######## design 1 ########
**src/rtl/avgpool_channel_sequencer_pkg.sv**
```systemverilog
// pool_pkg: shared definitions for the pooling/conv channel sequencers.
//   state_t / S_* : sequencer FSM state encoding (legacy-compatible constants)
//   pix_per_map() : pixels (and results) per feature map, W*H
package pool_pkg;

  typedef logic [2:0] state_t;

  localparam state_t S_IDLE  = 3'd0;
  localparam state_t S_CLEAR = 3'd1;
  localparam state_t S_FEED  = 3'd2;
  localparam state_t S_DRAIN = 3'd3;
  localparam state_t S_NEXT  = 3'd4;
  localparam state_t S_DONE  = 3'd5;

  function automatic int pix_per_map(input int w, input int h);
    return w * h;
  endfunction

endpackage

```
**src/rtl/avgpool_channel_sequencer_if.sv**
```systemverilog
// Pixel/result bus between the channel sequencer and its environment.
//   Input FIFO  : In_Data, In_Empty (to sequencer), In_RD (from sequencer)
//   Pool engine : Pool_In, Pool_Valid_IN, Pool_CLR (from sequencer),
//                 Pool_Out, Pool_Valid_OUT (to sequencer)
//   Output FIFO : Out_Data, Out_WR (from sequencer), Out_Almost_Full (to sequencer)
// master = sequencer side, slave = FIFOs/engine side.
interface avgpool_channel_sequencer_if
  import pool_pkg::*;
#(
  parameter int Datawidth = 16
);
  logic [Datawidth-1:0] In_Data;
  logic                 In_Empty;
  logic                 In_RD;
  logic [Datawidth-1:0] Pool_In;
  logic                 Pool_Valid_IN;
  logic                 Pool_CLR;
  logic [Datawidth-1:0] Pool_Out;
  logic                 Pool_Valid_OUT;
  logic [Datawidth-1:0] Out_Data;
  logic                 Out_WR;
  logic                 Out_Almost_Full;

  modport master (
    input  In_Data, In_Empty, Pool_Out, Pool_Valid_OUT, Out_Almost_Full,
    output In_RD, Pool_In, Pool_Valid_IN, Pool_CLR, Out_Data, Out_WR
  );

  modport slave (
    output In_Data, In_Empty, Pool_Out, Pool_Valid_OUT, Out_Almost_Full,
    input  In_RD, Pool_In, Pool_Valid_IN, Pool_CLR, Out_Data, Out_WR
  );
endinterface

```
**src/rtl/avgpool_channel_sequencer_result_collector.sv**
```systemverilog
// pool_result_collector: moves engine results into the output FIFO.
//   CLK, CLR         : clock, async active-high reset
//   clear            : zero the result counter (between channels)
//   enable           : results are accepted only while high (FEED/DRAIN)
//   pool_out/_valid  : engine result stream
//   out_almost_full  : output FIFO nearly full; a write while high sets ovf_err
//   out_data, out_wr : registered output FIFO write port
//   res_cnt          : results written for the current channel
//   ovf_err          : sticky, a result was written into an almost-full FIFO
// Results beyond Pix_Per_Map per channel are engine drain artefacts and dropped.
module pool_result_collector
  import pool_pkg::*;
#(
  parameter  int Datawidth   = 16,
  parameter  int Pix_Per_Map = 49,
  localparam int CNT_W       = $clog2(Pix_Per_Map + 1)
) (
  input  logic                 CLK,
  input  logic                 CLR,
  input  logic                 clear,
  input  logic                 enable,
  input  logic [Datawidth-1:0] pool_out,
  input  logic                 pool_valid_out,
  input  logic                 out_almost_full,
  output logic [Datawidth-1:0] out_data,
  output logic                 out_wr,
  output logic [CNT_W-1:0]     res_cnt,
  output logic                 ovf_err
);

  localparam logic [CNT_W-1:0] PIX_C = CNT_W'(Pix_Per_Map);

  logic accept;

  always_comb begin
    accept = enable & pool_valid_out & (res_cnt < PIX_C);
  end

  always_ff @(posedge CLK or posedge CLR) begin
    if (CLR) begin
      res_cnt  <= '0;
      out_wr   <= 1'b0;
      out_data <= '0;
      ovf_err  <= 1'b0;
    end else begin
      out_wr <= 1'b0;
      if (clear) begin
        res_cnt <= '0;
      end else if (accept) begin
        out_wr   <= 1'b1;
        out_data <= pool_out;
        res_cnt  <= res_cnt + 1'b1;
        // Never dropped: the FIFO's almost-full margin absorbs it, but flag it.
        if (out_almost_full) begin
          ovf_err <= 1'b1;
        end
      end
    end
  end

endmodule

```
**src/rtl/avgpool_channel_sequencer.sv**
```systemverilog
// avgpool_channel_sequencer: runs one streaming 7x7 average-pool engine over
// Channels feature maps of IMG_Width x IMG_Height per Start.
//   CLK, CLR     : clock, async active-high reset (aborts any run, no Done)
//   Start        : pulse, accepted in IDLE only
//   Busy         : high in every state except IDLE
//   Done         : one-cycle pulse after the last channel
//   Channel_Idx  : channel in progress
//   Err          : sticky drain timeout / result written while almost full
//   bus          : input FIFO, pool engine and output FIFO signals (master)
// Per channel: CLEAR (engine clear) -> FEED (W*H pixels from the FIFO) ->
// DRAIN (zero pixels until W*H results are collected) -> NEXT.
module avgpool_channel_sequencer
  import pool_pkg::*;
#(
  parameter  int IMG_Width    = 7,
  parameter  int IMG_Height   = 7,
  parameter  int Datawidth    = 16,
  parameter  int Channels     = 64,
  parameter  int Clear_Cycles = 2,
  parameter  int Drain_Limit  = IMG_Width * 3 + 8,
  localparam int CH_W         = (Channels > 1) ? $clog2(Channels) : 1
) (
  input  logic                           CLK,
  input  logic                           CLR,
  input  logic                           Start,
  output logic                           Busy,
  output logic                           Done,
  output logic [CH_W-1:0]                Channel_Idx,
  output logic                           Err,
  avgpool_channel_sequencer_if.master    bus
);

  localparam int PIX   = pix_per_map(IMG_Width, IMG_Height);
  localparam int CNT_W = $clog2(PIX + 1);
  localparam int DRN_W = $clog2(Drain_Limit + 1);
  localparam int CLR_W = (Clear_Cycles > 1) ? $clog2(Clear_Cycles) : 1;

  localparam logic [CNT_W-1:0] PIX_C    = CNT_W'(PIX);
  localparam logic [DRN_W-1:0] DRN_C    = DRN_W'(Drain_Limit);
  localparam logic [CLR_W-1:0] CLR_LAST = CLR_W'(Clear_Cycles - 1);
  localparam logic [CH_W-1:0]  CH_LAST  = CH_W'(Channels - 1);

  state_t               state;
  logic [CLR_W-1:0]     clr_cnt;
  logic [CNT_W-1:0]     rd_cnt;
  logic [CNT_W-1:0]     pix_cnt;
  logic [CNT_W-1:0]     res_cnt;
  logic [DRN_W-1:0]     drain_cnt;
  logic                 rd_pend;
  logic                 feed_valid_q;
  logic [Datawidth-1:0] feed_data_q;
  logic                 drain_err;
  logic                 ovf_err;

  logic in_feed;
  logic in_drain;
  logic rd_en;
  logic drain_px;
  logic feed_done;
  logic drain_timeout;

  always_comb begin
    in_feed       = (state == S_FEED);
    in_drain      = (state == S_DRAIN);
    rd_en         = in_feed & ~bus.In_Empty & ~bus.Out_Almost_Full & (rd_cnt < PIX_C);
    drain_px      = in_drain & ~bus.Out_Almost_Full & (drain_cnt < DRN_C);
    // pix_cnt lags Pool_Valid_IN by a cycle, so reaching W*H means the last
    // read has already been presented to the engine.
    feed_done     = (pix_cnt == PIX_C) & ~rd_pend & ~feed_valid_q;
    drain_timeout = (drain_cnt == DRN_C) & (res_cnt < PIX_C);
  end

  // Feed pixels come from the 2-stage read pipeline; drain pixels are
  // combinational so none leak out once DRAIN is left.
  assign bus.In_RD         = rd_en;
  assign bus.Pool_Valid_IN = feed_valid_q | drain_px;
  assign bus.Pool_In       = drain_px ? '0 : feed_data_q;
  assign bus.Pool_CLR      = ~(in_feed | in_drain);

  assign Busy = (state != S_IDLE);
  assign Done = (state == S_DONE);
  assign Err  = drain_err | ovf_err;

  always_ff @(posedge CLK or posedge CLR) begin
    if (CLR) begin
      state       <= S_IDLE;
      Channel_Idx <= '0;
      clr_cnt     <= '0;
      drain_err   <= 1'b0;
    end else begin
      case (state)
        S_IDLE: begin
          if (Start) begin
            Channel_Idx <= '0;
            clr_cnt     <= '0;
            state       <= S_CLEAR;
          end
        end
        S_CLEAR: begin
          if (clr_cnt == CLR_LAST) begin
            state <= S_FEED;
          end else begin
            clr_cnt <= clr_cnt + 1'b1;
          end
        end
        S_FEED: begin
          if (feed_done) begin
            state <= S_DRAIN;
          end
        end
        S_DRAIN: begin
          if (res_cnt == PIX_C) begin
            state <= S_NEXT;
          end else if (drain_timeout) begin
            drain_err <= 1'b1;
            state     <= S_NEXT;
          end
        end
        S_NEXT: begin
          if (Channel_Idx == CH_LAST) begin
            state <= S_DONE;
          end else begin
            Channel_Idx <= Channel_Idx + 1'b1;
            clr_cnt     <= '0;
            state       <= S_CLEAR;
          end
        end
        S_DONE: begin
          state <= S_IDLE;
        end
        default: begin
          state <= S_IDLE;
        end
      endcase
    end
  end

  always_ff @(posedge CLK or posedge CLR) begin
    if (CLR) begin
      rd_cnt       <= '0;
      pix_cnt      <= '0;
      drain_cnt    <= '0;
      rd_pend      <= 1'b0;
      feed_valid_q <= 1'b0;
      feed_data_q  <= '0;
    end else if (state == S_CLEAR) begin
      rd_cnt       <= '0;
      pix_cnt      <= '0;
      drain_cnt    <= '0;
      rd_pend      <= 1'b0;
      feed_valid_q <= 1'b0;
    end else begin
      rd_pend      <= rd_en;
      feed_valid_q <= rd_pend;
      if (rd_en) begin
        rd_cnt <= rd_cnt + 1'b1;
      end
      if (rd_pend) begin
        feed_data_q <= bus.In_Data;
      end
      if (feed_valid_q) begin
        pix_cnt <= pix_cnt + 1'b1;
      end
      if (drain_px) begin
        drain_cnt <= drain_cnt + 1'b1;
      end
    end
  end

  pool_result_collector #(
    .Datawidth   (Datawidth),
    .Pix_Per_Map (PIX)
  ) u_collector (
    .CLK             (CLK),
    .CLR             (CLR),
    .clear           (state == S_CLEAR),
    .enable          (in_feed | in_drain),
    .pool_out        (bus.Pool_Out),
    .pool_valid_out  (bus.Pool_Valid_OUT),
    .out_almost_full (bus.Out_Almost_Full),
    .out_data        (bus.Out_Data),
    .out_wr          (bus.Out_WR),
    .res_cnt         (res_cnt),
    .ovf_err         (ovf_err)
  );

endmodule

```
**src/flat_wrapper.sv**
```systemverilog
// flat-port wrapper written by rule: the top's interface ports become plain ports
module avgpool_channel_sequencer_flat import pool_pkg::*;
#(
  parameter  int IMG_Width    = 7,
  parameter  int IMG_Height   = 7,
  parameter  int Datawidth    = 16,
  parameter  int Channels     = 64,
  parameter  int Clear_Cycles = 2,
  parameter  int Drain_Limit  = IMG_Width * 3 + 8,
  localparam int CH_W         = (Channels > 1) ? $clog2(Channels) : 1
)
  (CLK, CLR, Start, Busy, Done, Channel_Idx, Err, bus_In_Data, bus_In_Empty, bus_Pool_Out, bus_Pool_Valid_OUT, bus_Out_Almost_Full, bus_In_RD, bus_Pool_In, bus_Pool_Valid_IN, bus_Pool_CLR, bus_Out_Data, bus_Out_WR);
  avgpool_channel_sequencer_if #(.Datawidth(Datawidth)) bus_i ();
  input  logic CLK;
  input  logic CLR;
  input  logic Start;
  output logic Busy;
  output logic Done;
  output logic [CH_W-1:0] Channel_Idx;
  output logic Err;
  input wire logic [$bits(bus_i.In_Data)-1:0] bus_In_Data;
  input wire logic [$bits(bus_i.In_Empty)-1:0] bus_In_Empty;
  input wire logic [$bits(bus_i.Pool_Out)-1:0] bus_Pool_Out;
  input wire logic [$bits(bus_i.Pool_Valid_OUT)-1:0] bus_Pool_Valid_OUT;
  input wire logic [$bits(bus_i.Out_Almost_Full)-1:0] bus_Out_Almost_Full;
  output wire logic [$bits(bus_i.In_RD)-1:0] bus_In_RD;
  output wire logic [$bits(bus_i.Pool_In)-1:0] bus_Pool_In;
  output wire logic [$bits(bus_i.Pool_Valid_IN)-1:0] bus_Pool_Valid_IN;
  output wire logic [$bits(bus_i.Pool_CLR)-1:0] bus_Pool_CLR;
  output wire logic [$bits(bus_i.Out_Data)-1:0] bus_Out_Data;
  output wire logic [$bits(bus_i.Out_WR)-1:0] bus_Out_WR;
  assign bus_i.In_Data = bus_In_Data;
  assign bus_i.In_Empty = bus_In_Empty;
  assign bus_i.Pool_Out = bus_Pool_Out;
  assign bus_i.Pool_Valid_OUT = bus_Pool_Valid_OUT;
  assign bus_i.Out_Almost_Full = bus_Out_Almost_Full;
  assign bus_In_RD = bus_i.In_RD;
  assign bus_Pool_In = bus_i.Pool_In;
  assign bus_Pool_Valid_IN = bus_i.Pool_Valid_IN;
  assign bus_Pool_CLR = bus_i.Pool_CLR;
  assign bus_Out_Data = bus_i.Out_Data;
  assign bus_Out_WR = bus_i.Out_WR;
  avgpool_channel_sequencer #(.IMG_Width(IMG_Width), .IMG_Height(IMG_Height), .Datawidth(Datawidth), .Channels(Channels), .Clear_Cycles(Clear_Cycles), .Drain_Limit(Drain_Limit)) u_core (.CLK(CLK), .CLR(CLR), .Start(Start), .Busy(Busy), .Done(Done), .Channel_Idx(Channel_Idx), .Err(Err), .bus(bus_i));
endmodule
```
**config.mk**
```make
export PLATFORM = sky130hd
export DESIGN_NAME = avgpool_channel_sequencer_flat
export DESIGN_NICKNAME = d
export VERILOG_FILES = /design/src/rtl/avgpool_channel_sequencer_pkg.sv /design/src/rtl/avgpool_channel_sequencer_if.sv /design/src/rtl/avgpool_channel_sequencer_result_collector.sv /design/src/rtl/avgpool_channel_sequencer.sv /design/src/flat_wrapper.sv
export SDC_FILE = /design/constraint.sdc
export NUM_CORES = 1
export LEC_CHECK = 0
export CORE_ASPECT_RATIO = 1.4
export CORE_MARGIN = 1
export CORE_UTILIZATION = 40
export CTS_CLUSTER_SIZE = 14
export DETAILED_ROUTE_END_ITERATION = 7
export MAX_ROUTING_LAYER = met4
export PLACE_DENSITY = 0.68
export SETUP_SLACK_MARGIN = 0.4
export SYNTH_ARGS = -nofsm -noshare
export SYNTH_HDL_FRONTEND = slang
export SYNTH_SLANG_ARGS = --single-unit
```
**constraint.sdc**
```tcl
create_clock -name CLK -period 4.95 [get_ports CLK]
set_input_delay 0.99 -clock CLK [delete_from_list [all_inputs] [get_ports CLK]]
set_output_delay 0.99 -clock CLK [all_outputs]
set_load 0.05 [all_outputs]
```
==> writeup.txt <==
The registers reported with the highest flop counts are u_core.feed_data_q (16), u_core.u_collector.out_data (16). The routed layout has 2610 vias. The max-slew violation count was 0. The run finished with clean final reports.

Wire segments on met3 add up to 311 um in the final route. The multi-input combinational cells in the finished layout cover a total of 0.00157 sq mm. STA classifies the critical path startpoint as an input port. The main area contributors are sky130_fd_sc_hd__dfrtp_1 51%, sky130_fd_sc_hd__nand2_1 7.4%, sky130_fd_sc_hd__mux2_2 5.5%. The power density over cell area came out at 692 mW/mm^2. After layout, the design draws a total of 3.19 mW.

Routing resource usage on met1 recorded by global route was 20.6%. In the final report, the number of hold violations comes to 0. Clock tree synthesis found a total of 70 sinks. The area share of and-or/or-and cells after synthesis was 9.64%; the number of nets in the final layout was 457. Of the combinational cells, the family taking the most area is simple AND/OR/NAND/NOR gates.
### Drive-strength map, design 1

Bar = 20 um.
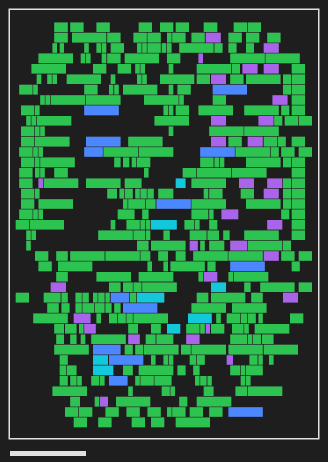
| size | colour | cells |
|---|---|---|
| _2 cells | purple | 30 |
| _6 and larger | blue | 13 |
| _0 and _1 cells | green | 361 |
| _3 and _4 cells | cyan | 8 |
final non-filler cell area: 0.00460 sq mm
Setup WS post-layout: 0.843 ns
buffer count excluding the clock tree in the final layout: 83
Area Overhead vs Synth: 33.3%

### Register map, names as in the netlist, design 1

Bar = 20 um.
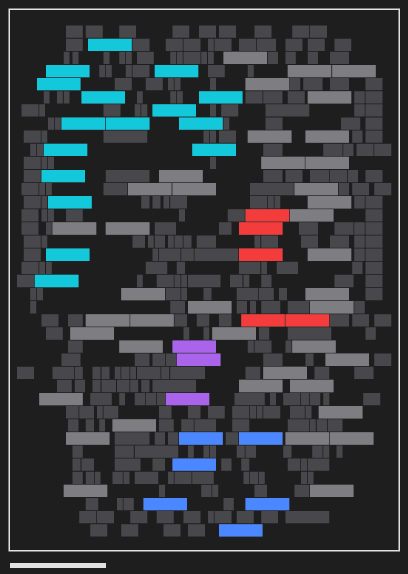
| name in the netlist | colour | sequential cells |
|---|---|---|
| `u_core.rd_cnt` | blue | 6 |
| `u_core.state` | purple | 3 |
| `u_core.u_collector.out_data` | cyan | 16 |
| `u_core.drain_cnt` | red | 5 |
Seq/total area: 38.1%
final core utilization: 55.8%
reported sequential group power: 1.01 mW


######## design 2 ########
### Clock wires, drivers and flops, design 2

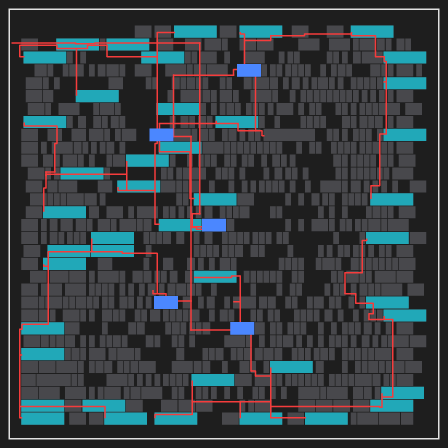
### Register map, names as in the netlist, design 2

Bar = 20 um.
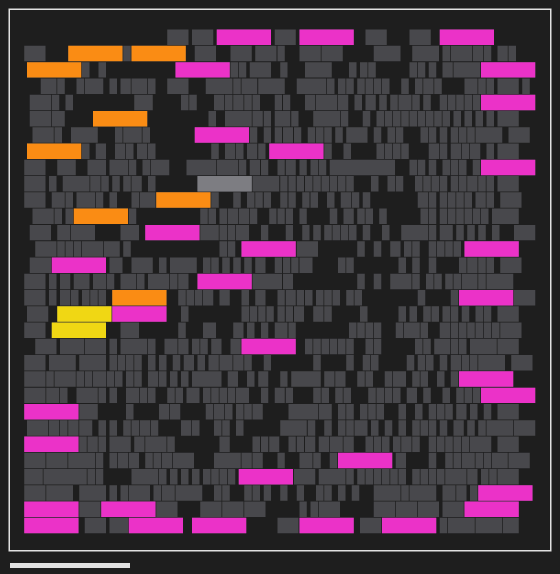
File: src/rtl/pow2_accum.sv
// pow2_accum: sums N pow2 results (mod 2^width_p) with sticky overflow, then
// presents the sum on a valid/ready handshake.
// Ports:
//   clk_i, reset_n_i           clock, async active-low reset
//   len_i, len_v_i, len_ready_o  length command in (accepted while idle)
//   data_i, v_i, yumi_o        pow2 result stream in (valid/yumi)
//   sum_o, overflow_o, v_o, ready_i  result out (valid/ready)
module pow2_accum #(
  parameter int width_p     = 32,
  parameter int len_width_p = 8
) (
  input  logic                   clk_i,
  input  logic                   reset_n_i,
  input  logic [len_width_p-1:0] len_i,
  input  logic                   len_v_i,
  output logic                   len_ready_o,
  input  logic [width_p-1:0]     data_i,
  input  logic                   v_i,
  output logic                   yumi_o,
  output logic [width_p-1:0]     sum_o,
  output logic                   overflow_o,
  output logic                   v_o,
  input  logic                   ready_i
);
  typedef enum logic [1:0] {eIDLE, eACCUM, eDONE} state_e;
  state_e                 r_state, w_next;
  logic [width_p-1:0]     r_sum;
  logic                   r_ovf;
  logic [len_width_p-1:0] r_rem;
  logic [width_p:0]       w_add;
  logic                   w_start;
  // the extra MSB of w_add is the carry out of width_p
  assign w_add   = {1'b0, r_sum} + {1'b0, data_i};
  assign w_start = len_v_i & len_ready_o;
  always_ff @(posedge clk_i or negedge reset_n_i)
    if (!reset_n_i) r_state <= eIDLE;
    else            r_state <= w_next;
  always_comb begin
    w_next = r_state;
    case (r_state)
      eIDLE:   if (w_start) w_next = (len_i == '0) ? eDONE : eACCUM;
      eACCUM:  if (yumi_o && r_rem == len_width_p'(1)) w_next = eDONE;
      eDONE:   if (ready_i) w_next = eIDLE;
      default: w_next = eIDLE;
    endcase
  end
  always_comb begin
    len_ready_o = (r_state == eIDLE);
    v_o         = (r_state == eDONE);
    yumi_o      = (r_state == eACCUM) & v_i;
    sum_o       = r_sum;
    overflow_o  = r_ovf;
  end
  always_ff @(posedge clk_i or negedge reset_n_i)
    if (!reset_n_i) begin
      r_sum <= '0;
      r_ovf <= 1'b0;
      r_rem <= '0;
    end else if (w_start) begin
      r_sum <= '0;
      r_ovf <= 1'b0;
      r_rem <= len_i;
    end else if (yumi_o) begin
      r_sum <= w_add[width_p-1:0];
      r_ovf <= r_ovf | w_add[width_p];
      r_rem <= r_rem - len_width_p'(1);
    end
endmodule
File: config.mk
export PLATFORM = sky130hd
export DESIGN_NAME = pow2_accum
export DESIGN_NICKNAME = d
export VERILOG_FILES = /design/src/rtl/pow2_accum.sv
export SDC_FILE = /design/constraint.sdc
export NUM_CORES = 1
export LEC_CHECK = 0
export ABC_AREA = 1
export CAP_MARGIN = 10
export CORE_MARGIN = 2
export CORE_UTILIZATION = 58
export DETAILED_ROUTE_END_ITERATION = 10
export PLACE_DENSITY_LB_ADDON = 0.12
export SLEW_MARGIN = 20
export SYNTH_ARGS = -nofsm -noshare
export SYNTH_HDL_FRONTEND = slang
export SYNTH_SLANG_ARGS = --single-unit
File: constraint.sdc
create_clock -name clk_i -period 4.4 [get_ports clk_i]
set_input_delay 0.66 -clock clk_i [delete_from_list [all_inputs] [get_ports clk_i]]
set_output_delay 0.66 -clock clk_i [all_outputs]
set_load 0.01 [all_outputs]
==> writeup.txt <==
The flow ran to the end, and the final reports show no timing, DRC or antenna violations. The library cell used most frequently in the layout, excluding fill and tap cells, is sky130_fd_sc_hd__nand2_1. In this run the worst setup path begins at v_i. Entering global routing, the biggest net connects 44 pins. Note, the detailed placer reported a final HPWL of 9530 um.

Summing internal, switching and leakage power gives 3.17 mW. The worst setup path is launched from an input port. For the remaining global-route overflow, the log shows 0.

Peak-usage layer in the global routing report: met2. The final timing report lists clock skew as 0.0210 ns. The run gives 11 for the worst-case reg-to-reg path depth.

The path class of the tightest hold or removal check is input port to asynchronous set/reset pin. The report lists the number of cells resized after CTS as 0. Yosys reports that the leading cell type by area covers 27.7% of the netlist area. Before any placement, the netlist area is recorded as 0.00431 sq mm. The terminus of the critical flop-to-flop path is sum_o[28]$_DFFE_PN0P_. In this run, the clock network consumes 10.9% of the power. For this run, asynchronously set or reset flops after synthesis account for 100%.
About 'Clock wires, drivers and flops' of design 2:
[clock wires] red | length: 758 um
[clock drivers] blue | count: 5
[flip-flops] cyan | count: 43
routed clock nets: 6
flops lie: widely spread

About 'Register map, names as in the netlist' of design 2:
| name in the netlist | colour | sequential cells |
|---|---|---|
| `sum_o` | magenta | 32 |
| `r_state` | yellow | 2 |
| `r_rem` | orange | 8 |
not coloured: 1


######## design 3 ########
### Routed metal per tile, design 3

The die is cut into 31 by 31 equal tiles; dark blue is low, red is high, scaled to the fullest tile. Values are wire area over tile area, all layers added.
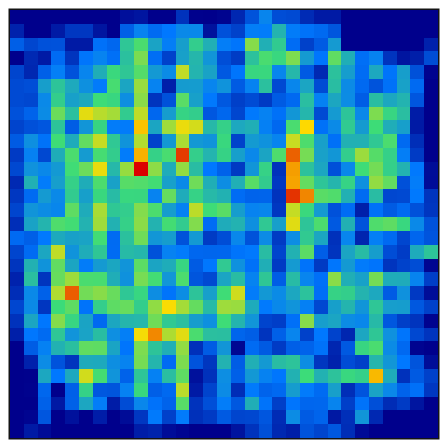
===== config.mk =====
export PLATFORM = sky130hd
export DESIGN_NAME = uart_tx_fifo
export DESIGN_NICKNAME = d
export VERILOG_FILES = /design/src/rtl/uart_pkg.sv /design/src/rtl/uart_sync_fifo.sv /design/src/rtl/uart_tx_fifo.sv
export SDC_FILE = /design/constraint.sdc
export NUM_CORES = 1
export LEC_CHECK = 0
export ABC_AREA = 1
export CELL_PAD_IN_SITES_DETAIL_PLACEMENT = 0
export CELL_PAD_IN_SITES_GLOBAL_PLACEMENT = 1
export CORE_MARGIN = 2
export CORE_UTILIZATION = 45
export CTS_BUF_LIST = sky130_fd_sc_hd__clkbuf_8
export CTS_CLUSTER_SIZE = 12
export DETAILED_ROUTE_END_ITERATION = 16
export HOLD_SLACK_MARGIN = 0.05
export PLACE_DENSITY_LB_ADDON = 0.1
export SETUP_SLACK_MARGIN = 0.05
export SYNTH_ARGS = -nofsm -noshare
export SYNTH_HDL_FRONTEND = slang
export SYNTH_SLANG_ARGS = --single-unit

===== constraint.sdc =====
create_clock -name mclk -period 6.5 [get_ports mclk]
set_clock_uncertainty 0.1 [all_clocks]
set_input_delay 0.65 -clock mclk [delete_from_list [all_inputs] [get_ports mclk]]
set_output_delay 0.65 -clock mclk [all_outputs]
set_load 0.01 [all_outputs]

===== src/rtl/uart_pkg.sv =====
// Shared UART definitions: parity modes, frame states and character-length helpers.
// Used by both the transmitter and the matching receiver.
package uart_pkg;

  localparam int MAX_DATA_W = 9;
  localparam int MIN_DATA_W = 5;

  localparam logic [1:0] PAR_NONE = 2'b00;
  localparam logic [1:0] PAR_ODD  = 2'b01;
  localparam logic [1:0] PAR_EVEN = 2'b10;

  typedef enum logic [2:0] {
    ST_IDLE   = 3'd0,
    ST_START  = 3'd1,
    ST_DATA   = 3'd2,
    ST_PARITY = 3'd3,
    ST_STOP   = 3'd4
  } uart_state_t;

  // Force a requested character length into 5..max_len.
  function automatic logic [3:0] clamp_len(input logic [3:0] len, input logic [3:0] max_len);
    logic [3:0] res;
    if (len < 4'd5) begin
      res = 4'd5;
    end else if (len > max_len) begin
      res = max_len;
    end else begin
      res = len;
    end
    return res;
  endfunction

  // XOR of the low 'len' bits; bits at or above len do not contribute.
  function automatic logic masked_xor(input logic [MAX_DATA_W-1:0] data, input logic [3:0] len);
    logic acc;
    acc = 1'b0;
    for (int i = 0; i < MAX_DATA_W; i++) begin
      if (4'(i) < len) begin
        acc = acc ^ data[i];
      end else begin
        acc = acc;
      end
    end
    return acc;
  endfunction

endpackage


===== src/rtl/uart_sync_fifo.sv =====
// Synchronous first-word fall-through FIFO: rd_data always shows the oldest entry.
// The caller must not write when full or read when empty.
module uart_sync_fifo #(
  parameter int DATA_W = 9,
  parameter int DEPTH  = 16
) (
  input  logic                     mclk,
  input  logic                     reset,
  input  logic                     wr_en,
  input  logic [DATA_W-1:0]        wr_data,
  input  logic                     rd_en,
  output logic [DATA_W-1:0]        rd_data,
  output logic [$clog2(DEPTH):0]   level
);

  localparam int AW = $clog2(DEPTH);

  logic [DATA_W-1:0] mem [DEPTH];
  logic [AW-1:0]     wr_ptr;
  logic [AW-1:0]     rd_ptr;

  // Storage array write; contents need no reset since level gates validity.
  always_ff @(posedge mclk) begin
    if (wr_en) begin
      mem[wr_ptr] <= wr_data;
    end
  end

  // Pointer and occupancy bookkeeping; pointers wrap naturally (power-of-two depth).
  always_ff @(posedge mclk or posedge reset) begin
    if (reset) begin
      wr_ptr <= '0;
      rd_ptr <= '0;
      level  <= '0;
    end else begin
      if (wr_en) begin
        wr_ptr <= wr_ptr + AW'(1);
      end
      if (rd_en) begin
        rd_ptr <= rd_ptr + AW'(1);
      end
      case ({wr_en, rd_en})
        2'b10:   level <= level + (AW+1)'(1);
        2'b01:   level <= level - (AW+1)'(1);
        default: level <= level;
      endcase
    end
  end

  assign rd_data = mem[rd_ptr];

endmodule


===== src/rtl/uart_tx_fifo.sv =====
// UART transmitter fed by a FIFO. Configuration is captured at each pop and
// held for the whole frame; queued characters are sent back-to-back.
module uart_tx_fifo
  import uart_pkg::*;
#(
  parameter int DATA_W     = 9,
  parameter int FIFO_DEPTH = 16,
  parameter int BAUD_W     = 16
) (
  input  logic                          mclk,
  input  logic                          reset,
  input  logic [BAUD_W-1:0]             baud_max_cnt,
  input  logic [3:0]                    data_len,
  input  logic [1:0]                    parity_sel,
  input  logic                          stop_sel,
  input  logic [DATA_W-1:0]             in_data,
  input  logic                          in_valid,
  output logic                          in_ready,
  output logic                          txd,
  output logic                          busy,
  output logic                          done,
  output logic [$clog2(FIFO_DEPTH):0]   fifo_level
);

  localparam int LW = $clog2(FIFO_DEPTH) + 1;
  localparam logic [LW-1:0] FULL_LEVEL = LW'(FIFO_DEPTH);

  uart_state_t         state_r, state_n;
  logic [BAUD_W-1:0]   cnt_r, cnt_n, baud_r, baud_n;
  logic [3:0]          idx_r, idx_n, len_r, len_n;
  logic [DATA_W-1:0]   word_r, word_n, fifo_rd_data, data_sh;
  logic [1:0]          par_r, par_n;
  logic                stop_r, stop_n;
  logic                txd_r, txd_n, busy_r, done_r, done_n;
  logic                bit_end, par_on, pop, push, fifo_empty;
  logic [MAX_DATA_W-1:0] word_ext;
  logic [LW-1:0]       level;

  assign in_ready   = (level != FULL_LEVEL);
  assign push       = in_valid && in_ready;
  assign fifo_empty = (level == '0);
  assign fifo_level = level;
  assign txd        = txd_r;
  assign busy       = busy_r;
  assign done       = done_r;

  uart_sync_fifo #(
    .DATA_W (DATA_W),
    .DEPTH  (FIFO_DEPTH)
  ) u_fifo (
    .mclk    (mclk),
    .reset   (reset),
    .wr_en   (push),
    .wr_data (in_data),
    .rd_en   (pop),
    .rd_data (fifo_rd_data),
    .level   (level)
  );

  // Next-state, bit sequencing, config capture and next serial-line value.
  always_comb begin
    state_n = state_r;
    cnt_n   = cnt_r + BAUD_W'(1);
    idx_n   = idx_r;
    word_n  = word_r;
    len_n   = len_r;
    par_n   = par_r;
    stop_n  = stop_r;
    baud_n  = baud_r;
    pop     = 1'b0;
    done_n  = 1'b0;
    bit_end = (cnt_r == baud_r);
    par_on  = (par_r == PAR_ODD) || (par_r == PAR_EVEN);

    case (state_r)
      ST_IDLE: begin
        cnt_n = '0;
        idx_n = 4'd0;
        if (!fifo_empty) begin
          pop     = 1'b1;
          state_n = ST_START;
        end else begin
          state_n = ST_IDLE;
        end
      end
      ST_START: begin
        if (bit_end) begin
          cnt_n   = '0;
          idx_n   = 4'd0;
          state_n = ST_DATA;
        end else begin
          state_n = ST_START;
        end
      end
      ST_DATA: begin
        if (bit_end) begin
          cnt_n = '0;
          if (idx_r == len_r - 4'd1) begin
            idx_n = 4'd0;
            if (par_on) begin
              state_n = ST_PARITY;
            end else begin
              state_n = ST_STOP;
            end
          end else begin
            idx_n = idx_r + 4'd1;
          end
        end else begin
          state_n = ST_DATA;
        end
      end
      ST_PARITY: begin
        if (bit_end) begin
          cnt_n   = '0;
          idx_n   = 4'd0;
          state_n = ST_STOP;
        end else begin
          state_n = ST_PARITY;
        end
      end
      ST_STOP: begin
        if (bit_end) begin
          cnt_n = '0;
          if (idx_r == {3'b000, stop_r}) begin
            // Final stop bit: the next start bit may follow on this same edge.
            done_n = 1'b1;
            idx_n  = 4'd0;
            if (!fifo_empty) begin
              pop     = 1'b1;
              state_n = ST_START;
            end else begin
              state_n = ST_IDLE;
            end
          end else begin
            idx_n = idx_r + 4'd1;
          end
        end else begin
          state_n = ST_STOP;
        end
      end
      default: begin
        state_n = ST_IDLE;
        cnt_n   = '0;
        idx_n   = 4'd0;
      end
    endcase

    if (pop) begin
      word_n = fifo_rd_data;
      len_n  = clamp_len(data_len, 4'(DATA_W));
      par_n  = parity_sel;
      stop_n = stop_sel;
      baud_n = baud_max_cnt;
    end else begin
      word_n = word_r;
    end

    word_ext = '0;
    word_ext[DATA_W-1:0] = word_n;
    data_sh = word_n >> idx_n;

    case (state_n)
      ST_START:  txd_n = 1'b0;
      ST_DATA:   txd_n = data_sh[0];
      ST_PARITY: txd_n = masked_xor(word_ext, len_n) ^ (par_n == PAR_ODD);
      default:   txd_n = 1'b1;
    endcase
  end

  // Frame state, captured configuration and registered line outputs.
  always_ff @(posedge mclk or posedge reset) begin
    if (reset) begin
      state_r <= ST_IDLE;
      cnt_r   <= '0;
      idx_r   <= 4'd0;
      word_r  <= '0;
      len_r   <= 4'd5;
      par_r   <= PAR_NONE;
      stop_r  <= 1'b0;
      baud_r  <= '0;
      txd_r   <= 1'b1;
      busy_r  <= 1'b0;
      done_r  <= 1'b0;
    end else begin
      state_r <= state_n;
      cnt_r   <= cnt_n;
      idx_r   <= idx_n;
      word_r  <= word_n;
      len_r   <= len_n;
      par_r   <= par_n;
      stop_r  <= stop_n;
      baud_r  <= baud_n;
      txd_r   <= txd_n;
      busy_r  <= (state_n != ST_IDLE);
      done_r  <= done_n;
    end
  end

endmodule


==> writeup.txt <==
STA classifies the critical path endpoint as a flip-flop. The final routed wire length divided by cell count was 16.6 um. The report lists the power per cell area as 396 mW/mm^2. In the routed design, unresolved DRC markers number 0. The flip-flop count of the largest register after layout works out to 144.

Routing resource usage on met3 recorded by global route was 3.56%. Hold repair after CTS inserted 0 buffers. Per STA, the endpoint of the critical path is txd$_DFF_PP1_.

The xor and xnor area share after synthesis was 1.85%. The tools report the sum of met3 wire segment lengths after detailed routing as 997 um. The global routing usage on met1 came out at 26.9%. The die span in y is 153 um. For this run, the detailed router reports a per-instance via density of 5.04. The tools report the root buffer cell as sky130_fd_sc_hd__clkbuf_8.

In the final timing run, aggregate negative setup slack is 0 ns. 44 I/O pins were placed. The region available for standard cell placement spans 0.0218 sq mm. Leaving out the clock tree, the finished layout contains an inverter count of 113. The flow ran to the end, and the final reports show no timing, DRC or antenna violations.

With the total count of hold-check failures in the final report at 0, the total of warnings raised by yosys is 0. The post-placement cell area is 0.0106 sq mm. The largest register by flop count is u_fifo.mem.

The HPWL after detailed placement was 14600 um.
Notes on 'Routed metal per tile' of design 3 above:
mean over tiles: 0.16
fullest tile: 0.53
densest ninth of the die: left middle
nearly empty tiles: 8.7%
tiles over half the peak: 15%


######## design 4 ########
File: src/rtl/ram_arb_pkg.sv
`default_nettype none
// ============================================================================
// Module      : ram_arb_pkg
// Description : Shared state and owner encodings for the RAM arbiter.
// Revision    : 1.0 - initial release
// ============================================================================
package ram_arb_pkg;

    localparam logic [1:0] IDLE   = 2'd0;
    localparam logic [1:0] ACCESS = 2'd1;
    localparam logic [1:0] ACK    = 2'd2;

    localparam logic OWN_DATA  = 1'b0;
    localparam logic OWN_INSTR = 1'b1;

endpackage
`default_nettype wire

File: src/rtl/ram_arbiter_if.sv
`default_nettype none
// ============================================================================
// Module      : ram_arbiter_if
// Description : Data port, fetch port and RAM-side bundle of the RAM arbiter.
// Revision    : 1.0 - initial release
// ============================================================================
interface ram_arbiter_if;

    logic        d_req;
    logic        d_we;
    logic [31:0] d_addr;
    logic [31:0] d_wdata;
    logic [31:0] d_rdata;
    logic        d_ack;

    logic        i_req;
    logic [31:0] i_addr;
    logic [31:0] i_rdata;
    logic        i_ack;

    logic [31:0] ram_address;
    logic [31:0] ram_data_in;
    logic        ram_write_enable;
    logic [31:0] ram_data_out;

    logic        busy;

    // Arbiter side
    modport slave (
        input  d_req, d_we, d_addr, d_wdata, i_req, i_addr, ram_data_out,
        output d_rdata, d_ack, i_rdata, i_ack,
               ram_address, ram_data_in, ram_write_enable, busy
    );

    // Requester / RAM side
    modport master (
        output d_req, d_we, d_addr, d_wdata, i_req, i_addr, ram_data_out,
        input  d_rdata, d_ack, i_rdata, i_ack,
               ram_address, ram_data_in, ram_write_enable, busy
    );

endinterface
`default_nettype wire

File: src/rtl/ram_arb_pick.sv
`default_nettype none
// ============================================================================
// Module      : ram_arb_pick
// Description : Combinational winner select between data and fetch requests.
//               RAM_ARBITER_ROUND_ROBIN_EN selects alternating priority;
//               otherwise data wins unless fetch has waited MAX_WAIT grants.
// Revision    : 1.0 - initial release
// ============================================================================
module ram_arb_pick
    import ram_arb_pkg::*;
`ifndef RAM_ARBITER_ROUND_ROBIN_EN
#(
    parameter int MAX_WAIT = 2,
    parameter int WAIT_W   = $clog2(MAX_WAIT + 1)
)
`endif
(
    input  logic              d_req,
    input  logic              i_req,
`ifdef RAM_ARBITER_ROUND_ROBIN_EN
    input  logic              last_owner,
`else
    input  logic [WAIT_W-1:0] wait_cnt,
`endif
    output logic              grant,
    output logic              owner
);

    logic w_contend_owner;

`ifdef RAM_ARBITER_ROUND_ROBIN_EN
    assign w_contend_owner = ~last_owner;
`else
    assign w_contend_owner = (wait_cnt == WAIT_W'(MAX_WAIT)) ? OWN_INSTR : OWN_DATA;
`endif

    always_comb begin
        grant = d_req | i_req;
        owner = OWN_DATA;
        if (d_req && i_req) begin
            owner = w_contend_owner;
        end else if (i_req) begin
            owner = OWN_INSTR;
        end
    end

endmodule
`default_nettype wire

File: src/rtl/ram_arbiter.sv
`default_nettype none
// ============================================================================
// Module      : ram_arbiter
// Description : Non-pipelined req/ack arbiter sharing one RAM between the
//               data port and the fetch port. Define RAM_ARBITER_ROUND_ROBIN_EN
//               for alternating priority instead of the starvation guard.
// Revision    : 1.0 - initial release
// ============================================================================
module ram_arbiter
    import ram_arb_pkg::*;
#(
    parameter int READ_LATENCY = 1,
    parameter int MAX_WAIT     = 2
)(
    input  logic         clk,
    input  logic         rst,
    ram_arbiter_if.slave bus
);

    localparam int CNT_W = $clog2(READ_LATENCY + 1);

    generate
        if (READ_LATENCY < 1 || MAX_WAIT < 1) begin : g_param_check
            $error("ram_arbiter: READ_LATENCY and MAX_WAIT must be >= 1");
        end
    endgenerate

    logic [1:0]       r_state;
    logic [CNT_W-1:0] r_cnt;
    logic             r_owner;
    logic             r_we;
    logic             r_ram_we;
    logic [31:0]      r_addr;
    logic [31:0]      r_wdata;
    logic [31:0]      r_d_rdata;
    logic [31:0]      r_i_rdata;

    logic             w_grant;
    logic             w_owner;
    logic             w_is_write;
    logic             w_take;

    assign w_take     = (r_state == IDLE) && w_grant;
    assign w_is_write = (w_owner == OWN_DATA) && bus.d_we;

`ifdef RAM_ARBITER_ROUND_ROBIN_EN
    logic r_last_owner;

    ram_arb_pick u_pick (
        .d_req      (bus.d_req),
        .i_req      (bus.i_req),
        .last_owner (r_last_owner),
        .grant      (w_grant),
        .owner      (w_owner)
    );

    // Reset to fetch so that data takes the first contended grant.
    always_ff @(posedge clk) begin
        if (rst) begin
            r_last_owner <= OWN_INSTR;
        end else if (w_take) begin
            r_last_owner <= w_owner;
        end
    end
`else
    localparam int WAIT_W = $clog2(MAX_WAIT + 1);

    logic [WAIT_W-1:0] r_wait_cnt;

    ram_arb_pick #(
        .MAX_WAIT (MAX_WAIT),
        .WAIT_W   (WAIT_W)
    ) u_pick (
        .d_req    (bus.d_req),
        .i_req    (bus.i_req),
        .wait_cnt (r_wait_cnt),
        .grant    (w_grant),
        .owner    (w_owner)
    );

    // Counts data grants that made a pending fetch wait; any fetch grant clears it.
    always_ff @(posedge clk) begin
        if (rst) begin
            r_wait_cnt <= '0;
        end else if (w_take) begin
            if (w_owner == OWN_INSTR) begin
                r_wait_cnt <= '0;
            end else if (bus.i_req && (r_wait_cnt != WAIT_W'(MAX_WAIT))) begin
                r_wait_cnt <= r_wait_cnt + WAIT_W'(1);
            end
        end
    end
`endif

    always_ff @(posedge clk) begin
        if (rst) begin
            r_state   <= IDLE;
            r_cnt     <= '0;
            r_owner   <= OWN_DATA;
            r_we      <= 1'b0;
            r_ram_we  <= 1'b0;
            r_addr    <= '0;
            r_wdata   <= '0;
            r_d_rdata <= '0;
            r_i_rdata <= '0;
        end else begin
            r_ram_we <= 1'b0;
            case (r_state)
                IDLE: begin
                    if (w_grant) begin
                        r_owner  <= w_owner;
                        r_we     <= w_is_write;
                        r_ram_we <= w_is_write;
                        r_addr   <= (w_owner == OWN_INSTR) ? bus.i_addr : bus.d_addr;
                        if (w_owner == OWN_DATA) begin
                            r_wdata <= bus.d_wdata;
                        end
                        r_cnt   <= w_is_write ? CNT_W'(1) : CNT_W'(READ_LATENCY);
                        r_state <= ACCESS;
                    end
                end
                ACCESS: begin
                    if (r_cnt == CNT_W'(1)) begin
                        // Write completions leave d_rdata at its previous value.
                        if (r_owner == OWN_INSTR) begin
                            r_i_rdata <= bus.ram_data_out;
                        end else if (!r_we) begin
                            r_d_rdata <= bus.ram_data_out;
                        end
                        r_state <= ACK;
                    end else begin
                        r_cnt <= r_cnt - CNT_W'(1);
                    end
                end
                ACK: begin
                    r_state <= IDLE;
                end
                default: begin
                    r_state <= IDLE;
                end
            endcase
        end
    end

    assign bus.ram_address      = r_addr;
    assign bus.ram_data_in      = r_wdata;
    assign bus.ram_write_enable = r_ram_we;
    assign bus.d_rdata          = r_d_rdata;
    assign bus.i_rdata          = r_i_rdata;
    assign bus.d_ack            = (r_state == ACK) && (r_owner == OWN_DATA);
    assign bus.i_ack            = (r_state == ACK) && (r_owner == OWN_INSTR);
    assign bus.busy             = (r_state != IDLE);

endmodule
`default_nettype wire

File: src/flat_wrapper.sv
// flat-port wrapper written by rule: the top's interface ports become plain ports
module ram_arbiter_flat import ram_arb_pkg::*;
#(
    parameter int READ_LATENCY = 1,
    parameter int MAX_WAIT     = 2
)
  (clk, rst, bus_d_req, bus_d_we, bus_d_addr, bus_d_wdata, bus_i_req, bus_i_addr, bus_ram_data_out, bus_d_rdata, bus_d_ack, bus_i_rdata, bus_i_ack, bus_ram_address, bus_ram_data_in, bus_ram_write_enable, bus_busy);
  ram_arbiter_if bus_i ();
  input  logic clk;
  input  logic rst;
  input wire logic [$bits(bus_i.d_req)-1:0] bus_d_req;
  input wire logic [$bits(bus_i.d_we)-1:0] bus_d_we;
  input wire logic [$bits(bus_i.d_addr)-1:0] bus_d_addr;
  input wire logic [$bits(bus_i.d_wdata)-1:0] bus_d_wdata;
  input wire logic [$bits(bus_i.i_req)-1:0] bus_i_req;
  input wire logic [$bits(bus_i.i_addr)-1:0] bus_i_addr;
  input wire logic [$bits(bus_i.ram_data_out)-1:0] bus_ram_data_out;
  output wire logic [$bits(bus_i.d_rdata)-1:0] bus_d_rdata;
  output wire logic [$bits(bus_i.d_ack)-1:0] bus_d_ack;
  output wire logic [$bits(bus_i.i_rdata)-1:0] bus_i_rdata;
  output wire logic [$bits(bus_i.i_ack)-1:0] bus_i_ack;
  output wire logic [$bits(bus_i.ram_address)-1:0] bus_ram_address;
  output wire logic [$bits(bus_i.ram_data_in)-1:0] bus_ram_data_in;
  output wire logic [$bits(bus_i.ram_write_enable)-1:0] bus_ram_write_enable;
  output wire logic [$bits(bus_i.busy)-1:0] bus_busy;
  assign bus_i.d_req = bus_d_req;
  assign bus_i.d_we = bus_d_we;
  assign bus_i.d_addr = bus_d_addr;
  assign bus_i.d_wdata = bus_d_wdata;
  assign bus_i.i_req = bus_i_req;
  assign bus_i.i_addr = bus_i_addr;
  assign bus_i.ram_data_out = bus_ram_data_out;
  assign bus_d_rdata = bus_i.d_rdata;
  assign bus_d_ack = bus_i.d_ack;
  assign bus_i_rdata = bus_i.i_rdata;
  assign bus_i_ack = bus_i.i_ack;
  assign bus_ram_address = bus_i.ram_address;
  assign bus_ram_data_in = bus_i.ram_data_in;
  assign bus_ram_write_enable = bus_i.ram_write_enable;
  assign bus_busy = bus_i.busy;
  ram_arbiter #(.READ_LATENCY(READ_LATENCY), .MAX_WAIT(MAX_WAIT)) u_core (.clk(clk), .rst(rst), .bus(bus_i));
endmodule
File: config.mk
export PLATFORM = sky130hd
export DESIGN_NAME = ram_arbiter_flat
export DESIGN_NICKNAME = d
export VERILOG_FILES = /design/src/rtl/ram_arb_pkg.sv /design/src/rtl/ram_arbiter_if.sv /design/src/rtl/ram_arb_pick.sv /design/src/rtl/ram_arbiter.sv /design/src/flat_wrapper.sv
export SDC_FILE = /design/constraint.sdc
export NUM_CORES = 1
export LEC_CHECK = 0
export CAP_MARGIN = 30
export CORE_MARGIN = 10
export CORE_UTILIZATION = 50
export DETAILED_ROUTE_END_ITERATION = 16
export DONT_BUFFER_PORTS = 1
export PLACE_DENSITY = 0.62
export RECOVER_POWER = 100
export REMOVE_ABC_BUFFERS = 1
export SKIP_CTS_REPAIR_TIMING = 1
export SLEW_MARGIN = 20
export SYNTH_ARGS = -nofsm -noshare
export SYNTH_HDL_FRONTEND = slang
export SYNTH_SLANG_ARGS = --single-unit
export TNS_END_PERCENT = 5
File: constraint.sdc
create_clock -name clk -period 2.5 [get_ports clk]
set_input_delay 0.375 -clock clk [delete_from_list [all_inputs] [get_ports clk]]
set_output_delay 0.375 -clock clk [all_outputs]
set_load 0.03 [all_outputs]
### Placement view, design 4

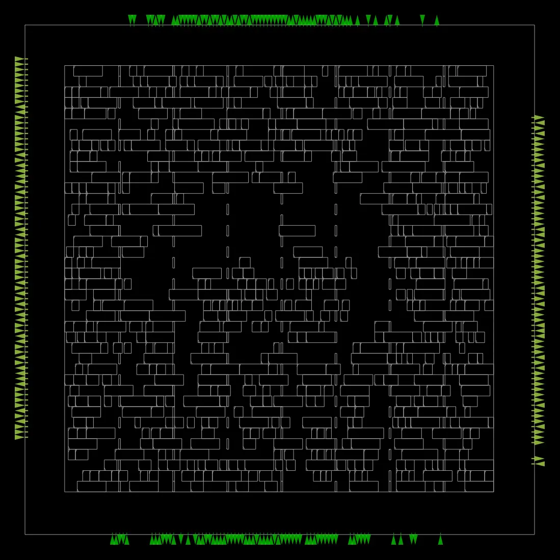
FFs & Latches: 136
final core utilization: 54.9%
Final Non-Filler Cells: 789
Rows: 40
number of filler instances in the final layout: 1070

### Drive-strength map, design 4

Bar = 50 um.
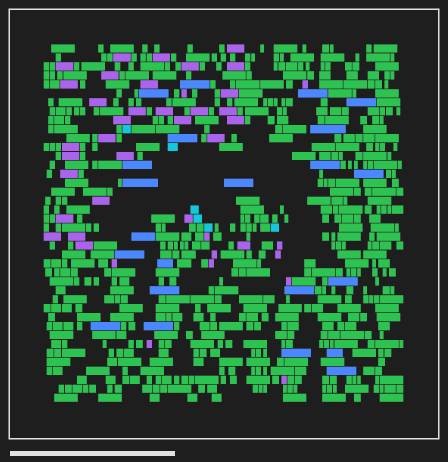
| size | colour | cells |
|---|---|---|
| _6 and larger | blue | 22 |
| _2 cells | purple | 42 |
| _3 and _4 cells | cyan | 6 |
| _0 and _1 cells | green | 572 |

==> writeup.txt <==
For the worst min-delay path, the startpoint reported by OpenROAD is rst. The average footprint of a synthesized cell is 9.12 sq um, and the count of vias placed by the detailed router is 4676. In this run the most used layer during global routing was met2. In this run, power in flip-flops and latches comes to 2.71 mW. According to the Yosys statistics, the synthesized design has a chip area of 0.00605 sq mm. The root buffer cell was sky130_fd_sc_hd__clkbuf_16.

The run finished with clean final reports. The critical path crosses 4 cells after its start point. Setup repair after global routing left no endpoint under its margin. From synthesis to final layout, the design area changed by 8.02%. The run gives 0.0169 sq mm for the area of the chip. The synthesized netlist occupies a cell area of 0.00605 sq mm.

The script extracted a net switching power of 1.57 mW. The static leakage is 2.32 nW. The run gives 5 for the number of detailed-routing iterations run before antenna repair. In this run, synthesis inferred 0 flip-flops with an integrated enable.

######## design 5 ########
**config.mk**
```make
export PLATFORM = sky130hd
export DESIGN_NAME = fetch_stage
export DESIGN_NICKNAME = d
export VERILOG_FILES = /design/src/rtl/wisc_pkg.sv /design/src/rtl/pc_reg.sv /design/src/rtl/fetch_stage.sv
export SDC_FILE = /design/constraint.sdc
export NUM_CORES = 1
export LEC_CHECK = 0
export CORE_ASPECT_RATIO = 1.5
export CORE_MARGIN = 3
export CORE_UTILIZATION = 35
export DETAILED_ROUTE_END_ITERATION = 6
export PLACE_DENSITY_LB_ADDON = 0.05
export SETUP_SLACK_MARGIN = 0.1
export SYNTH_ARGS = -nofsm -noshare
export SYNTH_HDL_FRONTEND = slang
export SYNTH_SLANG_ARGS = --single-unit
export TNS_END_PERCENT = 20
```
**constraint.sdc**
```tcl
create_clock -name clk -period 1.74 [get_ports clk]
set_clock_uncertainty 0.05 [all_clocks]
set_input_delay 0.174 -clock clk [delete_from_list [all_inputs] [get_ports clk]]
set_output_delay 0.174 -clock clk [all_outputs]
set_load 0.02 [all_outputs]
```
**src/rtl/wisc_pkg.sv**
```systemverilog
// Shared WISC-S25 definitions: opcodes, fetch defaults and the fetch FSM state enum.
package wisc_pkg;
    localparam logic [3:0]  OP_B  = 4'hC;
    localparam logic [3:0]  OP_BR = 4'hD;
    localparam logic [3:0]  OP_HLT = 4'hF;

    localparam logic [15:0] RESET_PC_DEF     = 16'h0000;
    localparam logic [15:0] BUBBLE_INSTR_DEF = 16'h0000;

    typedef enum logic [1:0] {
        FETCH = 2'd0,
        WAIT  = 2'd1,
        HALT  = 2'd2
    } fetch_state_e;
endpackage

```
**src/rtl/pc_reg.sv**
```systemverilog
// 16-bit enabled register with asynchronous active-low reset; used for PC and redir_pc.
module pc_reg #(
    parameter logic [15:0] RST_VAL = 16'h0000
) (
    input  logic        clk,
    input  logic        rst_n,
    input  logic        en_i,
    input  logic [15:0] d_i,
    output logic [15:0] q_o
);
    always_ff @(posedge clk or negedge rst_n) begin
        if (!rst_n)    q_o <= RST_VAL;
        else if (en_i) q_o <= d_i;
    end
endmodule

```
**src/rtl/fetch_stage.sv**
```systemverilog
// WISC-S25 instruction fetch: PC, I-cache request, redirects, stalls, HLT, IF/ID register.
// FETCH_MISS_WAIT_EN enables multi-cycle miss handling (WAIT state, pending redirect, hold register).
module fetch_stage
    import wisc_pkg::*;
#(
    parameter logic [15:0] RESET_PC     = RESET_PC_DEF,
    parameter logic [15:0] BUBBLE_INSTR = BUBBLE_INSTR_DEF
) (
    input  logic        clk,
    input  logic        rst_n,
    input  logic        stall,
    input  logic        branch_taken,
    input  logic [15:0] branch_target,
    output logic        imem_req,
    output logic [15:0] imem_addr,
    input  logic [15:0] imem_data,
    input  logic        imem_ready,
    output logic [15:0] ifid_instr,
    output logic [15:0] ifid_pc_plus2,
    output logic        ifid_valid,
    output logic        halted
);
    fetch_state_e state_q;
    logic [15:0]  pc_q, pc_d, pc_plus2, word, redir_tgt, tgt_even;
    logic         pc_en, rdy, fill_done, redirect_now, capture, is_hlt;
    logic         unused_bits;

    assign tgt_even = {branch_target[15:1], 1'b0};

`ifdef FETCH_MISS_WAIT_EN
    logic [15:0] redir_pc_q, hold_q;
    logic        redir_pend_q, hold_vld_q;

    pc_reg #(.RST_VAL(16'h0000)) u_redir_pc (
        .clk   (clk),
        .rst_n (rst_n),
        .en_i  (branch_taken && state_q == WAIT),
        .d_i   (tgt_even),
        .q_o   (redir_pc_q)
    );

    // A word buffered during a stall counts as a hit until it is consumed.
    assign rdy          = hold_vld_q | imem_ready;
    assign word         = hold_vld_q ? hold_q : imem_data;
    assign fill_done    = (state_q == WAIT) && imem_ready;
    assign redir_tgt    = branch_taken ? tgt_even : redir_pc_q;
    assign redirect_now = (branch_taken && state_q != WAIT) ||
                          (fill_done && (branch_taken || redir_pend_q));
    assign unused_bits  = branch_target[0];

    always_ff @(posedge clk or negedge rst_n) begin
        if (!rst_n) begin
            redir_pend_q <= 1'b0;
            hold_vld_q   <= 1'b0;
            hold_q       <= 16'h0000;
        end else if (redirect_now) begin
            redir_pend_q <= 1'b0;
            hold_vld_q   <= 1'b0;
        end else begin
            if (branch_taken && state_q == WAIT) redir_pend_q <= 1'b1;
            if (capture) begin
                hold_vld_q <= 1'b0;
            end else if (fill_done && stall) begin
                hold_q     <= imem_data;
                hold_vld_q <= 1'b1;
            end
        end
    end
`else
    assign rdy          = 1'b1;
    assign word         = imem_data;
    assign fill_done    = 1'b0;
    assign redir_tgt    = tgt_even;
    assign redirect_now = branch_taken;
    assign unused_bits  = ^{imem_ready, branch_target[0]};
`endif

    assign capture  = !redirect_now && !stall && ((state_q == FETCH && rdy) || fill_done);
    assign is_hlt   = (word[15:12] == OP_HLT);
    assign pc_plus2 = pc_q + 16'd2;
    // HLT keeps the PC on its own address.
    assign pc_en    = redirect_now || (capture && !is_hlt);
    assign pc_d     = redirect_now ? redir_tgt : pc_plus2;

    pc_reg #(.RST_VAL(RESET_PC)) u_pc (
        .clk   (clk),
        .rst_n (rst_n),
        .en_i  (pc_en),
        .d_i   (pc_d),
        .q_o   (pc_q)
    );

    always_ff @(posedge clk or negedge rst_n) begin
        if (!rst_n) begin
            state_q       <= FETCH;
            ifid_instr    <= BUBBLE_INSTR;
            ifid_pc_plus2 <= 16'h0000;
            ifid_valid    <= 1'b0;
        end else if (redirect_now) begin
            state_q    <= FETCH;
            ifid_instr <= BUBBLE_INSTR;
            ifid_valid <= 1'b0;
        end else if (capture) begin
            state_q       <= is_hlt ? HALT : FETCH;
            ifid_instr    <= word;
            ifid_pc_plus2 <= pc_plus2;
            ifid_valid    <= 1'b1;
        end else begin
            case (state_q)
                FETCH: if (!rdy) begin
                    state_q <= WAIT;
                    if (!stall) begin
                        ifid_instr <= BUBBLE_INSTR;
                        ifid_valid <= 1'b0;
                    end
                end
                WAIT: if (fill_done) begin
                    state_q <= FETCH;
                end else if (branch_taken || !stall) begin
                    ifid_instr <= BUBBLE_INSTR;
                    ifid_valid <= 1'b0;
                end
                HALT: if (!stall) begin
                    ifid_instr <= BUBBLE_INSTR;
                    ifid_valid <= 1'b0;
                end
                default: state_q <= FETCH;
            endcase
        end
    end

    assign imem_req  = (state_q != HALT);
    assign imem_addr = pc_q;
    assign halted    = (state_q == HALT);
endmodule
```
### Register map, names as in the netlist, design 5

Bar = 20 um.
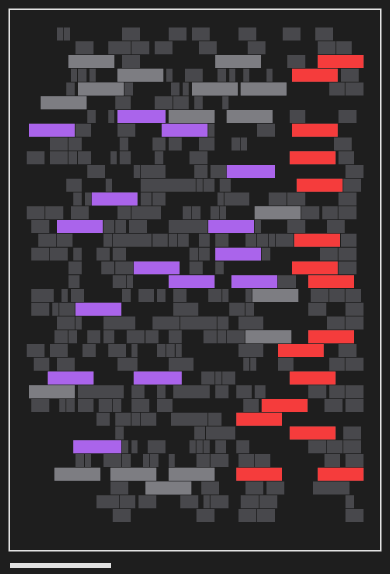
| name in the netlist | colour | sequential cells |
|---|---|---|
| `ifid_instr` | red | 16 |
| `u_pc.q_o` | purple | 15 |
not coloured: 17
Seq/total area: 33.6%
Storage cell area: 0.00121 sq mm
final core utilization: 54.9%

### Drive-strength map, design 5

Bar = 20 um.
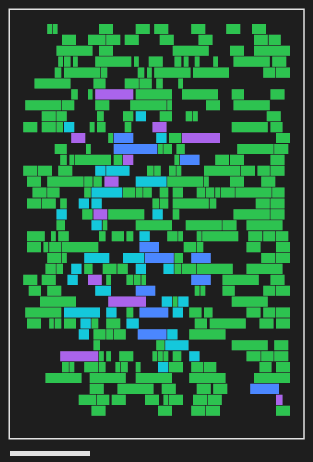
| size | colour | cells |
|---|---|---|
| _6 and larger | blue | 11 |
| _2 cells | purple | 11 |
| _3 and _4 cells | cyan | 32 |
| _0 and _1 cells | green | 271 |
final non-filler cell area: 0.00359 sq mm
Setup WS post-layout: 0.0688 ns

==> writeup.txt <==
The run finished with clean final reports. The report lists the number of cells resized after CTS as 3. For this run, the leading register cell type out of synthesis is sky130_fd_sc_hd__dfrtp_1. Detailed placement finished with a half-perimeter wire length of 4640 um. In this run the clock root is driven by a sky130_fd_sc_hd__clkbuf_8.

The power of the sequential group was 1.35 mW. The timing report shows that the slowest cell on the worst path is sky130_fd_sc_hd__clkdlybuf4s50_1. The plain and repair buffers instantiated in the layout total 110. The worst hold slack across all endpoints is 0.333 ns. The report puts the cell count of the worst reg-to-reg path at 5.

The tools report the required time of the critical path as 1.52 ns. After layout, the minimum clock period comes to 1.67 ns. Per the layout report, the design carries 3 non-clock inverters. TritonCTS built the clock tree.

Detailed placement reports a standard cell area of 0.00341 sq mm. The clock buffer instance count of the final layout came out at 6. The final cycle utilization of the critical path works out to 96.0%. The clock tree has to reach 48 sinks. The initial standard-cell utilization of the core was 36.2%. The most frequently used library cell after synthesis is sky130_fd_sc_hd__dfrtp_1. The tools report the total count of hold-check failures in the final report as 0.

For the remaining design rule violation count, the log shows 0. Non-clock buffers make up 29.9% of the layout cell area. The combinational cell fraction of total power was 28.9%. The top cell family by delay on the critical path was buffers and inverters. The top cell types in the final layout, fill and taps aside, are 77 x sky130_fd_sc_hd__clkdlybuf4s50_1, 44 x sky130_fd_sc_hd__dfrtp_1, 31 x sky130_fd_sc_hd__nand2_1. The detailed router finished its first iteration with 57 violations.

######## design 6 ########
**src/rtl/fifo_pop_arbiter.sv**
```systemverilog
// Round-robin pop arbiter for a bank of source FIFOs feeding one downstream FIFO.
// Pop decisions are combinational; the popped word is pushed downstream one cycle later.
module fifo_pop_arbiter #(
    parameter int DATA_WIDTH = 6,
    parameter int NUM_FIFOS  = 4
) (
    input  logic                            clk,
    input  logic                            reset_L,
    input  logic [NUM_FIFOS-1:0]            Fifo_Empty,
    input  logic [NUM_FIFOS*DATA_WIDTH-1:0] Fifo_Data_out,
    input  logic [NUM_FIFOS-1:0]            Error_Fifo,
    input  logic                            Pausa,
    input  logic                            Error_down,
    output logic [NUM_FIFOS-1:0]            pop,
    output logic                            push,
    output logic [DATA_WIDTH-1:0]           Data_out,
    output logic                            active,
    output logic                            idle,
    output logic                            Error_out,
    output logic [1:0]                      state
);

    localparam int PW = (NUM_FIFOS > 1) ? $clog2(NUM_FIFOS) : 1;

    typedef enum logic [1:0] {
        ST_INIT   = 2'd0,
        ST_IDLE   = 2'd1,
        ST_ACTIVE = 2'd2,
        ST_PAUSED = 2'd3
    } state_t;

    state_t                state_q, state_d;
    logic [PW-1:0]         ptr_q, ptr_d;
    logic [NUM_FIFOS-1:0]  last_pop_q, last_pop_d;
    logic [PW-1:0]         sel_q, sel_d;
    logic                  valid_q, valid_d;
    logic                  gnt_empty_q, gnt_empty_d;
    logic                  err_q, err_d;

    logic [NUM_FIFOS-1:0]  elig_s;
    logic [NUM_FIFOS-1:0]  grant_s;
    logic                  gnt_found_s;
    logic [PW-1:0]         gnt_idx_s;
    logic [PW-1:0]         idx_v;
    logic                  any_ne_s;
    logic                  any_elig_s;
    logic                  can_grant_s;

    // Eligibility masks out the source popped last cycle, since its empty flag lags by one cycle.
    always_comb begin
        elig_s      = ~Fifo_Empty & ~last_pop_q;
        any_ne_s    = ~(&Fifo_Empty);
        any_elig_s  = |elig_s;
        can_grant_s = ~Pausa & (state_q != ST_INIT);
    end

    // Round-robin search starting just after the last granted source.
    always_comb begin
        grant_s     = '0;
        gnt_found_s = 1'b0;
        gnt_idx_s   = ptr_q;
        idx_v       = '0;
        if (can_grant_s) begin
            for (int k = 1; k <= NUM_FIFOS; k++) begin
                idx_v = PW'((int'(ptr_q) + k) % NUM_FIFOS);
                if (!gnt_found_s && elig_s[idx_v]) begin
                    gnt_found_s = 1'b1;
                    gnt_idx_s   = idx_v;
                end else begin
                    gnt_found_s = gnt_found_s;
                end
            end
        end else begin
            gnt_found_s = 1'b0;
        end
        if (gnt_found_s) begin
            grant_s[gnt_idx_s] = 1'b1;
        end else begin
            grant_s = '0;
        end
    end

    // Next-state logic of the controller.
    always_comb begin
        state_d = state_q;
        case (state_q)
            ST_INIT: state_d = ST_IDLE;
            ST_IDLE: begin
                if (any_elig_s && !Pausa) begin
                    state_d = ST_ACTIVE;
                end else if (any_ne_s && Pausa) begin
                    state_d = ST_PAUSED;
                end else begin
                    state_d = ST_IDLE;
                end
            end
            ST_ACTIVE: begin
                if (Pausa) begin
                    state_d = ST_PAUSED;
                end else if (!any_elig_s && !any_ne_s) begin
                    state_d = ST_IDLE;
                end else begin
                    state_d = ST_ACTIVE;
                end
            end
            ST_PAUSED: begin
                if (!Pausa && any_ne_s) begin
                    state_d = ST_ACTIVE;
                end else if (!Pausa) begin
                    state_d = ST_IDLE;
                end else begin
                    state_d = ST_PAUSED;
                end
            end
            default: state_d = ST_INIT;
        endcase
    end

    // Pointer, in-flight capture and sticky error next values.
    always_comb begin
        last_pop_d = grant_s;
        valid_d    = gnt_found_s;
        if (gnt_found_s) begin
            ptr_d       = gnt_idx_s;
            sel_d       = gnt_idx_s;
            gnt_empty_d = Fifo_Empty[gnt_idx_s];
        end else begin
            ptr_d       = ptr_q;
            sel_d       = sel_q;
            gnt_empty_d = 1'b0;
        end
        err_d = err_q | (|Error_Fifo) | Error_down | (valid_q & gnt_empty_q);
    end

    // State registers; reset drops any in-flight word.
    always_ff @(posedge clk or negedge reset_L) begin
        if (!reset_L) begin
            state_q     <= ST_INIT;
            ptr_q       <= PW'(NUM_FIFOS - 1);
            last_pop_q  <= '0;
            sel_q       <= '0;
            valid_q     <= 1'b0;
            gnt_empty_q <= 1'b0;
            err_q       <= 1'b0;
        end else begin
            state_q     <= state_d;
            ptr_q       <= ptr_d;
            last_pop_q  <= last_pop_d;
            sel_q       <= sel_d;
            valid_q     <= valid_d;
            gnt_empty_q <= gnt_empty_d;
            err_q       <= err_d;
        end
    end

    // Source memory presents the popped word one cycle after the pop.
    always_comb begin
        if (valid_q) begin
            Data_out = Fifo_Data_out[sel_q*DATA_WIDTH +: DATA_WIDTH];
        end else begin
            Data_out = '0;
        end
    end

    assign pop       = grant_s;
    assign push      = valid_q;
    assign active    = (state_q == ST_ACTIVE);
    assign idle      = (state_q == ST_INIT) || (state_q == ST_IDLE);
    assign Error_out = err_q;
    assign state     = state_q;

endmodule

```
**config.mk**
```make
export PLATFORM = sky130hd
export DESIGN_NAME = fifo_pop_arbiter
export DESIGN_NICKNAME = d
export VERILOG_FILES = /design/src/rtl/fifo_pop_arbiter.sv
export SDC_FILE = /design/constraint.sdc
export NUM_CORES = 1
export LEC_CHECK = 0
export CAP_MARGIN = 20
export CORE_ASPECT_RATIO = 1.25
export CORE_MARGIN = 2
export CORE_UTILIZATION = 33
export CTS_CLUSTER_SIZE = 8
export DETAILED_ROUTE_END_ITERATION = 10
export GPL_TIMING_DRIVEN = 0
export PLACE_DENSITY = 0.75
export SYNTH_ARGS = -nofsm -noshare
export SYNTH_HDL_FRONTEND = slang
export SYNTH_SLANG_ARGS = --single-unit
export TNS_END_PERCENT = 30
```
**constraint.sdc**
```tcl
create_clock -name clk -period 2.1 [get_ports clk]
set_clock_uncertainty 0.05 [all_clocks]
set_input_delay 0.525 -clock clk [delete_from_list [all_inputs] [get_ports clk]]
set_output_delay 0.525 -clock clk [all_outputs]
set_load 0.01 [all_outputs]
```
### Register map, names as in the netlist, design 6

Bar = 20 um.
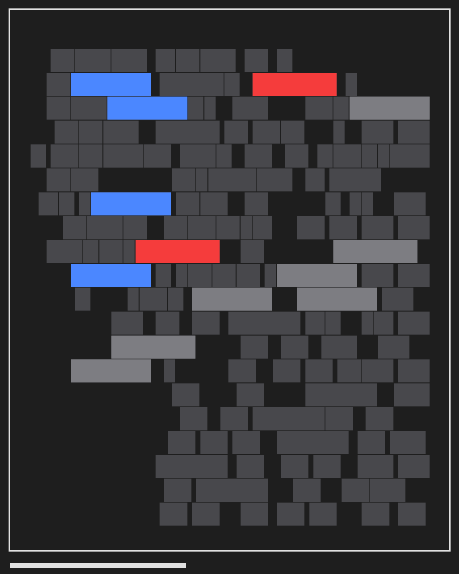
| name in the netlist | colour | sequential cells |
|---|---|---|
| `last_pop_q` | blue | 4 |
| `ptr_q` | red | 2 |
Storage cell area: 330 sq um
final core utilization: 66.0%

### Clock wires, drivers and flops, design 6

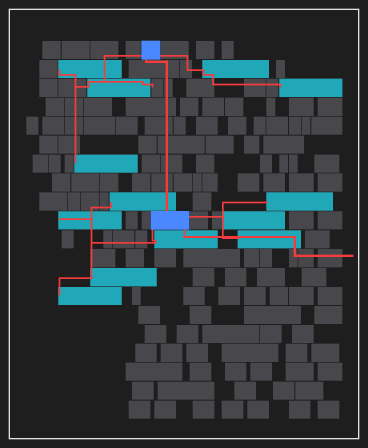
[clock drivers] blue | count: 3
[flip-flops] cyan | count: 13
[clock wires] red | length: 187 um
routed clock nets: 4
clock network fraction of total power: 9.9%
clock insertion delay at the later pin of the skew report: 0.28 ns
Clk. pwr: 163 uW

### Placement view, design 6

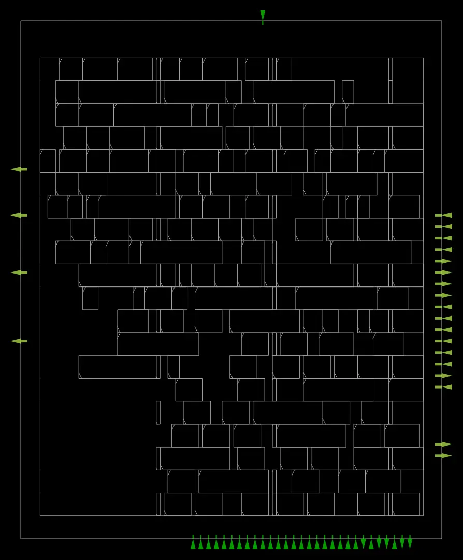
number of filler instances in the final layout: 200
Seq/total area: 20.2%
Placeable Area: 0.00248 sq mm
Rows: 20
Final Non-Filler Cells: 190

==> writeup.txt <==
The most common logic cell in the final layout is sky130_fd_sc_hd__dlygate4sd2_1. Per the cell usage report, the commonest logic cells after layout are 26 x sky130_fd_sc_hd__dlygate4sd2_1, 14 x sky130_fd_sc_hd__buf_4, 13 x sky130_fd_sc_hd__clkdlybuf4s50_1. For reference, the final report shows the hold violation count at 0.

The terminus of the critical flop-to-flop path is last_pop_q[3]$_DFF_PN0_. In the final layout, non-clock buffers account for 38.7% of the cell area. The logs give a warning total of 29. The final reports fail on negative setup slack. Met1 wire length: 1200 um.

The run gives 25.8% as the global routing usage on met1. The area after detailed placement came out at 0.00143 sq mm. TritonCTS built the clock tree.

The final worst slack was -0.555 ns. The end-of-flow timing check tallies setup violations at 12. The detailed router reports a met2 wire length of 1630 um.

After floorplanning, the die was sized to cover 0.00308 sq mm. Per report_power, the combinational group accounts for 64.2% of the total. The flow ran to the end, but the final reports show violations.

######## design 7 ########
### Drive-strength map, design 7

Bar = 50 um.
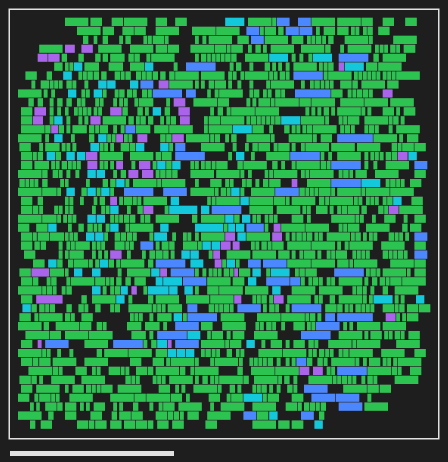
### Placement view, design 7

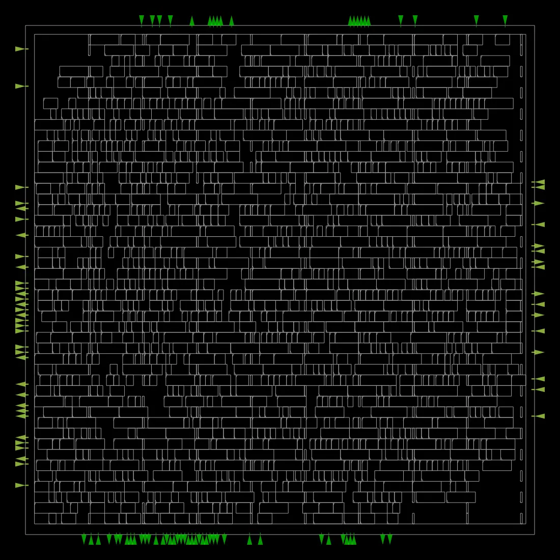
===== src/rtl/echo_tap_scheduler.sv =====
// Runs one shared delay/scale datapath over every enabled echo tap per input sample
// and emits the saturated sum. Tap settings are double-buffered and only take effect at a sample start.
module echo_tap_scheduler #(
    parameter int NUM_TAPS = 4,
    parameter int TAP_AW   = $clog2(NUM_TAPS)
) (
    input  logic              clk_in,
    input  logic              reset_in,
    input  logic              ready_in,
    input  logic [15:0]       signal_in,
    output logic              done_out,
    output logic [15:0]       signal_out,
    output logic              overrun_out,
    input  logic              cfg_we_in,
    input  logic [TAP_AW-1:0] cfg_addr_in,
    input  logic [7:0]        cfg_delay_in,
    input  logic [7:0]        cfg_scale_in,
    input  logic              cfg_en_in,
    input  logic              cfg_commit_in,
    output logic              dp_push_out,
    output logic [15:0]       dp_sample_out,
    output logic              dp_req_out,
    output logic [7:0]        dp_delay_out,
    output logic [7:0]        dp_scale_out,
    input  logic              dp_ack_in,
    input  logic [15:0]       dp_result_in
);
    localparam int ACC_W = 16 + TAP_AW + 1;
    localparam logic signed [ACC_W-1:0] SAT_MAX = ACC_W'(32767);
    localparam logic signed [ACC_W-1:0] SAT_MIN = ACC_W'(-32768);

    typedef enum logic [1:0] {IDLE, PUSH, ISSUE, FINISH} state_t;

    state_t                  state_reg, state_next;
    logic [TAP_AW-1:0]       idx_reg, idx_next;
    logic signed [ACC_W-1:0] acc_reg, acc_next;
    logic [15:0]             sample_reg, sample_next;
    logic [15:0]             signal_reg;
    logic                    done_reg, overrun_reg, commit_pending_reg;
    logic                    load_active, finish_now, advance;
    logic [15:0]             sat_value;

    logic [7:0] active_delay [NUM_TAPS];
    logic [7:0] active_scale [NUM_TAPS];
    logic       active_en    [NUM_TAPS];

    // Active copy is loaded only at a sample start, and picks up a same-cycle shadow write.
    assign load_active = (state_reg == IDLE) && ready_in && commit_pending_reg;

    generate
        for (genvar gi = 0; gi < NUM_TAPS; gi++) begin : g_tap
            logic [7:0] shadow_delay_reg, shadow_scale_reg;
            logic [7:0] active_delay_reg, active_scale_reg;
            logic       shadow_en_reg, active_en_reg;
            logic       wr_hit;

            assign wr_hit = cfg_we_in && (cfg_addr_in == TAP_AW'(gi));

            always_ff @(posedge clk_in) begin
                if (reset_in) begin
                    shadow_delay_reg <= '0;
                    shadow_scale_reg <= '0;
                    shadow_en_reg    <= 1'b0;
                    active_delay_reg <= '0;
                    active_scale_reg <= '0;
                    active_en_reg    <= 1'b0;
                end else begin
                    if (wr_hit) begin
                        shadow_delay_reg <= cfg_delay_in;
                        shadow_scale_reg <= cfg_scale_in;
                        shadow_en_reg    <= cfg_en_in;
                    end
                    if (load_active) begin
                        active_delay_reg <= wr_hit ? cfg_delay_in : shadow_delay_reg;
                        active_scale_reg <= wr_hit ? cfg_scale_in : shadow_scale_reg;
                        active_en_reg    <= wr_hit ? cfg_en_in    : shadow_en_reg;
                    end
                end
            end

            assign active_delay[gi] = active_delay_reg;
            assign active_scale[gi] = active_scale_reg;
            assign active_en[gi]    = active_en_reg;
        end
    endgenerate

    always_comb begin
        state_next  = state_reg;
        idx_next    = idx_reg;
        acc_next    = acc_reg;
        sample_next = sample_reg;
        finish_now  = 1'b0;
        advance     = 1'b0;
        dp_push_out  = 1'b0;
        dp_req_out   = 1'b0;
        dp_delay_out = '0;
        dp_scale_out = '0;
        case (state_reg)
            IDLE: begin
                if (ready_in) begin
                    sample_next = signal_in;
                    acc_next    = '0;
                    idx_next    = '0;
                    state_next  = PUSH;
                end
            end
            PUSH: begin
                dp_push_out = 1'b1;
                state_next  = ISSUE;
            end
            ISSUE: begin
                if (active_en[idx_reg]) begin
                    dp_req_out   = 1'b1;
                    dp_delay_out = active_delay[idx_reg];
                    dp_scale_out = active_scale[idx_reg];
                    if (dp_ack_in) begin
                        acc_next = acc_reg + $signed({{(ACC_W-16){dp_result_in[15]}}, dp_result_in});
                        advance  = 1'b1;
                    end
                end else begin
                    advance = 1'b1;
                end
                if (advance) begin
                    if (idx_reg == TAP_AW'(NUM_TAPS - 1))
                        state_next = FINISH;
                    else
                        idx_next = idx_reg + TAP_AW'(1);
                end
            end
            FINISH: begin
                finish_now = 1'b1;
                state_next = IDLE;
            end
            default: state_next = IDLE;
        endcase
    end

    always_comb begin
        if (acc_reg > SAT_MAX)
            sat_value = 16'h7FFF;
        else if (acc_reg < SAT_MIN)
            sat_value = 16'h8000;
        else
            sat_value = acc_reg[15:0];
    end

    always_ff @(posedge clk_in) begin
        if (reset_in) begin
            state_reg          <= IDLE;
            idx_reg            <= '0;
            acc_reg            <= '0;
            sample_reg         <= '0;
            signal_reg         <= '0;
            done_reg           <= 1'b0;
            overrun_reg        <= 1'b0;
            commit_pending_reg <= 1'b0;
        end else begin
            state_reg  <= state_next;
            idx_reg    <= idx_next;
            acc_reg    <= acc_next;
            sample_reg <= sample_next;
            done_reg   <= finish_now;
            if (finish_now)
                signal_reg <= sat_value;
            // Samples arriving mid-computation are dropped and flagged until reset.
            if (ready_in && (state_reg != IDLE))
                overrun_reg <= 1'b1;
            if (cfg_commit_in)
                commit_pending_reg <= 1'b1;
            else if (load_active)
                commit_pending_reg <= 1'b0;
        end
    end

    assign done_out      = done_reg;
    assign signal_out    = signal_reg;
    assign overrun_out   = overrun_reg;
    assign dp_sample_out = sample_reg;
endmodule


===== config.mk =====
export PLATFORM = sky130hd
export DESIGN_NAME = echo_tap_scheduler
export DESIGN_NICKNAME = d
export VERILOG_FILES = /design/src/rtl/echo_tap_scheduler.sv
export SDC_FILE = /design/constraint.sdc
export NUM_CORES = 1
export LEC_CHECK = 0
export ABC_AREA = 1
export CAP_MARGIN = 20
export CORE_MARGIN = 2
export CORE_UTILIZATION = 56
export CTS_BUF_LIST = sky130_fd_sc_hd__clkbuf_16
export CTS_CLUSTER_SIZE = 40
export DETAILED_ROUTE_END_ITERATION = 12
export PLACE_DENSITY_LB_ADDON = 0.15
export SKIP_CTS_REPAIR_TIMING = 1
export SYNTH_ARGS = -nofsm -noshare
export SYNTH_HDL_FRONTEND = slang
export SYNTH_SLANG_ARGS = --single-unit

===== constraint.sdc =====
create_clock -name clk_in -period 2 [get_ports clk_in]
set_input_delay 0.4 -clock clk_in [delete_from_list [all_inputs] [get_ports clk_in]]
set_output_delay 0.4 -clock clk_in [all_outputs]
set_load 0.02 [all_outputs]

==> writeup.txt <==
The group with the largest share of power is registers. The net count after synthesis is 1283. The run gives 7.39 mW as the internal power.

TritonCTS built the clock tree. The flow ran to the end, but the final reports show violations. The run gives 2 as the maximum root-to-sink buffer count. In this run, power in flip-flops and latches comes to 4.28 mW. The area taken by multi-input combinational cells is reported as 0.00447 sq mm. The layout summary lists the proportion of cells stronger than drive strength 1 as 14.6%. With the number of sinks on the clock net at 194, the number of failing setup endpoints in the final timing report is 17. Setup repair after global routing could not meet its margin everywhere. In this run, CTS created clock tree buffers numbering 17. The final worst slack was -0.148 ns; the worst hold slack across all endpoints was 0.378 ns. The checks that failed: negative setup slack.

Sequential elements use 43.6% of the synthesized area. The run gives 11.0 mW as the total power. The run gives 0.00389 sq mm for the area taken by flip-flops and latches. Across all stage logs, warnings added up to 32. Worst hold path startpoint: reset_in. Per the post-route antenna check, the number of violating nets is 0.

In the Yosys report the total cell count is 1202. STA puts the critical path data arrival time at 1.75 ns. The synthesis stats list as the most numerous cell sky130_fd_sc_hd__nand2_1. The met2 layer wire length in the routed design came out at 11200 um. Sequential cells burn 39.0% of the power.
## Picture notes: 'Drive-strength map' of design 7
| size | colour | cells |
|---|---|---|
| _6 and larger | blue | 58 |
| _3 and _4 cells | cyan | 92 |
| _2 cells | purple | 49 |
| _0 and _1 cells | green | 1164 |

## Picture notes: 'Placement view' of design 7
FFs & Latches: 194
Placeable Area: 0.0157 sq mm


######## design 8 ########
[src/rtl/operand_pair_sequencer.sv]
// operand_pair_sequencer: serialises a packed match word into one (activation, weight) index pair per beat.
// Define OPERAND_PAIR_SEQ_PERF_CNT_EN to add the pairCount/blockCount performance counters.
module operand_pair_sequencer #(
  parameter int BITMASK_LENGTH = 8,
  parameter int INDEX_BITWIDTH = 3,
  parameter int BITWIDTH_COUNT = 4,
  parameter int RESULT_WIDTH   = 64
) (
  input  logic                      clock,
  input  logic                      resetn,
  input  logic                      ivalid,
  output logic                      oready,
  input  logic [RESULT_WIDTH-1:0]   matchResult,
  output logic                      ovalid,
  input  logic                      iready,
  output logic [INDEX_BITWIDTH-1:0] idxA,
  output logic [INDEX_BITWIDTH-1:0] idxW,
  output logic                      olast,
  output logic                      oempty
`ifdef OPERAND_PAIR_SEQ_PERF_CNT_EN
  ,
  output logic [31:0]               pairCount,
  output logic [31:0]               blockCount
`endif
);
  localparam int FW = BITMASK_LENGTH * INDEX_BITWIDTH;
  localparam int CL = 2 * FW;
  localparam int BW = $clog2(FW);
  typedef enum logic {IDLE, ISSUE} state_t;
  state_t state_q, state_d;
  logic live_q;
  logic [FW-1:0] a_q, a_d, w_q, w_d;
  logic [BITWIDTH_COUNT-1:0] cnt_q, cnt_d, ptr_q, ptr_d, cnt_raw, cnt_in;
  logic [INDEX_BITWIDTH-1:0] idx_a_q, idx_a_d, idx_w_q, idx_w_d;
  logic ovalid_q, ovalid_d, olast_q, olast_d, oempty_q, oempty_d;
  logic [BW-1:0] base;
  logic in_xfer, out_xfer, unused_bits;
  assign unused_bits = ^matchResult[RESULT_WIDTH-1:CL+BITWIDTH_COUNT];
  assign cnt_raw = matchResult[CL +: BITWIDTH_COUNT];
  assign cnt_in = (cnt_raw > BITWIDTH_COUNT'(BITMASK_LENGTH)) ? BITWIDTH_COUNT'(BITMASK_LENGTH) : cnt_raw;
  // live_q keeps oready low until the first edge after reset release
  assign oready = live_q & ((state_q == IDLE) | (ovalid_q & olast_q & iready));
  assign in_xfer = ivalid & oready;
  assign out_xfer = ovalid_q & iready;
  assign ovalid = ovalid_q;
  assign olast = olast_q;
  assign oempty = oempty_q;
  assign idxA = idx_a_q;
  assign idxW = idx_w_q;
  always_comb begin
    state_d = in_xfer ? ISSUE : (out_xfer & olast_q) ? IDLE : state_q;
    a_d = in_xfer ? matchResult[FW-1:0] : a_q;
    w_d = in_xfer ? matchResult[FW +: FW] : w_q;
    cnt_d = in_xfer ? cnt_in : cnt_q;
    ptr_d = in_xfer ? '0 : (out_xfer & !olast_q) ? ptr_q + BITWIDTH_COUNT'(1) : ptr_q;
    base = BW'(ptr_d) * BW'(INDEX_BITWIDTH);
    ovalid_d = state_d == ISSUE;
    oempty_d = ovalid_d & (cnt_d == '0);
    olast_d = ovalid_d & ((ptr_d == cnt_d - BITWIDTH_COUNT'(1)) | (cnt_d == '0));
    idx_a_d = (ovalid_d & !oempty_d) ? INDEX_BITWIDTH'(a_d >> base) : '0;
    idx_w_d = (ovalid_d & !oempty_d) ? INDEX_BITWIDTH'(w_d >> base) : '0;
  end
  always_ff @(posedge clock or negedge resetn) begin
    if (!resetn) begin
      state_q <= IDLE;
      live_q <= 1'b0;
      a_q <= '0;
      w_q <= '0;
      cnt_q <= '0;
      ptr_q <= '0;
      ovalid_q <= 1'b0;
      olast_q <= 1'b0;
      oempty_q <= 1'b0;
      idx_a_q <= '0;
      idx_w_q <= '0;
    end else begin
      state_q <= state_d;
      live_q <= 1'b1;
      a_q <= a_d;
      w_q <= w_d;
      cnt_q <= cnt_d;
      ptr_q <= ptr_d;
      ovalid_q <= ovalid_d;
      olast_q <= olast_d;
      oempty_q <= oempty_d;
      idx_a_q <= idx_a_d;
      idx_w_q <= idx_w_d;
    end
  end
`ifdef OPERAND_PAIR_SEQ_PERF_CNT_EN
  logic [31:0] pair_count_q, pair_count_d, block_count_q, block_count_d;
  always_comb begin
    pair_count_d = pair_count_q + 32'(out_xfer & !oempty_q);
    block_count_d = block_count_q + 32'(out_xfer & olast_q);
  end
  always_ff @(posedge clock or negedge resetn) begin
    if (!resetn) begin
      pair_count_q <= '0;
      block_count_q <= '0;
    end else begin
      pair_count_q <= pair_count_d;
      block_count_q <= block_count_d;
    end
  end
  assign pairCount = pair_count_q;
  assign blockCount = block_count_q;
`endif
endmodule

[config.mk]
export PLATFORM = sky130hd
export DESIGN_NAME = operand_pair_sequencer
export DESIGN_NICKNAME = d
export VERILOG_FILES = /design/src/rtl/operand_pair_sequencer.sv
export SDC_FILE = /design/constraint.sdc
export NUM_CORES = 1
export LEC_CHECK = 0
export CORE_AREA = 4 4 107 83
export CTS_BUF_LIST = sky130_fd_sc_hd__clkbuf_8
export DETAILED_ROUTE_END_ITERATION = 7
export DIE_AREA = 0 0 111 87
export PLACE_DENSITY_LB_ADDON = 0.15
export SLEW_MARGIN = 20
export SYNTH_ARGS = -nofsm -noshare
export SYNTH_HDL_FRONTEND = slang
export SYNTH_SLANG_ARGS = --single-unit
[constraint.sdc]
create_clock -name clock -period 4.65 [get_ports clock]
set_clock_uncertainty 0.05 [all_clocks]
set_input_delay 0.465 -clock clock [delete_from_list [all_inputs] [get_ports clock]]
set_output_delay 0.465 -clock clock [all_outputs]
set_load 0.1 [all_outputs]
==> writeup.txt <==
The well tap count is 105, and the final cycle utilization of the critical path is 80.6%. The first routing iteration left 269 violations. Hold analysis shows the worst path with a depth of 2. The die span in y is 87 um. The run gives 0 as the initial antenna violation count. The synthesized netlist devotes 19.3% of its cell area to simple gates.

For the number of hold buffers added after CTS, the log shows 1. The flow ran to the end, and the final reports show no timing, DRC or antenna violations. The tools report the total clock buffers created by CTS as 9. Cell count after placement: 609. STA classifies the critical path endpoint as a flip-flop. The area recorded from the Yosys report for this design is 0.00414 sq mm. Core area: 0.00781 sq mm.

The tools report the antenna diode count as 0. The critical path goes through clkdlybuf4s50_1 > a21boi_2 > nor2_4 > nor2_1 > ha_1 > inv_1 > fa_1 > xor2_1 > buf_4 > mux2_2 > o22ai_1 > nor3_1 > a41o_1. Met2 layer wire length in the routed design: 5020 um. The final report lists the setup-violating endpoint count as 0. The worst setup path is launched from an input port.

Registers represent a cell area share of 32.3%. TritonCTS built the clock tree. The die covers 0.00966 sq mm. The non-clock buffer area fraction after layout was 15.0%. Max-slew violation count: 0. Setup repair after global routing left no endpoint under its margin. The average footprint of a synthesized cell works out to 9.12 sq um.
### Clock wires, drivers and flops, design 8

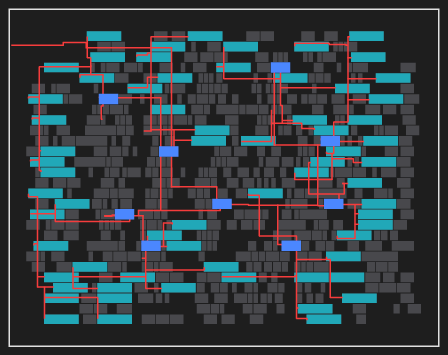
[clock drivers] blue | count: 9
[flip-flops] cyan | count: 66
[clock wires] red | length: 930 um
flops lie: widely spread

### Routed metal per tile, design 8

The die is cut into 22 by 17 equal tiles; dark blue is low, red is high, scaled to the fullest tile. Values are wire area over tile area, all layers added.
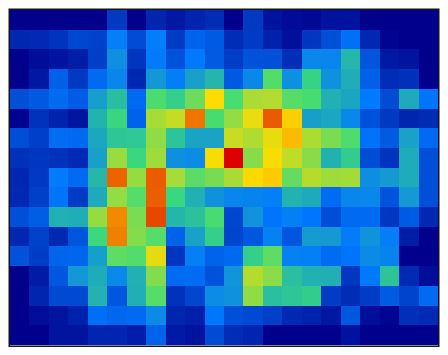
tiles over half the peak: 18%
mean over tiles: 0.18
densest ninth of the die: middle
routed length per placed instance: 17.3 um
Total Routed Length: 10800 um
vias: 3687


######## design 9 ########
==> src/rtl/eth_pkg.sv <==
// rtl/eth_pkg.sv - shared Ethernet header types and tx state encoding
package eth_pkg;

  localparam int ETH_HDR_BYTES = 14;
  localparam int CARRY_BYTES   = 6;

  typedef logic [47:0] mac_addr_t;
  typedef logic [15:0] ethertype_t;

  typedef struct packed {
    mac_addr_t  dst;
    mac_addr_t  src;
    ethertype_t eth_type;
  } eth_hdr_t;

  typedef enum logic [2:0] {IDLE, HDR1, PAY, TAIL, DONE} tx_state_e;

  // Wire byte 0 of a MAC sits in bits [47:40]; stream lane 0 is bits [7:0].
  function automatic logic [47:0] mac_to_lanes(input mac_addr_t mac);
    logic [47:0] lanes;
    for (int i = 0; i < 6; i++) begin
      lanes[8*i +: 8] = mac[47-8*i -: 8];
    end
    return lanes;
  endfunction

endpackage

==> src/rtl/axis_eth_tx_realign.sv <==
// rtl/axis_eth_tx_realign.sv - merges six carried bytes with a new payload beat
module axis_eth_tx_realign
  import eth_pkg::*;
(
  input  logic [8*CARRY_BYTES-1:0] carry,
  input  logic [63:0]              s_tdata,
  input  logic [7:0]               s_tkeep,
  output logic [63:0]              tdata,
  output logic [7:0]               tkeep,
  output logic                     needs_tail,
  output logic [8*CARRY_BYTES-1:0] next_carry,
  output logic [7:0]               tail_keep
);

  assign tdata      = {s_tdata[15:0], carry};
  assign tkeep      = {s_tkeep[1:0], 6'h3f};
  // More than two bytes in the beat leaves bytes behind for an extra beat.
  assign needs_tail = s_tkeep[2];
  assign next_carry = s_tdata[63:16];
  assign tail_keep  = {2'b00, s_tkeep[7:2]};

endmodule

==> src/rtl/axis_eth_frame_tx.sv <==
// rtl/axis_eth_frame_tx.sv - prepends a 14-byte Ethernet header to an AXI-Stream payload
module axis_eth_frame_tx
  import eth_pkg::*;
#(
  parameter int DATA_WIDTH = 64,
  parameter int USER_WIDTH = 1
) (
  input  logic                    clk,
  input  logic                    rst_n,
  input  logic [47:0]             hdr_dst,
  input  logic [47:0]             hdr_src,
  input  logic [15:0]             hdr_type,
  input  logic                    hdr_valid,
  output logic                    hdr_ready,
  input  logic [DATA_WIDTH-1:0]   s_tdata,
  input  logic [DATA_WIDTH/8-1:0] s_tkeep,
  input  logic                    s_tvalid,
  output logic                    s_tready,
  input  logic                    s_tlast,
  input  logic [USER_WIDTH-1:0]   s_tuser,
  output logic [DATA_WIDTH-1:0]   m_tdata,
  output logic [DATA_WIDTH/8-1:0] m_tkeep,
  output logic                    m_tvalid,
  input  logic                    m_tready,
  output logic                    m_tlast,
  output logic [USER_WIDTH-1:0]   m_tuser
);

  if (DATA_WIDTH != 64) begin : g_bad_width
    $fatal(1, "axis_eth_frame_tx supports DATA_WIDTH=64 only");
  end

  tx_state_e             state_q, state_d;
  logic [47:0]           carry_q, carry_d;
  logic [7:0]            tail_keep_q, tail_keep_d;
  logic [USER_WIDTH-1:0] user_q, user_d;
  logic [63:0]           m_tdata_q, m_tdata_d;
  logic [7:0]            m_tkeep_q, m_tkeep_d;
  logic                  m_tvalid_q, m_tvalid_d;
  logic                  m_tlast_q, m_tlast_d;
  logic [USER_WIDTH-1:0] m_tuser_q, m_tuser_d;

  eth_hdr_t              hdr_in;
  logic [47:0]           dst_lanes, src_lanes;
  logic [63:0]           beat0;
  logic [47:0]           hdr_carry;
  logic                  load;
  logic [USER_WIDTH-1:0] user_acc;

  logic [63:0] rl_tdata;
  logic [7:0]  rl_tkeep, rl_tail_keep;
  logic        rl_needs_tail;
  logic [47:0] rl_next_carry;

  assign hdr_in    = {hdr_dst, hdr_src, hdr_type};
  assign dst_lanes = mac_to_lanes(hdr_in.dst);
  assign src_lanes = mac_to_lanes(hdr_in.src);
  assign beat0     = {src_lanes[15:0], dst_lanes};
  // Header bytes 8..13 are preloaded as carry so HDR1 merges exactly like PAY.
  assign hdr_carry = {hdr_in.eth_type[7:0], hdr_in.eth_type[15:8], src_lanes[47:16]};
  assign load      = !m_tvalid_q || m_tready;
  assign user_acc  = user_q | s_tuser;

  axis_eth_tx_realign u_realign (
    .carry      (carry_q),
    .s_tdata    (s_tdata),
    .s_tkeep    (s_tkeep),
    .tdata      (rl_tdata),
    .tkeep      (rl_tkeep),
    .needs_tail (rl_needs_tail),
    .next_carry (rl_next_carry),
    .tail_keep  (rl_tail_keep)
  );

  always_comb begin
    state_d     = state_q;
    carry_d     = carry_q;
    tail_keep_d = tail_keep_q;
    user_d      = user_q;
    m_tdata_d   = m_tdata_q;
    m_tkeep_d   = m_tkeep_q;
    m_tvalid_d  = m_tvalid_q;
    m_tlast_d   = m_tlast_q;
    m_tuser_d   = m_tuser_q;
    hdr_ready   = 1'b0;
    s_tready    = 1'b0;
    if (load) begin
      m_tvalid_d = 1'b0;
      m_tlast_d  = 1'b0;
      m_tuser_d  = '0;
    end
    unique case (state_q)
      IDLE: begin
        hdr_ready = rst_n && load;
        if (hdr_valid && load) begin
          m_tdata_d  = beat0;
          m_tkeep_d  = 8'hff;
          m_tvalid_d = 1'b1;
          carry_d    = hdr_carry;
          user_d     = '0;
          state_d    = HDR1;
        end
      end
      HDR1, PAY: begin
        s_tready = load;
        if (s_tvalid && load) begin
          m_tdata_d  = rl_tdata;
          m_tkeep_d  = 8'hff;
          m_tvalid_d = 1'b1;
          carry_d    = rl_next_carry;
          user_d     = user_acc;
          state_d    = PAY;
          if (s_tlast && rl_needs_tail) begin
            tail_keep_d = rl_tail_keep;
            state_d     = TAIL;
          end else if (s_tlast) begin
            m_tkeep_d = rl_tkeep;
            m_tlast_d = 1'b1;
            m_tuser_d = user_acc;
            user_d    = '0;
            state_d   = DONE;
          end
        end
      end
      TAIL: begin
        if (load) begin
          m_tdata_d  = {16'h0000, carry_q};
          m_tkeep_d  = tail_keep_q;
          m_tvalid_d = 1'b1;
          m_tlast_d  = 1'b1;
          m_tuser_d  = user_q;
          user_d     = '0;
          state_d    = DONE;
        end
      end
      DONE: begin
        if (m_tvalid_q && m_tready) begin
          state_d = IDLE;
        end
      end
      default: state_d = IDLE;
    endcase
  end

  always_ff @(posedge clk or negedge rst_n) begin
    if (!rst_n) begin
      state_q     <= IDLE;
      carry_q     <= '0;
      tail_keep_q <= '0;
      user_q      <= '0;
      m_tdata_q   <= '0;
      m_tkeep_q   <= '0;
      m_tvalid_q  <= 1'b0;
      m_tlast_q   <= 1'b0;
      m_tuser_q   <= '0;
    end else begin
      state_q     <= state_d;
      carry_q     <= carry_d;
      tail_keep_q <= tail_keep_d;
      user_q      <= user_d;
      m_tdata_q   <= m_tdata_d;
      m_tkeep_q   <= m_tkeep_d;
      m_tvalid_q  <= m_tvalid_d;
      m_tlast_q   <= m_tlast_d;
      m_tuser_q   <= m_tuser_d;
    end
  end

  assign m_tdata  = m_tdata_q;
  assign m_tkeep  = m_tkeep_q;
  assign m_tvalid = m_tvalid_q;
  assign m_tlast  = m_tlast_q;
  assign m_tuser  = m_tuser_q;

`ifndef SYNTHESIS
  logic [7:0] keep_inc;
  assign keep_inc = s_tkeep + 8'd1;

  a_keep_contig: assert property (@(posedge clk) disable iff (!rst_n)
    s_tvalid |-> ((s_tkeep & keep_inc) == 8'd0));

  a_stall_stable: assert property (@(posedge clk) disable iff (!rst_n)
    (m_tvalid && !m_tready) |=> (m_tvalid && $stable(m_tdata) && $stable(m_tkeep)
                                 && $stable(m_tlast) && $stable(m_tuser)));
`endif

endmodule

==> config.mk <==
export PLATFORM = sky130hd
export DESIGN_NAME = axis_eth_frame_tx
export DESIGN_NICKNAME = d
export VERILOG_FILES = /design/src/rtl/eth_pkg.sv /design/src/rtl/axis_eth_tx_realign.sv /design/src/rtl/axis_eth_frame_tx.sv
export SDC_FILE = /design/constraint.sdc
export NUM_CORES = 1
export LEC_CHECK = 0
export CAP_MARGIN = 0
export CORE_MARGIN = 3
export CORE_UTILIZATION = 39
export DETAILED_ROUTE_END_ITERATION = 12
export MAX_ROUTING_LAYER = met4
export PLACE_DENSITY = 0.78
export SLEW_MARGIN = 25
export SYNTH_ARGS = -nofsm -noshare
export SYNTH_HDL_FRONTEND = slang
export SYNTH_SLANG_ARGS = --single-unit
==> constraint.sdc <==
create_clock -name clk -period 1.7 [get_ports clk]
set_clock_uncertainty 0.05 [all_clocks]
set_input_delay 0.34 -clock clk [delete_from_list [all_inputs] [get_ports clk]]
set_output_delay 0.34 -clock clk [all_outputs]
set_load 0.005 [all_outputs]
==> writeup.txt <==
Counting buffers and inverters, the worst setup path is 6 cells deep. The run gives 0.776 ns for the transition at the pin with the smallest max-transition slack. The count of vias placed by the detailed router came out at 5551. Final worst slack: -0.296 ns. The cell that appears most often on the critical path is sky130_fd_sc_hd__mux2_2. The checks that failed: negative hold slack, negative setup slack. Post-detailed-route count of antenna-violating nets: 0. The total count of hold-check failures in the final report was 41; the worst hold slack across all endpoints was -0.0888 ns. The flow ran to the end, but the final reports show violations. The number of failing setup endpoints in the final timing report was 131.

Per STA, the highest per-stage delay on the worst path measures 0.41 ns. The non-clock buffer area fraction after layout came out at 33.7%. The via count of the first global-routing pass is 5745, and the post-synthesis mux area share is 26.2%.

The biggest cell category by area in the final layout was non-clock buffers. For the initial standard-cell utilization of the core, the log shows 40.3%. After floorplanning, the core was sized to cover 0.0154 sq mm. The synthesized netlist was found by Yosys to have 528 cells.
### Drive-strength map, design 9

Bar = 50 um.
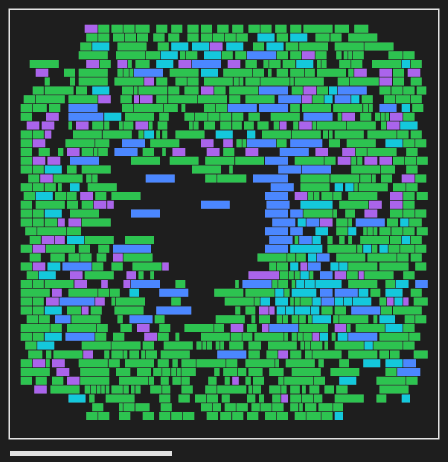
| size | colour | cells |
|---|---|---|
| _6 and larger | blue | 62 |
| _2 cells | purple | 95 |
| _0 and _1 cells | green | 618 |
| _3 and _4 cells | cyan | 83 |

### Routed metal per tile, design 9

The die is cut into 26 by 26 equal tiles; dark blue is low, red is high, scaled to the fullest tile. Values are wire area over tile area, all layers added.
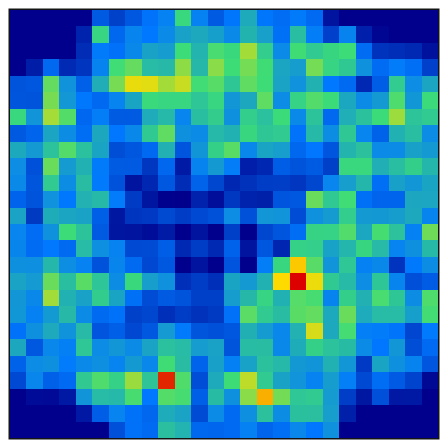
emptiest ninth of the die: middle
tiles over half the peak: 11%
fullest tile: 0.65
nearly empty tiles: 8.3%
mean over tiles: 0.19
densest ninth of the die: top middle
total global-route track usage: 22.7%
routed length per placed instance: 19.7 um
Total Routed Length: 21100 um


######## design 10 ########
### Clock wires, drivers and flops, design 10

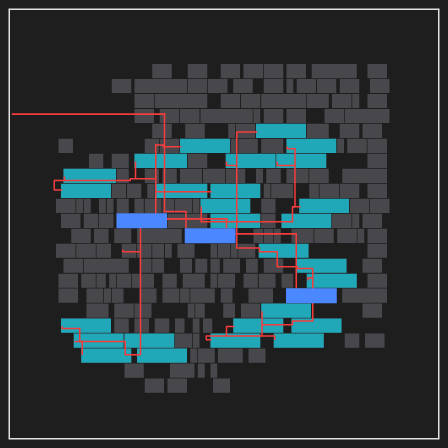
## config.mk

```make
export PLATFORM = sky130hd
export DESIGN_NAME = arbitro_registrador_flat
export DESIGN_NICKNAME = d
export VERILOG_FILES = /design/src/rtl/arbitro_registrador_pkg.sv /design/src/rtl/arbitro_registrador_if.sv /design/src/rtl/arbitro_registrador_rr_prioridade.sv /design/src/rtl/arbitro_registrador.sv /design/src/flat_wrapper.sv
export SDC_FILE = /design/constraint.sdc
export NUM_CORES = 1
export LEC_CHECK = 0
export CAP_MARGIN = 40
export CORE_MARGIN = 8
export CORE_UTILIZATION = 42
export CTS_BUF_LIST = sky130_fd_sc_hd__clkbuf_16
export CTS_CLUSTER_DIAMETER = 150
export CTS_CLUSTER_SIZE = 24
export DETAILED_ROUTE_END_ITERATION = 10
export PLACE_DENSITY = 0.88
export SKIP_LAST_GASP = 1
export SLEW_MARGIN = 20
export SYNTH_ARGS = -nofsm -noshare
export SYNTH_HDL_FRONTEND = slang
export SYNTH_SLANG_ARGS = --single-unit
```

## constraint.sdc

```tcl
create_clock -name clk -period 2.05 [get_ports clk]
set_input_delay 0.41 -clock clk [delete_from_list [all_inputs] [get_ports clk]]
set_output_delay 0.41 -clock clk [all_outputs]
set_load 0.03 [all_outputs]
```

## src/rtl/arbitro_registrador_pkg.sv

```systemverilog
`default_nettype none
// ---------------------------------------------------------------------------
// arbitro_registrador_pkg : state encodings and width helper for the arbiter
// Revision 1.0
// ---------------------------------------------------------------------------
package arbitro_registrador_pkg;

   localparam logic [1:0] ST_IDLE   = 2'd0;
   localparam logic [1:0] ST_GRANT  = 2'd1;
   localparam logic [1:0] ST_LOCKED = 2'd2;

   // Never returns 0, so a 1-entry range still gets a 1-bit index.
   function automatic int clog2_w(input int n);
      int r;
      r = 1;
      while ((1 << r) < n) r++;
      return r;
   endfunction

endpackage
`default_nettype wire

```

## src/rtl/arbitro_registrador_if.sv

```systemverilog
`default_nettype none
// ---------------------------------------------------------------------------
// arbitro_registrador_if : requester-side and register-side signals of the arbiter
// Revision 1.0
// ---------------------------------------------------------------------------
interface arbitro_registrador_if #(
   parameter int N     = 4,
   parameter int WIDTH = 8
) ();
   import arbitro_registrador_pkg::*;

   localparam int OW = clog2_w(N);

   logic [N-1:0]       req;
   logic [N-1:0]       lock;
   logic [N*WIDTH-1:0] din;
   logic [N-1:0]       gnt;
   logic [N-1:0]       ack;
   logic [WIDTH-1:0]   q;
   logic [WIDTH-1:0]   qn;
   logic [OW-1:0]      owner;
   logic               busy;

   modport master (
      output req, lock, din,
      input  gnt, ack, q, qn, owner, busy
   );

   modport slave (
      input  req, lock, din,
      output gnt, ack, q, qn, owner, busy
   );

endinterface
`default_nettype wire

```

## src/rtl/arbitro_registrador_rr_prioridade.sv

```systemverilog
`default_nettype none
// ---------------------------------------------------------------------------
// rr_prioridade : combinational round-robin pick, searching upward from last+1
// Revision 1.0
// ---------------------------------------------------------------------------
module rr_prioridade #(
   parameter int N  = 4,
   parameter int OW = 2
) (
   input  logic [N-1:0]  req,
   input  logic [OW-1:0] last,
   output logic [OW-1:0] winner,
   output logic          valid
);

   logic [OW-1:0] cand;

   // Walk from the farthest slot back to the nearest so the nearest hit wins.
   always_comb begin
      winner = '0;
      valid  = 1'b0;
      cand   = '0;
      for (int k = N; k >= 1; k--) begin
         cand = OW'((int'(last) + k) % N);
         if (req[cand]) begin
            winner = cand;
            valid  = 1'b1;
         end
      end
   end

endmodule
`default_nettype wire

```

## src/rtl/arbitro_registrador.sv

```systemverilog
`default_nettype none
// ---------------------------------------------------------------------------
// arbitro_registrador : round-robin owner of one shared register, with bounded lock bursts
// Revision 1.0
// ---------------------------------------------------------------------------
module arbitro_registrador
   import arbitro_registrador_pkg::*;
#(
   parameter int N        = 4,
   parameter int WIDTH    = 8,
   parameter int MAX_LOCK = 16
) (
   input  logic                  clk,
   input  logic                  rst_n,
   arbitro_registrador_if.slave  bus
);

   localparam int OW = clog2_w(N);
   localparam int CW = clog2_w(MAX_LOCK + 1);
   localparam logic [N-1:0] ONE = N'(1);

   logic [1:0]       state;
   logic [OW-1:0]    last;
   logic [OW-1:0]    owner;
   logic [CW-1:0]    count;
   logic [N-1:0]     gnt;
   logic [N-1:0]     ack;
   logic [WIDTH-1:0] q;

   logic [OW-1:0]    winner;
   logic             valid;
   logic [WIDTH-1:0] din_arr [N];

   generate
      for (genvar i = 0; i < N; i++) begin : g_unpack
         assign din_arr[i] = bus.din[i*WIDTH +: WIDTH];
      end
   endgenerate

   rr_prioridade #(
      .N  (N),
      .OW (OW)
   ) u_prio (
      .req    (bus.req),
      .last   (last),
      .winner (winner),
      .valid  (valid)
   );

   // count holds writes already done in this burst, GRANT write included.
   always_ff @(posedge clk or negedge rst_n) begin
      if (!rst_n) begin
         state <= ST_IDLE;
         last  <= OW'(N - 1);
         owner <= '0;
         count <= '0;
         gnt   <= '0;
         ack   <= '0;
         q     <= '0;
      end else begin
         ack <= '0;
         case (state)
            ST_IDLE: begin
               if (valid) begin
                  gnt   <= ONE << winner;
                  owner <= winner;
                  last  <= winner;
                  state <= ST_GRANT;
               end else begin
                  gnt <= '0;
               end
            end
            ST_GRANT: begin
               if (bus.req[owner]) begin
                  q   <= din_arr[owner];
                  ack <= ONE << owner;
                  if (bus.lock[owner] && (MAX_LOCK > 1)) begin
                     count <= CW'(1);
                     state <= ST_LOCKED;
                  end else begin
                     gnt   <= '0;
                     state <= ST_IDLE;
                  end
               end else begin
                  gnt   <= '0;
                  state <= ST_IDLE;
               end
            end
            ST_LOCKED: begin
               if (bus.req[owner]) begin
                  q   <= din_arr[owner];
                  ack <= ONE << owner;
                  if (bus.lock[owner] && (count < CW'(MAX_LOCK - 1))) begin
                     count <= count + CW'(1);
                  end else begin
                     gnt   <= '0;
                     state <= ST_IDLE;
                  end
               end else begin
                  gnt   <= '0;
                  state <= ST_IDLE;
               end
            end
            default: begin
               gnt   <= '0;
               state <= ST_IDLE;
            end
         endcase
      end
   end

   assign bus.gnt   = gnt;
   assign bus.ack   = ack;
   assign bus.q     = q;
   assign bus.qn    = ~q;
   assign bus.owner = owner;
   assign bus.busy  = (state != ST_IDLE);

endmodule
`default_nettype wire

```

## src/flat_wrapper.sv

```systemverilog
// flat-port wrapper written by rule: the top's interface ports become plain ports
module arbitro_registrador_flat import arbitro_registrador_pkg::*;
#(
   parameter int N        = 4,
   parameter int WIDTH    = 8,
   parameter int MAX_LOCK = 16
)
  (clk, rst_n, bus_req, bus_lock, bus_din, bus_gnt, bus_ack, bus_q, bus_qn, bus_owner, bus_busy);
  arbitro_registrador_if #(.N(N), .WIDTH(WIDTH)) bus_i ();
  input  logic clk;
  input  logic rst_n;
  input wire logic [$bits(bus_i.req)-1:0] bus_req;
  input wire logic [$bits(bus_i.lock)-1:0] bus_lock;
  input wire logic [$bits(bus_i.din)-1:0] bus_din;
  output wire logic [$bits(bus_i.gnt)-1:0] bus_gnt;
  output wire logic [$bits(bus_i.ack)-1:0] bus_ack;
  output wire logic [$bits(bus_i.q)-1:0] bus_q;
  output wire logic [$bits(bus_i.qn)-1:0] bus_qn;
  output wire logic [$bits(bus_i.owner)-1:0] bus_owner;
  output wire logic [$bits(bus_i.busy)-1:0] bus_busy;
  assign bus_i.req = bus_req;
  assign bus_i.lock = bus_lock;
  assign bus_i.din = bus_din;
  assign bus_gnt = bus_i.gnt;
  assign bus_ack = bus_i.ack;
  assign bus_q = bus_i.q;
  assign bus_qn = bus_i.qn;
  assign bus_owner = bus_i.owner;
  assign bus_busy = bus_i.busy;
  arbitro_registrador #(.N(N), .WIDTH(WIDTH), .MAX_LOCK(MAX_LOCK)) u_core (.clk(clk), .rst_n(rst_n), .bus(bus_i));
endmodule
```

==> writeup.txt <==
The flip-flop count of the largest register after layout works out to 8. Synthesis produced a netlist whose cell count is 137. The root buffer cell is sky130_fd_sc_hd__clkbuf_16. The pre-CTS setup slack is -0.0646 ns, and the summed standard-cell area reported by yosys is 0.00160 sq mm. Capturing element of the worst setup path: bus_owner[1]. With the met2 layer wire length in the routed design at 2310 um, the power of the combinational group is 2.46 mW. Sequential elements use 42.4% of the synthesized area. Global routing consumed, on the met3 layer, 5.07% of the routing resources.

After layout, the design draws a total of 3.87 mW. In the final layout, flip-flops and latches take up 27.1% of the cell area. Post-route period utilization is reported as 93.0%. According to the floorplan report, the die width is 77.7 um. Net switching is 42.7% of the power. The tally of OpenROAD warnings is 28, and the max-slew violation count is 0.

The registers of the reported paths see a clock transition of 0.07 ns. The run gives 48 as the well tap count. The run finished with clean final reports. The clock network burns 11.7% of the power.

The fraction of area in multi-input gates was 33.8%. According to the floorplan report, the die height is 77.7 um.
Notes on 'Clock wires, drivers and flops' of design 10 above:
[clock drivers] blue | count: 3
[clock wires] red | length: 339 um
[flip-flops] cyan | count: 27
routed clock nets: 4
clock insertion delay at the later pin of the skew report: 0.26 ns
worst clock skew on the final layout: 0.00351 ns


######## design 11 ########
### Clock wires, drivers and flops, design 11

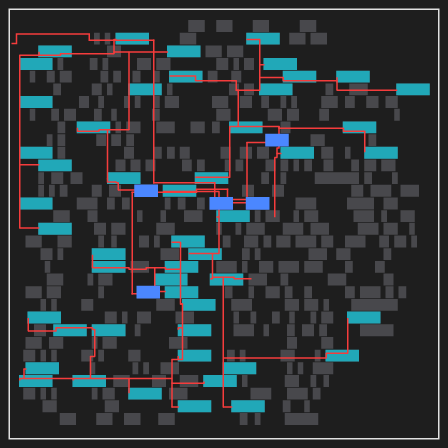
### Placement view, design 11

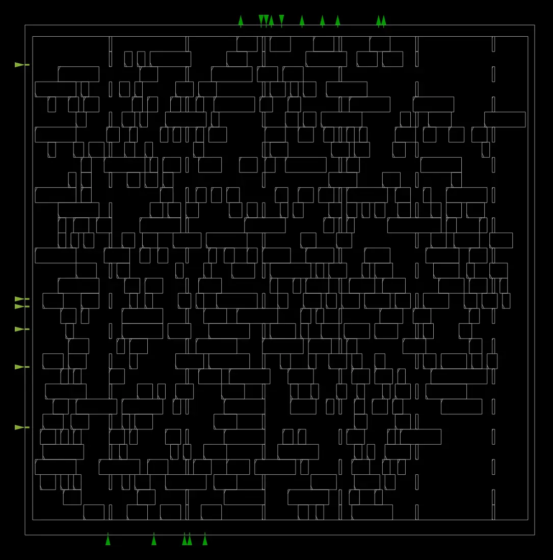
$ cat config.mk
export PLATFORM = sky130hd
export DESIGN_NAME = freq_gen_flat
export DESIGN_NICKNAME = d
export VERILOG_FILES = /design/src/rtl/freq_pkg.sv /design/src/rtl/freq_gen_if.sv /design/src/rtl/freq_gen_dda.sv /design/src/rtl/freq_gen.sv /design/src/flat_wrapper.sv
export SDC_FILE = /design/constraint.sdc
export NUM_CORES = 1
export LEC_CHECK = 0
export CELL_PAD_IN_SITES_DETAIL_PLACEMENT = 1
export CELL_PAD_IN_SITES_GLOBAL_PLACEMENT = 1
export CORE_UTILIZATION = 35
export DETAILED_ROUTE_END_ITERATION = 10
export GPL_ROUTABILITY_DRIVEN = 1
export PLACE_DENSITY_LB_ADDON = 0.1
export SLEW_MARGIN = 25
export SYNTH_ARGS = -nofsm -noshare
export SYNTH_HDL_FRONTEND = slang
export SYNTH_SLANG_ARGS = --single-unit
$ cat constraint.sdc
create_clock -name clk -period 4.1 [get_ports clk]
set_input_delay 0.82 -clock clk [delete_from_list [all_inputs] [get_ports clk]]
set_output_delay 0.82 -clock clk [all_outputs]
set_load 0.02 [all_outputs]
$ cat src/rtl/freq_pkg.sv
// Shared constants and state encoding for the tone generator and estimator.
package freq_pkg;
  localparam int WINDOW_CYCLES = 1600;
  localparam int CNT_W = 10;
  localparam int TIME_W = 11;
  localparam int AMP = 7;

  typedef enum logic {
    IDLE,
    RUN
  } state_e;
endpackage

$ cat src/rtl/freq_gen_if.sv
// Config port for the tone generator: N offered with valid/ready.
interface freq_gen_if;
  import freq_pkg::*;

  logic             cfg_valid;
  logic [CNT_W-1:0] cfg_count;
  logic             cfg_ready;

  modport master (
    output cfg_valid,
    output cfg_count,
    input  cfg_ready
  );

  modport slave (
    input  cfg_valid,
    input  cfg_count,
    output cfg_ready
  );
endinterface

$ cat src/rtl/freq_gen_dda.sv
// DDA accumulator: adds N per cycle, wraps at WINDOW and toggles the sign.
module freq_gen_dda #(
  parameter int WINDOW = 1600,
  parameter int CNT_W  = 10,
  parameter int TIME_W = 11
) (
  input  logic             clk,
  input  logic             RESETn,
  input  logic             clr_i,
  input  logic             en_i,
  input  logic [CNT_W-1:0] n_i,
  output logic             sign_o
);
  localparam logic [TIME_W:0] W_EXT = (TIME_W+1)'(WINDOW);

  logic [TIME_W-1:0] acc_q, acc_d;
  logic              sign_q, sign_d;
  logic [TIME_W:0]   s;
  logic              wrap;

  always_comb begin
    s      = {1'b0, acc_q} + (TIME_W+1)'(n_i);
    wrap   = (s >= W_EXT);
    acc_d  = acc_q;
    sign_d = sign_q;
    if (clr_i) begin
      acc_d  = '0;
      sign_d = 1'b0;
    end else if (en_i) begin
      acc_d  = TIME_W'(wrap ? s - W_EXT : s);
      sign_d = sign_q ^ wrap;
    end
  end

  always_ff @(posedge clk) begin
    if (!RESETn) begin
      acc_q  <= '0;
      sign_q <= 1'b0;
    end else begin
      acc_q  <= acc_d;
      sign_q <= sign_d;
    end
  end

  assign sign_o = sign_q;
endmodule

$ cat src/rtl/freq_gen.sv
// Square-wave test tone with N sign toggles per WINDOW clocks.
// FREQ_GEN_NOISE_EN adds LFSR amplitude jitter of -1/0/+1, clamped to 1..7.
module freq_gen #(
  parameter int WINDOW = freq_pkg::WINDOW_CYCLES,
  parameter int CNT_W  = freq_pkg::CNT_W,
  parameter int TIME_W = freq_pkg::TIME_W,
  parameter int AMP    = freq_pkg::AMP
) (
  input  logic              clk,
  input  logic              RESETn,
  input  logic              stop,
  freq_gen_if.slave         cfg,
  output logic signed [3:0] signal,
  output logic              window_start,
  output logic              active
);
  import freq_pkg::*;

  localparam logic [TIME_W-1:0] T_LAST = TIME_W'(WINDOW - 1);
  localparam logic [3:0]        AMP4   = 4'(AMP);

  state_e            state_q, state_d;
  logic [TIME_W-1:0] time_q, time_d;
  logic [CNT_W-1:0]  n_q, n_d, pn_q, pn_d;
  logic              loaded_q, loaded_d;
  logic              pend_q, pend_d;
  logic [3:0]        sig_q, sig_d;
  logic              ws_q, ws_d;
  logic              act_q, act_d;
  logic              dda_clr, dda_en, sign;
  logic              xfer, wrap;
  logic [3:0]        mag;

  assign xfer = cfg.cfg_valid & ~pend_q;

`ifdef FREQ_GEN_NOISE_EN
  logic [6:0] lfsr_q, lfsr_d;

  always_comb begin
    lfsr_d = lfsr_q;
    if (state_q == RUN && !stop)
      lfsr_d = {lfsr_q[5:0], lfsr_q[6] ^ lfsr_q[5]};
  end

  always_ff @(posedge clk) begin
    if (!RESETn) lfsr_q <= 7'h01;
    else         lfsr_q <= lfsr_d;
  end

  // Clamp keeps magnitude nonzero so the sign bit is never disturbed
  always_comb begin
    mag = AMP4;
    if (lfsr_q[1:0] == 2'b00 && AMP4 > 4'd1)
      mag = AMP4 - 4'd1;
    else if (lfsr_q[1] && AMP4 < 4'd7)
      mag = AMP4 + 4'd1;
  end
`else
  assign mag = AMP4;
`endif

  freq_gen_dda #(
    .WINDOW(WINDOW),
    .CNT_W (CNT_W),
    .TIME_W(TIME_W)
  ) u_dda (
    .clk   (clk),
    .RESETn(RESETn),
    .clr_i (dda_clr),
    .en_i  (dda_en),
    .n_i   (n_q),
    .sign_o(sign)
  );

  always_comb begin
    state_d  = state_q;
    time_d   = time_q;
    n_d      = n_q;
    pn_d     = pn_q;
    loaded_d = loaded_q;
    pend_d   = pend_q;
    sig_d    = sig_q;
    ws_d     = 1'b0;
    act_d    = act_q;
    dda_clr  = 1'b0;
    dda_en   = 1'b0;
    wrap     = (time_q == T_LAST);
    if (stop) begin
      state_d = IDLE;
      time_d  = '0;
      pend_d  = 1'b0;
      sig_d   = '0;
      act_d   = 1'b0;
      dda_clr = 1'b1;
      if (xfer) begin
        n_d      = cfg.cfg_count;
        loaded_d = 1'b1;
      end
    end else begin
      case (state_q)
        IDLE: begin
          sig_d = '0;
          act_d = 1'b0;
          if (xfer) begin
            n_d      = cfg.cfg_count;
            loaded_d = 1'b1;
          end
          if (xfer || loaded_q) begin
            state_d = RUN;
            time_d  = '0;
            dda_clr = 1'b1;
            ws_d    = 1'b1;
            act_d   = 1'b1;
          end
        end
        RUN: begin
          dda_en = 1'b1;
          act_d  = 1'b1;
          ws_d   = wrap;
          time_d = wrap ? '0 : time_q + 1'b1;
          sig_d  = sign ? 4'd0 - mag : mag;
          // New N takes effect only on a window boundary
          if (wrap && pend_q) begin
            n_d    = pn_q;
            pend_d = 1'b0;
          end
          if (xfer) begin
            pend_d = 1'b1;
            pn_d   = cfg.cfg_count;
          end
        end
        default: state_d = IDLE;
      endcase
    end
  end

  always_ff @(posedge clk) begin
    if (!RESETn) begin
      state_q  <= IDLE;
      time_q   <= '0;
      n_q      <= '0;
      pn_q     <= '0;
      loaded_q <= 1'b0;
      pend_q   <= 1'b0;
      sig_q    <= '0;
      ws_q     <= 1'b0;
      act_q    <= 1'b0;
    end else begin
      state_q  <= state_d;
      time_q   <= time_d;
      n_q      <= n_d;
      pn_q     <= pn_d;
      loaded_q <= loaded_d;
      pend_q   <= pend_d;
      sig_q    <= sig_d;
      ws_q     <= ws_d;
      act_q    <= act_d;
    end
  end

  assign cfg.cfg_ready = ~pend_q;
  assign signal        = $signed(sig_q);
  assign window_start  = ws_q;
  assign active        = act_q;
endmodule

$ cat src/flat_wrapper.sv
// flat-port wrapper written by rule: the top's interface ports become plain ports
module freq_gen_flat import freq_pkg::*;
#(
  parameter int WINDOW = freq_pkg::WINDOW_CYCLES,
  parameter int CNT_W  = freq_pkg::CNT_W,
  parameter int TIME_W = freq_pkg::TIME_W,
  parameter int AMP    = freq_pkg::AMP
)
  (clk, RESETn, stop, signal, window_start, active, cfg_cfg_valid, cfg_cfg_count, cfg_cfg_ready);
  freq_gen_if cfg_i ();
  input  logic clk;
  input  logic RESETn;
  input  logic stop;
  output logic signed [3:0] signal;
  output logic window_start;
  output logic active;
  input wire logic [$bits(cfg_i.cfg_valid)-1:0] cfg_cfg_valid;
  input wire logic [$bits(cfg_i.cfg_count)-1:0] cfg_cfg_count;
  output wire logic [$bits(cfg_i.cfg_ready)-1:0] cfg_cfg_ready;
  assign cfg_i.cfg_valid = cfg_cfg_valid;
  assign cfg_i.cfg_count = cfg_cfg_count;
  assign cfg_cfg_ready = cfg_i.cfg_ready;
  freq_gen #(.WINDOW(WINDOW), .CNT_W(CNT_W), .TIME_W(TIME_W), .AMP(AMP)) u_core (.clk(clk), .RESETn(RESETn), .stop(stop), .cfg(cfg_i), .signal(signal), .window_start(window_start), .active(active));
endmodule
==> writeup.txt <==
Per the STA report, the cell with the highest stage delay on the worst path is sky130_fd_sc_hd__or4_4. The tools report the number of nets in the final layout as 364. The analysis attributes to cell leakage a power of 1.17 nW.

The longest clock path from root to sink contains 2 buffers. The xor and xnor area share after synthesis was 3.10%. The library cells used most frequently in the layout, excluding fill and tap cells, are 50 x sky130_fd_sc_hd__dfxtp_1, 40 x sky130_fd_sc_hd__nand2_1, 26 x sky130_fd_sc_hd__nor2_1. The chip occupies 0.00843 sq mm.

The run gives 12.8% for the growth of design area from synthesis to finish. The total clock buffers created by CTS was 5; the synthesized netlist net count was 349. As reported, the later end of the worst-skew pair has a clock insertion delay of 0.31 ns.

The run gives 6.47% for the fraction of the mapped netlist area in adder cells. The combinational family with the most area after synthesis is AND-OR/OR-AND gates. The run finished with clean final reports.

The worst hold path terminates at u_core.u_dda.acc_q[0]$_SDFFE_PP0P_. Once layout is done, the placed cells without fillers occupy 0.00319 sq mm. Summing all placed instances gives a cell area of 0.00309 sq mm.

The number of cells on the worst reg-to-reg path is 14. TritonCTS built the clock tree. The pre-CTS setup slack is 0.429 ns, and the remaining design rule violation count is 0. The net switching power is 285 uW, and the global router's overall resource usage is 17.8%. Counting flops and latches in the post-synthesis netlist gives 50.
About 'Clock wires, drivers and flops' of design 11:
[clock drivers] blue | count: 5
[clock wires] red | length: 710 um
[flip-flops] cyan | count: 50
flops lie: widely spread

About 'Placement view' of design 11:
Seq/total area: 31.4%
Rows: 32
tap cells: 102


######## design 12 ########
--- config.mk ---
export PLATFORM = sky130hd
export DESIGN_NAME = iot_fleet_monitor
export DESIGN_NICKNAME = d
export VERILOG_FILES = /design/src/rtl/iot_mon_pkg.sv /design/src/rtl/iot_mon_channel.sv /design/src/rtl/iot_fleet_monitor.sv
export SDC_FILE = /design/constraint.sdc
export NUM_CORES = 1
export LEC_CHECK = 0
export CORE_MARGIN = 4
export CORE_UTILIZATION = 50
export DETAILED_ROUTE_END_ITERATION = 16
export PLACE_DENSITY_LB_ADDON = 0.12
export SYNTH_ARGS = -nofsm -noshare
export SYNTH_HDL_FRONTEND = slang
export SYNTH_SLANG_ARGS = --single-unit
--- constraint.sdc ---
create_clock -name clk -period 2.93 [get_ports clk]
set_clock_uncertainty 0.2 [all_clocks]
set_input_delay 0.586 -clock clk [delete_from_list [all_inputs] [get_ports clk]]
set_output_delay 0.586 -clock clk [all_outputs]
set_load 0.02 [all_outputs]
--- src/rtl/iot_mon_pkg.sv ---
// Shared types and default constants for the IoT fleet occupancy monitor.
package iot_mon_pkg;

   localparam int DEF_WIDTH    = 8;
   localparam int DEF_NCH      = 4;
   localparam int DEF_SATURATE = 0;
   localparam int DEF_ALARM_HI = 600;
   localparam int DEF_ALARM_LO = 400;
   localparam int DEF_HOLD     = 4;

   typedef enum logic [1:0] {
      NORMAL = 2'd0,
      ARMING = 2'd1,
      ALARM  = 2'd2
   } alarm_state_t;

endpackage

--- src/rtl/iot_mon_channel.sv ---
// One device channel: up/down occupancy counter with wrap or clamp at the
// range ends, plus a sticky flag recording that a boundary was hit.
module iot_mon_channel
   import iot_mon_pkg::*;
#(
   parameter int WIDTH    = DEF_WIDTH,
   parameter int SATURATE = DEF_SATURATE
) (
   input  logic             clk,
   input  logic             rst,
   input  logic             change,
   input  logic             on_off,
   input  logic             clear_flag,
   output logic [WIDTH-1:0] count,
   output logic             bound_flag
);

   localparam bit SAT = (SATURATE != 0);

   logic at_max;
   logic at_min;
   logic hit_bound;

   assign at_max    = &count;
   assign at_min    = ~|count;
   assign hit_bound = change & (on_off ? at_max : at_min);

   // NOTE: sequential state uses non-blocking assignments so every register
   // samples the pre-edge values, independent of statement order.
   always_ff @(posedge clk) begin
      if (rst) begin
         count      <= '0;
         bound_flag <= 1'b0;
      end else begin
         // A clamped update leaves the count alone; otherwise modulo arithmetic.
         if (change && !(hit_bound && SAT))
            count <= on_off ? count + 1'b1 : count - 1'b1;
         // A new boundary event beats a simultaneous clear.
         if (hit_bound)
            bound_flag <= 1'b1;
         else if (clear_flag)
            bound_flag <= 1'b0;
      end
   end

endmodule

--- src/rtl/iot_fleet_monitor.sv ---
// Fleet monitor: NCH independent device counters, a registered total and a
// hysteretic high-occupancy alarm that must qualify for HOLD cycles.
module iot_fleet_monitor
   import iot_mon_pkg::*;
#(
   parameter int WIDTH    = DEF_WIDTH,
   parameter int NCH      = DEF_NCH,
   parameter int SATURATE = DEF_SATURATE,
   parameter int ALARM_HI = DEF_ALARM_HI,
   parameter int ALARM_LO = DEF_ALARM_LO,
   parameter int HOLD     = DEF_HOLD
) (
   input  logic                          clk,
   input  logic                          rst,
   input  logic [NCH-1:0]                change,
   input  logic [NCH-1:0]                on_off,
   input  logic                          clear_flags,
   output logic [NCH*WIDTH-1:0]          count_out,
   output logic [WIDTH+$clog2(NCH):0]    total_out,
   output logic [NCH-1:0]                bound_flag,
   output logic                          alarm
);

   localparam int TOTAL_W = WIDTH + $clog2(NCH) + 1;
   // Two spare states above HOLD keep qual_cnt + 1 from overflowing when HOLD=1.
   localparam int QW      = $clog2(HOLD + 2);

   localparam logic [TOTAL_W-1:0] HI_TH  = TOTAL_W'(ALARM_HI);
   localparam logic [TOTAL_W-1:0] LO_TH  = TOTAL_W'(ALARM_LO);
   localparam logic [QW-1:0]      HOLD_Q = QW'(HOLD);

   generate
      if (ALARM_LO >= ALARM_HI) begin : g_bad_thresholds
         $error("iot_fleet_monitor: ALARM_LO must be below ALARM_HI");
      end
      if (WIDTH < 2 || NCH < 1 || HOLD < 1) begin : g_bad_sizes
         $error("iot_fleet_monitor: WIDTH >= 2, NCH >= 1 and HOLD >= 1 required");
      end
   endgenerate

   for (genvar i = 0; i < NCH; i++) begin : g_ch
      iot_mon_channel #(
         .WIDTH    (WIDTH),
         .SATURATE (SATURATE)
      ) u_ch (
         .clk        (clk),
         .rst        (rst),
         .change     (change[i]),
         .on_off     (on_off[i]),
         .clear_flag (clear_flags),
         .count      (count_out[i*WIDTH +: WIDTH]),
         .bound_flag (bound_flag[i])
      );
   end

   logic [TOTAL_W-1:0] sum;

   // NOTE: combinational outputs get a default before the loop so no latch is inferred.
   always_comb begin
      sum = '0;
      for (int i = 0; i < NCH; i++)
         sum = sum + TOTAL_W'(count_out[i*WIDTH +: WIDTH]);
   end

   alarm_state_t  state;
   logic [QW-1:0] qual_cnt;
   logic [QW-1:0] qual_nxt;
   logic          above_hi;
   logic          below_lo;

   assign qual_nxt = qual_cnt + 1'b1;
   assign above_hi = (total_out >= HI_TH);
   assign below_lo = (total_out <= LO_TH);

   always_ff @(posedge clk) begin
      if (rst) begin
         total_out <= '0;
         state     <= NORMAL;
         qual_cnt  <= '0;
         alarm     <= 1'b0;
      end else begin
         total_out <= sum;
         case (state)
            NORMAL: begin
               if (above_hi) begin
                  state    <= ARMING;
                  qual_cnt <= QW'(1);
               end
            end
            ARMING: begin
               if (above_hi) begin
                  qual_cnt <= qual_nxt;
                  if (qual_nxt >= HOLD_Q) begin
                     state <= ALARM;
                     alarm <= 1'b1;
                  end
               end else begin
                  state    <= NORMAL;
                  qual_cnt <= '0;
               end
            end
            ALARM: begin
               // Totals between the thresholds keep the alarm raised.
               if (below_lo) begin
                  state    <= NORMAL;
                  qual_cnt <= '0;
                  alarm    <= 1'b0;
               end
            end
            default: begin
               state    <= NORMAL;
               qual_cnt <= '0;
               alarm    <= 1'b0;
            end
         endcase
      end
   end

endmodule
### Clock wires, drivers and flops, design 12

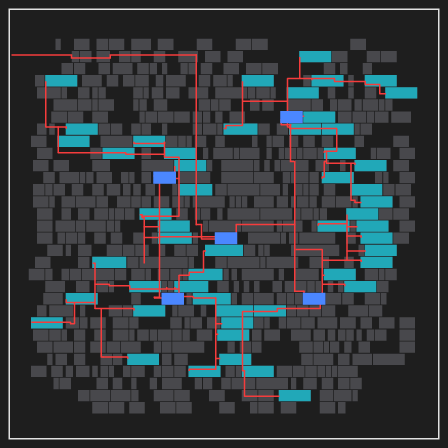
[clock wires] red | length: 653 um
[clock drivers] blue | count: 5
[flip-flops] cyan | count: 52
routed clock nets: 6

==> writeup.txt <==
Sequential cells consume a total of 921 uW. The flow ran to the end, but the final reports show violations. Kind of capture point of the worst setup path: a flip-flop. Recorded from the global router log, the overflow total was 0.

For the total of max-cap violations, the log shows 0. The number of nets in the final layout is 615. The total routed wirelength is 9200 um.

The run gives 3 as the number of failing setup endpoints in the final timing report. The run gives 3.67% as the met3 track utilization from global routing. In the hold report, the worst path ends at g_ch[0].u_ch.bound_flag$_SDFFE_PP0P_. The well tap count was 99; the clock slew seen by the registers of the worst setup and hold paths was 0.10 ns. The cell-mix breakdown from Yosys lists the XOR/XNOR area share as 5.19%. The proportion of register bits with asynchronous set or reset after synthesis is 0%. In this run the tightest slew margin relative to its limit is 62.3%. The layout report gives the register share of total cell area as 20.5%.

The type of the setup path with the least slack was flip-flop to flip-flop. The checks that failed: negative setup slack. The final worst slack is -0.201 ns, and the worst-case reg-to-reg path depth is 12. The post-synthesis mux area share is 6.22%.
### Register map, names as in the netlist, design 12

Bar = 20 um.
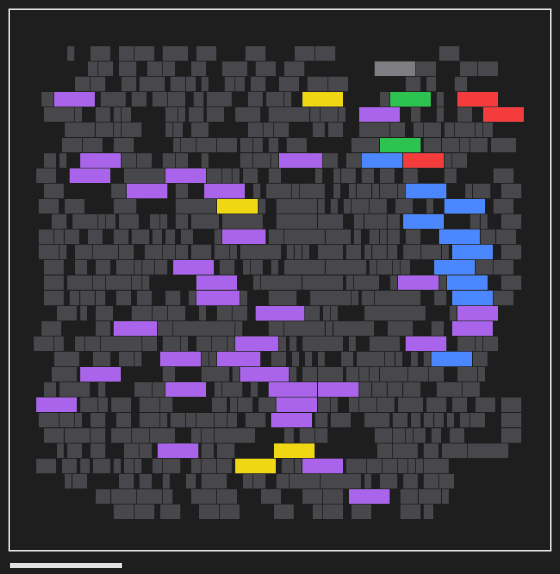
| name in the netlist | colour | sequential cells |
|---|---|---|
| `g_ch.u_ch.count` | purple | 32 |
| `g_ch.u_ch.bound_flag` | yellow | 4 |
| `total_out` | blue | 10 |
| `state` | green | 2 |
| `qual_cnt` | red | 3 |


######## design 13 ########
## src/rtl/sip_shift_acc_if.sv

```systemverilog
// Beat-input / result-output bundle of the SIP shift accumulator.
// The slave modport is the accumulator's view; master is the surrounding logic.
interface sip_shift_acc_if #(
  parameter int BITS_IN    = 16,
  parameter int BITS_ACC   = 32,
  parameter int BITS_SHIFT = 4
);
  // Upstream beat channel
  logic                  i_valid;
  logic                  o_ready;
  logic [BITS_IN-1:0]    i_sip_dot_adder;
  logic [BITS_SHIFT-1:0] i_shift;
  logic                  i_first;
  logic                  i_last;
  // Downstream result channel
  logic                  o_valid;
  logic                  i_ready;
  logic [BITS_ACC-1:0]   o_psum;
  logic                  o_sat;
  // Status
  logic                  o_err;

  modport slave (
    input  i_valid, i_sip_dot_adder, i_shift, i_first, i_last, i_ready,
    output o_ready, o_valid, o_psum, o_sat, o_err
  );

  modport master (
    output i_valid, i_sip_dot_adder, i_shift, i_first, i_last, i_ready,
    input  o_ready, o_valid, o_psum, o_sat, o_err
  );
endinterface

```

## src/rtl/sip_shift_acc.sv

```systemverilog
// Shift-and-accumulate stage behind the SIP dot-product adder tree.
// Each accepted beat adds (partial_sum << shift) into a saturating
// accumulator; the last beat of a group emits one result on a
// single-entry valid/ready output register.
module sip_shift_acc #(
  parameter int BITS_IN    = 16,
  parameter int BITS_ACC   = 32,
  parameter int BITS_SHIFT = 4
) (
  input logic             clk,
  input logic             rst,
  sip_shift_acc_if.slave  bus
);

  // Wide enough that neither the shift nor the add can wrap before clipping.
  localparam int W = BITS_ACC + (2 ** BITS_SHIFT) + 1;

  localparam logic signed [W-1:0] SAT_MAX =
    {{(W - BITS_ACC + 1){1'b0}}, {(BITS_ACC - 1){1'b1}}};
  localparam logic signed [W-1:0] SAT_MIN =
    {{(W - BITS_ACC + 1){1'b1}}, {(BITS_ACC - 1){1'b0}}};

  typedef enum logic {IDLE, ACC} state_e;

  state_e                     state_q, state_d;
  logic signed [BITS_ACC-1:0] acc_q, acc_d;
  logic                       grp_sat_q, grp_sat_d;
  logic                       o_valid_q, o_valid_d;
  logic [BITS_ACC-1:0]        o_psum_q, o_psum_d;
  logic                       o_sat_q, o_sat_d;
  logic                       o_err_q, o_err_d;

  logic                       ready;
  logic                       accept;
  logic                       start;
  logic signed [W-1:0]        term;
  logic signed [W-1:0]        base;
  logic signed [W-1:0]        sum;
  logic                       clip;
  logic [BITS_ACC-1:0]        sum_sat;
  logic                       grp_sat_new;

  // State register: tracks whether a group is currently open.
  // NOTE: sequential state is written with <= so every flop samples pre-edge values.
  always_ff @(posedge clk) begin
    if (rst) state_q <= IDLE;
    else     state_q <= state_d;
  end

  // Next state: a non-last beat opens/keeps a group, a last beat closes it.
  always_comb begin
    // NOTE: every combinational output gets a default first so no latch is inferred.
    state_d = state_q;
    if (accept) state_d = bus.i_last ? IDLE : ACC;
  end

  // FSM outputs: handshake and whether this beat starts a fresh accumulation.
  always_comb begin
    ready  = ~(o_valid_q & ~bus.i_ready);
    accept = bus.i_valid & ready;
    start  = (state_q == IDLE) | bus.i_first;
  end

  // Datapath: shifted term, widened sum, clip to the signed accumulator range.
  always_comb begin
    term        = $signed({{(W - BITS_IN){bus.i_sip_dot_adder[BITS_IN-1]}},
                           bus.i_sip_dot_adder}) <<< bus.i_shift;
    base        = start ? '0 : $signed({{(W - BITS_ACC){acc_q[BITS_ACC-1]}}, acc_q});
    sum         = base + term;
    clip        = 1'b0;
    sum_sat     = sum[BITS_ACC-1:0];
    if (sum > SAT_MAX) begin
      clip    = 1'b1;
      sum_sat = SAT_MAX[BITS_ACC-1:0];
    end else if (sum < SAT_MIN) begin
      clip    = 1'b1;
      sum_sat = SAT_MIN[BITS_ACC-1:0];
    end
    grp_sat_new = (~start & grp_sat_q) | clip;
  end

  // Next values for the accumulator, group flag, result register and error flag.
  always_comb begin
    acc_d     = acc_q;
    grp_sat_d = grp_sat_q;
    o_valid_d = o_valid_q;
    o_psum_d  = o_psum_q;
    o_sat_d   = o_sat_q;
    o_err_d   = o_err_q;
    if (o_valid_q && bus.i_ready) o_valid_d = 1'b0;
    if (accept) begin
      if ((state_q == ACC) && bus.i_first) o_err_d = 1'b1;
      if (bus.i_last) begin
        o_valid_d = 1'b1;
        o_psum_d  = sum_sat;
        o_sat_d   = grp_sat_new;
        acc_d     = '0;
        grp_sat_d = 1'b0;
      end else begin
        acc_d     = $signed(sum_sat);
        grp_sat_d = grp_sat_new;
      end
    end
  end

  // Datapath registers with synchronous reset.
  always_ff @(posedge clk) begin
    if (rst) begin
      acc_q     <= '0;
      grp_sat_q <= 1'b0;
      o_valid_q <= 1'b0;
      o_psum_q  <= '0;
      o_sat_q   <= 1'b0;
      o_err_q   <= 1'b0;
    end else begin
      acc_q     <= acc_d;
      grp_sat_q <= grp_sat_d;
      o_valid_q <= o_valid_d;
      o_psum_q  <= o_psum_d;
      o_sat_q   <= o_sat_d;
      o_err_q   <= o_err_d;
    end
  end

  assign bus.o_ready = ready;
  assign bus.o_valid = o_valid_q;
  assign bus.o_psum  = o_psum_q;
  assign bus.o_sat   = o_sat_q;
  assign bus.o_err   = o_err_q;

endmodule

```

## src/flat_wrapper.sv

```systemverilog
// flat-port wrapper written by rule: the top's interface ports become plain ports
module sip_shift_acc_flat 
#(
  parameter int BITS_IN    = 16,
  parameter int BITS_ACC   = 32,
  parameter int BITS_SHIFT = 4
)
  (clk, rst, bus_i_valid, bus_i_sip_dot_adder, bus_i_shift, bus_i_first, bus_i_last, bus_i_ready, bus_o_ready, bus_o_valid, bus_o_psum, bus_o_sat, bus_o_err);
  sip_shift_acc_if #(.BITS_IN(BITS_IN), .BITS_ACC(BITS_ACC), .BITS_SHIFT(BITS_SHIFT)) bus_i ();
  input logic clk;
  input logic rst;
  input wire logic [$bits(bus_i.i_valid)-1:0] bus_i_valid;
  input wire logic [$bits(bus_i.i_sip_dot_adder)-1:0] bus_i_sip_dot_adder;
  input wire logic [$bits(bus_i.i_shift)-1:0] bus_i_shift;
  input wire logic [$bits(bus_i.i_first)-1:0] bus_i_first;
  input wire logic [$bits(bus_i.i_last)-1:0] bus_i_last;
  input wire logic [$bits(bus_i.i_ready)-1:0] bus_i_ready;
  output wire logic [$bits(bus_i.o_ready)-1:0] bus_o_ready;
  output wire logic [$bits(bus_i.o_valid)-1:0] bus_o_valid;
  output wire logic [$bits(bus_i.o_psum)-1:0] bus_o_psum;
  output wire logic [$bits(bus_i.o_sat)-1:0] bus_o_sat;
  output wire logic [$bits(bus_i.o_err)-1:0] bus_o_err;
  assign bus_i.i_valid = bus_i_valid;
  assign bus_i.i_sip_dot_adder = bus_i_sip_dot_adder;
  assign bus_i.i_shift = bus_i_shift;
  assign bus_i.i_first = bus_i_first;
  assign bus_i.i_last = bus_i_last;
  assign bus_i.i_ready = bus_i_ready;
  assign bus_o_ready = bus_i.o_ready;
  assign bus_o_valid = bus_i.o_valid;
  assign bus_o_psum = bus_i.o_psum;
  assign bus_o_sat = bus_i.o_sat;
  assign bus_o_err = bus_i.o_err;
  sip_shift_acc #(.BITS_IN(BITS_IN), .BITS_ACC(BITS_ACC), .BITS_SHIFT(BITS_SHIFT)) u_core (.clk(clk), .rst(rst), .bus(bus_i));
endmodule
```

## config.mk

```make
export PLATFORM = sky130hd
export DESIGN_NAME = sip_shift_acc_flat
export DESIGN_NICKNAME = d
export VERILOG_FILES = /design/src/rtl/sip_shift_acc_if.sv /design/src/rtl/sip_shift_acc.sv /design/src/flat_wrapper.sv
export SDC_FILE = /design/constraint.sdc
export NUM_CORES = 1
export LEC_CHECK = 0
export CAP_MARGIN = 10
export CORE_MARGIN = 5
export CORE_UTILIZATION = 55
export CTS_CLUSTER_DIAMETER = 120
export CTS_CLUSTER_SIZE = 28
export DETAILED_ROUTE_END_ITERATION = 8
export PLACE_DENSITY = 0.79
export SYNTH_ARGS = -nofsm -noshare
export SYNTH_HDL_FRONTEND = slang
export SYNTH_SLANG_ARGS = --single-unit
```

## constraint.sdc

```tcl
create_clock -name clk -period 5.8 [get_ports clk]
set_input_delay 1.16 -clock clk [delete_from_list [all_inputs] [get_ports clk]]
set_output_delay 1.16 -clock clk [all_outputs]
set_load 0.05 [all_outputs]
```

==> writeup.txt <==
In the hold timing report, the worst path depth is 2. The final critical path time including I/O delays and setup is 5.49 ns, and the share of Yosys cell area claimed by the top area cell type is 26.5%. The run gives 0 as the count of buffers added by post-CTS timing repair for setup. Averaged over all synthesized cells, the footprint is 8.52 sq um.

The global routing stage identified its most utilized layer as met2. The synthesis run shows the most used standard cells to be 69 x sky130_fd_sc_hd__dfxtp_1, 62 x sky130_fd_sc_hd__a221o_1, 61 x sky130_fd_sc_hd__a21oi_1. After synthesis, the largest family of logic cells by area is AND-OR/OR-AND gates. The group with the largest share of power was registers. The final routed wire length divided by cell count was 18.8 um. The power report puts the leakage power at 2.51 nW. The final cycle utilization of the critical path is 94.7%. The flow ran to the end, and the final reports show no timing, DRC or antenna violations. The most common cell in the netlist was sky130_fd_sc_hd__dfxtp_1.

Reported clock group power: 442 uW. The logs give 33 for the maximum number of pins on one net before global-route repair and 5.77 ns for the signal arrival time at the worst endpoint. Clock network area share: 3.62%.
### Routed metal per tile, design 13

The die is cut into 21 by 21 equal tiles; dark blue is low, red is high, scaled to the fullest tile. Values are wire area over tile area, all layers added.
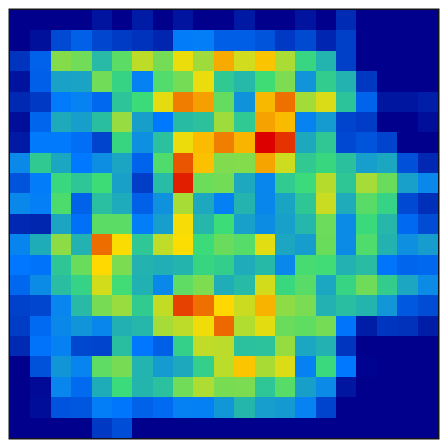
mean over tiles: 0.22
nearly empty tiles: 16%
fullest tile: 0.64
tiles over half the peak: 25%
vias: 5108
Total Routed Length: 15100 um
total global-route track usage: 26.5%

### Drive-strength map, design 13

Bar = 20 um.
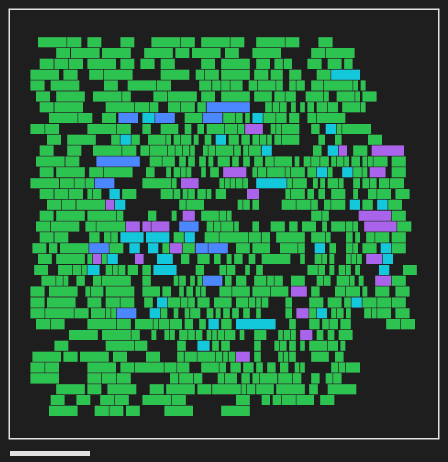
| size | colour | cells |
|---|---|---|
| _6 and larger | blue | 12 |
| _2 cells | purple | 23 |
| _0 and _1 cells | green | 602 |
| _3 and _4 cells | cyan | 35 |


######## design 14 ########
### Register map, names as in the netlist, design 14

Bar = 50 um.
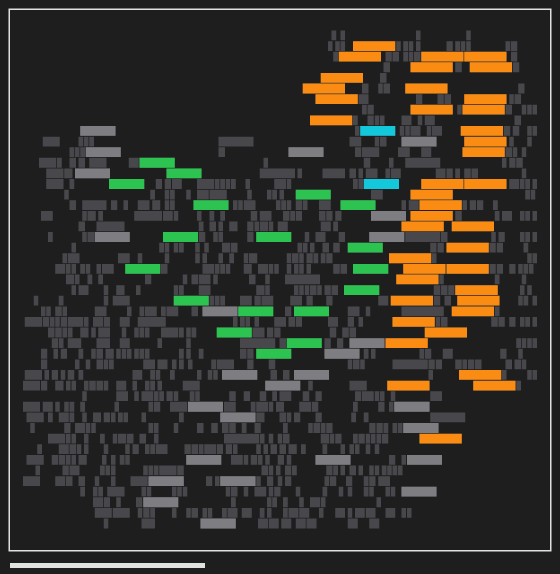
### Drive-strength map, design 14

Bar = 50 um.
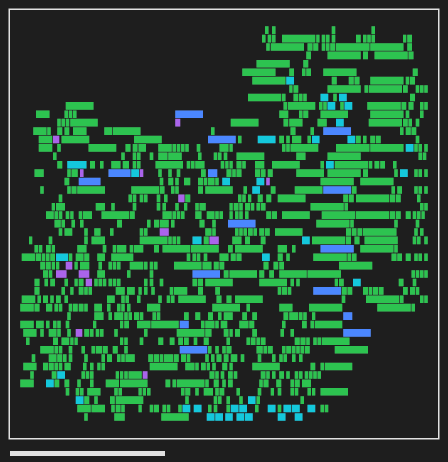
$ cat config.mk
export PLATFORM = sky130hd
export DESIGN_NAME = param_fetch_seq
export DESIGN_NICKNAME = d
export VERILOG_FILES = /design/src/rtl/param_fetch_seq.sv
export SDC_FILE = /design/constraint.sdc
export NUM_CORES = 1
export LEC_CHECK = 0
export ABC_AREA = 1
export CORE_MARGIN = 3
export CORE_UTILIZATION = 35
export DETAILED_ROUTE_END_ITERATION = 8
export DONT_BUFFER_PORTS = 1
export HOLD_SLACK_MARGIN = 0.15
export PLACE_DENSITY = 0.53
export RECOVER_POWER = 25
export SLEW_MARGIN = 20
export SYNTH_ARGS = -nofsm -noshare
export SYNTH_HDL_FRONTEND = slang
export SYNTH_SLANG_ARGS = --single-unit
$ cat constraint.sdc
create_clock -name clk -period 2.9 [get_ports clk]
set_input_delay 0.58 -clock clk [delete_from_list [all_inputs] [get_ports clk]]
set_output_delay 0.58 -clock clk [all_outputs]
set_load 0.01 [all_outputs]
$ cat src/rtl/param_fetch_seq.sv
// param_fetch_seq: streams the words of one [firstaddr,lastaddr) window from weight or bias RAM (FETCH_CHECKSUM_EN adds csum).
// Latency: first out_valid 2 cycles after an accepted start; 1 word/cycle while out_ready stays high.
// Backpressure: reads pause once FIFO entries plus reads in flight reach 2; a stalled word holds steady.

module pfs_fifo #(
  parameter int WIDTH = 8,
  parameter int DEPTH = 2
) (
  input  logic                           clk,
  input  logic                           rst_n,
  input  logic                           push,
  input  logic [WIDTH-1:0]               push_dat,
  input  logic                           pop,
  output logic [WIDTH-1:0]               head_dat,
  output logic [$clog2(DEPTH+1)-1:0]     count
);
  localparam int AW = (DEPTH > 1) ? $clog2(DEPTH) : 1;

  logic [WIDTH-1:0] mem [DEPTH];
  logic [AW-1:0]    wr_ptr;
  logic [AW-1:0]    rd_ptr;

  function automatic logic [AW-1:0] ptr_inc(input logic [AW-1:0] p);
    return (p == AW'(DEPTH - 1)) ? '0 : p + 1'b1;
  endfunction

  always_ff @(posedge clk) begin
    if (push) mem[wr_ptr] <= push_dat;
  end

  always_ff @(posedge clk or negedge rst_n) begin
    if (!rst_n) begin
      wr_ptr <= '0;
      rd_ptr <= '0;
      count  <= '0;
    end else begin
      if (push) wr_ptr <= ptr_inc(wr_ptr);
      if (pop)  rd_ptr <= ptr_inc(rd_ptr);
      case ({push, pop})
        2'b10:   count <= count + 1'b1;
        2'b01:   count <= count - 1'b1;
        default: ;
      endcase
    end
  end

  assign head_dat = mem[rd_ptr];
endmodule

module param_fetch_seq #(
  parameter int ADDR_W = 18,
  parameter int DATA_W = 19,
  parameter int CNT_W  = 18
) (
  input  logic              clk,
  input  logic              rst_n,
  input  logic              start,
  input  logic [ADDR_W-1:0] firstaddr,
  input  logic [ADDR_W-1:0] lastaddr,
  input  logic              re_weights,
  input  logic              re_bias,
  output logic              w_re,
  output logic              b_re,
  output logic [ADDR_W-1:0] mem_addr,
  input  logic [DATA_W-1:0] w_rdata,
  input  logic [DATA_W-1:0] b_rdata,
  output logic [DATA_W-1:0] out_data,
  output logic              out_valid,
  input  logic              out_ready,
  output logic              out_is_bias,
  output logic              out_last,
  output logic              busy,
  output logic              done,
  output logic              err
`ifdef FETCH_CHECKSUM_EN
  ,
  output logic [31:0]       csum
`endif
);
  localparam int FIFO_DEPTH = 2;
  localparam int FCW        = $clog2(FIFO_DEPTH + 1);

  typedef enum logic [1:0] {IDLE, RUN, DRAIN, FIN} state_t;

  typedef struct packed {
    logic              last;
    logic [DATA_W-1:0] dat;
  } word_t;

  state_t            state_q, state_d;
  logic [ADDR_W-1:0] addr_q;
  logic [CNT_W-1:0]  rem_q;
  logic              tgt_bias_q;
  logic              inflight_q;
  logic              inflight_last_q;

  logic              start_bad;
  logic              accept;
  logic              empty_win;
  logic [CNT_W-1:0]  win_len;
  logic [FCW-1:0]    fifo_cnt;
  logic [1:0]        slots_used;
  logic              fifo_empty;
  logic              issue;
  logic              issue_last;
  logic              push;
  logic              pop;
  logic              xfer;
  word_t             rd_word;
  word_t             fifo_head;
  word_t             out_word;

  assign start_bad  = (re_weights == re_bias) || (lastaddr < firstaddr);
  assign accept     = (state_q == IDLE) && start && !start_bad;
  assign empty_win  = (lastaddr == firstaddr);
  assign win_len    = CNT_W'(lastaddr) - CNT_W'(firstaddr);

  // Words in the FIFO plus the read whose data lands this cycle.
  assign fifo_empty = (fifo_cnt == '0);
  assign slots_used = fifo_cnt + {1'b0, inflight_q};
  assign issue      = (state_q == RUN) && (slots_used < 2'd2);
  assign issue_last = issue && (rem_q == CNT_W'(1));

  assign rd_word.last = inflight_last_q;
  assign rd_word.dat  = tgt_bias_q ? b_rdata : w_rdata;

  // Fresh read data bypasses an empty FIFO; it is only stored if not taken now.
  assign out_word  = fifo_empty ? rd_word : fifo_head;
  assign out_valid = inflight_q || !fifo_empty;
  assign xfer      = out_valid && out_ready;
  assign push      = inflight_q && !(fifo_empty && out_ready);
  assign pop       = !fifo_empty && out_ready;

  pfs_fifo #(
    .WIDTH ($bits(word_t)),
    .DEPTH (FIFO_DEPTH)
  ) u_fifo (
    .clk      (clk),
    .rst_n    (rst_n),
    .push     (push),
    .push_dat (rd_word),
    .pop      (pop),
    .head_dat (fifo_head),
    .count    (fifo_cnt)
  );

  always_comb begin
    state_d = state_q;
    case (state_q)
      IDLE: begin
        if (start && !start_bad) state_d = empty_win ? FIN : RUN;
      end
      RUN: begin
        if (issue_last) state_d = DRAIN;
      end
      DRAIN: begin
        if (xfer && out_word.last) state_d = FIN;
      end
      FIN: begin
        state_d = IDLE;
      end
      default: state_d = IDLE;
    endcase
  end

  always_ff @(posedge clk or negedge rst_n) begin
    if (!rst_n) begin
      state_q         <= IDLE;
      addr_q          <= '0;
      rem_q           <= '0;
      tgt_bias_q      <= 1'b0;
      inflight_q      <= 1'b0;
      inflight_last_q <= 1'b0;
      err             <= 1'b0;
    end else begin
      state_q         <= state_d;
      err             <= (state_q == IDLE) && start && start_bad;
      inflight_q      <= issue;
      inflight_last_q <= issue_last;
      if (accept) begin
        addr_q     <= firstaddr;
        rem_q      <= win_len;
        tgt_bias_q <= re_bias;
      end else if (issue) begin
        addr_q <= addr_q + 1'b1;
        rem_q  <= rem_q - 1'b1;
      end
    end
  end

  assign w_re        = issue && !tgt_bias_q;
  assign b_re        = issue && tgt_bias_q;
  assign mem_addr    = issue ? addr_q : '0;
  assign out_data    = out_valid ? out_word.dat : '0;
  assign out_last    = out_valid && out_word.last;
  assign out_is_bias = tgt_bias_q;
  assign busy        = (state_q == RUN) || (state_q == DRAIN);
  assign done        = (state_q == FIN);

`ifdef FETCH_CHECKSUM_EN
  always_ff @(posedge clk or negedge rst_n) begin
    if (!rst_n) begin
      csum <= '0;
    end else if (accept) begin
      csum <= '0;
    end else if (xfer) begin
      csum <= csum + 32'(out_data);
    end
  end
`endif
endmodule
==> writeup.txt <==
In this run, synthesis inferred 40 flip-flops with an integrated enable. Broken down by cell family, the worst path's largest delay share belongs to buffers and inverters. In this run, post-CTS repair resized a total of 0 instances. After filler insertion, the fill cell instance count of the layout stands at 1736. Recorded from the global router log, the overflow total was 0. The critical path's slowest stage uses the library cell sky130_fd_sc_hd__dfrtp_1.

The final worst slack was 0.348 ns. The flip-flop count of the largest register after layout works out to 40. Summed over the clock group, the power is 1.18 mW. The run gives 38.3% for the post-synthesis sequential area ratio. The tools report the maximum level of the CTS H-tree as 3.

The number of hold buffers added after CTS is 2, and the HPWL after detailed placement is 13200 um. The finished design was reported to have a net count of 983. The flow ran to the end, and the final reports show no timing, DRC or antenna violations. The number of register bits inferred by synthesis is 86. Per the hold report, the tightest min-delay path originates at re_bias. The detailed router reported a total wirelength of 17200 um.

Detailed routing placed a total of 7560 um of wire on met2. The tools report the area of the chip as 0.0192 sq mm.
## Picture notes: 'Register map, names as in the netlist' of design 14
| name in the netlist | colour | sequential cells |
|---|---|---|
| `u_fifo.count` | cyan | 2 |
| `u_fifo.mem` | orange | 40 |
| `rem_q` | green | 18 |
not coloured: 26
reported sequential group power: 2.15 mW
Storage cell area: 0.00235 sq mm

## Picture notes: 'Drive-strength map' of design 14
| size | colour | cells |
|---|---|---|
| _2 cells | purple | 14 |
| _6 and larger | blue | 15 |
| _3 and _4 cells | cyan | 41 |
| _0 and _1 cells | green | 810 |
buffer count excluding the clock tree in the final layout: 41
final non-filler cell area: 0.00687 sq mm
Area Overhead vs Synth: 11.9%


######## design 15 ########
### Placement view, design 15

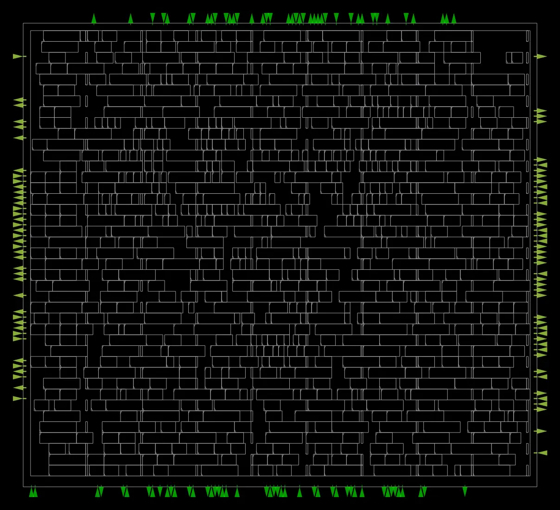
### Register map, names as in the netlist, design 15

Bar = 50 um.
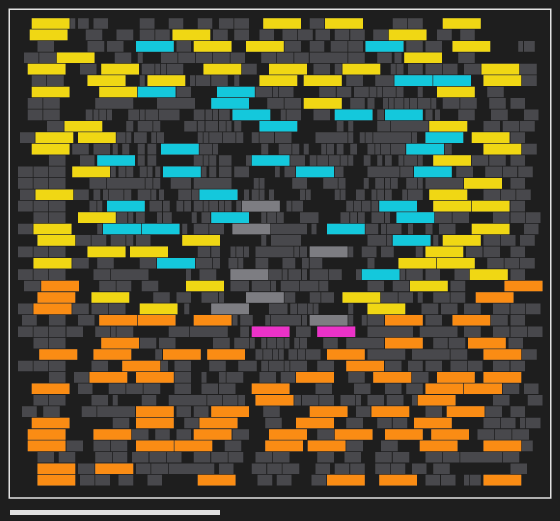
File: src/rtl/fetch_unit_if.sv
// Instruction-memory request/response bus between fetch_unit (master) and imem (slave).
interface fetch_unit_if;
  logic        imem_req_o;
  logic [31:0] imem_addr_o;
  logic        imem_gnt_i;
  logic        imem_rvalid_i;
  logic [31:0] imem_rdata_i;

  modport master (
    output imem_req_o,
    output imem_addr_o,
    input  imem_gnt_i,
    input  imem_rvalid_i,
    input  imem_rdata_i
  );

  modport slave (
    input  imem_req_o,
    input  imem_addr_o,
    output imem_gnt_i,
    output imem_rvalid_i,
    output imem_rdata_i
  );
endinterface

File: src/rtl/fetch_unit.sv
// Instruction fetch unit: word-aligned PC, 2-entry in-order fetch queue,
// redirect with kill counting of in-flight responses.
// Optional feature macro FETCH_PERF_CNT_EN adds perf_bubble_cnt_o.
module fetch_unit #(
  parameter logic [31:0] RESET_PC = 32'h0000_0000
) (
  input  logic        clk_i,
  input  logic        rst_ni,
  fetch_unit_if.master imem,
  input  logic        redirect_i,
  input  logic [31:0] redirect_pc_i,
  output logic        id_valid_o,
  input  logic        id_ready_i,
  output logic [31:0] id_instr_o,
  output logic [31:0] id_pc_o
`ifdef FETCH_PERF_CNT_EN
  ,
  output logic [31:0] perf_bubble_cnt_o
`endif
);

  localparam int unsigned XLEN  = 32;
  localparam int unsigned DEPTH = 2;
  localparam int unsigned CNTW  = 2;
  localparam logic [XLEN-1:0] RESET_PC_AL = {RESET_PC[XLEN-1:2], 2'b00};

  logic [XLEN-1:0] pc_q;
  logic [CNTW-1:0] count_q;
  logic [CNTW-1:0] kill_q;
  logic            wr_ptr_q;
  logic            fill_ptr_q;
  logic            rd_ptr_q;
  logic [DEPTH-1:0] filled_q;
  logic [XLEN-1:0] ent_pc_q    [DEPTH];
  logic [XLEN-1:0] ent_instr_q [DEPTH];

  logic            req;
  logic            grant;
  logic            xfer;
  logic            fill;
  logic            kill_dec;
  logic [CNTW-1:0] n_filled;
  logic [CNTW-1:0] unfilled;
  logic [CNTW:0]   inflight;
  logic            rvalid_old;
  logic [CNTW-1:0] kill_redir;

  // Occupancy, request gating and response classification
  always_comb begin
    n_filled   = CNTW'(filled_q[0]) + CNTW'(filled_q[1]);
    unfilled   = count_q - n_filled;
    inflight   = (CNTW+1)'(count_q) + (CNTW+1)'(kill_q);
    req        = rst_ni & ~redirect_i & (inflight < (CNTW+1)'(2));
    grant      = req & imem.imem_gnt_i;
    xfer       = id_valid_o & id_ready_i;
    fill       = ~redirect_i & imem.imem_rvalid_i & (kill_q == '0) & (unfilled != '0);
    kill_dec   = ~redirect_i & imem.imem_rvalid_i & (kill_q != '0);
    // a response landing in the redirect cycle retires one old-stream slot
    rvalid_old = imem.imem_rvalid_i & ((kill_q != '0) | (unfilled != '0));
    kill_redir = kill_q + unfilled - CNTW'(rvalid_old);
  end

  assign imem.imem_req_o  = req;
  assign imem.imem_addr_o = pc_q;

  // Decode-side view comes straight from the queue head registers
  assign id_valid_o = filled_q[rd_ptr_q];
  assign id_instr_o = ent_instr_q[rd_ptr_q];
  assign id_pc_o    = ent_pc_q[rd_ptr_q];

  // PC, queue and kill-counter state
  always_ff @(posedge clk_i or negedge rst_ni) begin
    if (!rst_ni) begin
      pc_q       <= RESET_PC_AL;
      count_q    <= '0;
      kill_q     <= '0;
      wr_ptr_q   <= 1'b0;
      fill_ptr_q <= 1'b0;
      rd_ptr_q   <= 1'b0;
      filled_q   <= '0;
      for (int unsigned i = 0; i < DEPTH; i++) begin
        ent_pc_q[i]    <= '0;
        ent_instr_q[i] <= '0;
      end
    end else if (redirect_i) begin
      pc_q       <= {redirect_pc_i[XLEN-1:2], 2'b00};
      count_q    <= '0;
      kill_q     <= kill_redir;
      wr_ptr_q   <= 1'b0;
      fill_ptr_q <= 1'b0;
      rd_ptr_q   <= 1'b0;
      filled_q   <= '0;
    end else begin
      if (grant) begin
        ent_pc_q[wr_ptr_q] <= pc_q;
        wr_ptr_q           <= ~wr_ptr_q;
        pc_q               <= pc_q + XLEN'(4);
      end
      if (fill) begin
        ent_instr_q[fill_ptr_q] <= imem.imem_rdata_i;
        filled_q[fill_ptr_q]    <= 1'b1;
        fill_ptr_q              <= ~fill_ptr_q;
      end
      if (kill_dec) begin
        kill_q <= kill_q - CNTW'(1);
      end
      if (xfer) begin
        filled_q[rd_ptr_q] <= 1'b0;
        rd_ptr_q           <= ~rd_ptr_q;
      end
      count_q <= count_q + CNTW'(grant) - CNTW'(xfer);
    end
  end

`ifdef FETCH_PERF_CNT_EN
  logic            redir_d_q;
  logic [XLEN-1:0] perf_cnt_q;

  // Saturating count of decode-starved cycles, ignoring redirect shadow
  always_ff @(posedge clk_i or negedge rst_ni) begin
    if (!rst_ni) begin
      redir_d_q  <= 1'b0;
      perf_cnt_q <= '0;
    end else begin
      redir_d_q <= redirect_i;
      if (id_ready_i && !id_valid_o && !redirect_i && !redir_d_q && (perf_cnt_q != '1)) begin
        perf_cnt_q <= perf_cnt_q + XLEN'(1);
      end
    end
  end

  assign perf_bubble_cnt_o = perf_cnt_q;
`endif

endmodule
File: src/flat_wrapper.sv
// flat-port wrapper written by rule: the top's interface ports become plain ports
module fetch_unit_flat 
#(
  parameter logic [31:0] RESET_PC = 32'h0000_0000
)
  (clk_i, rst_ni, redirect_i, redirect_pc_i, id_valid_o, id_ready_i, id_instr_o, id_pc_o, imem_imem_req_o, imem_imem_addr_o, imem_imem_gnt_i, imem_imem_rvalid_i, imem_imem_rdata_i);
  fetch_unit_if imem_i ();
  input  logic clk_i;
  input  logic rst_ni;
  input  logic redirect_i;
  input  logic [31:0] redirect_pc_i;
  output logic id_valid_o;
  input  logic id_ready_i;
  output logic [31:0] id_instr_o;
  output logic [31:0] id_pc_o;
  output wire logic [$bits(imem_i.imem_req_o)-1:0] imem_imem_req_o;
  output wire logic [$bits(imem_i.imem_addr_o)-1:0] imem_imem_addr_o;
  input wire logic [$bits(imem_i.imem_gnt_i)-1:0] imem_imem_gnt_i;
  input wire logic [$bits(imem_i.imem_rvalid_i)-1:0] imem_imem_rvalid_i;
  input wire logic [$bits(imem_i.imem_rdata_i)-1:0] imem_imem_rdata_i;
  assign imem_imem_req_o = imem_i.imem_req_o;
  assign imem_imem_addr_o = imem_i.imem_addr_o;
  assign imem_i.imem_gnt_i = imem_imem_gnt_i;
  assign imem_i.imem_rvalid_i = imem_imem_rvalid_i;
  assign imem_i.imem_rdata_i = imem_imem_rdata_i;
  fetch_unit #(.RESET_PC(RESET_PC)) u_core (.clk_i(clk_i), .rst_ni(rst_ni), .imem(imem_i), .redirect_i(redirect_i), .redirect_pc_i(redirect_pc_i), .id_valid_o(id_valid_o), .id_ready_i(id_ready_i), .id_instr_o(id_instr_o), .id_pc_o(id_pc_o));
endmodule
File: config.mk
export PLATFORM = sky130hd
export DESIGN_NAME = fetch_unit_flat
export DESIGN_NICKNAME = d
export VERILOG_FILES = /design/src/rtl/fetch_unit_if.sv /design/src/rtl/fetch_unit.sv /design/src/flat_wrapper.sv
export SDC_FILE = /design/constraint.sdc
export NUM_CORES = 1
export LEC_CHECK = 0
export CORE_ASPECT_RATIO = 0.9
export CORE_MARGIN = 1.5
export CORE_UTILIZATION = 55
export CTS_CLUSTER_SIZE = 14
export DETAILED_ROUTE_END_ITERATION = 7
export GPL_TIMING_DRIVEN = 0
export HOLD_SLACK_MARGIN = 0.06
export PLACE_DENSITY_LB_ADDON = 0.1
export SYNTH_ARGS = -nofsm -noshare
export SYNTH_HDL_FRONTEND = slang
export SYNTH_SLANG_ARGS = --single-unit
File: constraint.sdc
create_clock -name clk_i -period 6 [get_ports clk_i]
set_clock_uncertainty 0.05 [all_clocks]
set_input_delay 1.2 -clock clk_i [delete_from_list [all_inputs] [get_ports clk_i]]
set_output_delay 1.2 -clock clk_i [all_outputs]
set_load 0.005 [all_outputs]
==> writeup.txt <==
The slowest stage of the critical path belongs to the cell sky130_fd_sc_hd__clkdlybuf4s50_1. The detailed router finished its first iteration with 391 violations. Largest register by flop count: u_core.ent_instr_q.

For the number of detailed-routing iterations run before antenna repair, the log shows 5. In this run the post-CTS setup repair buffer count came out at 0. The run finished with clean final reports. Sum of buffers and inverters on the critical path: 2. Post-detailed-route count of antenna-violating nets: 0. The overall die size recorded for this design is 0.0149 sq mm. The number of sinks on the clock net was 163. The region available for standard cell placement spans 0.0140 sq mm. Cell count after placement: 988.

In this run the tightest slew margin relative to its limit is 17.5%. Kind of capture point of the worst setup path: a primary output. Global router's overall resource usage: 27.5%.

The run gives 4 as the maximum level of the CTS H-tree. Hold analysis shows the worst path with a depth of 2. By instance count after routing, the leading logic cell types are 180 x sky130_fd_sc_hd__mux2_2, 163 x sky130_fd_sc_hd__dfrtp_1, 160 x sky130_fd_sc_hd__clkdlybuf4s50_1. The number of cells on the critical path is 3, and the summed standard-cell area reported by yosys is 0.00782 sq mm. The logs give 1.96 ns for the pre-CTS setup slack and 9230 um for the met2 layer wire length in the routed design. A synthesized cell averages 12.4 sq um.

Launch point of the critical path: redirect_i.
About 'Placement view' of design 15:
number of filler instances in the final layout: 977
tap cells: 193
final core utilization: 73.6%

About 'Register map, names as in the netlist' of design 15:
| name in the netlist | colour | sequential cells |
|---|---|---|
| `u_core.ent_instr_q` | orange | 64 |
| `u_core.filled_q` | magenta | 2 |
| `u_core.ent_pc_q` | yellow | 60 |
| `u_core.imem.imem_addr_o` | cyan | 30 |


######## design 16 ########
### Routed metal per tile, design 16

The die is cut into 24 by 36 equal tiles; dark blue is low, red is high, scaled to the fullest tile. Values are wire area over tile area, all layers added.
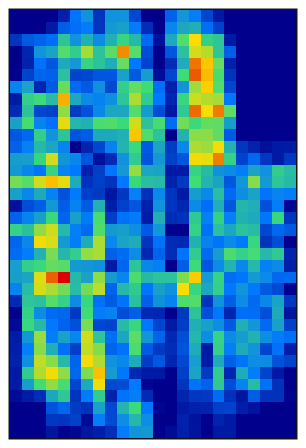
### Drive-strength map, design 16

Bar = 20 um.
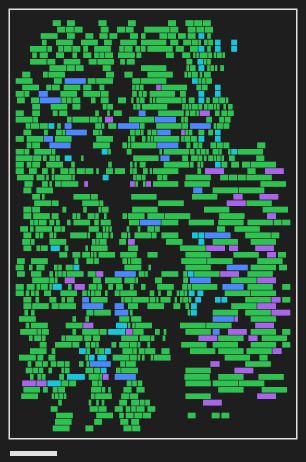
## src/rtl/decrypt_ctrl.sv

```systemverilog
// decrypt_ctrl: session controller feeding the decrypt pipeline through a credit-guarded output FIFO.
// Define DECRYPT_CTRL_ABORT_EN to add the abort input and FLUSH state.
module decrypt_ctrl #(
  parameter int PIPE_LAT   = 4,
  parameter int FIFO_DEPTH = 8,
  parameter int LEN_W      = 16
) (
  input  logic             clk,
  input  logic             rst,
  input  logic             cfg_we,
  input  logic [3:0]       cfg_addr,
  input  logic [7:0]       cfg_wdata,
  input  logic             start,
  input  logic [LEN_W-1:0] msg_len,
  output logic             busy,
  output logic             done,
  output logic             cfg_err,
`ifdef DECRYPT_CTRL_ABORT_EN
  input  logic             abort,
`endif
  input  logic             in_valid,
  input  logic [7:0]       in_data,
  output logic             in_ready,
  output logic             pipe_en,
  output logic [7:0]       pipe_din,
  output logic [7:0]       pipe_k1,
  output logic [7:0]       pipe_k2,
  output logic [7:0]       pipe_k3,
  output logic [2:0]       pipe_rot_freq,
  output logic             pipe_shift_en,
  output logic [2:0]       pipe_shift_amt,
  output logic             pipe_mode,
  output logic [2:0]       pipe_perm0,
  output logic [2:0]       pipe_perm1,
  output logic [2:0]       pipe_perm2,
  output logic [2:0]       pipe_perm3,
  output logic [2:0]       pipe_perm4,
  output logic [2:0]       pipe_perm5,
  output logic [2:0]       pipe_perm6,
  output logic [2:0]       pipe_perm7,
  input  logic             pipe_v,
  input  logic [7:0]       pipe_dout,
  output logic             out_valid,
  output logic [7:0]       out_data,
  input  logic             out_ready
);
  localparam int AW = $clog2(FIFO_DEPTH);
  localparam int CW = AW + 1;
`ifdef DECRYPT_CTRL_ABORT_EN
  typedef enum logic [2:0] {IDLE, CHECK, RUN, DRAIN, FLUSH} state_t;
`else
  typedef enum logic [2:0] {IDLE, CHECK, RUN, DRAIN} state_t;
`endif
  state_t           state;
  logic [LEN_W-1:0] rem_in, rem_out;
  logic [CW-1:0]    inflight, count;
  logic [AW-1:0]    wr_ptr, rd_ptr;
  logic [7:0]       mem [FIFO_DEPTH];
  logic [7:0]       k1, k2, k3, ctl;
  logic [2:0]       perm [8];
  logic [7:0]       seen;
  logic             perm_ok, hs, dec, push, pop, flushing, abort_hit;

`ifdef DECRYPT_CTRL_ABORT_EN
  assign abort_hit = abort && (state == RUN || state == DRAIN);
  assign flushing  = state == FLUSH;
`else
  assign abort_hit = 1'b0;
  assign flushing  = 1'b0;
`endif

  always_comb begin
    seen = '0;
    for (int i = 0; i < 8; i++) seen[perm[i]] = 1'b1;
    perm_ok = &seen;
  end

  // Credit check: bytes in the pipe plus bytes already queued may never exceed the FIFO.
  assign in_ready  = state == RUN && rem_in != '0 && !abort_hit &&
                     (CW+1)'(inflight) + (CW+1)'(count) < (CW+1)'(FIFO_DEPTH);
  assign hs        = in_valid && in_ready;
  assign pipe_en   = hs;
  assign pipe_din  = hs ? in_data : 8'h00;
  // Pulses with nothing in flight are stale leftovers from before a reset.
  assign dec       = pipe_v && inflight != '0;
  assign push      = dec && !flushing;
  assign out_valid = count != '0 && !flushing;
  assign pop       = out_valid && out_ready;
  assign out_data  = mem[rd_ptr];
  assign busy      = state != IDLE;
  assign cfg_err   = state == CHECK && !perm_ok;
  assign done      = (state == CHECK && perm_ok && rem_in == '0) ||
                     (state == DRAIN && pop && rem_out == LEN_W'(1) && !abort_hit) ||
                     (flushing && inflight == '0);

  assign pipe_k1        = k1;
  assign pipe_k2        = k2;
  assign pipe_k3        = k3;
  assign pipe_mode      = ctl[7];
  assign pipe_shift_en  = ctl[6];
  assign pipe_shift_amt = ctl[5:3];
  assign pipe_rot_freq  = ctl[2:0];
  assign pipe_perm0     = perm[0];
  assign pipe_perm1     = perm[1];
  assign pipe_perm2     = perm[2];
  assign pipe_perm3     = perm[3];
  assign pipe_perm4     = perm[4];
  assign pipe_perm5     = perm[5];
  assign pipe_perm6     = perm[6];
  assign pipe_perm7     = perm[7];

  always_ff @(posedge clk)
    if (push) mem[wr_ptr] <= pipe_dout;

  always_ff @(posedge clk) begin
    if (!rst) begin
      state    <= IDLE;
      rem_in   <= '0;
      rem_out  <= '0;
      inflight <= '0;
      count    <= '0;
      wr_ptr   <= '0;
      rd_ptr   <= '0;
      k1       <= '0;
      k2       <= '0;
      k3       <= '0;
      ctl      <= '0;
      for (int i = 0; i < 8; i++) perm[i] <= 3'(i);
    end else begin
      if (cfg_we && state == IDLE) begin
        if (cfg_addr == 4'd0) k1 <= cfg_wdata;
        if (cfg_addr == 4'd1) k2 <= cfg_wdata;
        if (cfg_addr == 4'd2) k3 <= cfg_wdata;
        if (cfg_addr == 4'd3) ctl <= cfg_wdata;
        if (cfg_addr >= 4'd4 && cfg_addr <= 4'd11) perm[3'(cfg_addr - 4'd4)] <= cfg_wdata[2:0];
      end
      inflight <= inflight + CW'(hs) - CW'(dec);
      if (flushing) begin
        wr_ptr <= '0;
        rd_ptr <= '0;
        count  <= '0;
      end else begin
        if (push) wr_ptr <= wr_ptr + 1'b1;
        if (pop) rd_ptr <= rd_ptr + 1'b1;
        count <= count + CW'(push) - CW'(pop);
      end
      if (hs) rem_in <= rem_in - LEN_W'(1);
      if (pop) rem_out <= rem_out - LEN_W'(1);
      case (state)
        IDLE: if (start) begin
          state   <= CHECK;
          rem_in  <= msg_len;
          rem_out <= msg_len;
        end
        CHECK: state <= !perm_ok || rem_in == '0 ? IDLE : RUN;
`ifdef DECRYPT_CTRL_ABORT_EN
        RUN:   state <= abort_hit ? FLUSH : hs && rem_in == LEN_W'(1) ? DRAIN : RUN;
        DRAIN: state <= abort_hit ? FLUSH : done ? IDLE : DRAIN;
        FLUSH: state <= inflight == '0 ? IDLE : FLUSH;
`else
        RUN:   state <= hs && rem_in == LEN_W'(1) ? DRAIN : RUN;
        DRAIN: state <= done ? IDLE : DRAIN;
`endif
        default: state <= IDLE;
      endcase
    end
  end

  always_ff @(posedge clk)
    if (rst) assert (FIFO_DEPTH >= PIPE_LAT && !(push && !pop && count == CW'(FIFO_DEPTH)));
endmodule

```

## config.mk

```make
export PLATFORM = sky130hd
export DESIGN_NAME = decrypt_ctrl
export DESIGN_NICKNAME = d
export VERILOG_FILES = /design/src/rtl/decrypt_ctrl.sv
export SDC_FILE = /design/constraint.sdc
export NUM_CORES = 1
export LEC_CHECK = 0
export ABC_AREA = 0
export CAP_MARGIN = 0
export CORE_AREA = 2 2 119 179
export DETAILED_ROUTE_END_ITERATION = 8
export DIE_AREA = 0 0 121 181
export SLEW_MARGIN = 0
export SYNTH_ARGS = -nofsm -noshare
export SYNTH_HDL_FRONTEND = slang
export SYNTH_SLANG_ARGS = --single-unit
```

## constraint.sdc

```tcl
create_clock -name clk -period 3.2 [get_ports clk]
set_input_delay 0.32 -clock clk [delete_from_list [all_inputs] [get_ports clk]]
set_output_delay 0.32 -clock clk [all_outputs]
set_load 0.005 [all_outputs]
```

==> writeup.txt <==
The power report lists cell-internal power as 4.37 mW. In the placement report, post-DP HPWL is listed as 14000 um. Counting flops with a built-in enable in the synthesized netlist gives 88.

With the last weighted congestion value of the routability-driven placer at 0.838, the average footprint of a synthesized cell is 11.2 sq um. The worst setup path is captured at a primary output. Once layout is complete, the cells apart from fillers number 1141. The first routing iteration left 250 violations.

Clock tree synthesis selected as its root buffer the cell sky130_fd_sc_hd__clkbuf_16. The share of the Yosys chip area taken by registers is 53.6%. According to the report, the first pass of detailed routing completed in 4 iterations. Leaving out buffers and inverters, the combinational logic in the layout accounts for 0.00350 sq mm.

For this configuration, the core starts out at a cell density of 39.6%. The run gives 0 for the number of hold buffers added after CTS. Looking at the gate-level netlist, the highest instance count belongs to sky130_fd_sc_hd__edfxtp_1. Per the layout area report, the sequential fraction of cell area is 41.4%. The run finished with clean final reports. For the clock latency on the worst-skew pair, the log shows 0.43 ns. After synthesis, the cell types taking the most area are sky130_fd_sc_hd__edfxtp_1 33%, sky130_fd_sc_hd__dfxtp_1 21%, sky130_fd_sc_hd__mux4_2 4.5%. The tools report the synthesized area as 0.00803 sq mm.

Type of the tightest min-delay check: flip-flop to flip-flop. Yosys reported that registers with async set or reset make up 0%. The routed design uses 10600 um of met2 wire. For this design the static power due to leakage is 3.74 nW. The run gives 0 for the total of warnings raised by yosys.

The finished cells cover 0.0104 sq mm.
Notes on 'Routed metal per tile' of design 16 above:
fullest tile: 0.51
tiles over half the peak: 13%
densest ninth of the die: left middle
routed length per placed instance: 17.0 um
Total Routed Length: 19400 um
total global-route track usage: 18.1%

Notes on 'Drive-strength map' of design 16 above:
| size | colour | cells |
|---|---|---|
| _2 cells | purple | 41 |
| _0 and _1 cells | green | 762 |
| _3 and _4 cells | cyan | 45 |
| _6 and larger | blue | 29 |


######## design 17 ########
### Placement view, design 17

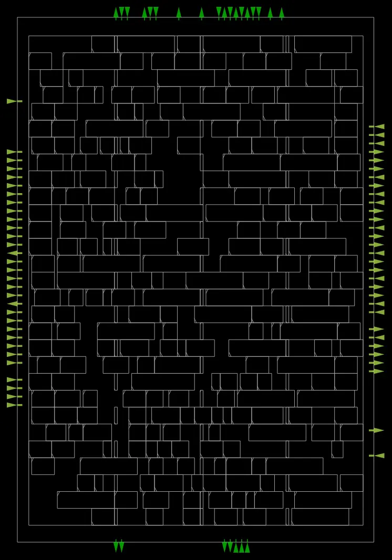
### Clock wires, drivers and flops, design 17

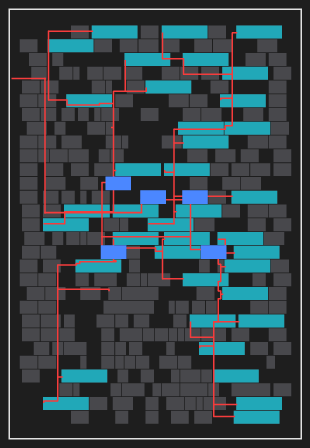
### Routed metal per tile, design 17

The die is cut into 11 by 17 equal tiles; dark blue is low, red is high, scaled to the fullest tile. Values are wire area over tile area, all layers added.
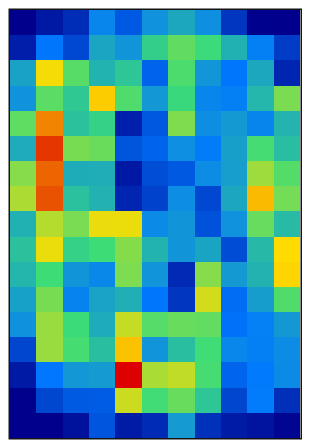
### config.mk
export PLATFORM = sky130hd
export DESIGN_NAME = channel_rom_arbiter
export DESIGN_NICKNAME = d
export VERILOG_FILES = /design/src/rtl/channel_rom_arbiter_pkg.sv /design/src/rtl/channel_rom_arbiter_picker.sv /design/src/rtl/channel_rom_arbiter.sv
export SDC_FILE = /design/constraint.sdc
export NUM_CORES = 1
export LEC_CHECK = 0
export CAP_MARGIN = 20
export CORE_ASPECT_RATIO = 1.5
export CORE_MARGIN = 1.5
export CORE_UTILIZATION = 43
export CTS_BUF_LIST = sky130_fd_sc_hd__clkbuf_8
export CTS_CLUSTER_SIZE = 14
export DETAILED_ROUTE_END_ITERATION = 8
export HOLD_SLACK_MARGIN = 0.15
export PLACE_DENSITY_LB_ADDON = 0.25
export SLEW_MARGIN = 20
export SYNTH_ARGS = -nofsm -noshare
export SYNTH_HDL_FRONTEND = slang
export SYNTH_SLANG_ARGS = --single-unit
### constraint.sdc
create_clock -name i_clk -period 4.1 [get_ports i_clk]
set_input_delay 1.23 -clock i_clk [delete_from_list [all_inputs] [get_ports i_clk]]
set_output_delay 1.23 -clock i_clk [all_outputs]
set_load 0.02 [all_outputs]
### src/rtl/channel_rom_arbiter_pkg.sv
// Shared defaults and width helpers for the channel ROM arbiter and its
// round-robin picker; also imported by the channel controller tops.
package channel_rom_arbiter_pkg;

  localparam int NUM_CH_DEF      = 4;
  localparam int ADDR_WIDTH_DEF  = 8;
  localparam int DATA_WIDTH_DEF  = 16;
  localparam int ROM_LATENCY_DEF = 1;

  // Round-robin pointer width; never narrower than one bit.
  function automatic int ptr_width(input int n);
    return (n <= 2) ? 1 : $clog2(n);
  endfunction

endpackage

### src/rtl/channel_rom_arbiter_picker.sv
// Combinational round-robin picker: rotate requests by ptr, take the lowest
// set bit, then map that offset back to an absolute channel index.
module rr_priority_picker
  import channel_rom_arbiter_pkg::*;
#(
  parameter int NUM_CH = NUM_CH_DEF,
  parameter int PTR_W  = ptr_width(NUM_CH)
) (
  input  logic [NUM_CH-1:0] req,
  input  logic [PTR_W-1:0]  ptr,
  output logic [NUM_CH-1:0] winner,
  output logic [PTR_W-1:0]  winner_idx,
  output logic              any
);

  localparam logic [PTR_W:0] CH_CNT = (PTR_W+1)'(NUM_CH);

  logic [2*NUM_CH-1:0] doubled;
  logic [NUM_CH-1:0]   rotated;
  logic [PTR_W-1:0]    offset;
  logic [PTR_W:0]      sum;

  always_comb begin
    doubled = {req, req} >> ptr;
    rotated = doubled[NUM_CH-1:0];
    offset  = '0;
    for (int i = NUM_CH - 1; i >= 0; i--) begin
      if (rotated[i]) offset = PTR_W'(i);
    end
    // Explicit wrap so non-power-of-2 channel counts never rely on overflow.
    sum = {1'b0, ptr} + {1'b0, offset};
    if (sum >= CH_CNT) sum = sum - CH_CNT;
    winner_idx = sum[PTR_W-1:0];
    any        = |req;
    winner     = any ? (NUM_CH'(1) << winner_idx) : '0;
  end

endmodule

### src/rtl/channel_rom_arbiter.sv
// Round-robin sharing of one synchronous ROM between NUM_CH requesters: one
// read issued per clock, a one-hot tag follows each read to route the data back.
module channel_rom_arbiter
  import channel_rom_arbiter_pkg::*;
#(
  parameter int NUM_CH      = NUM_CH_DEF,
  parameter int ADDR_WIDTH  = ADDR_WIDTH_DEF,
  parameter int DATA_WIDTH  = DATA_WIDTH_DEF,
  parameter int ROM_LATENCY = ROM_LATENCY_DEF
) (
  input  logic                         i_clk,
  input  logic                         i_rst_n,
  input  logic [NUM_CH-1:0]            i_req,
  input  logic [NUM_CH*ADDR_WIDTH-1:0] i_addr,
  output logic [NUM_CH-1:0]            o_grant,
  output logic [NUM_CH-1:0]            o_valid,
  output logic [DATA_WIDTH-1:0]        o_data,
  output logic                         o_busy,
  output logic [ADDR_WIDTH-1:0]        o_rom_addr,
  input  logic [DATA_WIDTH-1:0]        i_rom_data
);

  localparam int              PTR_W   = ptr_width(NUM_CH);
  localparam logic [PTR_W-1:0] LAST_CH = PTR_W'(NUM_CH - 1);

  logic [PTR_W-1:0]      ptr_p0;
  logic [NUM_CH-1:0]     elig;
  logic [NUM_CH-1:0]     win_oh;
  logic [PTR_W-1:0]      win_idx;
  logic                  win_any;
  logic [ADDR_WIDTH-1:0] win_addr;
  logic [NUM_CH-1:0]     vld_p [ROM_LATENCY];

  // A requester still holding req in its own grant cycle must not win twice.
  assign elig = i_req & ~o_grant;

  rr_priority_picker #(
    .NUM_CH (NUM_CH),
    .PTR_W  (PTR_W)
  ) u_picker (
    .req        (elig),
    .ptr        (ptr_p0),
    .winner     (win_oh),
    .winner_idx (win_idx),
    .any        (win_any)
  );

  assign win_addr = i_addr[win_idx*ADDR_WIDTH +: ADDR_WIDTH];

  // ---- issue stage: grant pulse, ROM address, round-robin pointer ----
  always_ff @(posedge i_clk or negedge i_rst_n) begin
    if (!i_rst_n) begin
      o_grant    <= '0;
      o_rom_addr <= '0;
      ptr_p0     <= '0;
    end else begin
      o_grant <= win_oh;
      if (win_any) begin
        o_rom_addr <= win_addr;
        ptr_p0     <= (win_idx == LAST_CH) ? '0 : win_idx + PTR_W'(1);
      end
    end
  end

  // ---- tag pipeline: tracks the ROM's read latency ----
  always_ff @(posedge i_clk or negedge i_rst_n) begin
    if (!i_rst_n) begin
      for (int k = 0; k < ROM_LATENCY; k++) vld_p[k] <= '0;
    end else begin
      vld_p[0] <= o_grant;
      for (int k = 1; k < ROM_LATENCY; k++) vld_p[k] <= vld_p[k-1];
    end
  end

  // ---- output stage: registered data, held between valid pulses ----
  always_ff @(posedge i_clk or negedge i_rst_n) begin
    if (!i_rst_n) begin
      o_valid <= '0;
      o_data  <= '0;
    end else begin
      o_valid <= vld_p[ROM_LATENCY-1];
      if (|vld_p[ROM_LATENCY-1]) o_data <= i_rom_data;
    end
  end

  always_comb begin
    o_busy = |o_grant;
    for (int k = 0; k < ROM_LATENCY; k++) o_busy = o_busy | (|vld_p[k]);
  end

endmodule

==> writeup.txt <==
Looking at the max-slew report, the worst-margin pin has a slew of 0.841 ns. After Yosys synthesis, AND-OR and OR-AND compound gates account for 12.0% of the synthesized area. The initial detailed-routing violation count came out at 28. The tools report the kind of capture point of the worst setup path as a flip-flop.

For this design, the CTS-stage hold fixing added 0 buffers. After detailed placement, the design holds a cell count of 291. Summed over all nets, wire length on met2 after detailed routing comes to 2490 um. The tools report the clock buffer instance count of the final layout as 6. Per STA, the worst path is made up of clkdlybuf4s50_1 > nor2b_1 > a21boi_0 > o21ai_0 > o21ai_0 > a32o_1 > ha_1 > buf_4 > nand2b_1 > nor4_2 > buf_4 > a2111oi_4 > nand3_2 > ha_1 > mux2_2. Of the combinational cells, the family taking the most area is multiplexers. The tools report the peak supply drop as 0.000549 V. For this design the ratio of total power to cell area is 884 mW/mm^2.

For the total power, the log shows 2.65 mW. The run finished with clean final reports. According to the floorplan report, the die width is 57.4 um.

Remaining global-route overflow: 0. The critical path crosses 15 cells after its start point.
Notes on 'Placement view' of design 17 above:
Rows: 29
Final Non-Filler Cells: 299
number of filler instances in the final layout: 334

Notes on 'Clock wires, drivers and flops' of design 17 above:
[clock wires] red | length: 444 um
[clock drivers] blue | count: 5
[flip-flops] cyan | count: 38
routed clock nets: 6

Notes on 'Routed metal per tile' of design 17 above:
tiles over half the peak: 29%
densest ninth of the die: left middle
fullest tile: 0.39
mean over tiles: 0.15
nearly empty tiles: 3.7%
routed length per placed instance: 14.9 um
total global-route track usage: 18.9%
Total Routed Length: 4450 um
vias: 1598


######## design 18 ########
### Routed metal per tile, design 18

The die is cut into 14 by 14 equal tiles; dark blue is low, red is high, scaled to the fullest tile. Values are wire area over tile area, all layers added.
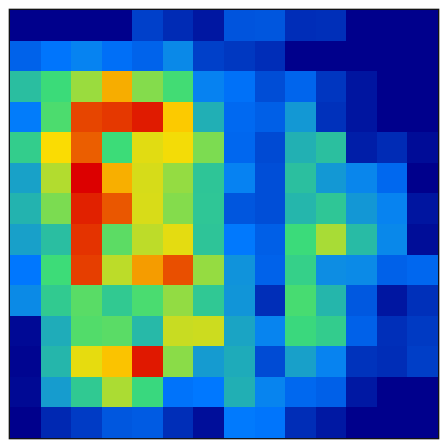
--- config.mk ---
export PLATFORM = sky130hd
export DESIGN_NAME = uart_tx_arbiter_flat
export DESIGN_NICKNAME = d
export VERILOG_FILES = /design/src/rtl/uart_tx_arbiter_if.sv /design/src/rtl/uart_tx_arbiter.sv /design/src/flat_wrapper.sv
export SDC_FILE = /design/constraint.sdc
export NUM_CORES = 1
export LEC_CHECK = 0
export ABC_AREA = 1
export CORE_MARGIN = 2
export CORE_UTILIZATION = 45
export DETAILED_ROUTE_END_ITERATION = 6
export PLACE_DENSITY = 0.82
export SLEW_MARGIN = 20
export SYNTH_ARGS = -nofsm -noshare
export SYNTH_HDL_FRONTEND = slang
export SYNTH_SLANG_ARGS = --single-unit
--- constraint.sdc ---
create_clock -name clk -period 2.03 [get_ports clk]
set_input_delay 0.203 -clock clk [delete_from_list [all_inputs] [get_ports clk]]
set_output_delay 0.203 -clock clk [all_outputs]
set_load 0.005 [all_outputs]
--- src/rtl/uart_tx_arbiter_if.sv ---
// Requester/transmitter/baud-config bundle for the UART TX arbiter.
// The master side is the arbiter; the slave side is its environment.
interface uart_tx_arbiter_if;
    logic [3:0]  req;
    logic [31:0] req_data;
    logic [3:0]  grant;
    logic [7:0]  tx_data;
    logic        tx_start;
    logic        tx_busy;
    logic        cfg_valid;
    logic [1:0]  cfg_baud;
    logic        cfg_ready;
    logic [1:0]  baud_select;
    logic        gen_reset_n;
    logic        timeout_err;

    modport master (
        input  req, req_data, tx_busy, cfg_valid, cfg_baud,
        output grant, tx_data, tx_start, cfg_ready,
               baud_select, gen_reset_n, timeout_err
    );

    modport slave (
        output req, req_data, tx_busy, cfg_valid, cfg_baud,
        input  grant, tx_data, tx_start, cfg_ready,
               baud_select, gen_reset_n, timeout_err
    );
endinterface

--- src/rtl/uart_tx_arbiter.sv ---
// Round-robin arbiter feeding one UART transmitter from four byte
// requesters, with baud reconfiguration and busy-handshake timeout.
module uart_tx_arbiter #(
    parameter int SETTLE_CYCLES = 16,
    parameter int BUSY_TIMEOUT  = 64
) (
    input logic              clk,
    input logic              reset_n,
    uart_tx_arbiter_if.master bus
);
    localparam logic [2:0] S_IDLE      = 3'd0;
    localparam logic [2:0] S_ISSUE     = 3'd1;
    localparam logic [2:0] S_WAIT_BUSY = 3'd2;
    localparam logic [2:0] S_WAIT_DONE = 3'd3;
    localparam logic [2:0] S_CFG_HOLD  = 3'd4;

    logic [2:0] r_state;
    logic [7:0] r_cnt;
    logic [1:0] r_last;
    logic [3:0] r_grant;
    logic [7:0] r_tx_data;
    logic       r_tx_start;
    logic       r_timeout;
    logic [1:0] r_baud;
    logic       r_gen_rst_n;

    logic       w_cfg_ready;
    logic       w_cfg_take;
    logic       w_grant_take;
    logic       w_pick_vld;
    logic [1:0] w_pick_idx;

    assign w_cfg_ready  = (r_state == S_IDLE) && !bus.tx_busy;
    assign w_cfg_take   = w_cfg_ready && bus.cfg_valid;
    assign w_grant_take = w_cfg_ready && !bus.cfg_valid && w_pick_vld;

    // Walk downward so the candidate nearest after r_last wins last.
    always_comb begin
        w_pick_vld = 1'b0;
        w_pick_idx = 2'd0;
        for (int k = 4; k >= 1; k--) begin
            if (bus.req[r_last + 2'(k)]) begin
                w_pick_vld = 1'b1;
                w_pick_idx = r_last + 2'(k);
            end
        end
    end

    always_ff @(posedge clk or negedge reset_n) begin
        if (!reset_n) begin
            r_state     <= S_IDLE;
            r_cnt       <= 8'd0;
            r_last      <= 2'd3;
            r_grant     <= 4'd0;
            r_tx_data   <= 8'd0;
            r_tx_start  <= 1'b0;
            r_timeout   <= 1'b0;
            r_baud      <= 2'd0;
            r_gen_rst_n <= 1'b0;
        end else begin
            r_grant     <= 4'd0;
            r_tx_start  <= 1'b0;
            r_timeout   <= 1'b0;
            r_gen_rst_n <= 1'b1;
            unique case (1'b1)
                (r_state == S_IDLE): begin
                    if (w_cfg_take) begin
                        r_baud      <= bus.cfg_baud;
                        r_gen_rst_n <= 1'b0;
                        r_cnt       <= 8'(SETTLE_CYCLES);
                        r_state     <= S_CFG_HOLD;
                    end else if (w_grant_take) begin
                        r_grant   <= 4'b0001 << w_pick_idx;
                        r_tx_data <= bus.req_data[8*w_pick_idx +: 8];
                        r_last    <= w_pick_idx;
                        r_state   <= S_ISSUE;
                    end
                end
                (r_state == S_ISSUE): begin
                    r_tx_start <= 1'b1;
                    r_cnt      <= 8'(BUSY_TIMEOUT);
                    r_state    <= S_WAIT_BUSY;
                end
                (r_state == S_WAIT_BUSY): begin
                    if (bus.tx_busy) begin
                        r_state <= S_WAIT_DONE;
                    end else begin
                        r_cnt <= r_cnt - 8'd1;
                        if (r_cnt <= 8'd1) begin
                            r_timeout <= 1'b1;
                            r_state   <= S_IDLE;
                        end
                    end
                end
                (r_state == S_WAIT_DONE): begin
                    if (!bus.tx_busy)
                        r_state <= S_IDLE;
                end
                (r_state == S_CFG_HOLD): begin
                    r_cnt <= r_cnt - 8'd1;
                    if (r_cnt <= 8'd1)
                        r_state <= S_IDLE;
                    else
                        r_gen_rst_n <= 1'b0;
                end
                default: r_state <= S_IDLE;
            endcase
        end
    end

    assign bus.grant       = r_grant;
    assign bus.tx_data     = r_tx_data;
    assign bus.tx_start    = r_tx_start;
    assign bus.cfg_ready   = w_cfg_ready;
    assign bus.baud_select = r_baud;
    assign bus.gen_reset_n = r_gen_rst_n;
    assign bus.timeout_err = r_timeout;
endmodule
--- src/flat_wrapper.sv ---
// flat-port wrapper written by rule: the top's interface ports become plain ports
module uart_tx_arbiter_flat 
#(
    parameter int SETTLE_CYCLES = 16,
    parameter int BUSY_TIMEOUT  = 64
)
  (clk, reset_n, bus_req, bus_req_data, bus_tx_busy, bus_cfg_valid, bus_cfg_baud, bus_grant, bus_tx_data, bus_tx_start, bus_cfg_ready, bus_baud_select, bus_gen_reset_n, bus_timeout_err);
  uart_tx_arbiter_if bus_i ();
  input logic clk;
  input logic reset_n;
  input wire logic [$bits(bus_i.req)-1:0] bus_req;
  input wire logic [$bits(bus_i.req_data)-1:0] bus_req_data;
  input wire logic [$bits(bus_i.tx_busy)-1:0] bus_tx_busy;
  input wire logic [$bits(bus_i.cfg_valid)-1:0] bus_cfg_valid;
  input wire logic [$bits(bus_i.cfg_baud)-1:0] bus_cfg_baud;
  output wire logic [$bits(bus_i.grant)-1:0] bus_grant;
  output wire logic [$bits(bus_i.tx_data)-1:0] bus_tx_data;
  output wire logic [$bits(bus_i.tx_start)-1:0] bus_tx_start;
  output wire logic [$bits(bus_i.cfg_ready)-1:0] bus_cfg_ready;
  output wire logic [$bits(bus_i.baud_select)-1:0] bus_baud_select;
  output wire logic [$bits(bus_i.gen_reset_n)-1:0] bus_gen_reset_n;
  output wire logic [$bits(bus_i.timeout_err)-1:0] bus_timeout_err;
  assign bus_i.req = bus_req;
  assign bus_i.req_data = bus_req_data;
  assign bus_i.tx_busy = bus_tx_busy;
  assign bus_i.cfg_valid = bus_cfg_valid;
  assign bus_i.cfg_baud = bus_cfg_baud;
  assign bus_grant = bus_i.grant;
  assign bus_tx_data = bus_i.tx_data;
  assign bus_tx_start = bus_i.tx_start;
  assign bus_cfg_ready = bus_i.cfg_ready;
  assign bus_baud_select = bus_i.baud_select;
  assign bus_gen_reset_n = bus_i.gen_reset_n;
  assign bus_timeout_err = bus_i.timeout_err;
  uart_tx_arbiter #(.SETTLE_CYCLES(SETTLE_CYCLES), .BUSY_TIMEOUT(BUSY_TIMEOUT)) u_core (.clk(clk), .reset_n(reset_n), .bus(bus_i));
endmodule
==> writeup.txt <==
Summed over all failing endpoints, the final setup total negative slack is -0.775 ns. The worst register-to-register path ends at u_core.bus.tx_data[6]$_DFFE_PN0P_. Per the log, the first TritonRoute iteration ended with a DRC count of 170. The final worst slack is -0.122 ns, and the clock share of power is 7.2%. Overall power consumption after layout is estimated at 5.91 mW. Setup repair after global routing could not meet its margin everywhere.

For the combinational group, total power comes out at 4.45 mW. In the final layout, the share of cells above drive strength 1 is 27.6%. The number of port buffers is 59. The most area-hungry cell type in the Yosys netlist is sky130_fd_sc_hd__dfrtp_1.

The fraction of the mapped netlist area in adder cells is 1.29%. In the floorplan report the effective utilization is 47.4%. The number of signal-net inverters in the final layout was 30. The final reports fail on negative setup slack. At the pin with the least slew margin, the transition time is 0.487 ns.

Flop share of the area: 24.2%. The clock network area share is 2.46%, and the clock tree skew after final layout is 0.00500 ns. Per STA, the endpoint of the critical path is u_core.bus.tx_data[6]$_DFFE_PN0P_. Per the final timing report, the hold violations number 0.

The overall die size recorded for this design is 0.00485 sq mm. With the number of failing setup endpoints in the final timing report at 11, the synthesized area is 0.00194 sq mm. Measured on the final layout, buffering overhead outside the clock network stands at 28.0%.

Once detail routing completed, the nets flagged for antenna violations numbered 0. The run finished, with violations left.
## Picture notes: 'Routed metal per tile' of design 18
tiles over half the peak: 25%
densest ninth of the die: left middle
nearly empty tiles: 13%


######## design 19 ########
===== src/rtl/alu_pkg.sv =====
// Shared command codes, FSM state type and error-bit indices for alu_seq.
package alu_pkg;

  localparam logic [3:0] CMD_ADD = 4'd0;
  localparam logic [3:0] CMD_SUB = 4'd1;
  localparam logic [3:0] CMD_MUL = 4'd2;
  localparam logic [3:0] CMD_DIV = 4'd3;
  localparam logic [3:0] CMD_MOD = 4'd4;

  typedef enum logic [1:0] {IDLE, EXEC, DONE} state_e;

  localparam int unsigned ERR_OVF  = 0;
  localparam int unsigned ERR_DIVZ = 1;

  // True when the command needs the iterative engine; div/mod by zero short-circuits.
  function automatic logic needs_iter(input logic [3:0] cmd, input logic b_zero);
    return (cmd == CMD_MUL) || (((cmd == CMD_DIV) || (cmd == CMD_MOD)) && !b_zero);
  endfunction

endpackage


===== src/rtl/alu_iter.sv =====
// Radix-2 iterative engine: shift-add multiply and restoring divide on one shared
// double-width shift register. Outputs reflect the value after the current step so
// the parent can capture them on the edge where done is high.
module alu_iter #(
  parameter int unsigned WIDTH = 16
) (
  input  logic                 clk,
  input  logic                 rst_n,
  input  logic                 start,
  input  logic                 op,         // 0 multiply, 1 divide
  input  logic [WIDTH-1:0]     a,
  input  logic [WIDTH-1:0]     b,
  output logic                 done,
  output logic [2*WIDTH-1:0]   product,
  output logic [WIDTH-1:0]     quotient,
  output logic [WIDTH-1:0]     remainder
);

  localparam int unsigned RW = 2 * WIDTH;
  localparam int unsigned CW = $clog2(WIDTH + 1);

  logic [RW-1:0]    sh_q, sh_d;
  logic [WIDTH-1:0] b_q;
  logic [CW-1:0]    cnt_q;
  logic             busy_q;
  logic             op_q;

  logic [WIDTH:0]   mul_hi;
  logic [WIDTH:0]   trial;
  logic [WIDTH-1:0] diff;

  // One step of either algorithm, selected by the latched op.
  always_comb begin
    mul_hi = {1'b0, sh_q[RW-1:WIDTH]} + (sh_q[0] ? {1'b0, b_q} : '0);
    trial  = sh_q[RW-1:WIDTH-1];
    diff   = trial[WIDTH-1:0] - b_q;
    sh_d   = sh_q;
    if (!op_q) begin
      // Multiplier sits in the low half and is consumed LSB first as the sum shifts down.
      sh_d = {mul_hi, sh_q[WIDTH-1:1]};
    end else if (trial >= {1'b0, b_q}) begin
      sh_d = {diff, sh_q[WIDTH-2:0], 1'b1};
    end else begin
      sh_d = {trial[WIDTH-1:0], sh_q[WIDTH-2:0], 1'b0};
    end
  end

  assign done      = busy_q && (cnt_q == CW'(WIDTH - 1));
  assign product   = sh_d;
  assign quotient  = sh_d[WIDTH-1:0];
  assign remainder = sh_d[RW-1:WIDTH];

  // Load on start, then step once per cycle until WIDTH steps are done.
  always_ff @(posedge clk or negedge rst_n) begin
    if (!rst_n) begin
      sh_q   <= '0;
      b_q    <= '0;
      cnt_q  <= '0;
      busy_q <= 1'b0;
      op_q   <= 1'b0;
    end else if (start) begin
      sh_q   <= {{WIDTH{1'b0}}, a};
      b_q    <= b;
      cnt_q  <= '0;
      busy_q <= 1'b1;
      op_q   <= op;
    end else if (busy_q) begin
      sh_q  <= sh_d;
      cnt_q <= cnt_q + 1'b1;
      if (done) begin
        busy_q <= 1'b0;
      end
    end
  end

endmodule


===== src/rtl/alu_seq.sv =====
// Sequential ALU with valid/ready on both sides. Add/sub and short-circuit cases
// finish in one cycle; mul/div/mod use alu_iter for WIDTH cycles.
module alu_seq
  import alu_pkg::*;
#(
  parameter int unsigned  WIDTH  = 16,
  localparam int unsigned RWIDTH = 2 * WIDTH
) (
  input  logic              clk,
  input  logic              rst_n,
  input  logic              inValid,
  output logic              inReady,
  input  logic [WIDTH-1:0]  inputA,
  input  logic [WIDTH-1:0]  inputB,
  input  logic [3:0]        command,
  output logic              outValid,
  input  logic              outReady,
  output logic [RWIDTH-1:0] result,
  output logic [1:0]        error
);

  state_e state_q, state_d;

  logic              accept;
  logic              out_xfer;
  logic              b_zero;
  logic              iter_start;
  logic              iter_op;
  logic [3:0]        cmd_q;

  logic              is_sub;
  logic [WIDTH-1:0]  bx;
  logic [WIDTH:0]    sum;
  logic [RWIDTH-1:0] fast_res;
  logic [1:0]        fast_err;

  logic              iter_done;
  logic [RWIDTH-1:0] iter_prod;
  logic [WIDTH-1:0]  iter_quo;
  logic [WIDTH-1:0]  iter_rem;

  logic [RWIDTH-1:0] result_q, result_d;
  logic [1:0]        error_q, error_d;

  assign inReady    = (state_q == IDLE) || ((state_q == DONE) && outReady);
  assign outValid   = (state_q == DONE);
  assign accept     = inValid && inReady;
  assign out_xfer   = outValid && outReady;
  assign b_zero     = (inputB == '0);
  assign iter_start = accept && needs_iter(command, b_zero);
  assign iter_op    = (command != CMD_MUL);
  assign result     = result_q;
  assign error      = error_q;

  alu_iter #(
    .WIDTH(WIDTH)
  ) u_iter (
    .clk      (clk),
    .rst_n    (rst_n),
    .start    (iter_start),
    .op       (iter_op),
    .a        (inputA),
    .b        (inputB),
    .done     (iter_done),
    .product  (iter_prod),
    .quotient (iter_quo),
    .remainder(iter_rem)
  );

  // Single-cycle results computed straight from the inputs being accepted.
  always_comb begin
    is_sub   = (command == CMD_SUB);
    bx       = inputB ^ {WIDTH{is_sub}};
    sum      = {1'b0, inputA} + {1'b0, bx} + {{WIDTH{1'b0}}, is_sub};
    fast_res = '0;
    fast_err = 2'b00;
    unique case (command)
      CMD_ADD, CMD_SUB: begin
        fast_res = {{(RWIDTH - WIDTH - 1){1'b0}}, sum};
        // Carry into the MSB is recovered from the MSB sum bit and its two inputs.
        fast_err[ERR_OVF] = (sum[WIDTH-1] ^ inputA[WIDTH-1] ^ bx[WIDTH-1]) ^ sum[WIDTH];
      end
      CMD_DIV, CMD_MOD: fast_err[ERR_DIVZ] = b_zero;
      default: ;
    endcase
  end

  // Next state and result/error update; result only changes on entry to DONE.
  always_comb begin
    state_d  = state_q;
    result_d = result_q;
    error_d  = error_q;
    if (accept) begin
      if (iter_start) begin
        state_d = EXEC;
      end else begin
        state_d  = DONE;
        result_d = fast_res;
        error_d  = fast_err;
      end
    end else begin
      unique case (state_q)
        EXEC: begin
          if (iter_done) begin
            state_d = DONE;
            error_d = 2'b00;
            if (cmd_q == CMD_MUL) begin
              result_d = iter_prod;
            end else if (cmd_q == CMD_DIV) begin
              result_d = {{WIDTH{1'b0}}, iter_quo};
            end else begin
              result_d = {{WIDTH{1'b0}}, iter_rem};
            end
          end
        end
        DONE: begin
          if (out_xfer) begin
            state_d = IDLE;
          end
        end
        default: ;
      endcase
    end
  end

  // State, captured command and registered outputs.
  always_ff @(posedge clk or negedge rst_n) begin
    if (!rst_n) begin
      state_q  <= IDLE;
      cmd_q    <= 4'd0;
      result_q <= '0;
      error_q  <= 2'b00;
    end else begin
      state_q  <= state_d;
      result_q <= result_d;
      error_q  <= error_d;
      if (accept) begin
        cmd_q <= command;
      end
    end
  end

endmodule


===== config.mk =====
export PLATFORM = sky130hd
export DESIGN_NAME = alu_seq
export DESIGN_NICKNAME = d
export VERILOG_FILES = /design/src/rtl/alu_pkg.sv /design/src/rtl/alu_iter.sv /design/src/rtl/alu_seq.sv
export SDC_FILE = /design/constraint.sdc
export NUM_CORES = 1
export LEC_CHECK = 0
export CAP_MARGIN = 20
export CELL_PAD_IN_SITES_DETAIL_PLACEMENT = 1
export CELL_PAD_IN_SITES_GLOBAL_PLACEMENT = 2
export CORE_ASPECT_RATIO = 0.5
export CORE_MARGIN = 2
export CORE_UTILIZATION = 38
export DETAILED_ROUTE_END_ITERATION = 16
export GPL_TIMING_DRIVEN = 0
export PLACE_DENSITY_LB_ADDON = 0.1
export SETUP_SLACK_MARGIN = 0.02
export SLEW_MARGIN = 20
export SYNTH_ARGS = -nofsm -noshare
export SYNTH_HDL_FRONTEND = slang
export SYNTH_HIERARCHICAL = 1
export SYNTH_SLANG_ARGS = --single-unit

===== constraint.sdc =====
create_clock -name clk -period 8.6 [get_ports clk]
set_clock_uncertainty 0.15 [all_clocks]
set_input_delay 1.72 -clock clk [delete_from_list [all_inputs] [get_ports clk]]
set_output_delay 1.72 -clock clk [all_outputs]
set_load 0.05 [all_outputs]

### Register map, names as in the netlist, design 19

Bar = 50 um.
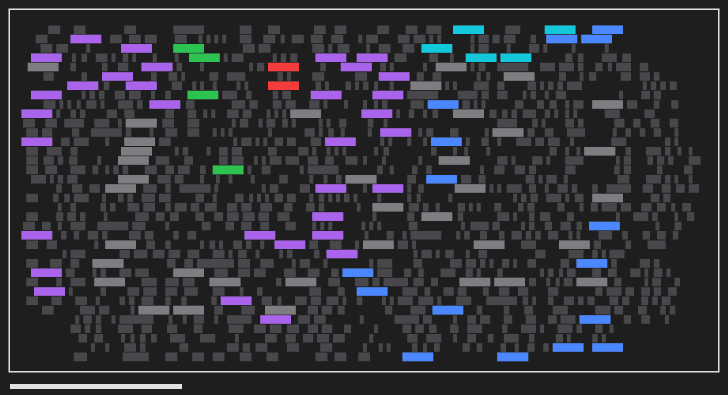
| name in the netlist | colour | sequential cells |
|---|---|---|
| `result` | purple | 32 |
| `u_iter/b_q` | blue | 16 |
| `state_q` | red | 2 |
| `u_iter/cnt_q` | cyan | 5 |
| `cmd_q` | green | 4 |
reported sequential group power: 655 uW
Storage cell area: 0.00238 sq mm
Seq/total area: 26.0%

### Drive-strength map, design 19

Bar = 50 um.
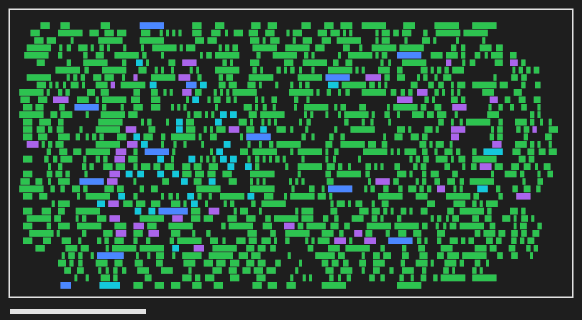
| size | colour | cells |
|---|---|---|
| _0 and _1 cells | green | 910 |
| _2 cells | purple | 41 |
| _3 and _4 cells | cyan | 38 |
| _6 and larger | blue | 13 |
Setup WS post-layout: 2.53 ns
Area Overhead vs Synth: 18.1%
final non-filler cell area: 0.00916 sq mm

==> writeup.txt <==
The run finished with clean final reports. The area of the chip is 0.0216 sq mm, and the reg2reg setup slack is 3.72 ns. Most frequent logic cell in the layout: sky130_fd_sc_hd__nand2_1.

The share of post-route cells with drive strength above 1 was 9.18%. The first TritonRoute pass finished after 5 iterations. Warnings raised by the tools during the run amount to 26. The final layout reports a setup TNS of 0 ns.

The most common cell in the netlist is sky130_fd_sc_hd__nand2_1. The first global-routing pass estimated 44800 um of wire. Maximum number of pins on one net before global-route repair: 52. The tools report the kind of capture point of the worst setup path as a flip-flop. The logs give 0 for the max-slew violation count and 2.20 ns for the pre-CTS setup slack.

For the synthesized area, the log shows 0.00775 sq mm. Synthesized netlist net count: 1003. Among all cell classes, the greatest summed area belongs to multi-input combinational cells.

The synthesis run identifies the leading combinational cell family as AND-OR/OR-AND gates. The combinational cell area excluding buffers and inverters is 0.00485 sq mm.
### Routed metal per tile, design 19

The die is cut into 21 by 10 equal tiles; dark blue is low, red is high, scaled to the fullest tile. Values are wire area over tile area, all layers added.
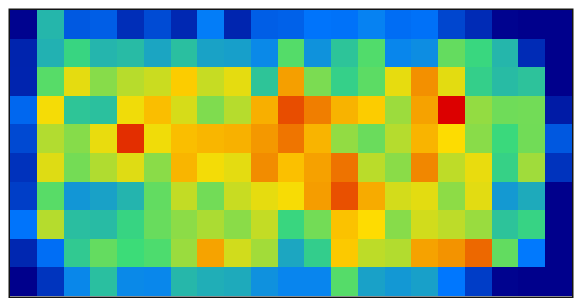
nearly empty tiles: 6.2%
emptiest ninth of the die: top right
densest ninth of the die: middle
mean over tiles: 0.20
fullest tile: 0.41


######## design 20 ########
### Register map, names as in the netlist, design 20

Bar = 50 um.
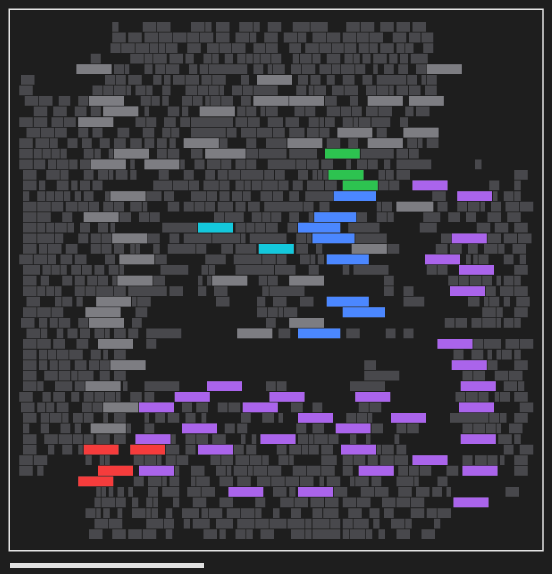
### Placement view, design 20

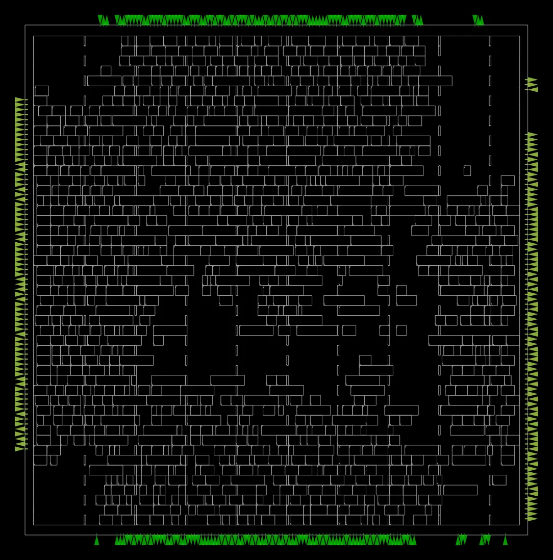
### Drive-strength map, design 20

Bar = 50 um.
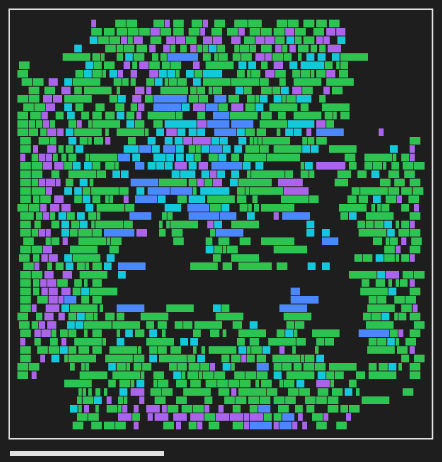
$ cat config.mk
export PLATFORM = sky130hd
export DESIGN_NAME = ctx_mem_arbiter
export DESIGN_NICKNAME = d
export VERILOG_FILES = /design/src/rtl/ctx_mem_arbiter.sv
export SDC_FILE = /design/constraint.sdc
export NUM_CORES = 1
export LEC_CHECK = 0
export CORE_AREA = 2 2 135 137
export CTS_BUF_LIST = sky130_fd_sc_hd__clkbuf_4 sky130_fd_sc_hd__clkbuf_8 sky130_fd_sc_hd__clkbuf_16
export DETAILED_ROUTE_END_ITERATION = 7
export DIE_AREA = 0 0 137 139
export PLACE_DENSITY = 0.77
export SLEW_MARGIN = 15
export SYNTH_ARGS = -nofsm -noshare
export SYNTH_HDL_FRONTEND = slang
export SYNTH_SLANG_ARGS = --single-unit
export TNS_END_PERCENT = 30
$ cat constraint.sdc
create_clock -name clk_i -period 2.8 [get_ports clk_i]
set_clock_uncertainty 0.1 [all_clocks]
set_input_delay 0.56 -clock clk_i [delete_from_list [all_inputs] [get_ports clk_i]]
set_output_delay 0.56 -clock clk_i [all_outputs]
set_load 0.005 [all_outputs]
$ cat src/rtl/ctx_mem_arbiter.sv
// ctx_mem_arbiter
// Shares one memory port between the core data interface and the RTOS
// context save/restore engine. Granted transactions are tagged in a small
// in-order FIFO so that each memory response is routed back to its owner.
//
// Build option: CTX_MEM_ARB_STARVE_EN adds a starvation counter. Once context
// traffic has lost to the core STARVE_LIMIT times, context requests get
// priority until one of them is granted.
//
// state  | meaning
// -------+----------------------------------------------------------------
// IDLE   | arbitrate combinationally among the current requesters
// LOCKED | request shown but not granted; owner and mem_* attributes frozen

module ctx_mem_arbiter #(
    parameter int MAX_OUTSTANDING = 2,
    parameter int STARVE_LIMIT    = 8
) (
    input  logic        clk_i,
    input  logic        rst_ni,

    input  logic        core_req_i,
    output logic        core_gnt_o,
    input  logic        core_we_i,
    input  logic [3:0]  core_be_i,
    input  logic [31:0] core_addr_i,
    input  logic [31:0] core_wdata_i,
    output logic        core_rvalid_o,
    output logic [31:0] core_rdata_o,

    input  logic        ctx_wr_valid_i,
    input  logic [31:0] ctx_wr_addr_i,
    input  logic [31:0] ctx_wr_data_i,
    output logic        ctx_wr_ack_o,

    input  logic        ctx_rd_valid_i,
    input  logic [31:0] ctx_rd_addr_i,
    output logic        ctx_rd_ack_o,
    output logic        ctx_rd_resp_valid_o,
    output logic [31:0] ctx_rd_resp_data_o,

    output logic        mem_req_o,
    output logic        mem_we_o,
    output logic [3:0]  mem_be_o,
    output logic [31:0] mem_addr_o,
    output logic [31:0] mem_wdata_o,
    input  logic        mem_gnt_i,
    input  logic        mem_rvalid_i,
    input  logic [31:0] mem_rdata_i,

    output logic        err_unexp_rvalid_o
);

    typedef enum logic [1:0] {
        TAG_CORE = 2'd0,
        TAG_WR   = 2'd1,
        TAG_RD   = 2'd2
    } tag_e;

    typedef enum logic {
        ST_IDLE   = 1'b0,
        ST_LOCKED = 1'b1
    } state_e;

    localparam logic [2:0] FIFO_DEPTH = 3'(MAX_OUTSTANDING);
    localparam logic [1:0] PTR_LAST   = 2'(MAX_OUTSTANDING - 1);

    state_e      state_q, state_d;

    // attributes frozen while LOCKED
    tag_e        lock_owner_q;
    logic        lock_we_q;
    logic [3:0]  lock_be_q;
    logic [31:0] lock_addr_q;
    logic [31:0] lock_wdata_q;

    // tag FIFO; storage sized for the largest legal depth, pointers wrap at depth-1
    tag_e        tag_mem [0:3];
    logic [1:0]  wr_ptr_q, rd_ptr_q;
    logic [2:0]  count_q;

    logic        err_q;

    tag_e        arb_owner;
    logic        arb_valid;
    logic        sel_we;
    logic [3:0]  sel_be;
    logic [31:0] sel_addr;
    logic [31:0] sel_wdata;

    tag_e        mem_owner;
    logic        fifo_empty;
    logic        fifo_full;
    logic        pop;
    logic        push;
    logic        issue_ok;
    logic        starve_active;
    tag_e        head_tag;

    function automatic logic [1:0] ptr_inc(input logic [1:0] ptr);
        return (ptr == PTR_LAST) ? 2'd0 : ptr + 2'd1;
    endfunction

    assign fifo_empty = (count_q == 3'd0);
    assign fifo_full  = (count_q == FIFO_DEPTH);
    assign pop        = mem_rvalid_i & ~fifo_empty;
    // a response retiring this cycle frees the slot a new grant would take
    assign issue_ok   = ~fifo_full | pop;
    assign push       = mem_req_o & mem_gnt_i;
    assign head_tag   = tag_mem[rd_ptr_q];

`ifdef CTX_MEM_ARB_STARVE_EN
    logic [7:0] starve_cnt_q;

    assign starve_active = (starve_cnt_q >= 8'(STARVE_LIMIT));

    // count IDLE cycles where the core beats a pending context offer
    always_ff @(posedge clk_i or negedge rst_ni) begin
        if (!rst_ni) begin
            starve_cnt_q <= 8'd0;
        end else if (ctx_wr_ack_o || ctx_rd_ack_o) begin
            starve_cnt_q <= 8'd0;
        end else if (state_q == ST_IDLE && mem_req_o && mem_owner == TAG_CORE &&
                     (ctx_wr_valid_i || ctx_rd_valid_i) && starve_cnt_q != 8'hFF) begin
            starve_cnt_q <= starve_cnt_q + 8'd1;
        end
    end
`else
    assign starve_active = 1'b0;
`endif

    // priority select among current requesters
    always_comb begin
        arb_valid = 1'b0;
        arb_owner = TAG_CORE;
        if (starve_active) begin
            if (ctx_wr_valid_i) begin
                arb_valid = 1'b1;
                arb_owner = TAG_WR;
            end else if (ctx_rd_valid_i) begin
                arb_valid = 1'b1;
                arb_owner = TAG_RD;
            end else if (core_req_i) begin
                arb_valid = 1'b1;
                arb_owner = TAG_CORE;
            end
        end else begin
            if (core_req_i) begin
                arb_valid = 1'b1;
                arb_owner = TAG_CORE;
            end else if (ctx_wr_valid_i) begin
                arb_valid = 1'b1;
                arb_owner = TAG_WR;
            end else if (ctx_rd_valid_i) begin
                arb_valid = 1'b1;
                arb_owner = TAG_RD;
            end
        end
    end

    // request attributes of the arbitration winner
    always_comb begin
        sel_we    = 1'b0;
        sel_be    = 4'hF;
        sel_addr  = 32'd0;
        sel_wdata = 32'd0;
        case (arb_owner)
            TAG_CORE: begin
                sel_we    = core_we_i;
                sel_be    = core_be_i;
                sel_addr  = core_addr_i;
                sel_wdata = core_wdata_i;
            end
            TAG_WR: begin
                sel_we    = 1'b1;
                sel_addr  = ctx_wr_addr_i;
                sel_wdata = ctx_wr_data_i;
            end
            TAG_RD: begin
                sel_addr  = ctx_rd_addr_i;
            end
            default: begin
                sel_we    = 1'b0;
            end
        endcase
    end

    // next state and memory-side outputs
    always_comb begin
        state_d     = state_q;
        mem_req_o   = 1'b0;
        mem_we_o    = 1'b0;
        mem_be_o    = 4'h0;
        mem_addr_o  = 32'd0;
        mem_wdata_o = 32'd0;
        mem_owner   = TAG_CORE;
        case (state_q)
            ST_IDLE: begin
                // rst_ni gating keeps mem_req_o low for the whole reset window
                if (rst_ni && arb_valid && issue_ok) begin
                    mem_req_o   = 1'b1;
                    mem_we_o    = sel_we;
                    mem_be_o    = sel_be;
                    mem_addr_o  = sel_addr;
                    mem_wdata_o = sel_wdata;
                    mem_owner   = arb_owner;
                    if (!mem_gnt_i) begin
                        state_d = ST_LOCKED;
                    end
                end
            end
            ST_LOCKED: begin
                mem_req_o   = 1'b1;
                mem_we_o    = lock_we_q;
                mem_be_o    = lock_be_q;
                mem_addr_o  = lock_addr_q;
                mem_wdata_o = lock_wdata_q;
                mem_owner   = lock_owner_q;
                if (mem_gnt_i) begin
                    state_d = ST_IDLE;
                end
            end
            default: begin
                state_d = ST_IDLE;
            end
        endcase
    end

    assign core_gnt_o   = push & (mem_owner == TAG_CORE);
    assign ctx_wr_ack_o = push & (mem_owner == TAG_WR);
    assign ctx_rd_ack_o = push & (mem_owner == TAG_RD);

    // responses go straight through to whoever owns the FIFO head; write tags are dropped
    assign core_rvalid_o       = pop & (head_tag == TAG_CORE);
    assign core_rdata_o        = mem_rdata_i;
    assign ctx_rd_resp_valid_o = pop & (head_tag == TAG_RD);
    assign ctx_rd_resp_data_o  = mem_rdata_i;

    assign err_unexp_rvalid_o = err_q;

    // FSM state register
    always_ff @(posedge clk_i or negedge rst_ni) begin
        if (!rst_ni) begin
            state_q <= ST_IDLE;
        end else begin
            state_q <= state_d;
        end
    end

    // freeze the ungranted request so a withdrawing requester cannot disturb it
    always_ff @(posedge clk_i or negedge rst_ni) begin
        if (!rst_ni) begin
            lock_owner_q <= TAG_CORE;
            lock_we_q    <= 1'b0;
            lock_be_q    <= 4'h0;
            lock_addr_q  <= 32'd0;
            lock_wdata_q <= 32'd0;
        end else if (state_q == ST_IDLE && mem_req_o && !mem_gnt_i) begin
            lock_owner_q <= mem_owner;
            lock_we_q    <= mem_we_o;
            lock_be_q    <= mem_be_o;
            lock_addr_q  <= mem_addr_o;
            lock_wdata_q <= mem_wdata_o;
        end
    end

    // tag storage; contents are only meaningful below count_q
    always_ff @(posedge clk_i) begin
        if (push) begin
            tag_mem[wr_ptr_q] <= mem_owner;
        end
    end

    // tag FIFO pointers and occupancy
    always_ff @(posedge clk_i or negedge rst_ni) begin
        if (!rst_ni) begin
            wr_ptr_q <= 2'd0;
            rd_ptr_q <= 2'd0;
            count_q  <= 3'd0;
        end else begin
            if (push) begin
                wr_ptr_q <= ptr_inc(wr_ptr_q);
            end
            if (pop) begin
                rd_ptr_q <= ptr_inc(rd_ptr_q);
            end
            case ({push, pop})
                2'b10:   count_q <= count_q + 3'd1;
                2'b01:   count_q <= count_q - 3'd1;
                default: count_q <= count_q;
            endcase
        end
    end

    // sticky flag for a response with nothing outstanding
    always_ff @(posedge clk_i or negedge rst_ni) begin
        if (!rst_ni) begin
            err_q <= 1'b0;
        end else if (mem_rvalid_i && fifo_empty) begin
            err_q <= 1'b1;
        end
    end

endmodule

==> writeup.txt <==
The run finished, with violations left. The final reports fail on negative setup slack. Final hold analysis gives a worst-case slack of 0.0819 ns.

Launch point of the critical path: count_q[0]$_DFFE_PN0P_. The average via count per standard cell is 5.63, and the share of Yosys cell area claimed by the top area cell type is 30.1%. The first detailed-routing pass ran for 5 iterations. Grouping non-sequential cells by family puts the most area in AND-OR/OR-AND gates. In this run the worst path has a maximum fanout of 10. The sum of met3 wire segment lengths after detailed routing was 1380 um. After synthesis, the most frequently instantiated cells are 129 x sky130_fd_sc_hd__o31ai_1, 80 x sky130_fd_sc_hd__dfrtp_1, 71 x sky130_fd_sc_hd__nand2_1. The detailed router reports a met2 wire length of 12200 um. The final worst slack came out at -0.0129 ns. The net switching power came out at 1.86 mW. The beginning of the worst register-to-register path was count_q[0]$_DFFE_PN0P_. The final critical path time including I/O delays and setup is 2.81 ns, and the total of max-cap violations is 0. Counting flops and latches in the post-synthesis netlist gives 88. The combinational cell area excluding buffers and inverters was 0.00371 sq mm.

The number of hold buffers added after CTS was 0; the remaining global-route overflow was 0. For reference, the clock transition at the flip-flops on the worst setup and hold paths is 0.07 ns. Setup violations remaining at the end of the flow were counted as 2. After layout, the design draws a total of 5.50 mW.

In this run, CTS created clock tree buffers numbering 9. The mapped netlist covers 0.00665 sq mm. The share of post-route cells with drive strength above 1 is 35.5%, and the pre-CTS setup slack is -0.596 ns.
About 'Register map, names as in the netlist' of design 20:
| name in the netlist | colour | sequential cells |
|---|---|---|
| `tag_mem` | blue | 8 |
| `lock_wdata_q` | purple | 32 |
| `count_q` | green | 3 |
| `lock_be_q` | red | 4 |
| `lock_owner_q` | cyan | 2 |

About 'Placement view' of design 20:
Rows: 49
number of filler instances in the final layout: 1550
Placeable Area: 0.0177 sq mm
final core utilization: 58.5%
tap cells: 229

About 'Drive-strength map' of design 20:
| size | colour | cells |
|---|---|---|
| _3 and _4 cells | cyan | 156 |
| _2 cells | purple | 167 |
| _0 and _1 cells | green | 660 |
| _6 and larger | blue | 40 |


######## design 21 ########
### Clock wires, drivers and flops, design 21

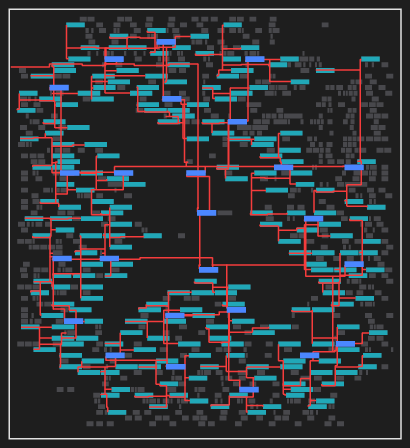
### Register map, names as in the netlist, design 21

Bar = 50 um.
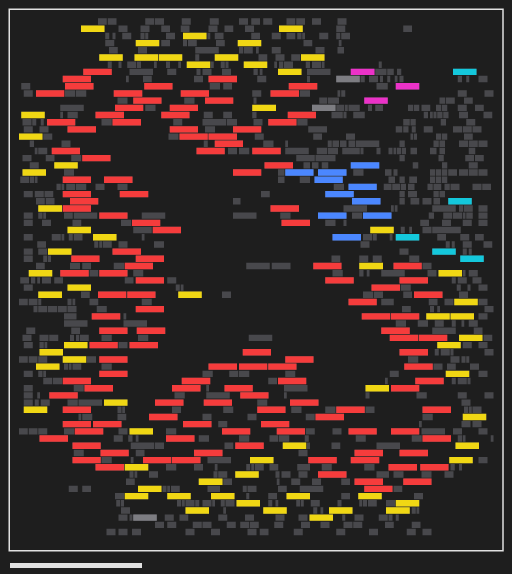
## config.mk

```make
export PLATFORM = sky130hd
export DESIGN_NAME = wb_arbiter
export DESIGN_NICKNAME = d
export VERILOG_FILES = /design/src/rtl/wb_arbiter.sv
export SDC_FILE = /design/constraint.sdc
export NUM_CORES = 1
export LEC_CHECK = 0
export CORE_ASPECT_RATIO = 1.1
export CORE_MARGIN = 3
export CORE_UTILIZATION = 25
export DETAILED_ROUTE_END_ITERATION = 16
export PLACE_DENSITY_LB_ADDON = 0.15
export REMOVE_ABC_BUFFERS = 1
export SYNTH_ARGS = -nofsm -noshare
export SYNTH_HDL_FRONTEND = slang
export SYNTH_SLANG_ARGS = --single-unit
```

## constraint.sdc

```tcl
create_clock -name clk -period 4.3 [get_ports clk]
set_input_delay 0.86 -clock clk [delete_from_list [all_inputs] [get_ports clk]]
set_output_delay 0.86 -clock clk [all_outputs]
set_load 0.02 [all_outputs]
```

## src/rtl/wb_arbiter.sv

```systemverilog
// wb_arbiter: regfile write-port arbiter between a single-cycle ALU and a
// multi-cycle MDU. MDU results are held in a 2-entry in-order FIFO. The ALU
// normally wins the write port, but a FIFO head that has waited MaxWait
// cycles raises stall_o and takes priority on the following edge.
module wb_arbiter #(
  parameter int Size    = 64,
  parameter int MaxWait = 4
) (
  input  logic            clk,
  input  logic            reset,
  input  logic            alu_valid,
  input  logic [4:0]      alu_rd_addr,
  input  logic [Size-1:0] alu_rd_i,
  input  logic            mdu_valid,
  output logic            mdu_ready,
  input  logic [4:0]      mdu_rd_addr,
  input  logic [Size-1:0] mdu_rd_i,
  output logic            load,
  output logic [4:0]      rd_addr,
  output logic [Size-1:0] rd_i,
  output logic [31:0]     pending_o,
  output logic            stall_o
);

  localparam int AgeW = (MaxWait < 2) ? 1 : $clog2(MaxWait + 1);

  typedef enum logic [1:0] {
    SEL_NONE,
    SEL_FIFO,
    SEL_ALU
  } sel_e;

  // Entry 0 is always the head; entry 1 is only meaningful when count == 2.
  logic [4:0]      fifo_addr [2];
  logic [Size-1:0] fifo_data [2];
  logic [1:0]      count;
  logic [AgeW-1:0] age;

  sel_e sel;
  logic push;
  logic pop;
  logic alu_ok;

  // Handshake, stall and write-port source selection.
  // NOTE: every signal written in always_comb gets a default first so no latch is inferred.
  always_comb begin
    mdu_ready = !reset && (count < 2'd2);
    stall_o   = (count != 2'd0) && (age == AgeW'(MaxWait));
    // x0 results are handshaked but never enqueued.
    push      = mdu_valid && mdu_ready && (mdu_rd_addr != 5'd0);
    alu_ok    = alu_valid && (alu_rd_addr != 5'd0);
    sel       = SEL_NONE;
    if (stall_o) begin
      sel = SEL_FIFO;            // ALU data during a stall is ignored
    end else if (alu_ok) begin
      sel = SEL_ALU;
    end else if (count != 2'd0) begin
      sel = SEL_FIFO;
    end
    pop = (sel == SEL_FIFO);
  end

  // One-hot map of destinations still waiting in the FIFO.
  always_comb begin
    pending_o = '0;
    if (count != 2'd0) pending_o[fifo_addr[0]] = 1'b1;
    if (count == 2'd2) pending_o[fifo_addr[1]] = 1'b1;
    pending_o[0] = 1'b0;
  end

  // FIFO occupancy, head age and the registered regfile write port.
  // NOTE: sequential state uses non-blocking assignments so every flop samples pre-edge values.
  always_ff @(posedge clk or posedge reset) begin
    if (reset) begin
      count   <= 2'd0;
      age     <= '0;
      load    <= 1'b0;
      rd_addr <= 5'd0;
      rd_i    <= '0;
    end else begin
      case ({push, pop})
        2'b10:   count <= count + 2'd1;
        2'b01:   count <= count - 2'd1;
        default: count <= count;
      endcase

      // A fresh head (after a pop or into an empty FIFO) starts at age 0.
      if (pop || (count == 2'd0)) begin
        age <= '0;
      end else if (age != AgeW'(MaxWait)) begin
        age <= age + 1'b1;
      end

      case (sel)
        SEL_ALU: begin
          load    <= 1'b1;
          rd_addr <= alu_rd_addr;
          rd_i    <= alu_rd_i;
        end
        SEL_FIFO: begin
          load    <= 1'b1;
          rd_addr <= fifo_addr[0];
          rd_i    <= fifo_data[0];
        end
        default: load <= 1'b0;
      endcase
    end
  end

  // FIFO payload storage: shift toward the head on pop, write at the tail on push.
  // NOTE: payload is not reset; validity comes solely from count, which is reset.
  always_ff @(posedge clk) begin
    if (pop) begin
      fifo_addr[0] <= fifo_addr[1];
      fifo_data[0] <= fifo_data[1];
    end
    if (push) begin
      if ((count == 2'd0) || ((count == 2'd1) && pop)) begin
        fifo_addr[0] <= mdu_rd_addr;
        fifo_data[0] <= mdu_rd_i;
      end else begin
        fifo_addr[1] <= mdu_rd_addr;
        fifo_data[1] <= mdu_rd_i;
      end
    end
  end

endmodule

```

==> writeup.txt <==
The flow ran to the end, and the final reports show no timing, DRC or antenna violations. The net switching power is 2.69 mW. Combinational power for this build is 2.85 mW. The run gives 283 as the initial detailed-routing violation count.

The run gives 39.5% as the sequential power share. Number of register bits inferred by synthesis: 213. The share of post-route cells with drive strength above 1 was 12.8%. The antenna diode count was 1; the switching power share of the total was 33.3%.

Per Yosys stat, the portion of area used by sequential elements is 67.4%. The launch point of the critical path was count[1]$_DFFE_PP0P_. Yosys reports that the most numerous cell types are 138 x sky130_fd_sc_hd__edfxtp_1, 75 x sky130_fd_sc_hd__dfrtp_1, 74 x sky130_fd_sc_hd__nand2_1. The most common cell in the netlist is sky130_fd_sc_hd__edfxtp_1. The tools report the clock share of power as 25.3%.

Slowest cell on the critical path: sky130_fd_sc_hd__clkdlybuf4s50_1. Entering global routing, the biggest net connects 64 pins. The worst path needs 3.66 ns of the cycle, external delays included.
About 'Clock wires, drivers and flops' of design 21:
[flip-flops] cyan | count: 213
[clock drivers] blue | count: 25
[clock wires] red | length: 3280 um
routed clock nets: 26

About 'Register map, names as in the netlist' of design 21:
| name in the netlist | colour | sequential cells |
|---|---|---|
| `age` | magenta | 3 |
| `fifo_addr` | blue | 10 |
| `rd_addr` | cyan | 5 |
| `rd_i` | yellow | 64 |
| `fifo_data` | red | 128 |
Seq/total area: 47.2%
final core utilization: 36.2%
reported sequential group power: 3.19 mW
Storage cell area: 0.00602 sq mm


######## design 22 ########
### Drive-strength map, design 22

Bar = 50 um.
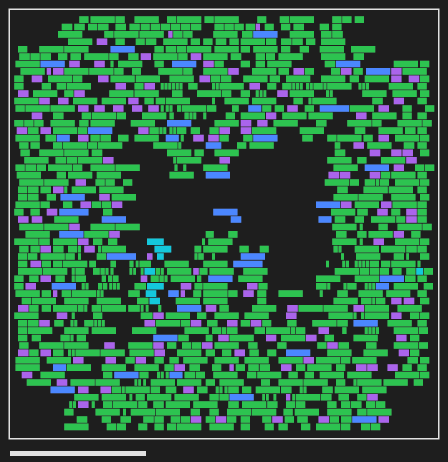
File: src/rtl/pea_cfg_loader.sv
// Configuration loader for the M x N processing element array.
// Streams N_BITS-wide words in over valid/ready, unpacks each word into two
// per-PE configuration slots, checks every field for legal encodings and
// reports completion with a one-cycle done pulse.
module pea_cfg_loader #(
  parameter int N_BITS        = 32,
  parameter int N_CFG_BITS_PE = 16,
  parameter int M             = 4,
  parameter int N             = 4,
  localparam int N_PE         = M * N,
  localparam int N_WORDS      = N_PE * N_CFG_BITS_PE / N_BITS,
  localparam int IDX_W        = (N_PE > 1) ? $clog2(N_PE) : 1,
  localparam int CNT_W        = (N_WORDS > 1) ? $clog2(N_WORDS) : 1
) (
  input  logic                          clk_i,
  input  logic                          rst_i,
  input  logic                          start_i,
  input  logic                          abort_i,
  input  logic [N_BITS-1:0]             cfg_data_i,
  input  logic                          cfg_valid_i,
  output logic                          cfg_ready_o,
  output logic [N_PE*N_CFG_BITS_PE-1:0] pe_cfg_o,
  output logic                          pe_cfg_valid_o,
  output logic                          busy_o,
  output logic                          done_o,
  output logic                          illegal_o,
  output logic [IDX_W-1:0]              err_idx_o
);

  typedef enum logic [1:0] {
    IDLE = 2'd0,
    LOAD = 2'd1,
    DONE = 2'd2
  } state_t;

  state_t            state_reg;
  logic [CNT_W-1:0]  word_cnt_reg;
  logic              pe_cfg_valid_reg;
  logic              busy_reg;
  logic              done_reg;
  logic              illegal_reg;
  logic [IDX_W-1:0]  err_idx_reg;

  logic              handshake;
  logic              wr_en;
  logic [1:0]        half_bad;
  logic [IDX_W-1:0]  base_idx;
  logic [IDX_W-1:0]  first_bad_idx;

  // A PE word is legal when the opcode is ADD..SGNMUL, neither input select
  // is 7, and the reserved upper bits are all zero.
  function automatic logic pe_cfg_legal(input logic [N_CFG_BITS_PE-1:0] c);
    return (c[3:0] <= 4'hC) && (c[6:4] != 3'd7) && (c[9:7] != 3'd7) &&
           (c[N_CFG_BITS_PE-1:10] == '0);
  endfunction

  assign cfg_ready_o = (state_reg == LOAD);
  assign handshake   = cfg_valid_i & cfg_ready_o;
  // Abort wins over a same-cycle handshake: the word is dropped.
  assign wr_en       = handshake & ~abort_i;

  // Legality of the lower (even PE) and upper (odd PE) halves of the word.
  for (genvar gi = 0; gi < 2; gi++) begin : g_half_chk
    assign half_bad[gi] =
      ~pe_cfg_legal(cfg_data_i[gi*N_CFG_BITS_PE +: N_CFG_BITS_PE]);
  end

  // The lower half has the smaller PE index, so it is reported first.
  assign base_idx      = IDX_W'(word_cnt_reg) << 1;
  assign first_bad_idx = half_bad[0] ? base_idx : (base_idx | IDX_W'(1));

  // Control FSM: sequences the load and produces all registered status.
  always_ff @(posedge clk_i or posedge rst_i) begin
    if (rst_i) begin
      state_reg        <= IDLE;
      word_cnt_reg     <= '0;
      pe_cfg_valid_reg <= 1'b0;
      busy_reg         <= 1'b0;
      done_reg         <= 1'b0;
      illegal_reg      <= 1'b0;
      err_idx_reg      <= '0;
    end else begin
      done_reg <= 1'b0;
      case (state_reg)
        IDLE: begin
          if (start_i) begin
            state_reg        <= LOAD;
            word_cnt_reg     <= '0;
            pe_cfg_valid_reg <= 1'b0;
            illegal_reg      <= 1'b0;
            err_idx_reg      <= '0;
            busy_reg         <= 1'b1;
          end
        end
        LOAD: begin
          if (abort_i) begin
            state_reg <= IDLE;
            busy_reg  <= 1'b0;
          end else if (handshake) begin
            word_cnt_reg <= word_cnt_reg + CNT_W'(1);
            if (!illegal_reg && (|half_bad)) begin
              illegal_reg <= 1'b1;
              err_idx_reg <= first_bad_idx;
            end
            if (word_cnt_reg == CNT_W'(N_WORDS - 1)) begin
              state_reg        <= DONE;
              done_reg         <= 1'b1;
              pe_cfg_valid_reg <= 1'b1;
              busy_reg         <= 1'b0;
            end
          end
        end
        DONE: begin
          state_reg <= IDLE;
        end
        default: begin
          state_reg <= IDLE;
        end
      endcase
    end
  end

  // One register per bus word; each holds the two PE slots that word feeds.
  for (genvar gi = 0; gi < N_WORDS; gi++) begin : g_word
    logic [N_BITS-1:0] word_reg;

    // Capture the accepted word into this slot pair when the counter points here.
    always_ff @(posedge clk_i or posedge rst_i) begin
      if (rst_i) begin
        word_reg <= '0;
      end else if (wr_en && (word_cnt_reg == CNT_W'(gi))) begin
        word_reg <= cfg_data_i;
      end
    end

    assign pe_cfg_o[gi*N_BITS +: N_BITS] = word_reg;
  end

  assign pe_cfg_valid_o = pe_cfg_valid_reg;
  assign busy_o         = busy_reg;
  assign done_o         = done_reg;
  assign illegal_o      = illegal_reg;
  assign err_idx_o      = err_idx_reg;

endmodule

File: config.mk
export PLATFORM = sky130hd
export DESIGN_NAME = pea_cfg_loader
export DESIGN_NICKNAME = d
export VERILOG_FILES = /design/src/rtl/pea_cfg_loader.sv
export SDC_FILE = /design/constraint.sdc
export NUM_CORES = 1
export LEC_CHECK = 0
export CORE_UTILIZATION = 43
export CTS_CLUSTER_SIZE = 30
export DETAILED_ROUTE_END_ITERATION = 10
export PLACE_DENSITY = 0.77
export RECOVER_POWER = 50
export SLEW_MARGIN = 25
export SYNTH_ARGS = -nofsm -noshare
export SYNTH_HDL_FRONTEND = slang
export SYNTH_SLANG_ARGS = --single-unit
export TNS_END_PERCENT = 50
File: constraint.sdc
create_clock -name clk_i -period 10.4 [get_ports clk_i]
set_clock_uncertainty 0.2 [all_clocks]
set_input_delay 3.12 -clock clk_i [delete_from_list [all_inputs] [get_ports clk_i]]
set_output_delay 3.12 -clock clk_i [all_outputs]
set_load 0.03 [all_outputs]
==> writeup.txt <==
The run finished, with violations left. The checks that failed: max-capacitance violations, max-slew violations. Non-clock inverters in the final layout number 10. With the total routed wirelength at 27700 um, the total I/O pin count is 302. As reported, the later end of the worst-skew pair has a clock insertion delay of 0.55 ns. From bottom edge to top edge, the die measures 157 um. The run gives 38.9% as the sequential power share. The antenna diode count came out at 0.

For the final routed database, the setup TNS stands at 0 ns. The combinational power reported by the tool is 1.09 mW. Per the post-synthesis stats, the area per cell is 14.4 sq um. The critical path crosses 3 cells after its start point. The max-slew violation count was 164; the number of nets in the final layout was 1039. With the relative slew slack at -140%, the total of max-cap violations is 4. The run gives 1337 for the final non-filler cell total.
Notes on 'Drive-strength map' of design 22 above:
| size | colour | cells |
|---|---|---|
| _6 and larger | blue | 42 |
| _0 and _1 cells | green | 824 |
| _3 and _4 cells | cyan | 8 |
| _2 cells | purple | 144 |
final non-filler cell area: 0.0145 sq mm
Area Overhead vs Synth: 40.3%


######## design 23 ########
### Drive-strength map, design 23

Bar = 50 um.
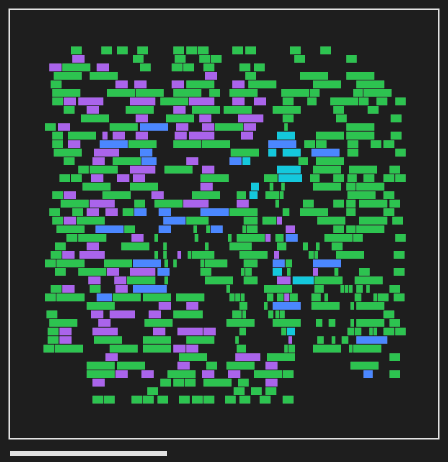
### Placement view, design 23

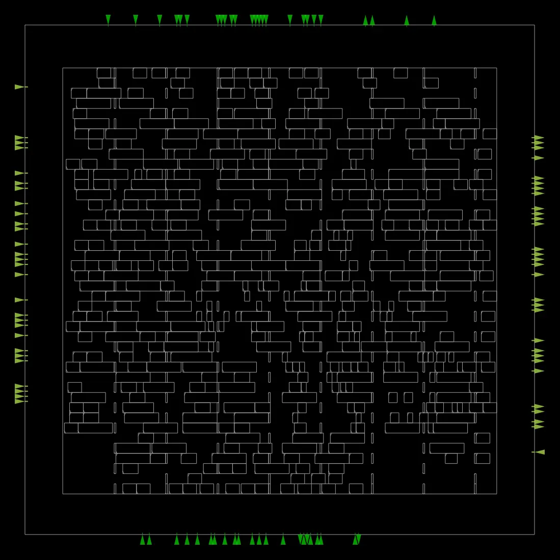
<file path="src/rtl/nibble_serial_sub_ctrl_pkg.sv">
// ---------------------------------------------------------------------------
// sub_pkg: shared definitions for the nibble-serial subtractor.
//   state_e   - controller state encoding (IDLE / RUN / DONE)
//   SLICE_W   - width of the reused ripple-borrow slice
//   nib_count - number of slice iterations for a given operand width
// ---------------------------------------------------------------------------
package sub_pkg;

  typedef enum logic [1:0] {
    ST_IDLE = 2'd0,
    ST_RUN  = 2'd1,
    ST_DONE = 2'd2
  } state_e;

  localparam int SLICE_W = 4;

  function automatic int nib_count(input int width);
    return width / SLICE_W;
  endfunction

endpackage

</file>
<file path="src/rtl/nibble_serial_sub_ctrl_slice.sv">
// ---------------------------------------------------------------------------
// nibble_sub_slice: combinational 4-bit ripple-borrow subtractor.
//   a, b  - nibble operands (minuend, subtrahend)
//   bin   - borrow into bit 0
//   diff  - a - b - bin (mod 16)
//   bout  - borrow out of bit 3
// ---------------------------------------------------------------------------
module nibble_sub_slice
  import sub_pkg::*;
(
  input  logic [SLICE_W-1:0] a,
  input  logic [SLICE_W-1:0] b,
  input  logic               bin,
  output logic [SLICE_W-1:0] diff,
  output logic               bout
);

  logic br;

  always_comb begin
    diff = '0;
    br   = bin;
    for (int i = 0; i < SLICE_W; i++) begin
      diff[i] = a[i] ^ b[i] ^ br;
      // Borrow when a<b at this bit, or the bits are equal and a borrow came in.
      br      = (~a[i] & b[i]) | (~(a[i] ^ b[i]) & br);
    end
    bout = br;
  end

endmodule

</file>
<file path="src/rtl/nibble_serial_sub_ctrl.sv">
// ---------------------------------------------------------------------------
// nibble_serial_sub_ctrl: WIDTH-bit subtractor (A - B - Bin) built from one
// 4-bit ripple-borrow slice reused over WIDTH/4 cycles, LS nibble first.
//
// Ports:
//   clk, rst            - clock (rising edge), asynchronous active-high reset
//   in_valid/in_ready   - operand handshake (accepted only in IDLE)
//   A, B, Bin           - minuend, subtrahend, borrow-in
//   out_valid/out_ready - result handshake (result held in DONE)
//   Diff, Bor           - difference mod 2^WIDTH, borrow-out of top nibble
//   busy                - high while the slice is iterating (RUN)
//   Zero, Ovf           - only with `define SUB_CMP_FLAGS_EN: result==0 and
//                         signed overflow, registered on entry to DONE
// ---------------------------------------------------------------------------
module nibble_serial_sub_ctrl
  import sub_pkg::*;
#(
  parameter int WIDTH = 32
) (
  input  logic             clk,
  input  logic             rst,
  input  logic             in_valid,
  output logic             in_ready,
  input  logic [WIDTH-1:0] A,
  input  logic [WIDTH-1:0] B,
  input  logic             Bin,
  output logic             out_valid,
  input  logic             out_ready,
  output logic [WIDTH-1:0] Diff,
  output logic             Bor,
`ifdef SUB_CMP_FLAGS_EN
  output logic             Zero,
  output logic             Ovf,
`endif
  output logic             busy
);

  localparam int NIB   = nib_count(WIDTH);
  localparam int IDX_W = (NIB > 1) ? $clog2(NIB) : 1;
  localparam logic [IDX_W-1:0] IDX_LAST = IDX_W'(NIB - 1);

  if ((WIDTH % SLICE_W) != 0 || WIDTH < SLICE_W) begin : g_bad_width
    $error("nibble_serial_sub_ctrl: WIDTH must be a multiple of 4 and >= 4");
  end

  state_e           state_q, state_d;
  logic [WIDTH-1:0] a_q, a_d;
  logic [WIDTH-1:0] b_q, b_d;
  logic [WIDTH-1:0] diff_q, diff_d;
  logic             borrow_q, borrow_d;
  logic             bor_q, bor_d;
  logic [IDX_W-1:0] idx_q, idx_d;
`ifdef SUB_CMP_FLAGS_EN
  logic             zero_q, zero_d;
  logic             ovf_q, ovf_d;
`endif

  logic [SLICE_W-1:0] s_a, s_b, s_diff;
  logic               s_bout;
  logic [31:0]        sh;

  // Bit offset of the nibble currently being processed.
  assign sh  = SLICE_W * 32'(idx_q);
  assign s_a = SLICE_W'(a_q >> sh);
  assign s_b = SLICE_W'(b_q >> sh);

  nibble_sub_slice u_slice (
    .a    (s_a),
    .b    (s_b),
    .bin  (borrow_q),
    .diff (s_diff),
    .bout (s_bout)
  );

  always_comb begin
    state_d  = state_q;
    a_d      = a_q;
    b_d      = b_q;
    diff_d   = diff_q;
    borrow_d = borrow_q;
    bor_d    = bor_q;
    idx_d    = idx_q;
`ifdef SUB_CMP_FLAGS_EN
    zero_d   = zero_q;
    ovf_d    = ovf_q;
`endif
    unique case (state_q)
      ST_IDLE: begin
        if (in_valid) begin
          a_d      = A;
          b_d      = B;
          borrow_d = Bin;
          idx_d    = '0;
          diff_d   = '0;
          bor_d    = 1'b0;
`ifdef SUB_CMP_FLAGS_EN
          zero_d   = 1'b0;
          ovf_d    = 1'b0;
`endif
          state_d  = ST_RUN;
        end
      end
      ST_RUN: begin
        // Merge the slice result into its nibble position; the accumulator
        // was cleared on accept so only this nibble changes.
        diff_d   = (diff_q & ~({{(WIDTH-SLICE_W){1'b0}}, {SLICE_W{1'b1}}} << sh))
                 | ({{(WIDTH-SLICE_W){1'b0}}, s_diff} << sh);
        borrow_d = s_bout;
        idx_d    = idx_q + 1'b1;
        if (idx_q == IDX_LAST) begin
          bor_d   = s_bout;
          idx_d   = '0;
`ifdef SUB_CMP_FLAGS_EN
          zero_d  = (diff_d == '0);
          ovf_d   = (a_q[WIDTH-1] != b_q[WIDTH-1]) && (s_diff[SLICE_W-1] != a_q[WIDTH-1]);
`endif
          state_d = ST_DONE;
        end
      end
      ST_DONE: begin
        if (out_ready) state_d = ST_IDLE;
      end
      default: state_d = ST_IDLE;
    endcase
  end

  always_ff @(posedge clk or posedge rst) begin
    if (rst) begin
      state_q  <= ST_IDLE;
      a_q      <= '0;
      b_q      <= '0;
      diff_q   <= '0;
      borrow_q <= 1'b0;
      bor_q    <= 1'b0;
      idx_q    <= '0;
`ifdef SUB_CMP_FLAGS_EN
      zero_q   <= 1'b0;
      ovf_q    <= 1'b0;
`endif
    end else begin
      state_q  <= state_d;
      a_q      <= a_d;
      b_q      <= b_d;
      diff_q   <= diff_d;
      borrow_q <= borrow_d;
      bor_q    <= bor_d;
      idx_q    <= idx_d;
`ifdef SUB_CMP_FLAGS_EN
      zero_q   <= zero_d;
      ovf_q    <= ovf_d;
`endif
    end
  end

  assign in_ready  = (state_q == ST_IDLE);
  assign out_valid = (state_q == ST_DONE);
  assign busy      = (state_q == ST_RUN);
  assign Diff      = diff_q;
  assign Bor       = bor_q;
`ifdef SUB_CMP_FLAGS_EN
  assign Zero      = zero_q;
  assign Ovf       = ovf_q;
`endif

endmodule

</file>
<file path="config.mk">
export PLATFORM = sky130hd
export DESIGN_NAME = nibble_serial_sub_ctrl
export DESIGN_NICKNAME = d
export VERILOG_FILES = /design/src/rtl/nibble_serial_sub_ctrl_pkg.sv /design/src/rtl/nibble_serial_sub_ctrl_slice.sv /design/src/rtl/nibble_serial_sub_ctrl.sv
export SDC_FILE = /design/constraint.sdc
export NUM_CORES = 1
export LEC_CHECK = 0
export CAP_MARGIN = 20
export CELL_PAD_IN_SITES_DETAIL_PLACEMENT = 0
export CELL_PAD_IN_SITES_GLOBAL_PLACEMENT = 2
export CORE_MARGIN = 10
export CORE_UTILIZATION = 35
export DETAILED_ROUTE_END_ITERATION = 10
export GPL_TIMING_DRIVEN = 0
export PLACE_DENSITY_LB_ADDON = 0.1
export SLEW_MARGIN = 15
export SYNTH_ARGS = -nofsm -noshare
export SYNTH_HDL_FRONTEND = slang
export SYNTH_SLANG_ARGS = --single-unit
export TNS_END_PERCENT = 30
</file>
<file path="constraint.sdc">
create_clock -name clk -period 4.4 [get_ports clk]
set_input_delay 1.1 -clock clk [delete_from_list [all_inputs] [get_ports clk]]
set_output_delay 1.1 -clock clk [all_outputs]
set_load 0.005 [all_outputs]
</file>
==> writeup.txt <==
The skew report gives the latency at the later pin of the worst-skew pair as 0.34 ns. The flow ran to the end, and the final reports show no timing, DRC or antenna violations. The area after detailed placement is 0.00605 sq mm. Flop share of the area: 40.5%.

The run gives 0.538 ns as the pre-CTS setup slack. The remaining global-route overflow was 0. The path with the worst hold slack has its endpoint at Diff[22]$_DFFE_PP0P_. Highest metal layer used by the detailed router: met4. Sorting the Yosys area breakdown by cell type puts at the top sky130_fd_sc_hd__dfrtp_1. After technology mapping, the gate count stands at 325.

Antenna diode count: 0. In this run, synthesis produced a sequential element count of 103. With the total routed wirelength at 12000 um, the clock slew seen by the registers of the worst setup and hold paths is 0.07 ns.

The power density over cell area works out to 793 mW/mm^2. The transition at the pin with the smallest max-transition slack is 0.546 ns, and the cell count after placement is 606. The worst setup path is launched from a flip-flop. The final timing report counts setup violations totalling 0.

Across all checked pins, the minimum headroom to the slew limit is 63.4%. Internal power: 3.17 mW. Slowest cell on the critical path: sky130_fd_sc_hd__dfrtp_1. For reference, the most critical setup path is categorized as flip-flop to flip-flop.

The fraction of area in multi-input gates was 30.6%. In this run the cell area of the synthesized design comes to 0.00476 sq mm. The final max-slew violation count recorded for this run is 0.

The combinational family with the most area after synthesis was multiplexers. The tightest hold path in the finished design has a slack of 0.498 ns. The power report lists the sequential group at 1.60 mW. Setup repair after global routing left no endpoint under its margin.
About 'Drive-strength map' of design 23:
| size | colour | cells |
|---|---|---|
| _2 cells | purple | 90 |
| _6 and larger | blue | 24 |
| _3 and _4 cells | cyan | 11 |
| _0 and _1 cells | green | 321 |

About 'Placement view' of design 23:
final core utilization: 47.9%
tap cells: 176
number of filler instances in the final layout: 1220
Final Non-Filler Cells: 622
Placeable Area: 0.0133 sq mm


######## design 24 ########
### Register map, names as in the netlist, design 24

Bar = 50 um.
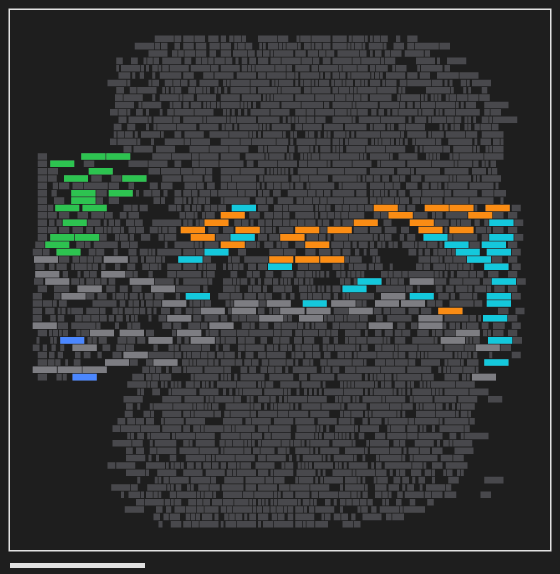
### Routed metal per tile, design 24

The die is cut into 40 by 40 equal tiles; dark blue is low, red is high, scaled to the fullest tile. Values are wire area over tile area, all layers added.
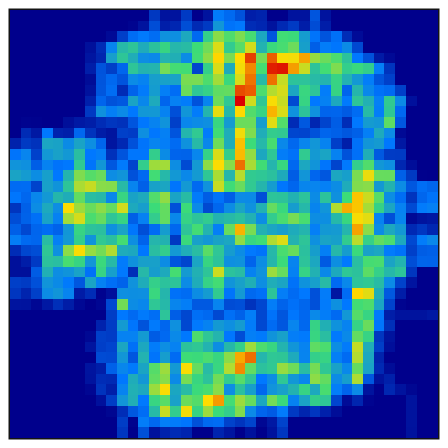
File: config.mk
export PLATFORM = sky130hd
export DESIGN_NAME = corr_frame_gen
export DESIGN_NICKNAME = d
export VERILOG_FILES = /design/src/rtl/corr_pkg.sv /design/src/rtl/corr_cmult.sv /design/src/rtl/corr_frame_gen.sv
export SDC_FILE = /design/constraint.sdc
export NUM_CORES = 1
export LEC_CHECK = 0
export CAP_MARGIN = 15
export CORE_MARGIN = 8
export CORE_UTILIZATION = 51
export DETAILED_ROUTE_END_ITERATION = 10
export PLACE_DENSITY = 0.77
export SLEW_MARGIN = 5
export SYNTH_ARGS = -nofsm -noshare
export SYNTH_HDL_FRONTEND = slang
export SYNTH_HIERARCHICAL = 1
export SYNTH_SLANG_ARGS = --single-unit
File: constraint.sdc
create_clock -name i_clk -period 3.1 [get_ports i_clk]
set_clock_uncertainty 0.05 [all_clocks]
set_input_delay 0.775 -clock i_clk [delete_from_list [all_inputs] [get_ports i_clk]]
set_output_delay 0.775 -clock i_clk [all_outputs]
set_load 0.05 [all_outputs]
File: src/rtl/corr_pkg.sv
// Shared definitions for the correlation framer: output width, FSM states and
// default geometry used by corr_frame_gen and corr_cmult.
package corr_pkg;

  localparam int CORR_OUT_W   = 31;
  localparam int CORR_DW      = 12;
  localparam int CORR_LEN_W   = 16;
  localparam int CORR_GAP_CYC = 1;

  typedef enum logic [1:0] {
    IDLE = 2'd0,
    RUN  = 2'd1,
    GAP  = 2'd2
  } corr_state_t;

  // Width of a down-counter that must hold the value cyc (never below 1 bit).
  function automatic int corr_cnt_w(input int cyc);
    return (cyc < 2) ? 1 : $clog2(cyc + 1);
  endfunction

endpackage

File: src/rtl/corr_cmult.sv
// Two-stage Re{x*conj(y)} pipeline: stage 1 registers xI*yI and xQ*yQ, stage 2
// registers their sum sign-extended to CORR_OUT_W. Valid/last ride alongside.
module corr_cmult
  import corr_pkg::*;
#(
  parameter int DW = CORR_DW
) (
  input  logic                  i_clk,
  input  logic                  i_resetn,
  input  logic signed [DW-1:0]  xi_i,
  input  logic signed [DW-1:0]  xq_i,
  input  logic signed [DW-1:0]  yi_i,
  input  logic signed [DW-1:0]  yq_i,
  input  logic                  vld_i,
  input  logic                  last_i,
  output logic [CORR_OUT_W-1:0] data_o,
  output logic                  vld_o,
  output logic                  last_o,
  output logic                  st1_vld_o
);

  localparam int PW  = 2 * DW;
  localparam int SW  = 2 * DW + 1;
  localparam int EXT = CORR_OUT_W - SW;

  logic signed [PW-1:0]  p_ii_d, p_qq_d;
  logic signed [PW-1:0]  p_ii_q, p_qq_q;
  logic                  st1_vld_q, st1_last_q;
  logic [SW-1:0]         sum_d;
  logic [CORR_OUT_W-1:0] data_d, data_q;
  logic                  vld_q, last_q;

  // Operands are widened before multiplying so the full 2*DW product is kept.
  assign p_ii_d = (PW)'(xi_i) * (PW)'(yi_i);
  assign p_qq_d = (PW)'(xq_i) * (PW)'(yq_i);
  assign sum_d  = {p_ii_q[PW-1], p_ii_q} + {p_qq_q[PW-1], p_qq_q};
  assign data_d = {{EXT{sum_d[SW-1]}}, sum_d};

  // NOTE: sequential state uses <= so every register samples pre-edge values;
  // the datapath registers are reset too because the outputs must read 0 in reset.
  always_ff @(posedge i_clk or negedge i_resetn) begin
    if (!i_resetn) begin
      p_ii_q     <= '0;
      p_qq_q     <= '0;
      st1_vld_q  <= 1'b0;
      st1_last_q <= 1'b0;
      data_q     <= '0;
      vld_q      <= 1'b0;
      last_q     <= 1'b0;
    end else begin
      st1_vld_q  <= vld_i;
      st1_last_q <= vld_i & last_i;
      vld_q      <= st1_vld_q;
      last_q     <= st1_vld_q & st1_last_q;
      if (vld_i) begin
        p_ii_q <= p_ii_d;
        p_qq_q <= p_qq_d;
      end
      // Output data only moves with a valid product and holds otherwise.
      if (st1_vld_q) begin
        data_q <= data_d;
      end
    end
  end

  assign data_o    = data_q;
  assign vld_o     = vld_q;
  assign last_o    = last_q;
  assign st1_vld_o = st1_vld_q;

endmodule

File: src/rtl/corr_frame_gen.sv
// Snapshot framer feeding the correlation accumulator: frames paired samples into
// snapshots with a guard gap after each last. Optional status counters are built
// when CORR_FRAME_STATUS_EN is defined.
module corr_frame_gen
  import corr_pkg::*;
#(
  parameter int DW      = CORR_DW,
  parameter int LEN_W   = CORR_LEN_W,
  parameter int GAP_CYC = CORR_GAP_CYC
) (
  input  logic                  i_clk,
  input  logic                  i_resetn,
  input  logic                  i_start,
  input  logic                  i_cont,
  input  logic [LEN_W-1:0]      i_snap_len,
  input  logic                  i_valid,
  input  logic signed [DW-1:0]  i_xi,
  input  logic signed [DW-1:0]  i_xq,
  input  logic signed [DW-1:0]  i_yi,
  input  logic signed [DW-1:0]  i_yq,
  output logic [CORR_OUT_W-1:0] o_data,
  output logic                  o_valid,
  output logic                  o_last,
  output logic                  o_busy,
  output logic                  o_done
`ifdef CORR_FRAME_STATUS_EN
  ,
  output logic [15:0]           o_frame_cnt,
  output logic [15:0]           o_drop_cnt
`endif
);

  localparam int GAP_W = corr_cnt_w(GAP_CYC);

  corr_state_t      state_q, state_d;
  logic [LEN_W-1:0] len_q, len_d;
  logic [LEN_W-1:0] cnt_q, cnt_d;
  logic [GAP_W-1:0] gap_q, gap_d;
  logic             done_q, done_d;
  logic             st1_vld;
  logic             busy, busy_next;
  logic             start_ok, accept, is_last;

  assign busy     = (state_q != IDLE) | st1_vld | o_valid;
  assign start_ok = i_start & ~busy & (i_snap_len != '0);
  assign accept   = (state_q == RUN) & i_valid;
  assign is_last  = accept & (cnt_q == (len_q - LEN_W'(1)));

  // NOTE: every always_comb output gets its default first, so no path infers a latch.
  always_comb begin
    state_d = state_q;
    len_d   = len_q;
    cnt_d   = cnt_q;
    gap_d   = gap_q;
    unique case (state_q)
      IDLE: begin
        if (start_ok) begin
          state_d = RUN;
          len_d   = i_snap_len;
          cnt_d   = '0;
        end
      end
      RUN: begin
        if (is_last) begin
          state_d = GAP;
          gap_d   = GAP_W'(GAP_CYC);
          cnt_d   = '0;
        end else if (accept) begin
          cnt_d = cnt_q + LEN_W'(1);
        end
      end
      GAP: begin
        gap_d = gap_q - GAP_W'(1);
        // Continuous mode is decided on the final gap cycle only.
        if (gap_q == GAP_W'(1)) begin
          state_d = i_cont ? RUN : IDLE;
        end
      end
      default: state_d = IDLE;
    endcase
  end

  // Done fires on the edge where the framer and its pipeline both go quiet.
  assign busy_next = (state_d != IDLE) | accept | st1_vld;
  assign done_d    = busy & ~busy_next;

  always_ff @(posedge i_clk or negedge i_resetn) begin
    if (!i_resetn) begin
      state_q <= IDLE;
      len_q   <= '0;
      cnt_q   <= '0;
      gap_q   <= '0;
      done_q  <= 1'b0;
    end else begin
      state_q <= state_d;
      len_q   <= len_d;
      cnt_q   <= cnt_d;
      gap_q   <= gap_d;
      done_q  <= done_d;
    end
  end

  corr_cmult #(
    .DW(DW)
  ) u_cmult (
    .i_clk     (i_clk),
    .i_resetn  (i_resetn),
    .xi_i      (i_xi),
    .xq_i      (i_xq),
    .yi_i      (i_yi),
    .yq_i      (i_yq),
    .vld_i     (accept),
    .last_i    (is_last),
    .data_o    (o_data),
    .vld_o     (o_valid),
    .last_o    (o_last),
    .st1_vld_o (st1_vld)
  );

  assign o_busy = busy;
  assign o_done = done_q;

`ifdef CORR_FRAME_STATUS_EN
  logic [15:0] frame_cnt_q, drop_cnt_q;
  logic        drop;

  // Anything offered outside RUN is discarded and counted.
  assign drop = i_valid & (state_q != RUN);

  always_ff @(posedge i_clk or negedge i_resetn) begin
    if (!i_resetn) begin
      frame_cnt_q <= '0;
      drop_cnt_q  <= '0;
    end else begin
      if (o_valid & o_last) begin
        frame_cnt_q <= frame_cnt_q + 16'd1;
      end
      if (drop && (drop_cnt_q != 16'hFFFF)) begin
        drop_cnt_q <= drop_cnt_q + 16'd1;
      end
    end
  end

  assign o_frame_cnt = frame_cnt_q;
  assign o_drop_cnt  = drop_cnt_q;
`endif

endmodule
==> writeup.txt <==
The tools report the pre-CTS setup slack as -2.96 ns. Number of failing setup endpoints in the final timing report: 38. Largest driver fanout on the critical path: 5. The run gives -2.15 ns for the final worst slack. The layout has 374 inverters outside the clock class.

For reference, the final report shows the max-slew violation count at 0. The tally of OpenROAD warnings is 29.

The count of buffers added by post-CTS timing repair for setup came out at 55. The flow ran to the end, but the final reports show violations. Based on the critical path, the design can be clocked at up to 0.190 GHz. After detailed routing, the average wire length per cell comes to 17.4 um.

The tools report the number of sequential cells in the layout as 113. The area fraction of the largest cell type after synthesis is 32.2%. The multi-input combinational cells in the finished layout cover a total of 0.0143 sq mm. The highest metal layer carrying signal wires in the routed design is met4. TritonCTS built the clock tree. The mapped netlist covers 0.0172 sq mm. For this run, global-route usage on met3 was measured as 3.64%. After its last routability iteration, the placer logged a weighted congestion of 0.895.

After Yosys synthesis, XOR and XNOR cells account for 4.07% of the synthesized area. The number of hold buffers added after CTS was 0. The type of the tightest min-delay check is input port to asynchronous set/reset pin. The slew check shows that the tightest pin keeps a relative margin of 55.8%. The timing report attributes the biggest portion of critical-path delay to adder cells. The final reports fail on negative setup slack. The die is 200 um wide.
## Picture notes: 'Register map, names as in the netlist' of design 24
| name in the netlist | colour | sequential cells |
|---|---|---|
| `state_q` | blue | 2 |
| `len_q` | green | 16 |
| `u_cmult/p_qq_q` | orange | 24 |
| `u_cmult/data_o` | cyan | 25 |
not coloured: 46
Storage cell area: 0.00283 sq mm
Seq/total area: 12.1%

## Picture notes: 'Routed metal per tile' of design 24
tiles over half the peak: 14%
emptiest ninth of the die: bottom left
mean over tiles: 0.19



==> layout pictures side by side <==
Drive-strength map.
Plate I
Bar = 50 um.
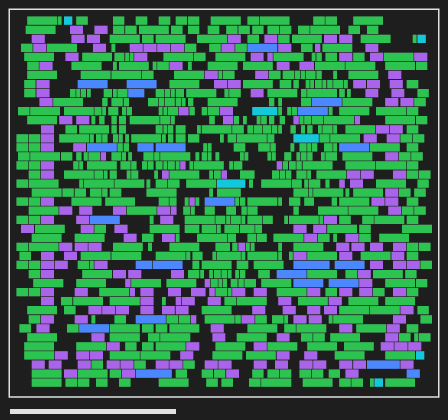
Plate II
Bar = 50 um.
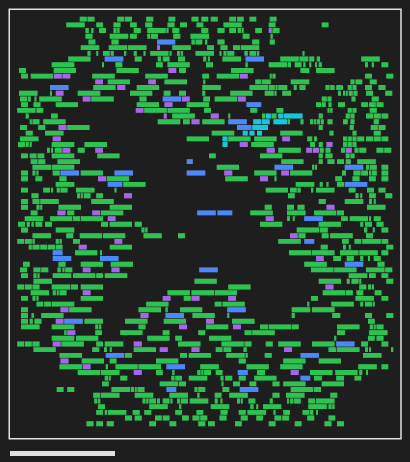
Plate III
Bar = 50 um.
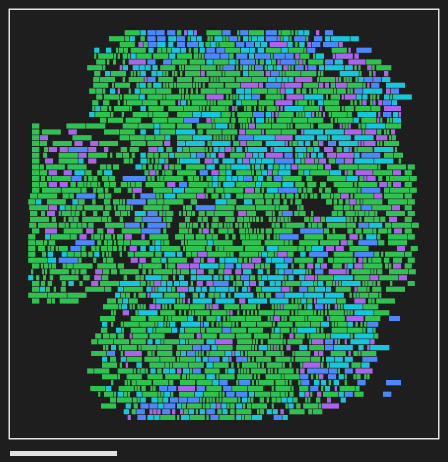
Plate IV
Bar = 20 um.
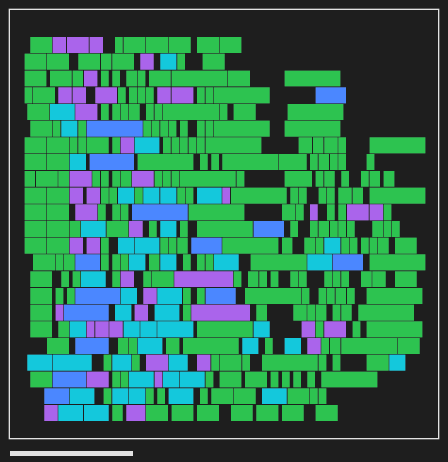
Plate V
Bar = 20 um.
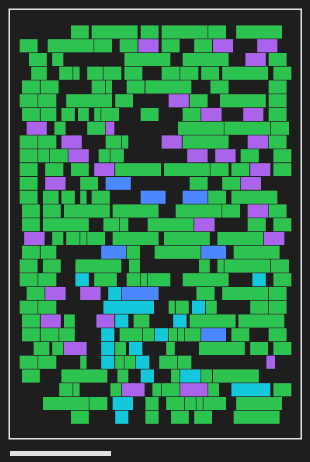
Plate VI
Bar = 20 um.
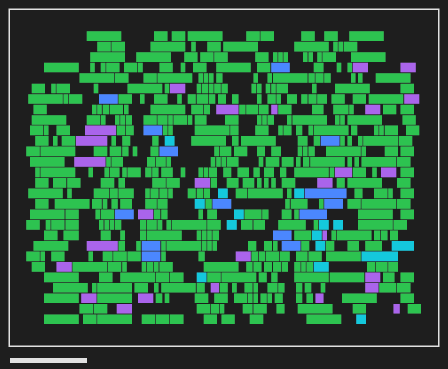
Plate III: design 24
Plate VI: design 8
Plate II: design 21
Plate IV: design 18
Plate I: design 15
Plate V: design 17
- fewest cells: Plate V
- most cells: Plate III

Key to Plate V:
| size | colour | cells |
|---|---|---|
| _2 cells | purple | 31 |
| _0 and _1 cells | green | 197 |
| _3 and _4 cells | cyan | 18 |
| _6 and larger | blue | 7 |


==> layout pictures side by side <==
Drive-strength map.
panel A
Bar = 20 um.
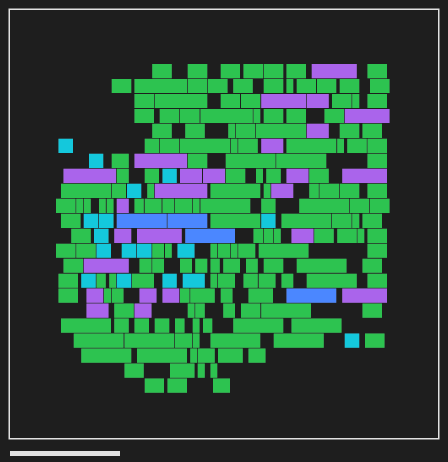
panel B
Bar = 20 um.
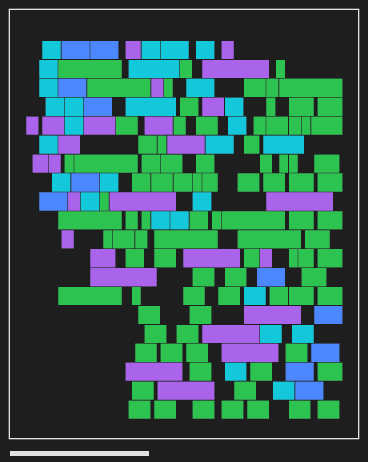
panel C
Bar = 20 um.
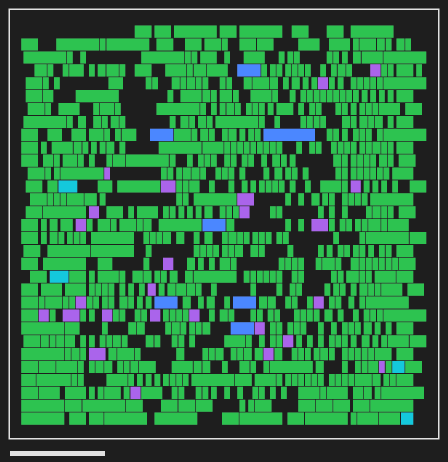
panel D
Bar = 20 um.
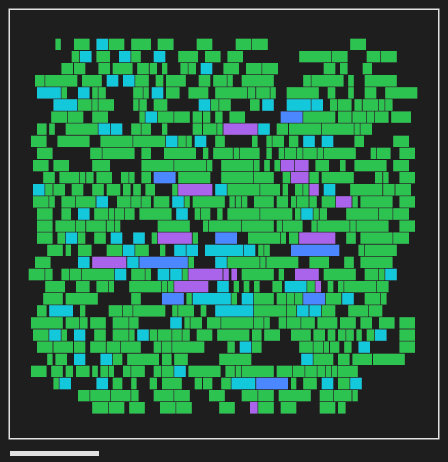
panel E
Bar = 50 um.
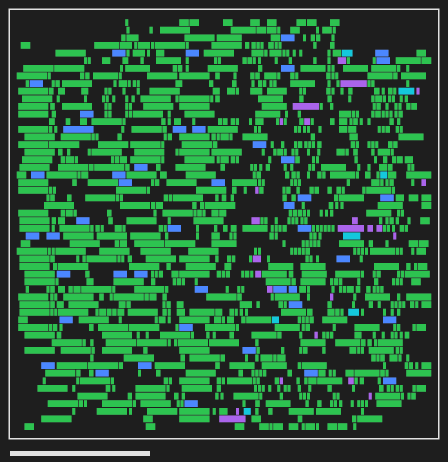
panel F
Bar = 20 um.
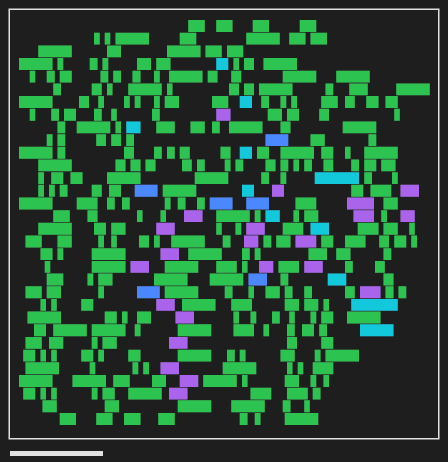
Of these, most cells: panel E
design 11 -> panel F
design 12 -> panel D
design 3 -> panel E
design 6 -> panel B
design 2 -> panel C
design 10 -> panel A

Key to panel E:
| size | colour | cells |
|---|---|---|
| _0 and _1 cells | green | 1040 |
| _2 cells | purple | 24 |
| _6 and larger | blue | 44 |
| _3 and _4 cells | cyan | 7 |

Power is estimated from default activity; no workload was simulated.
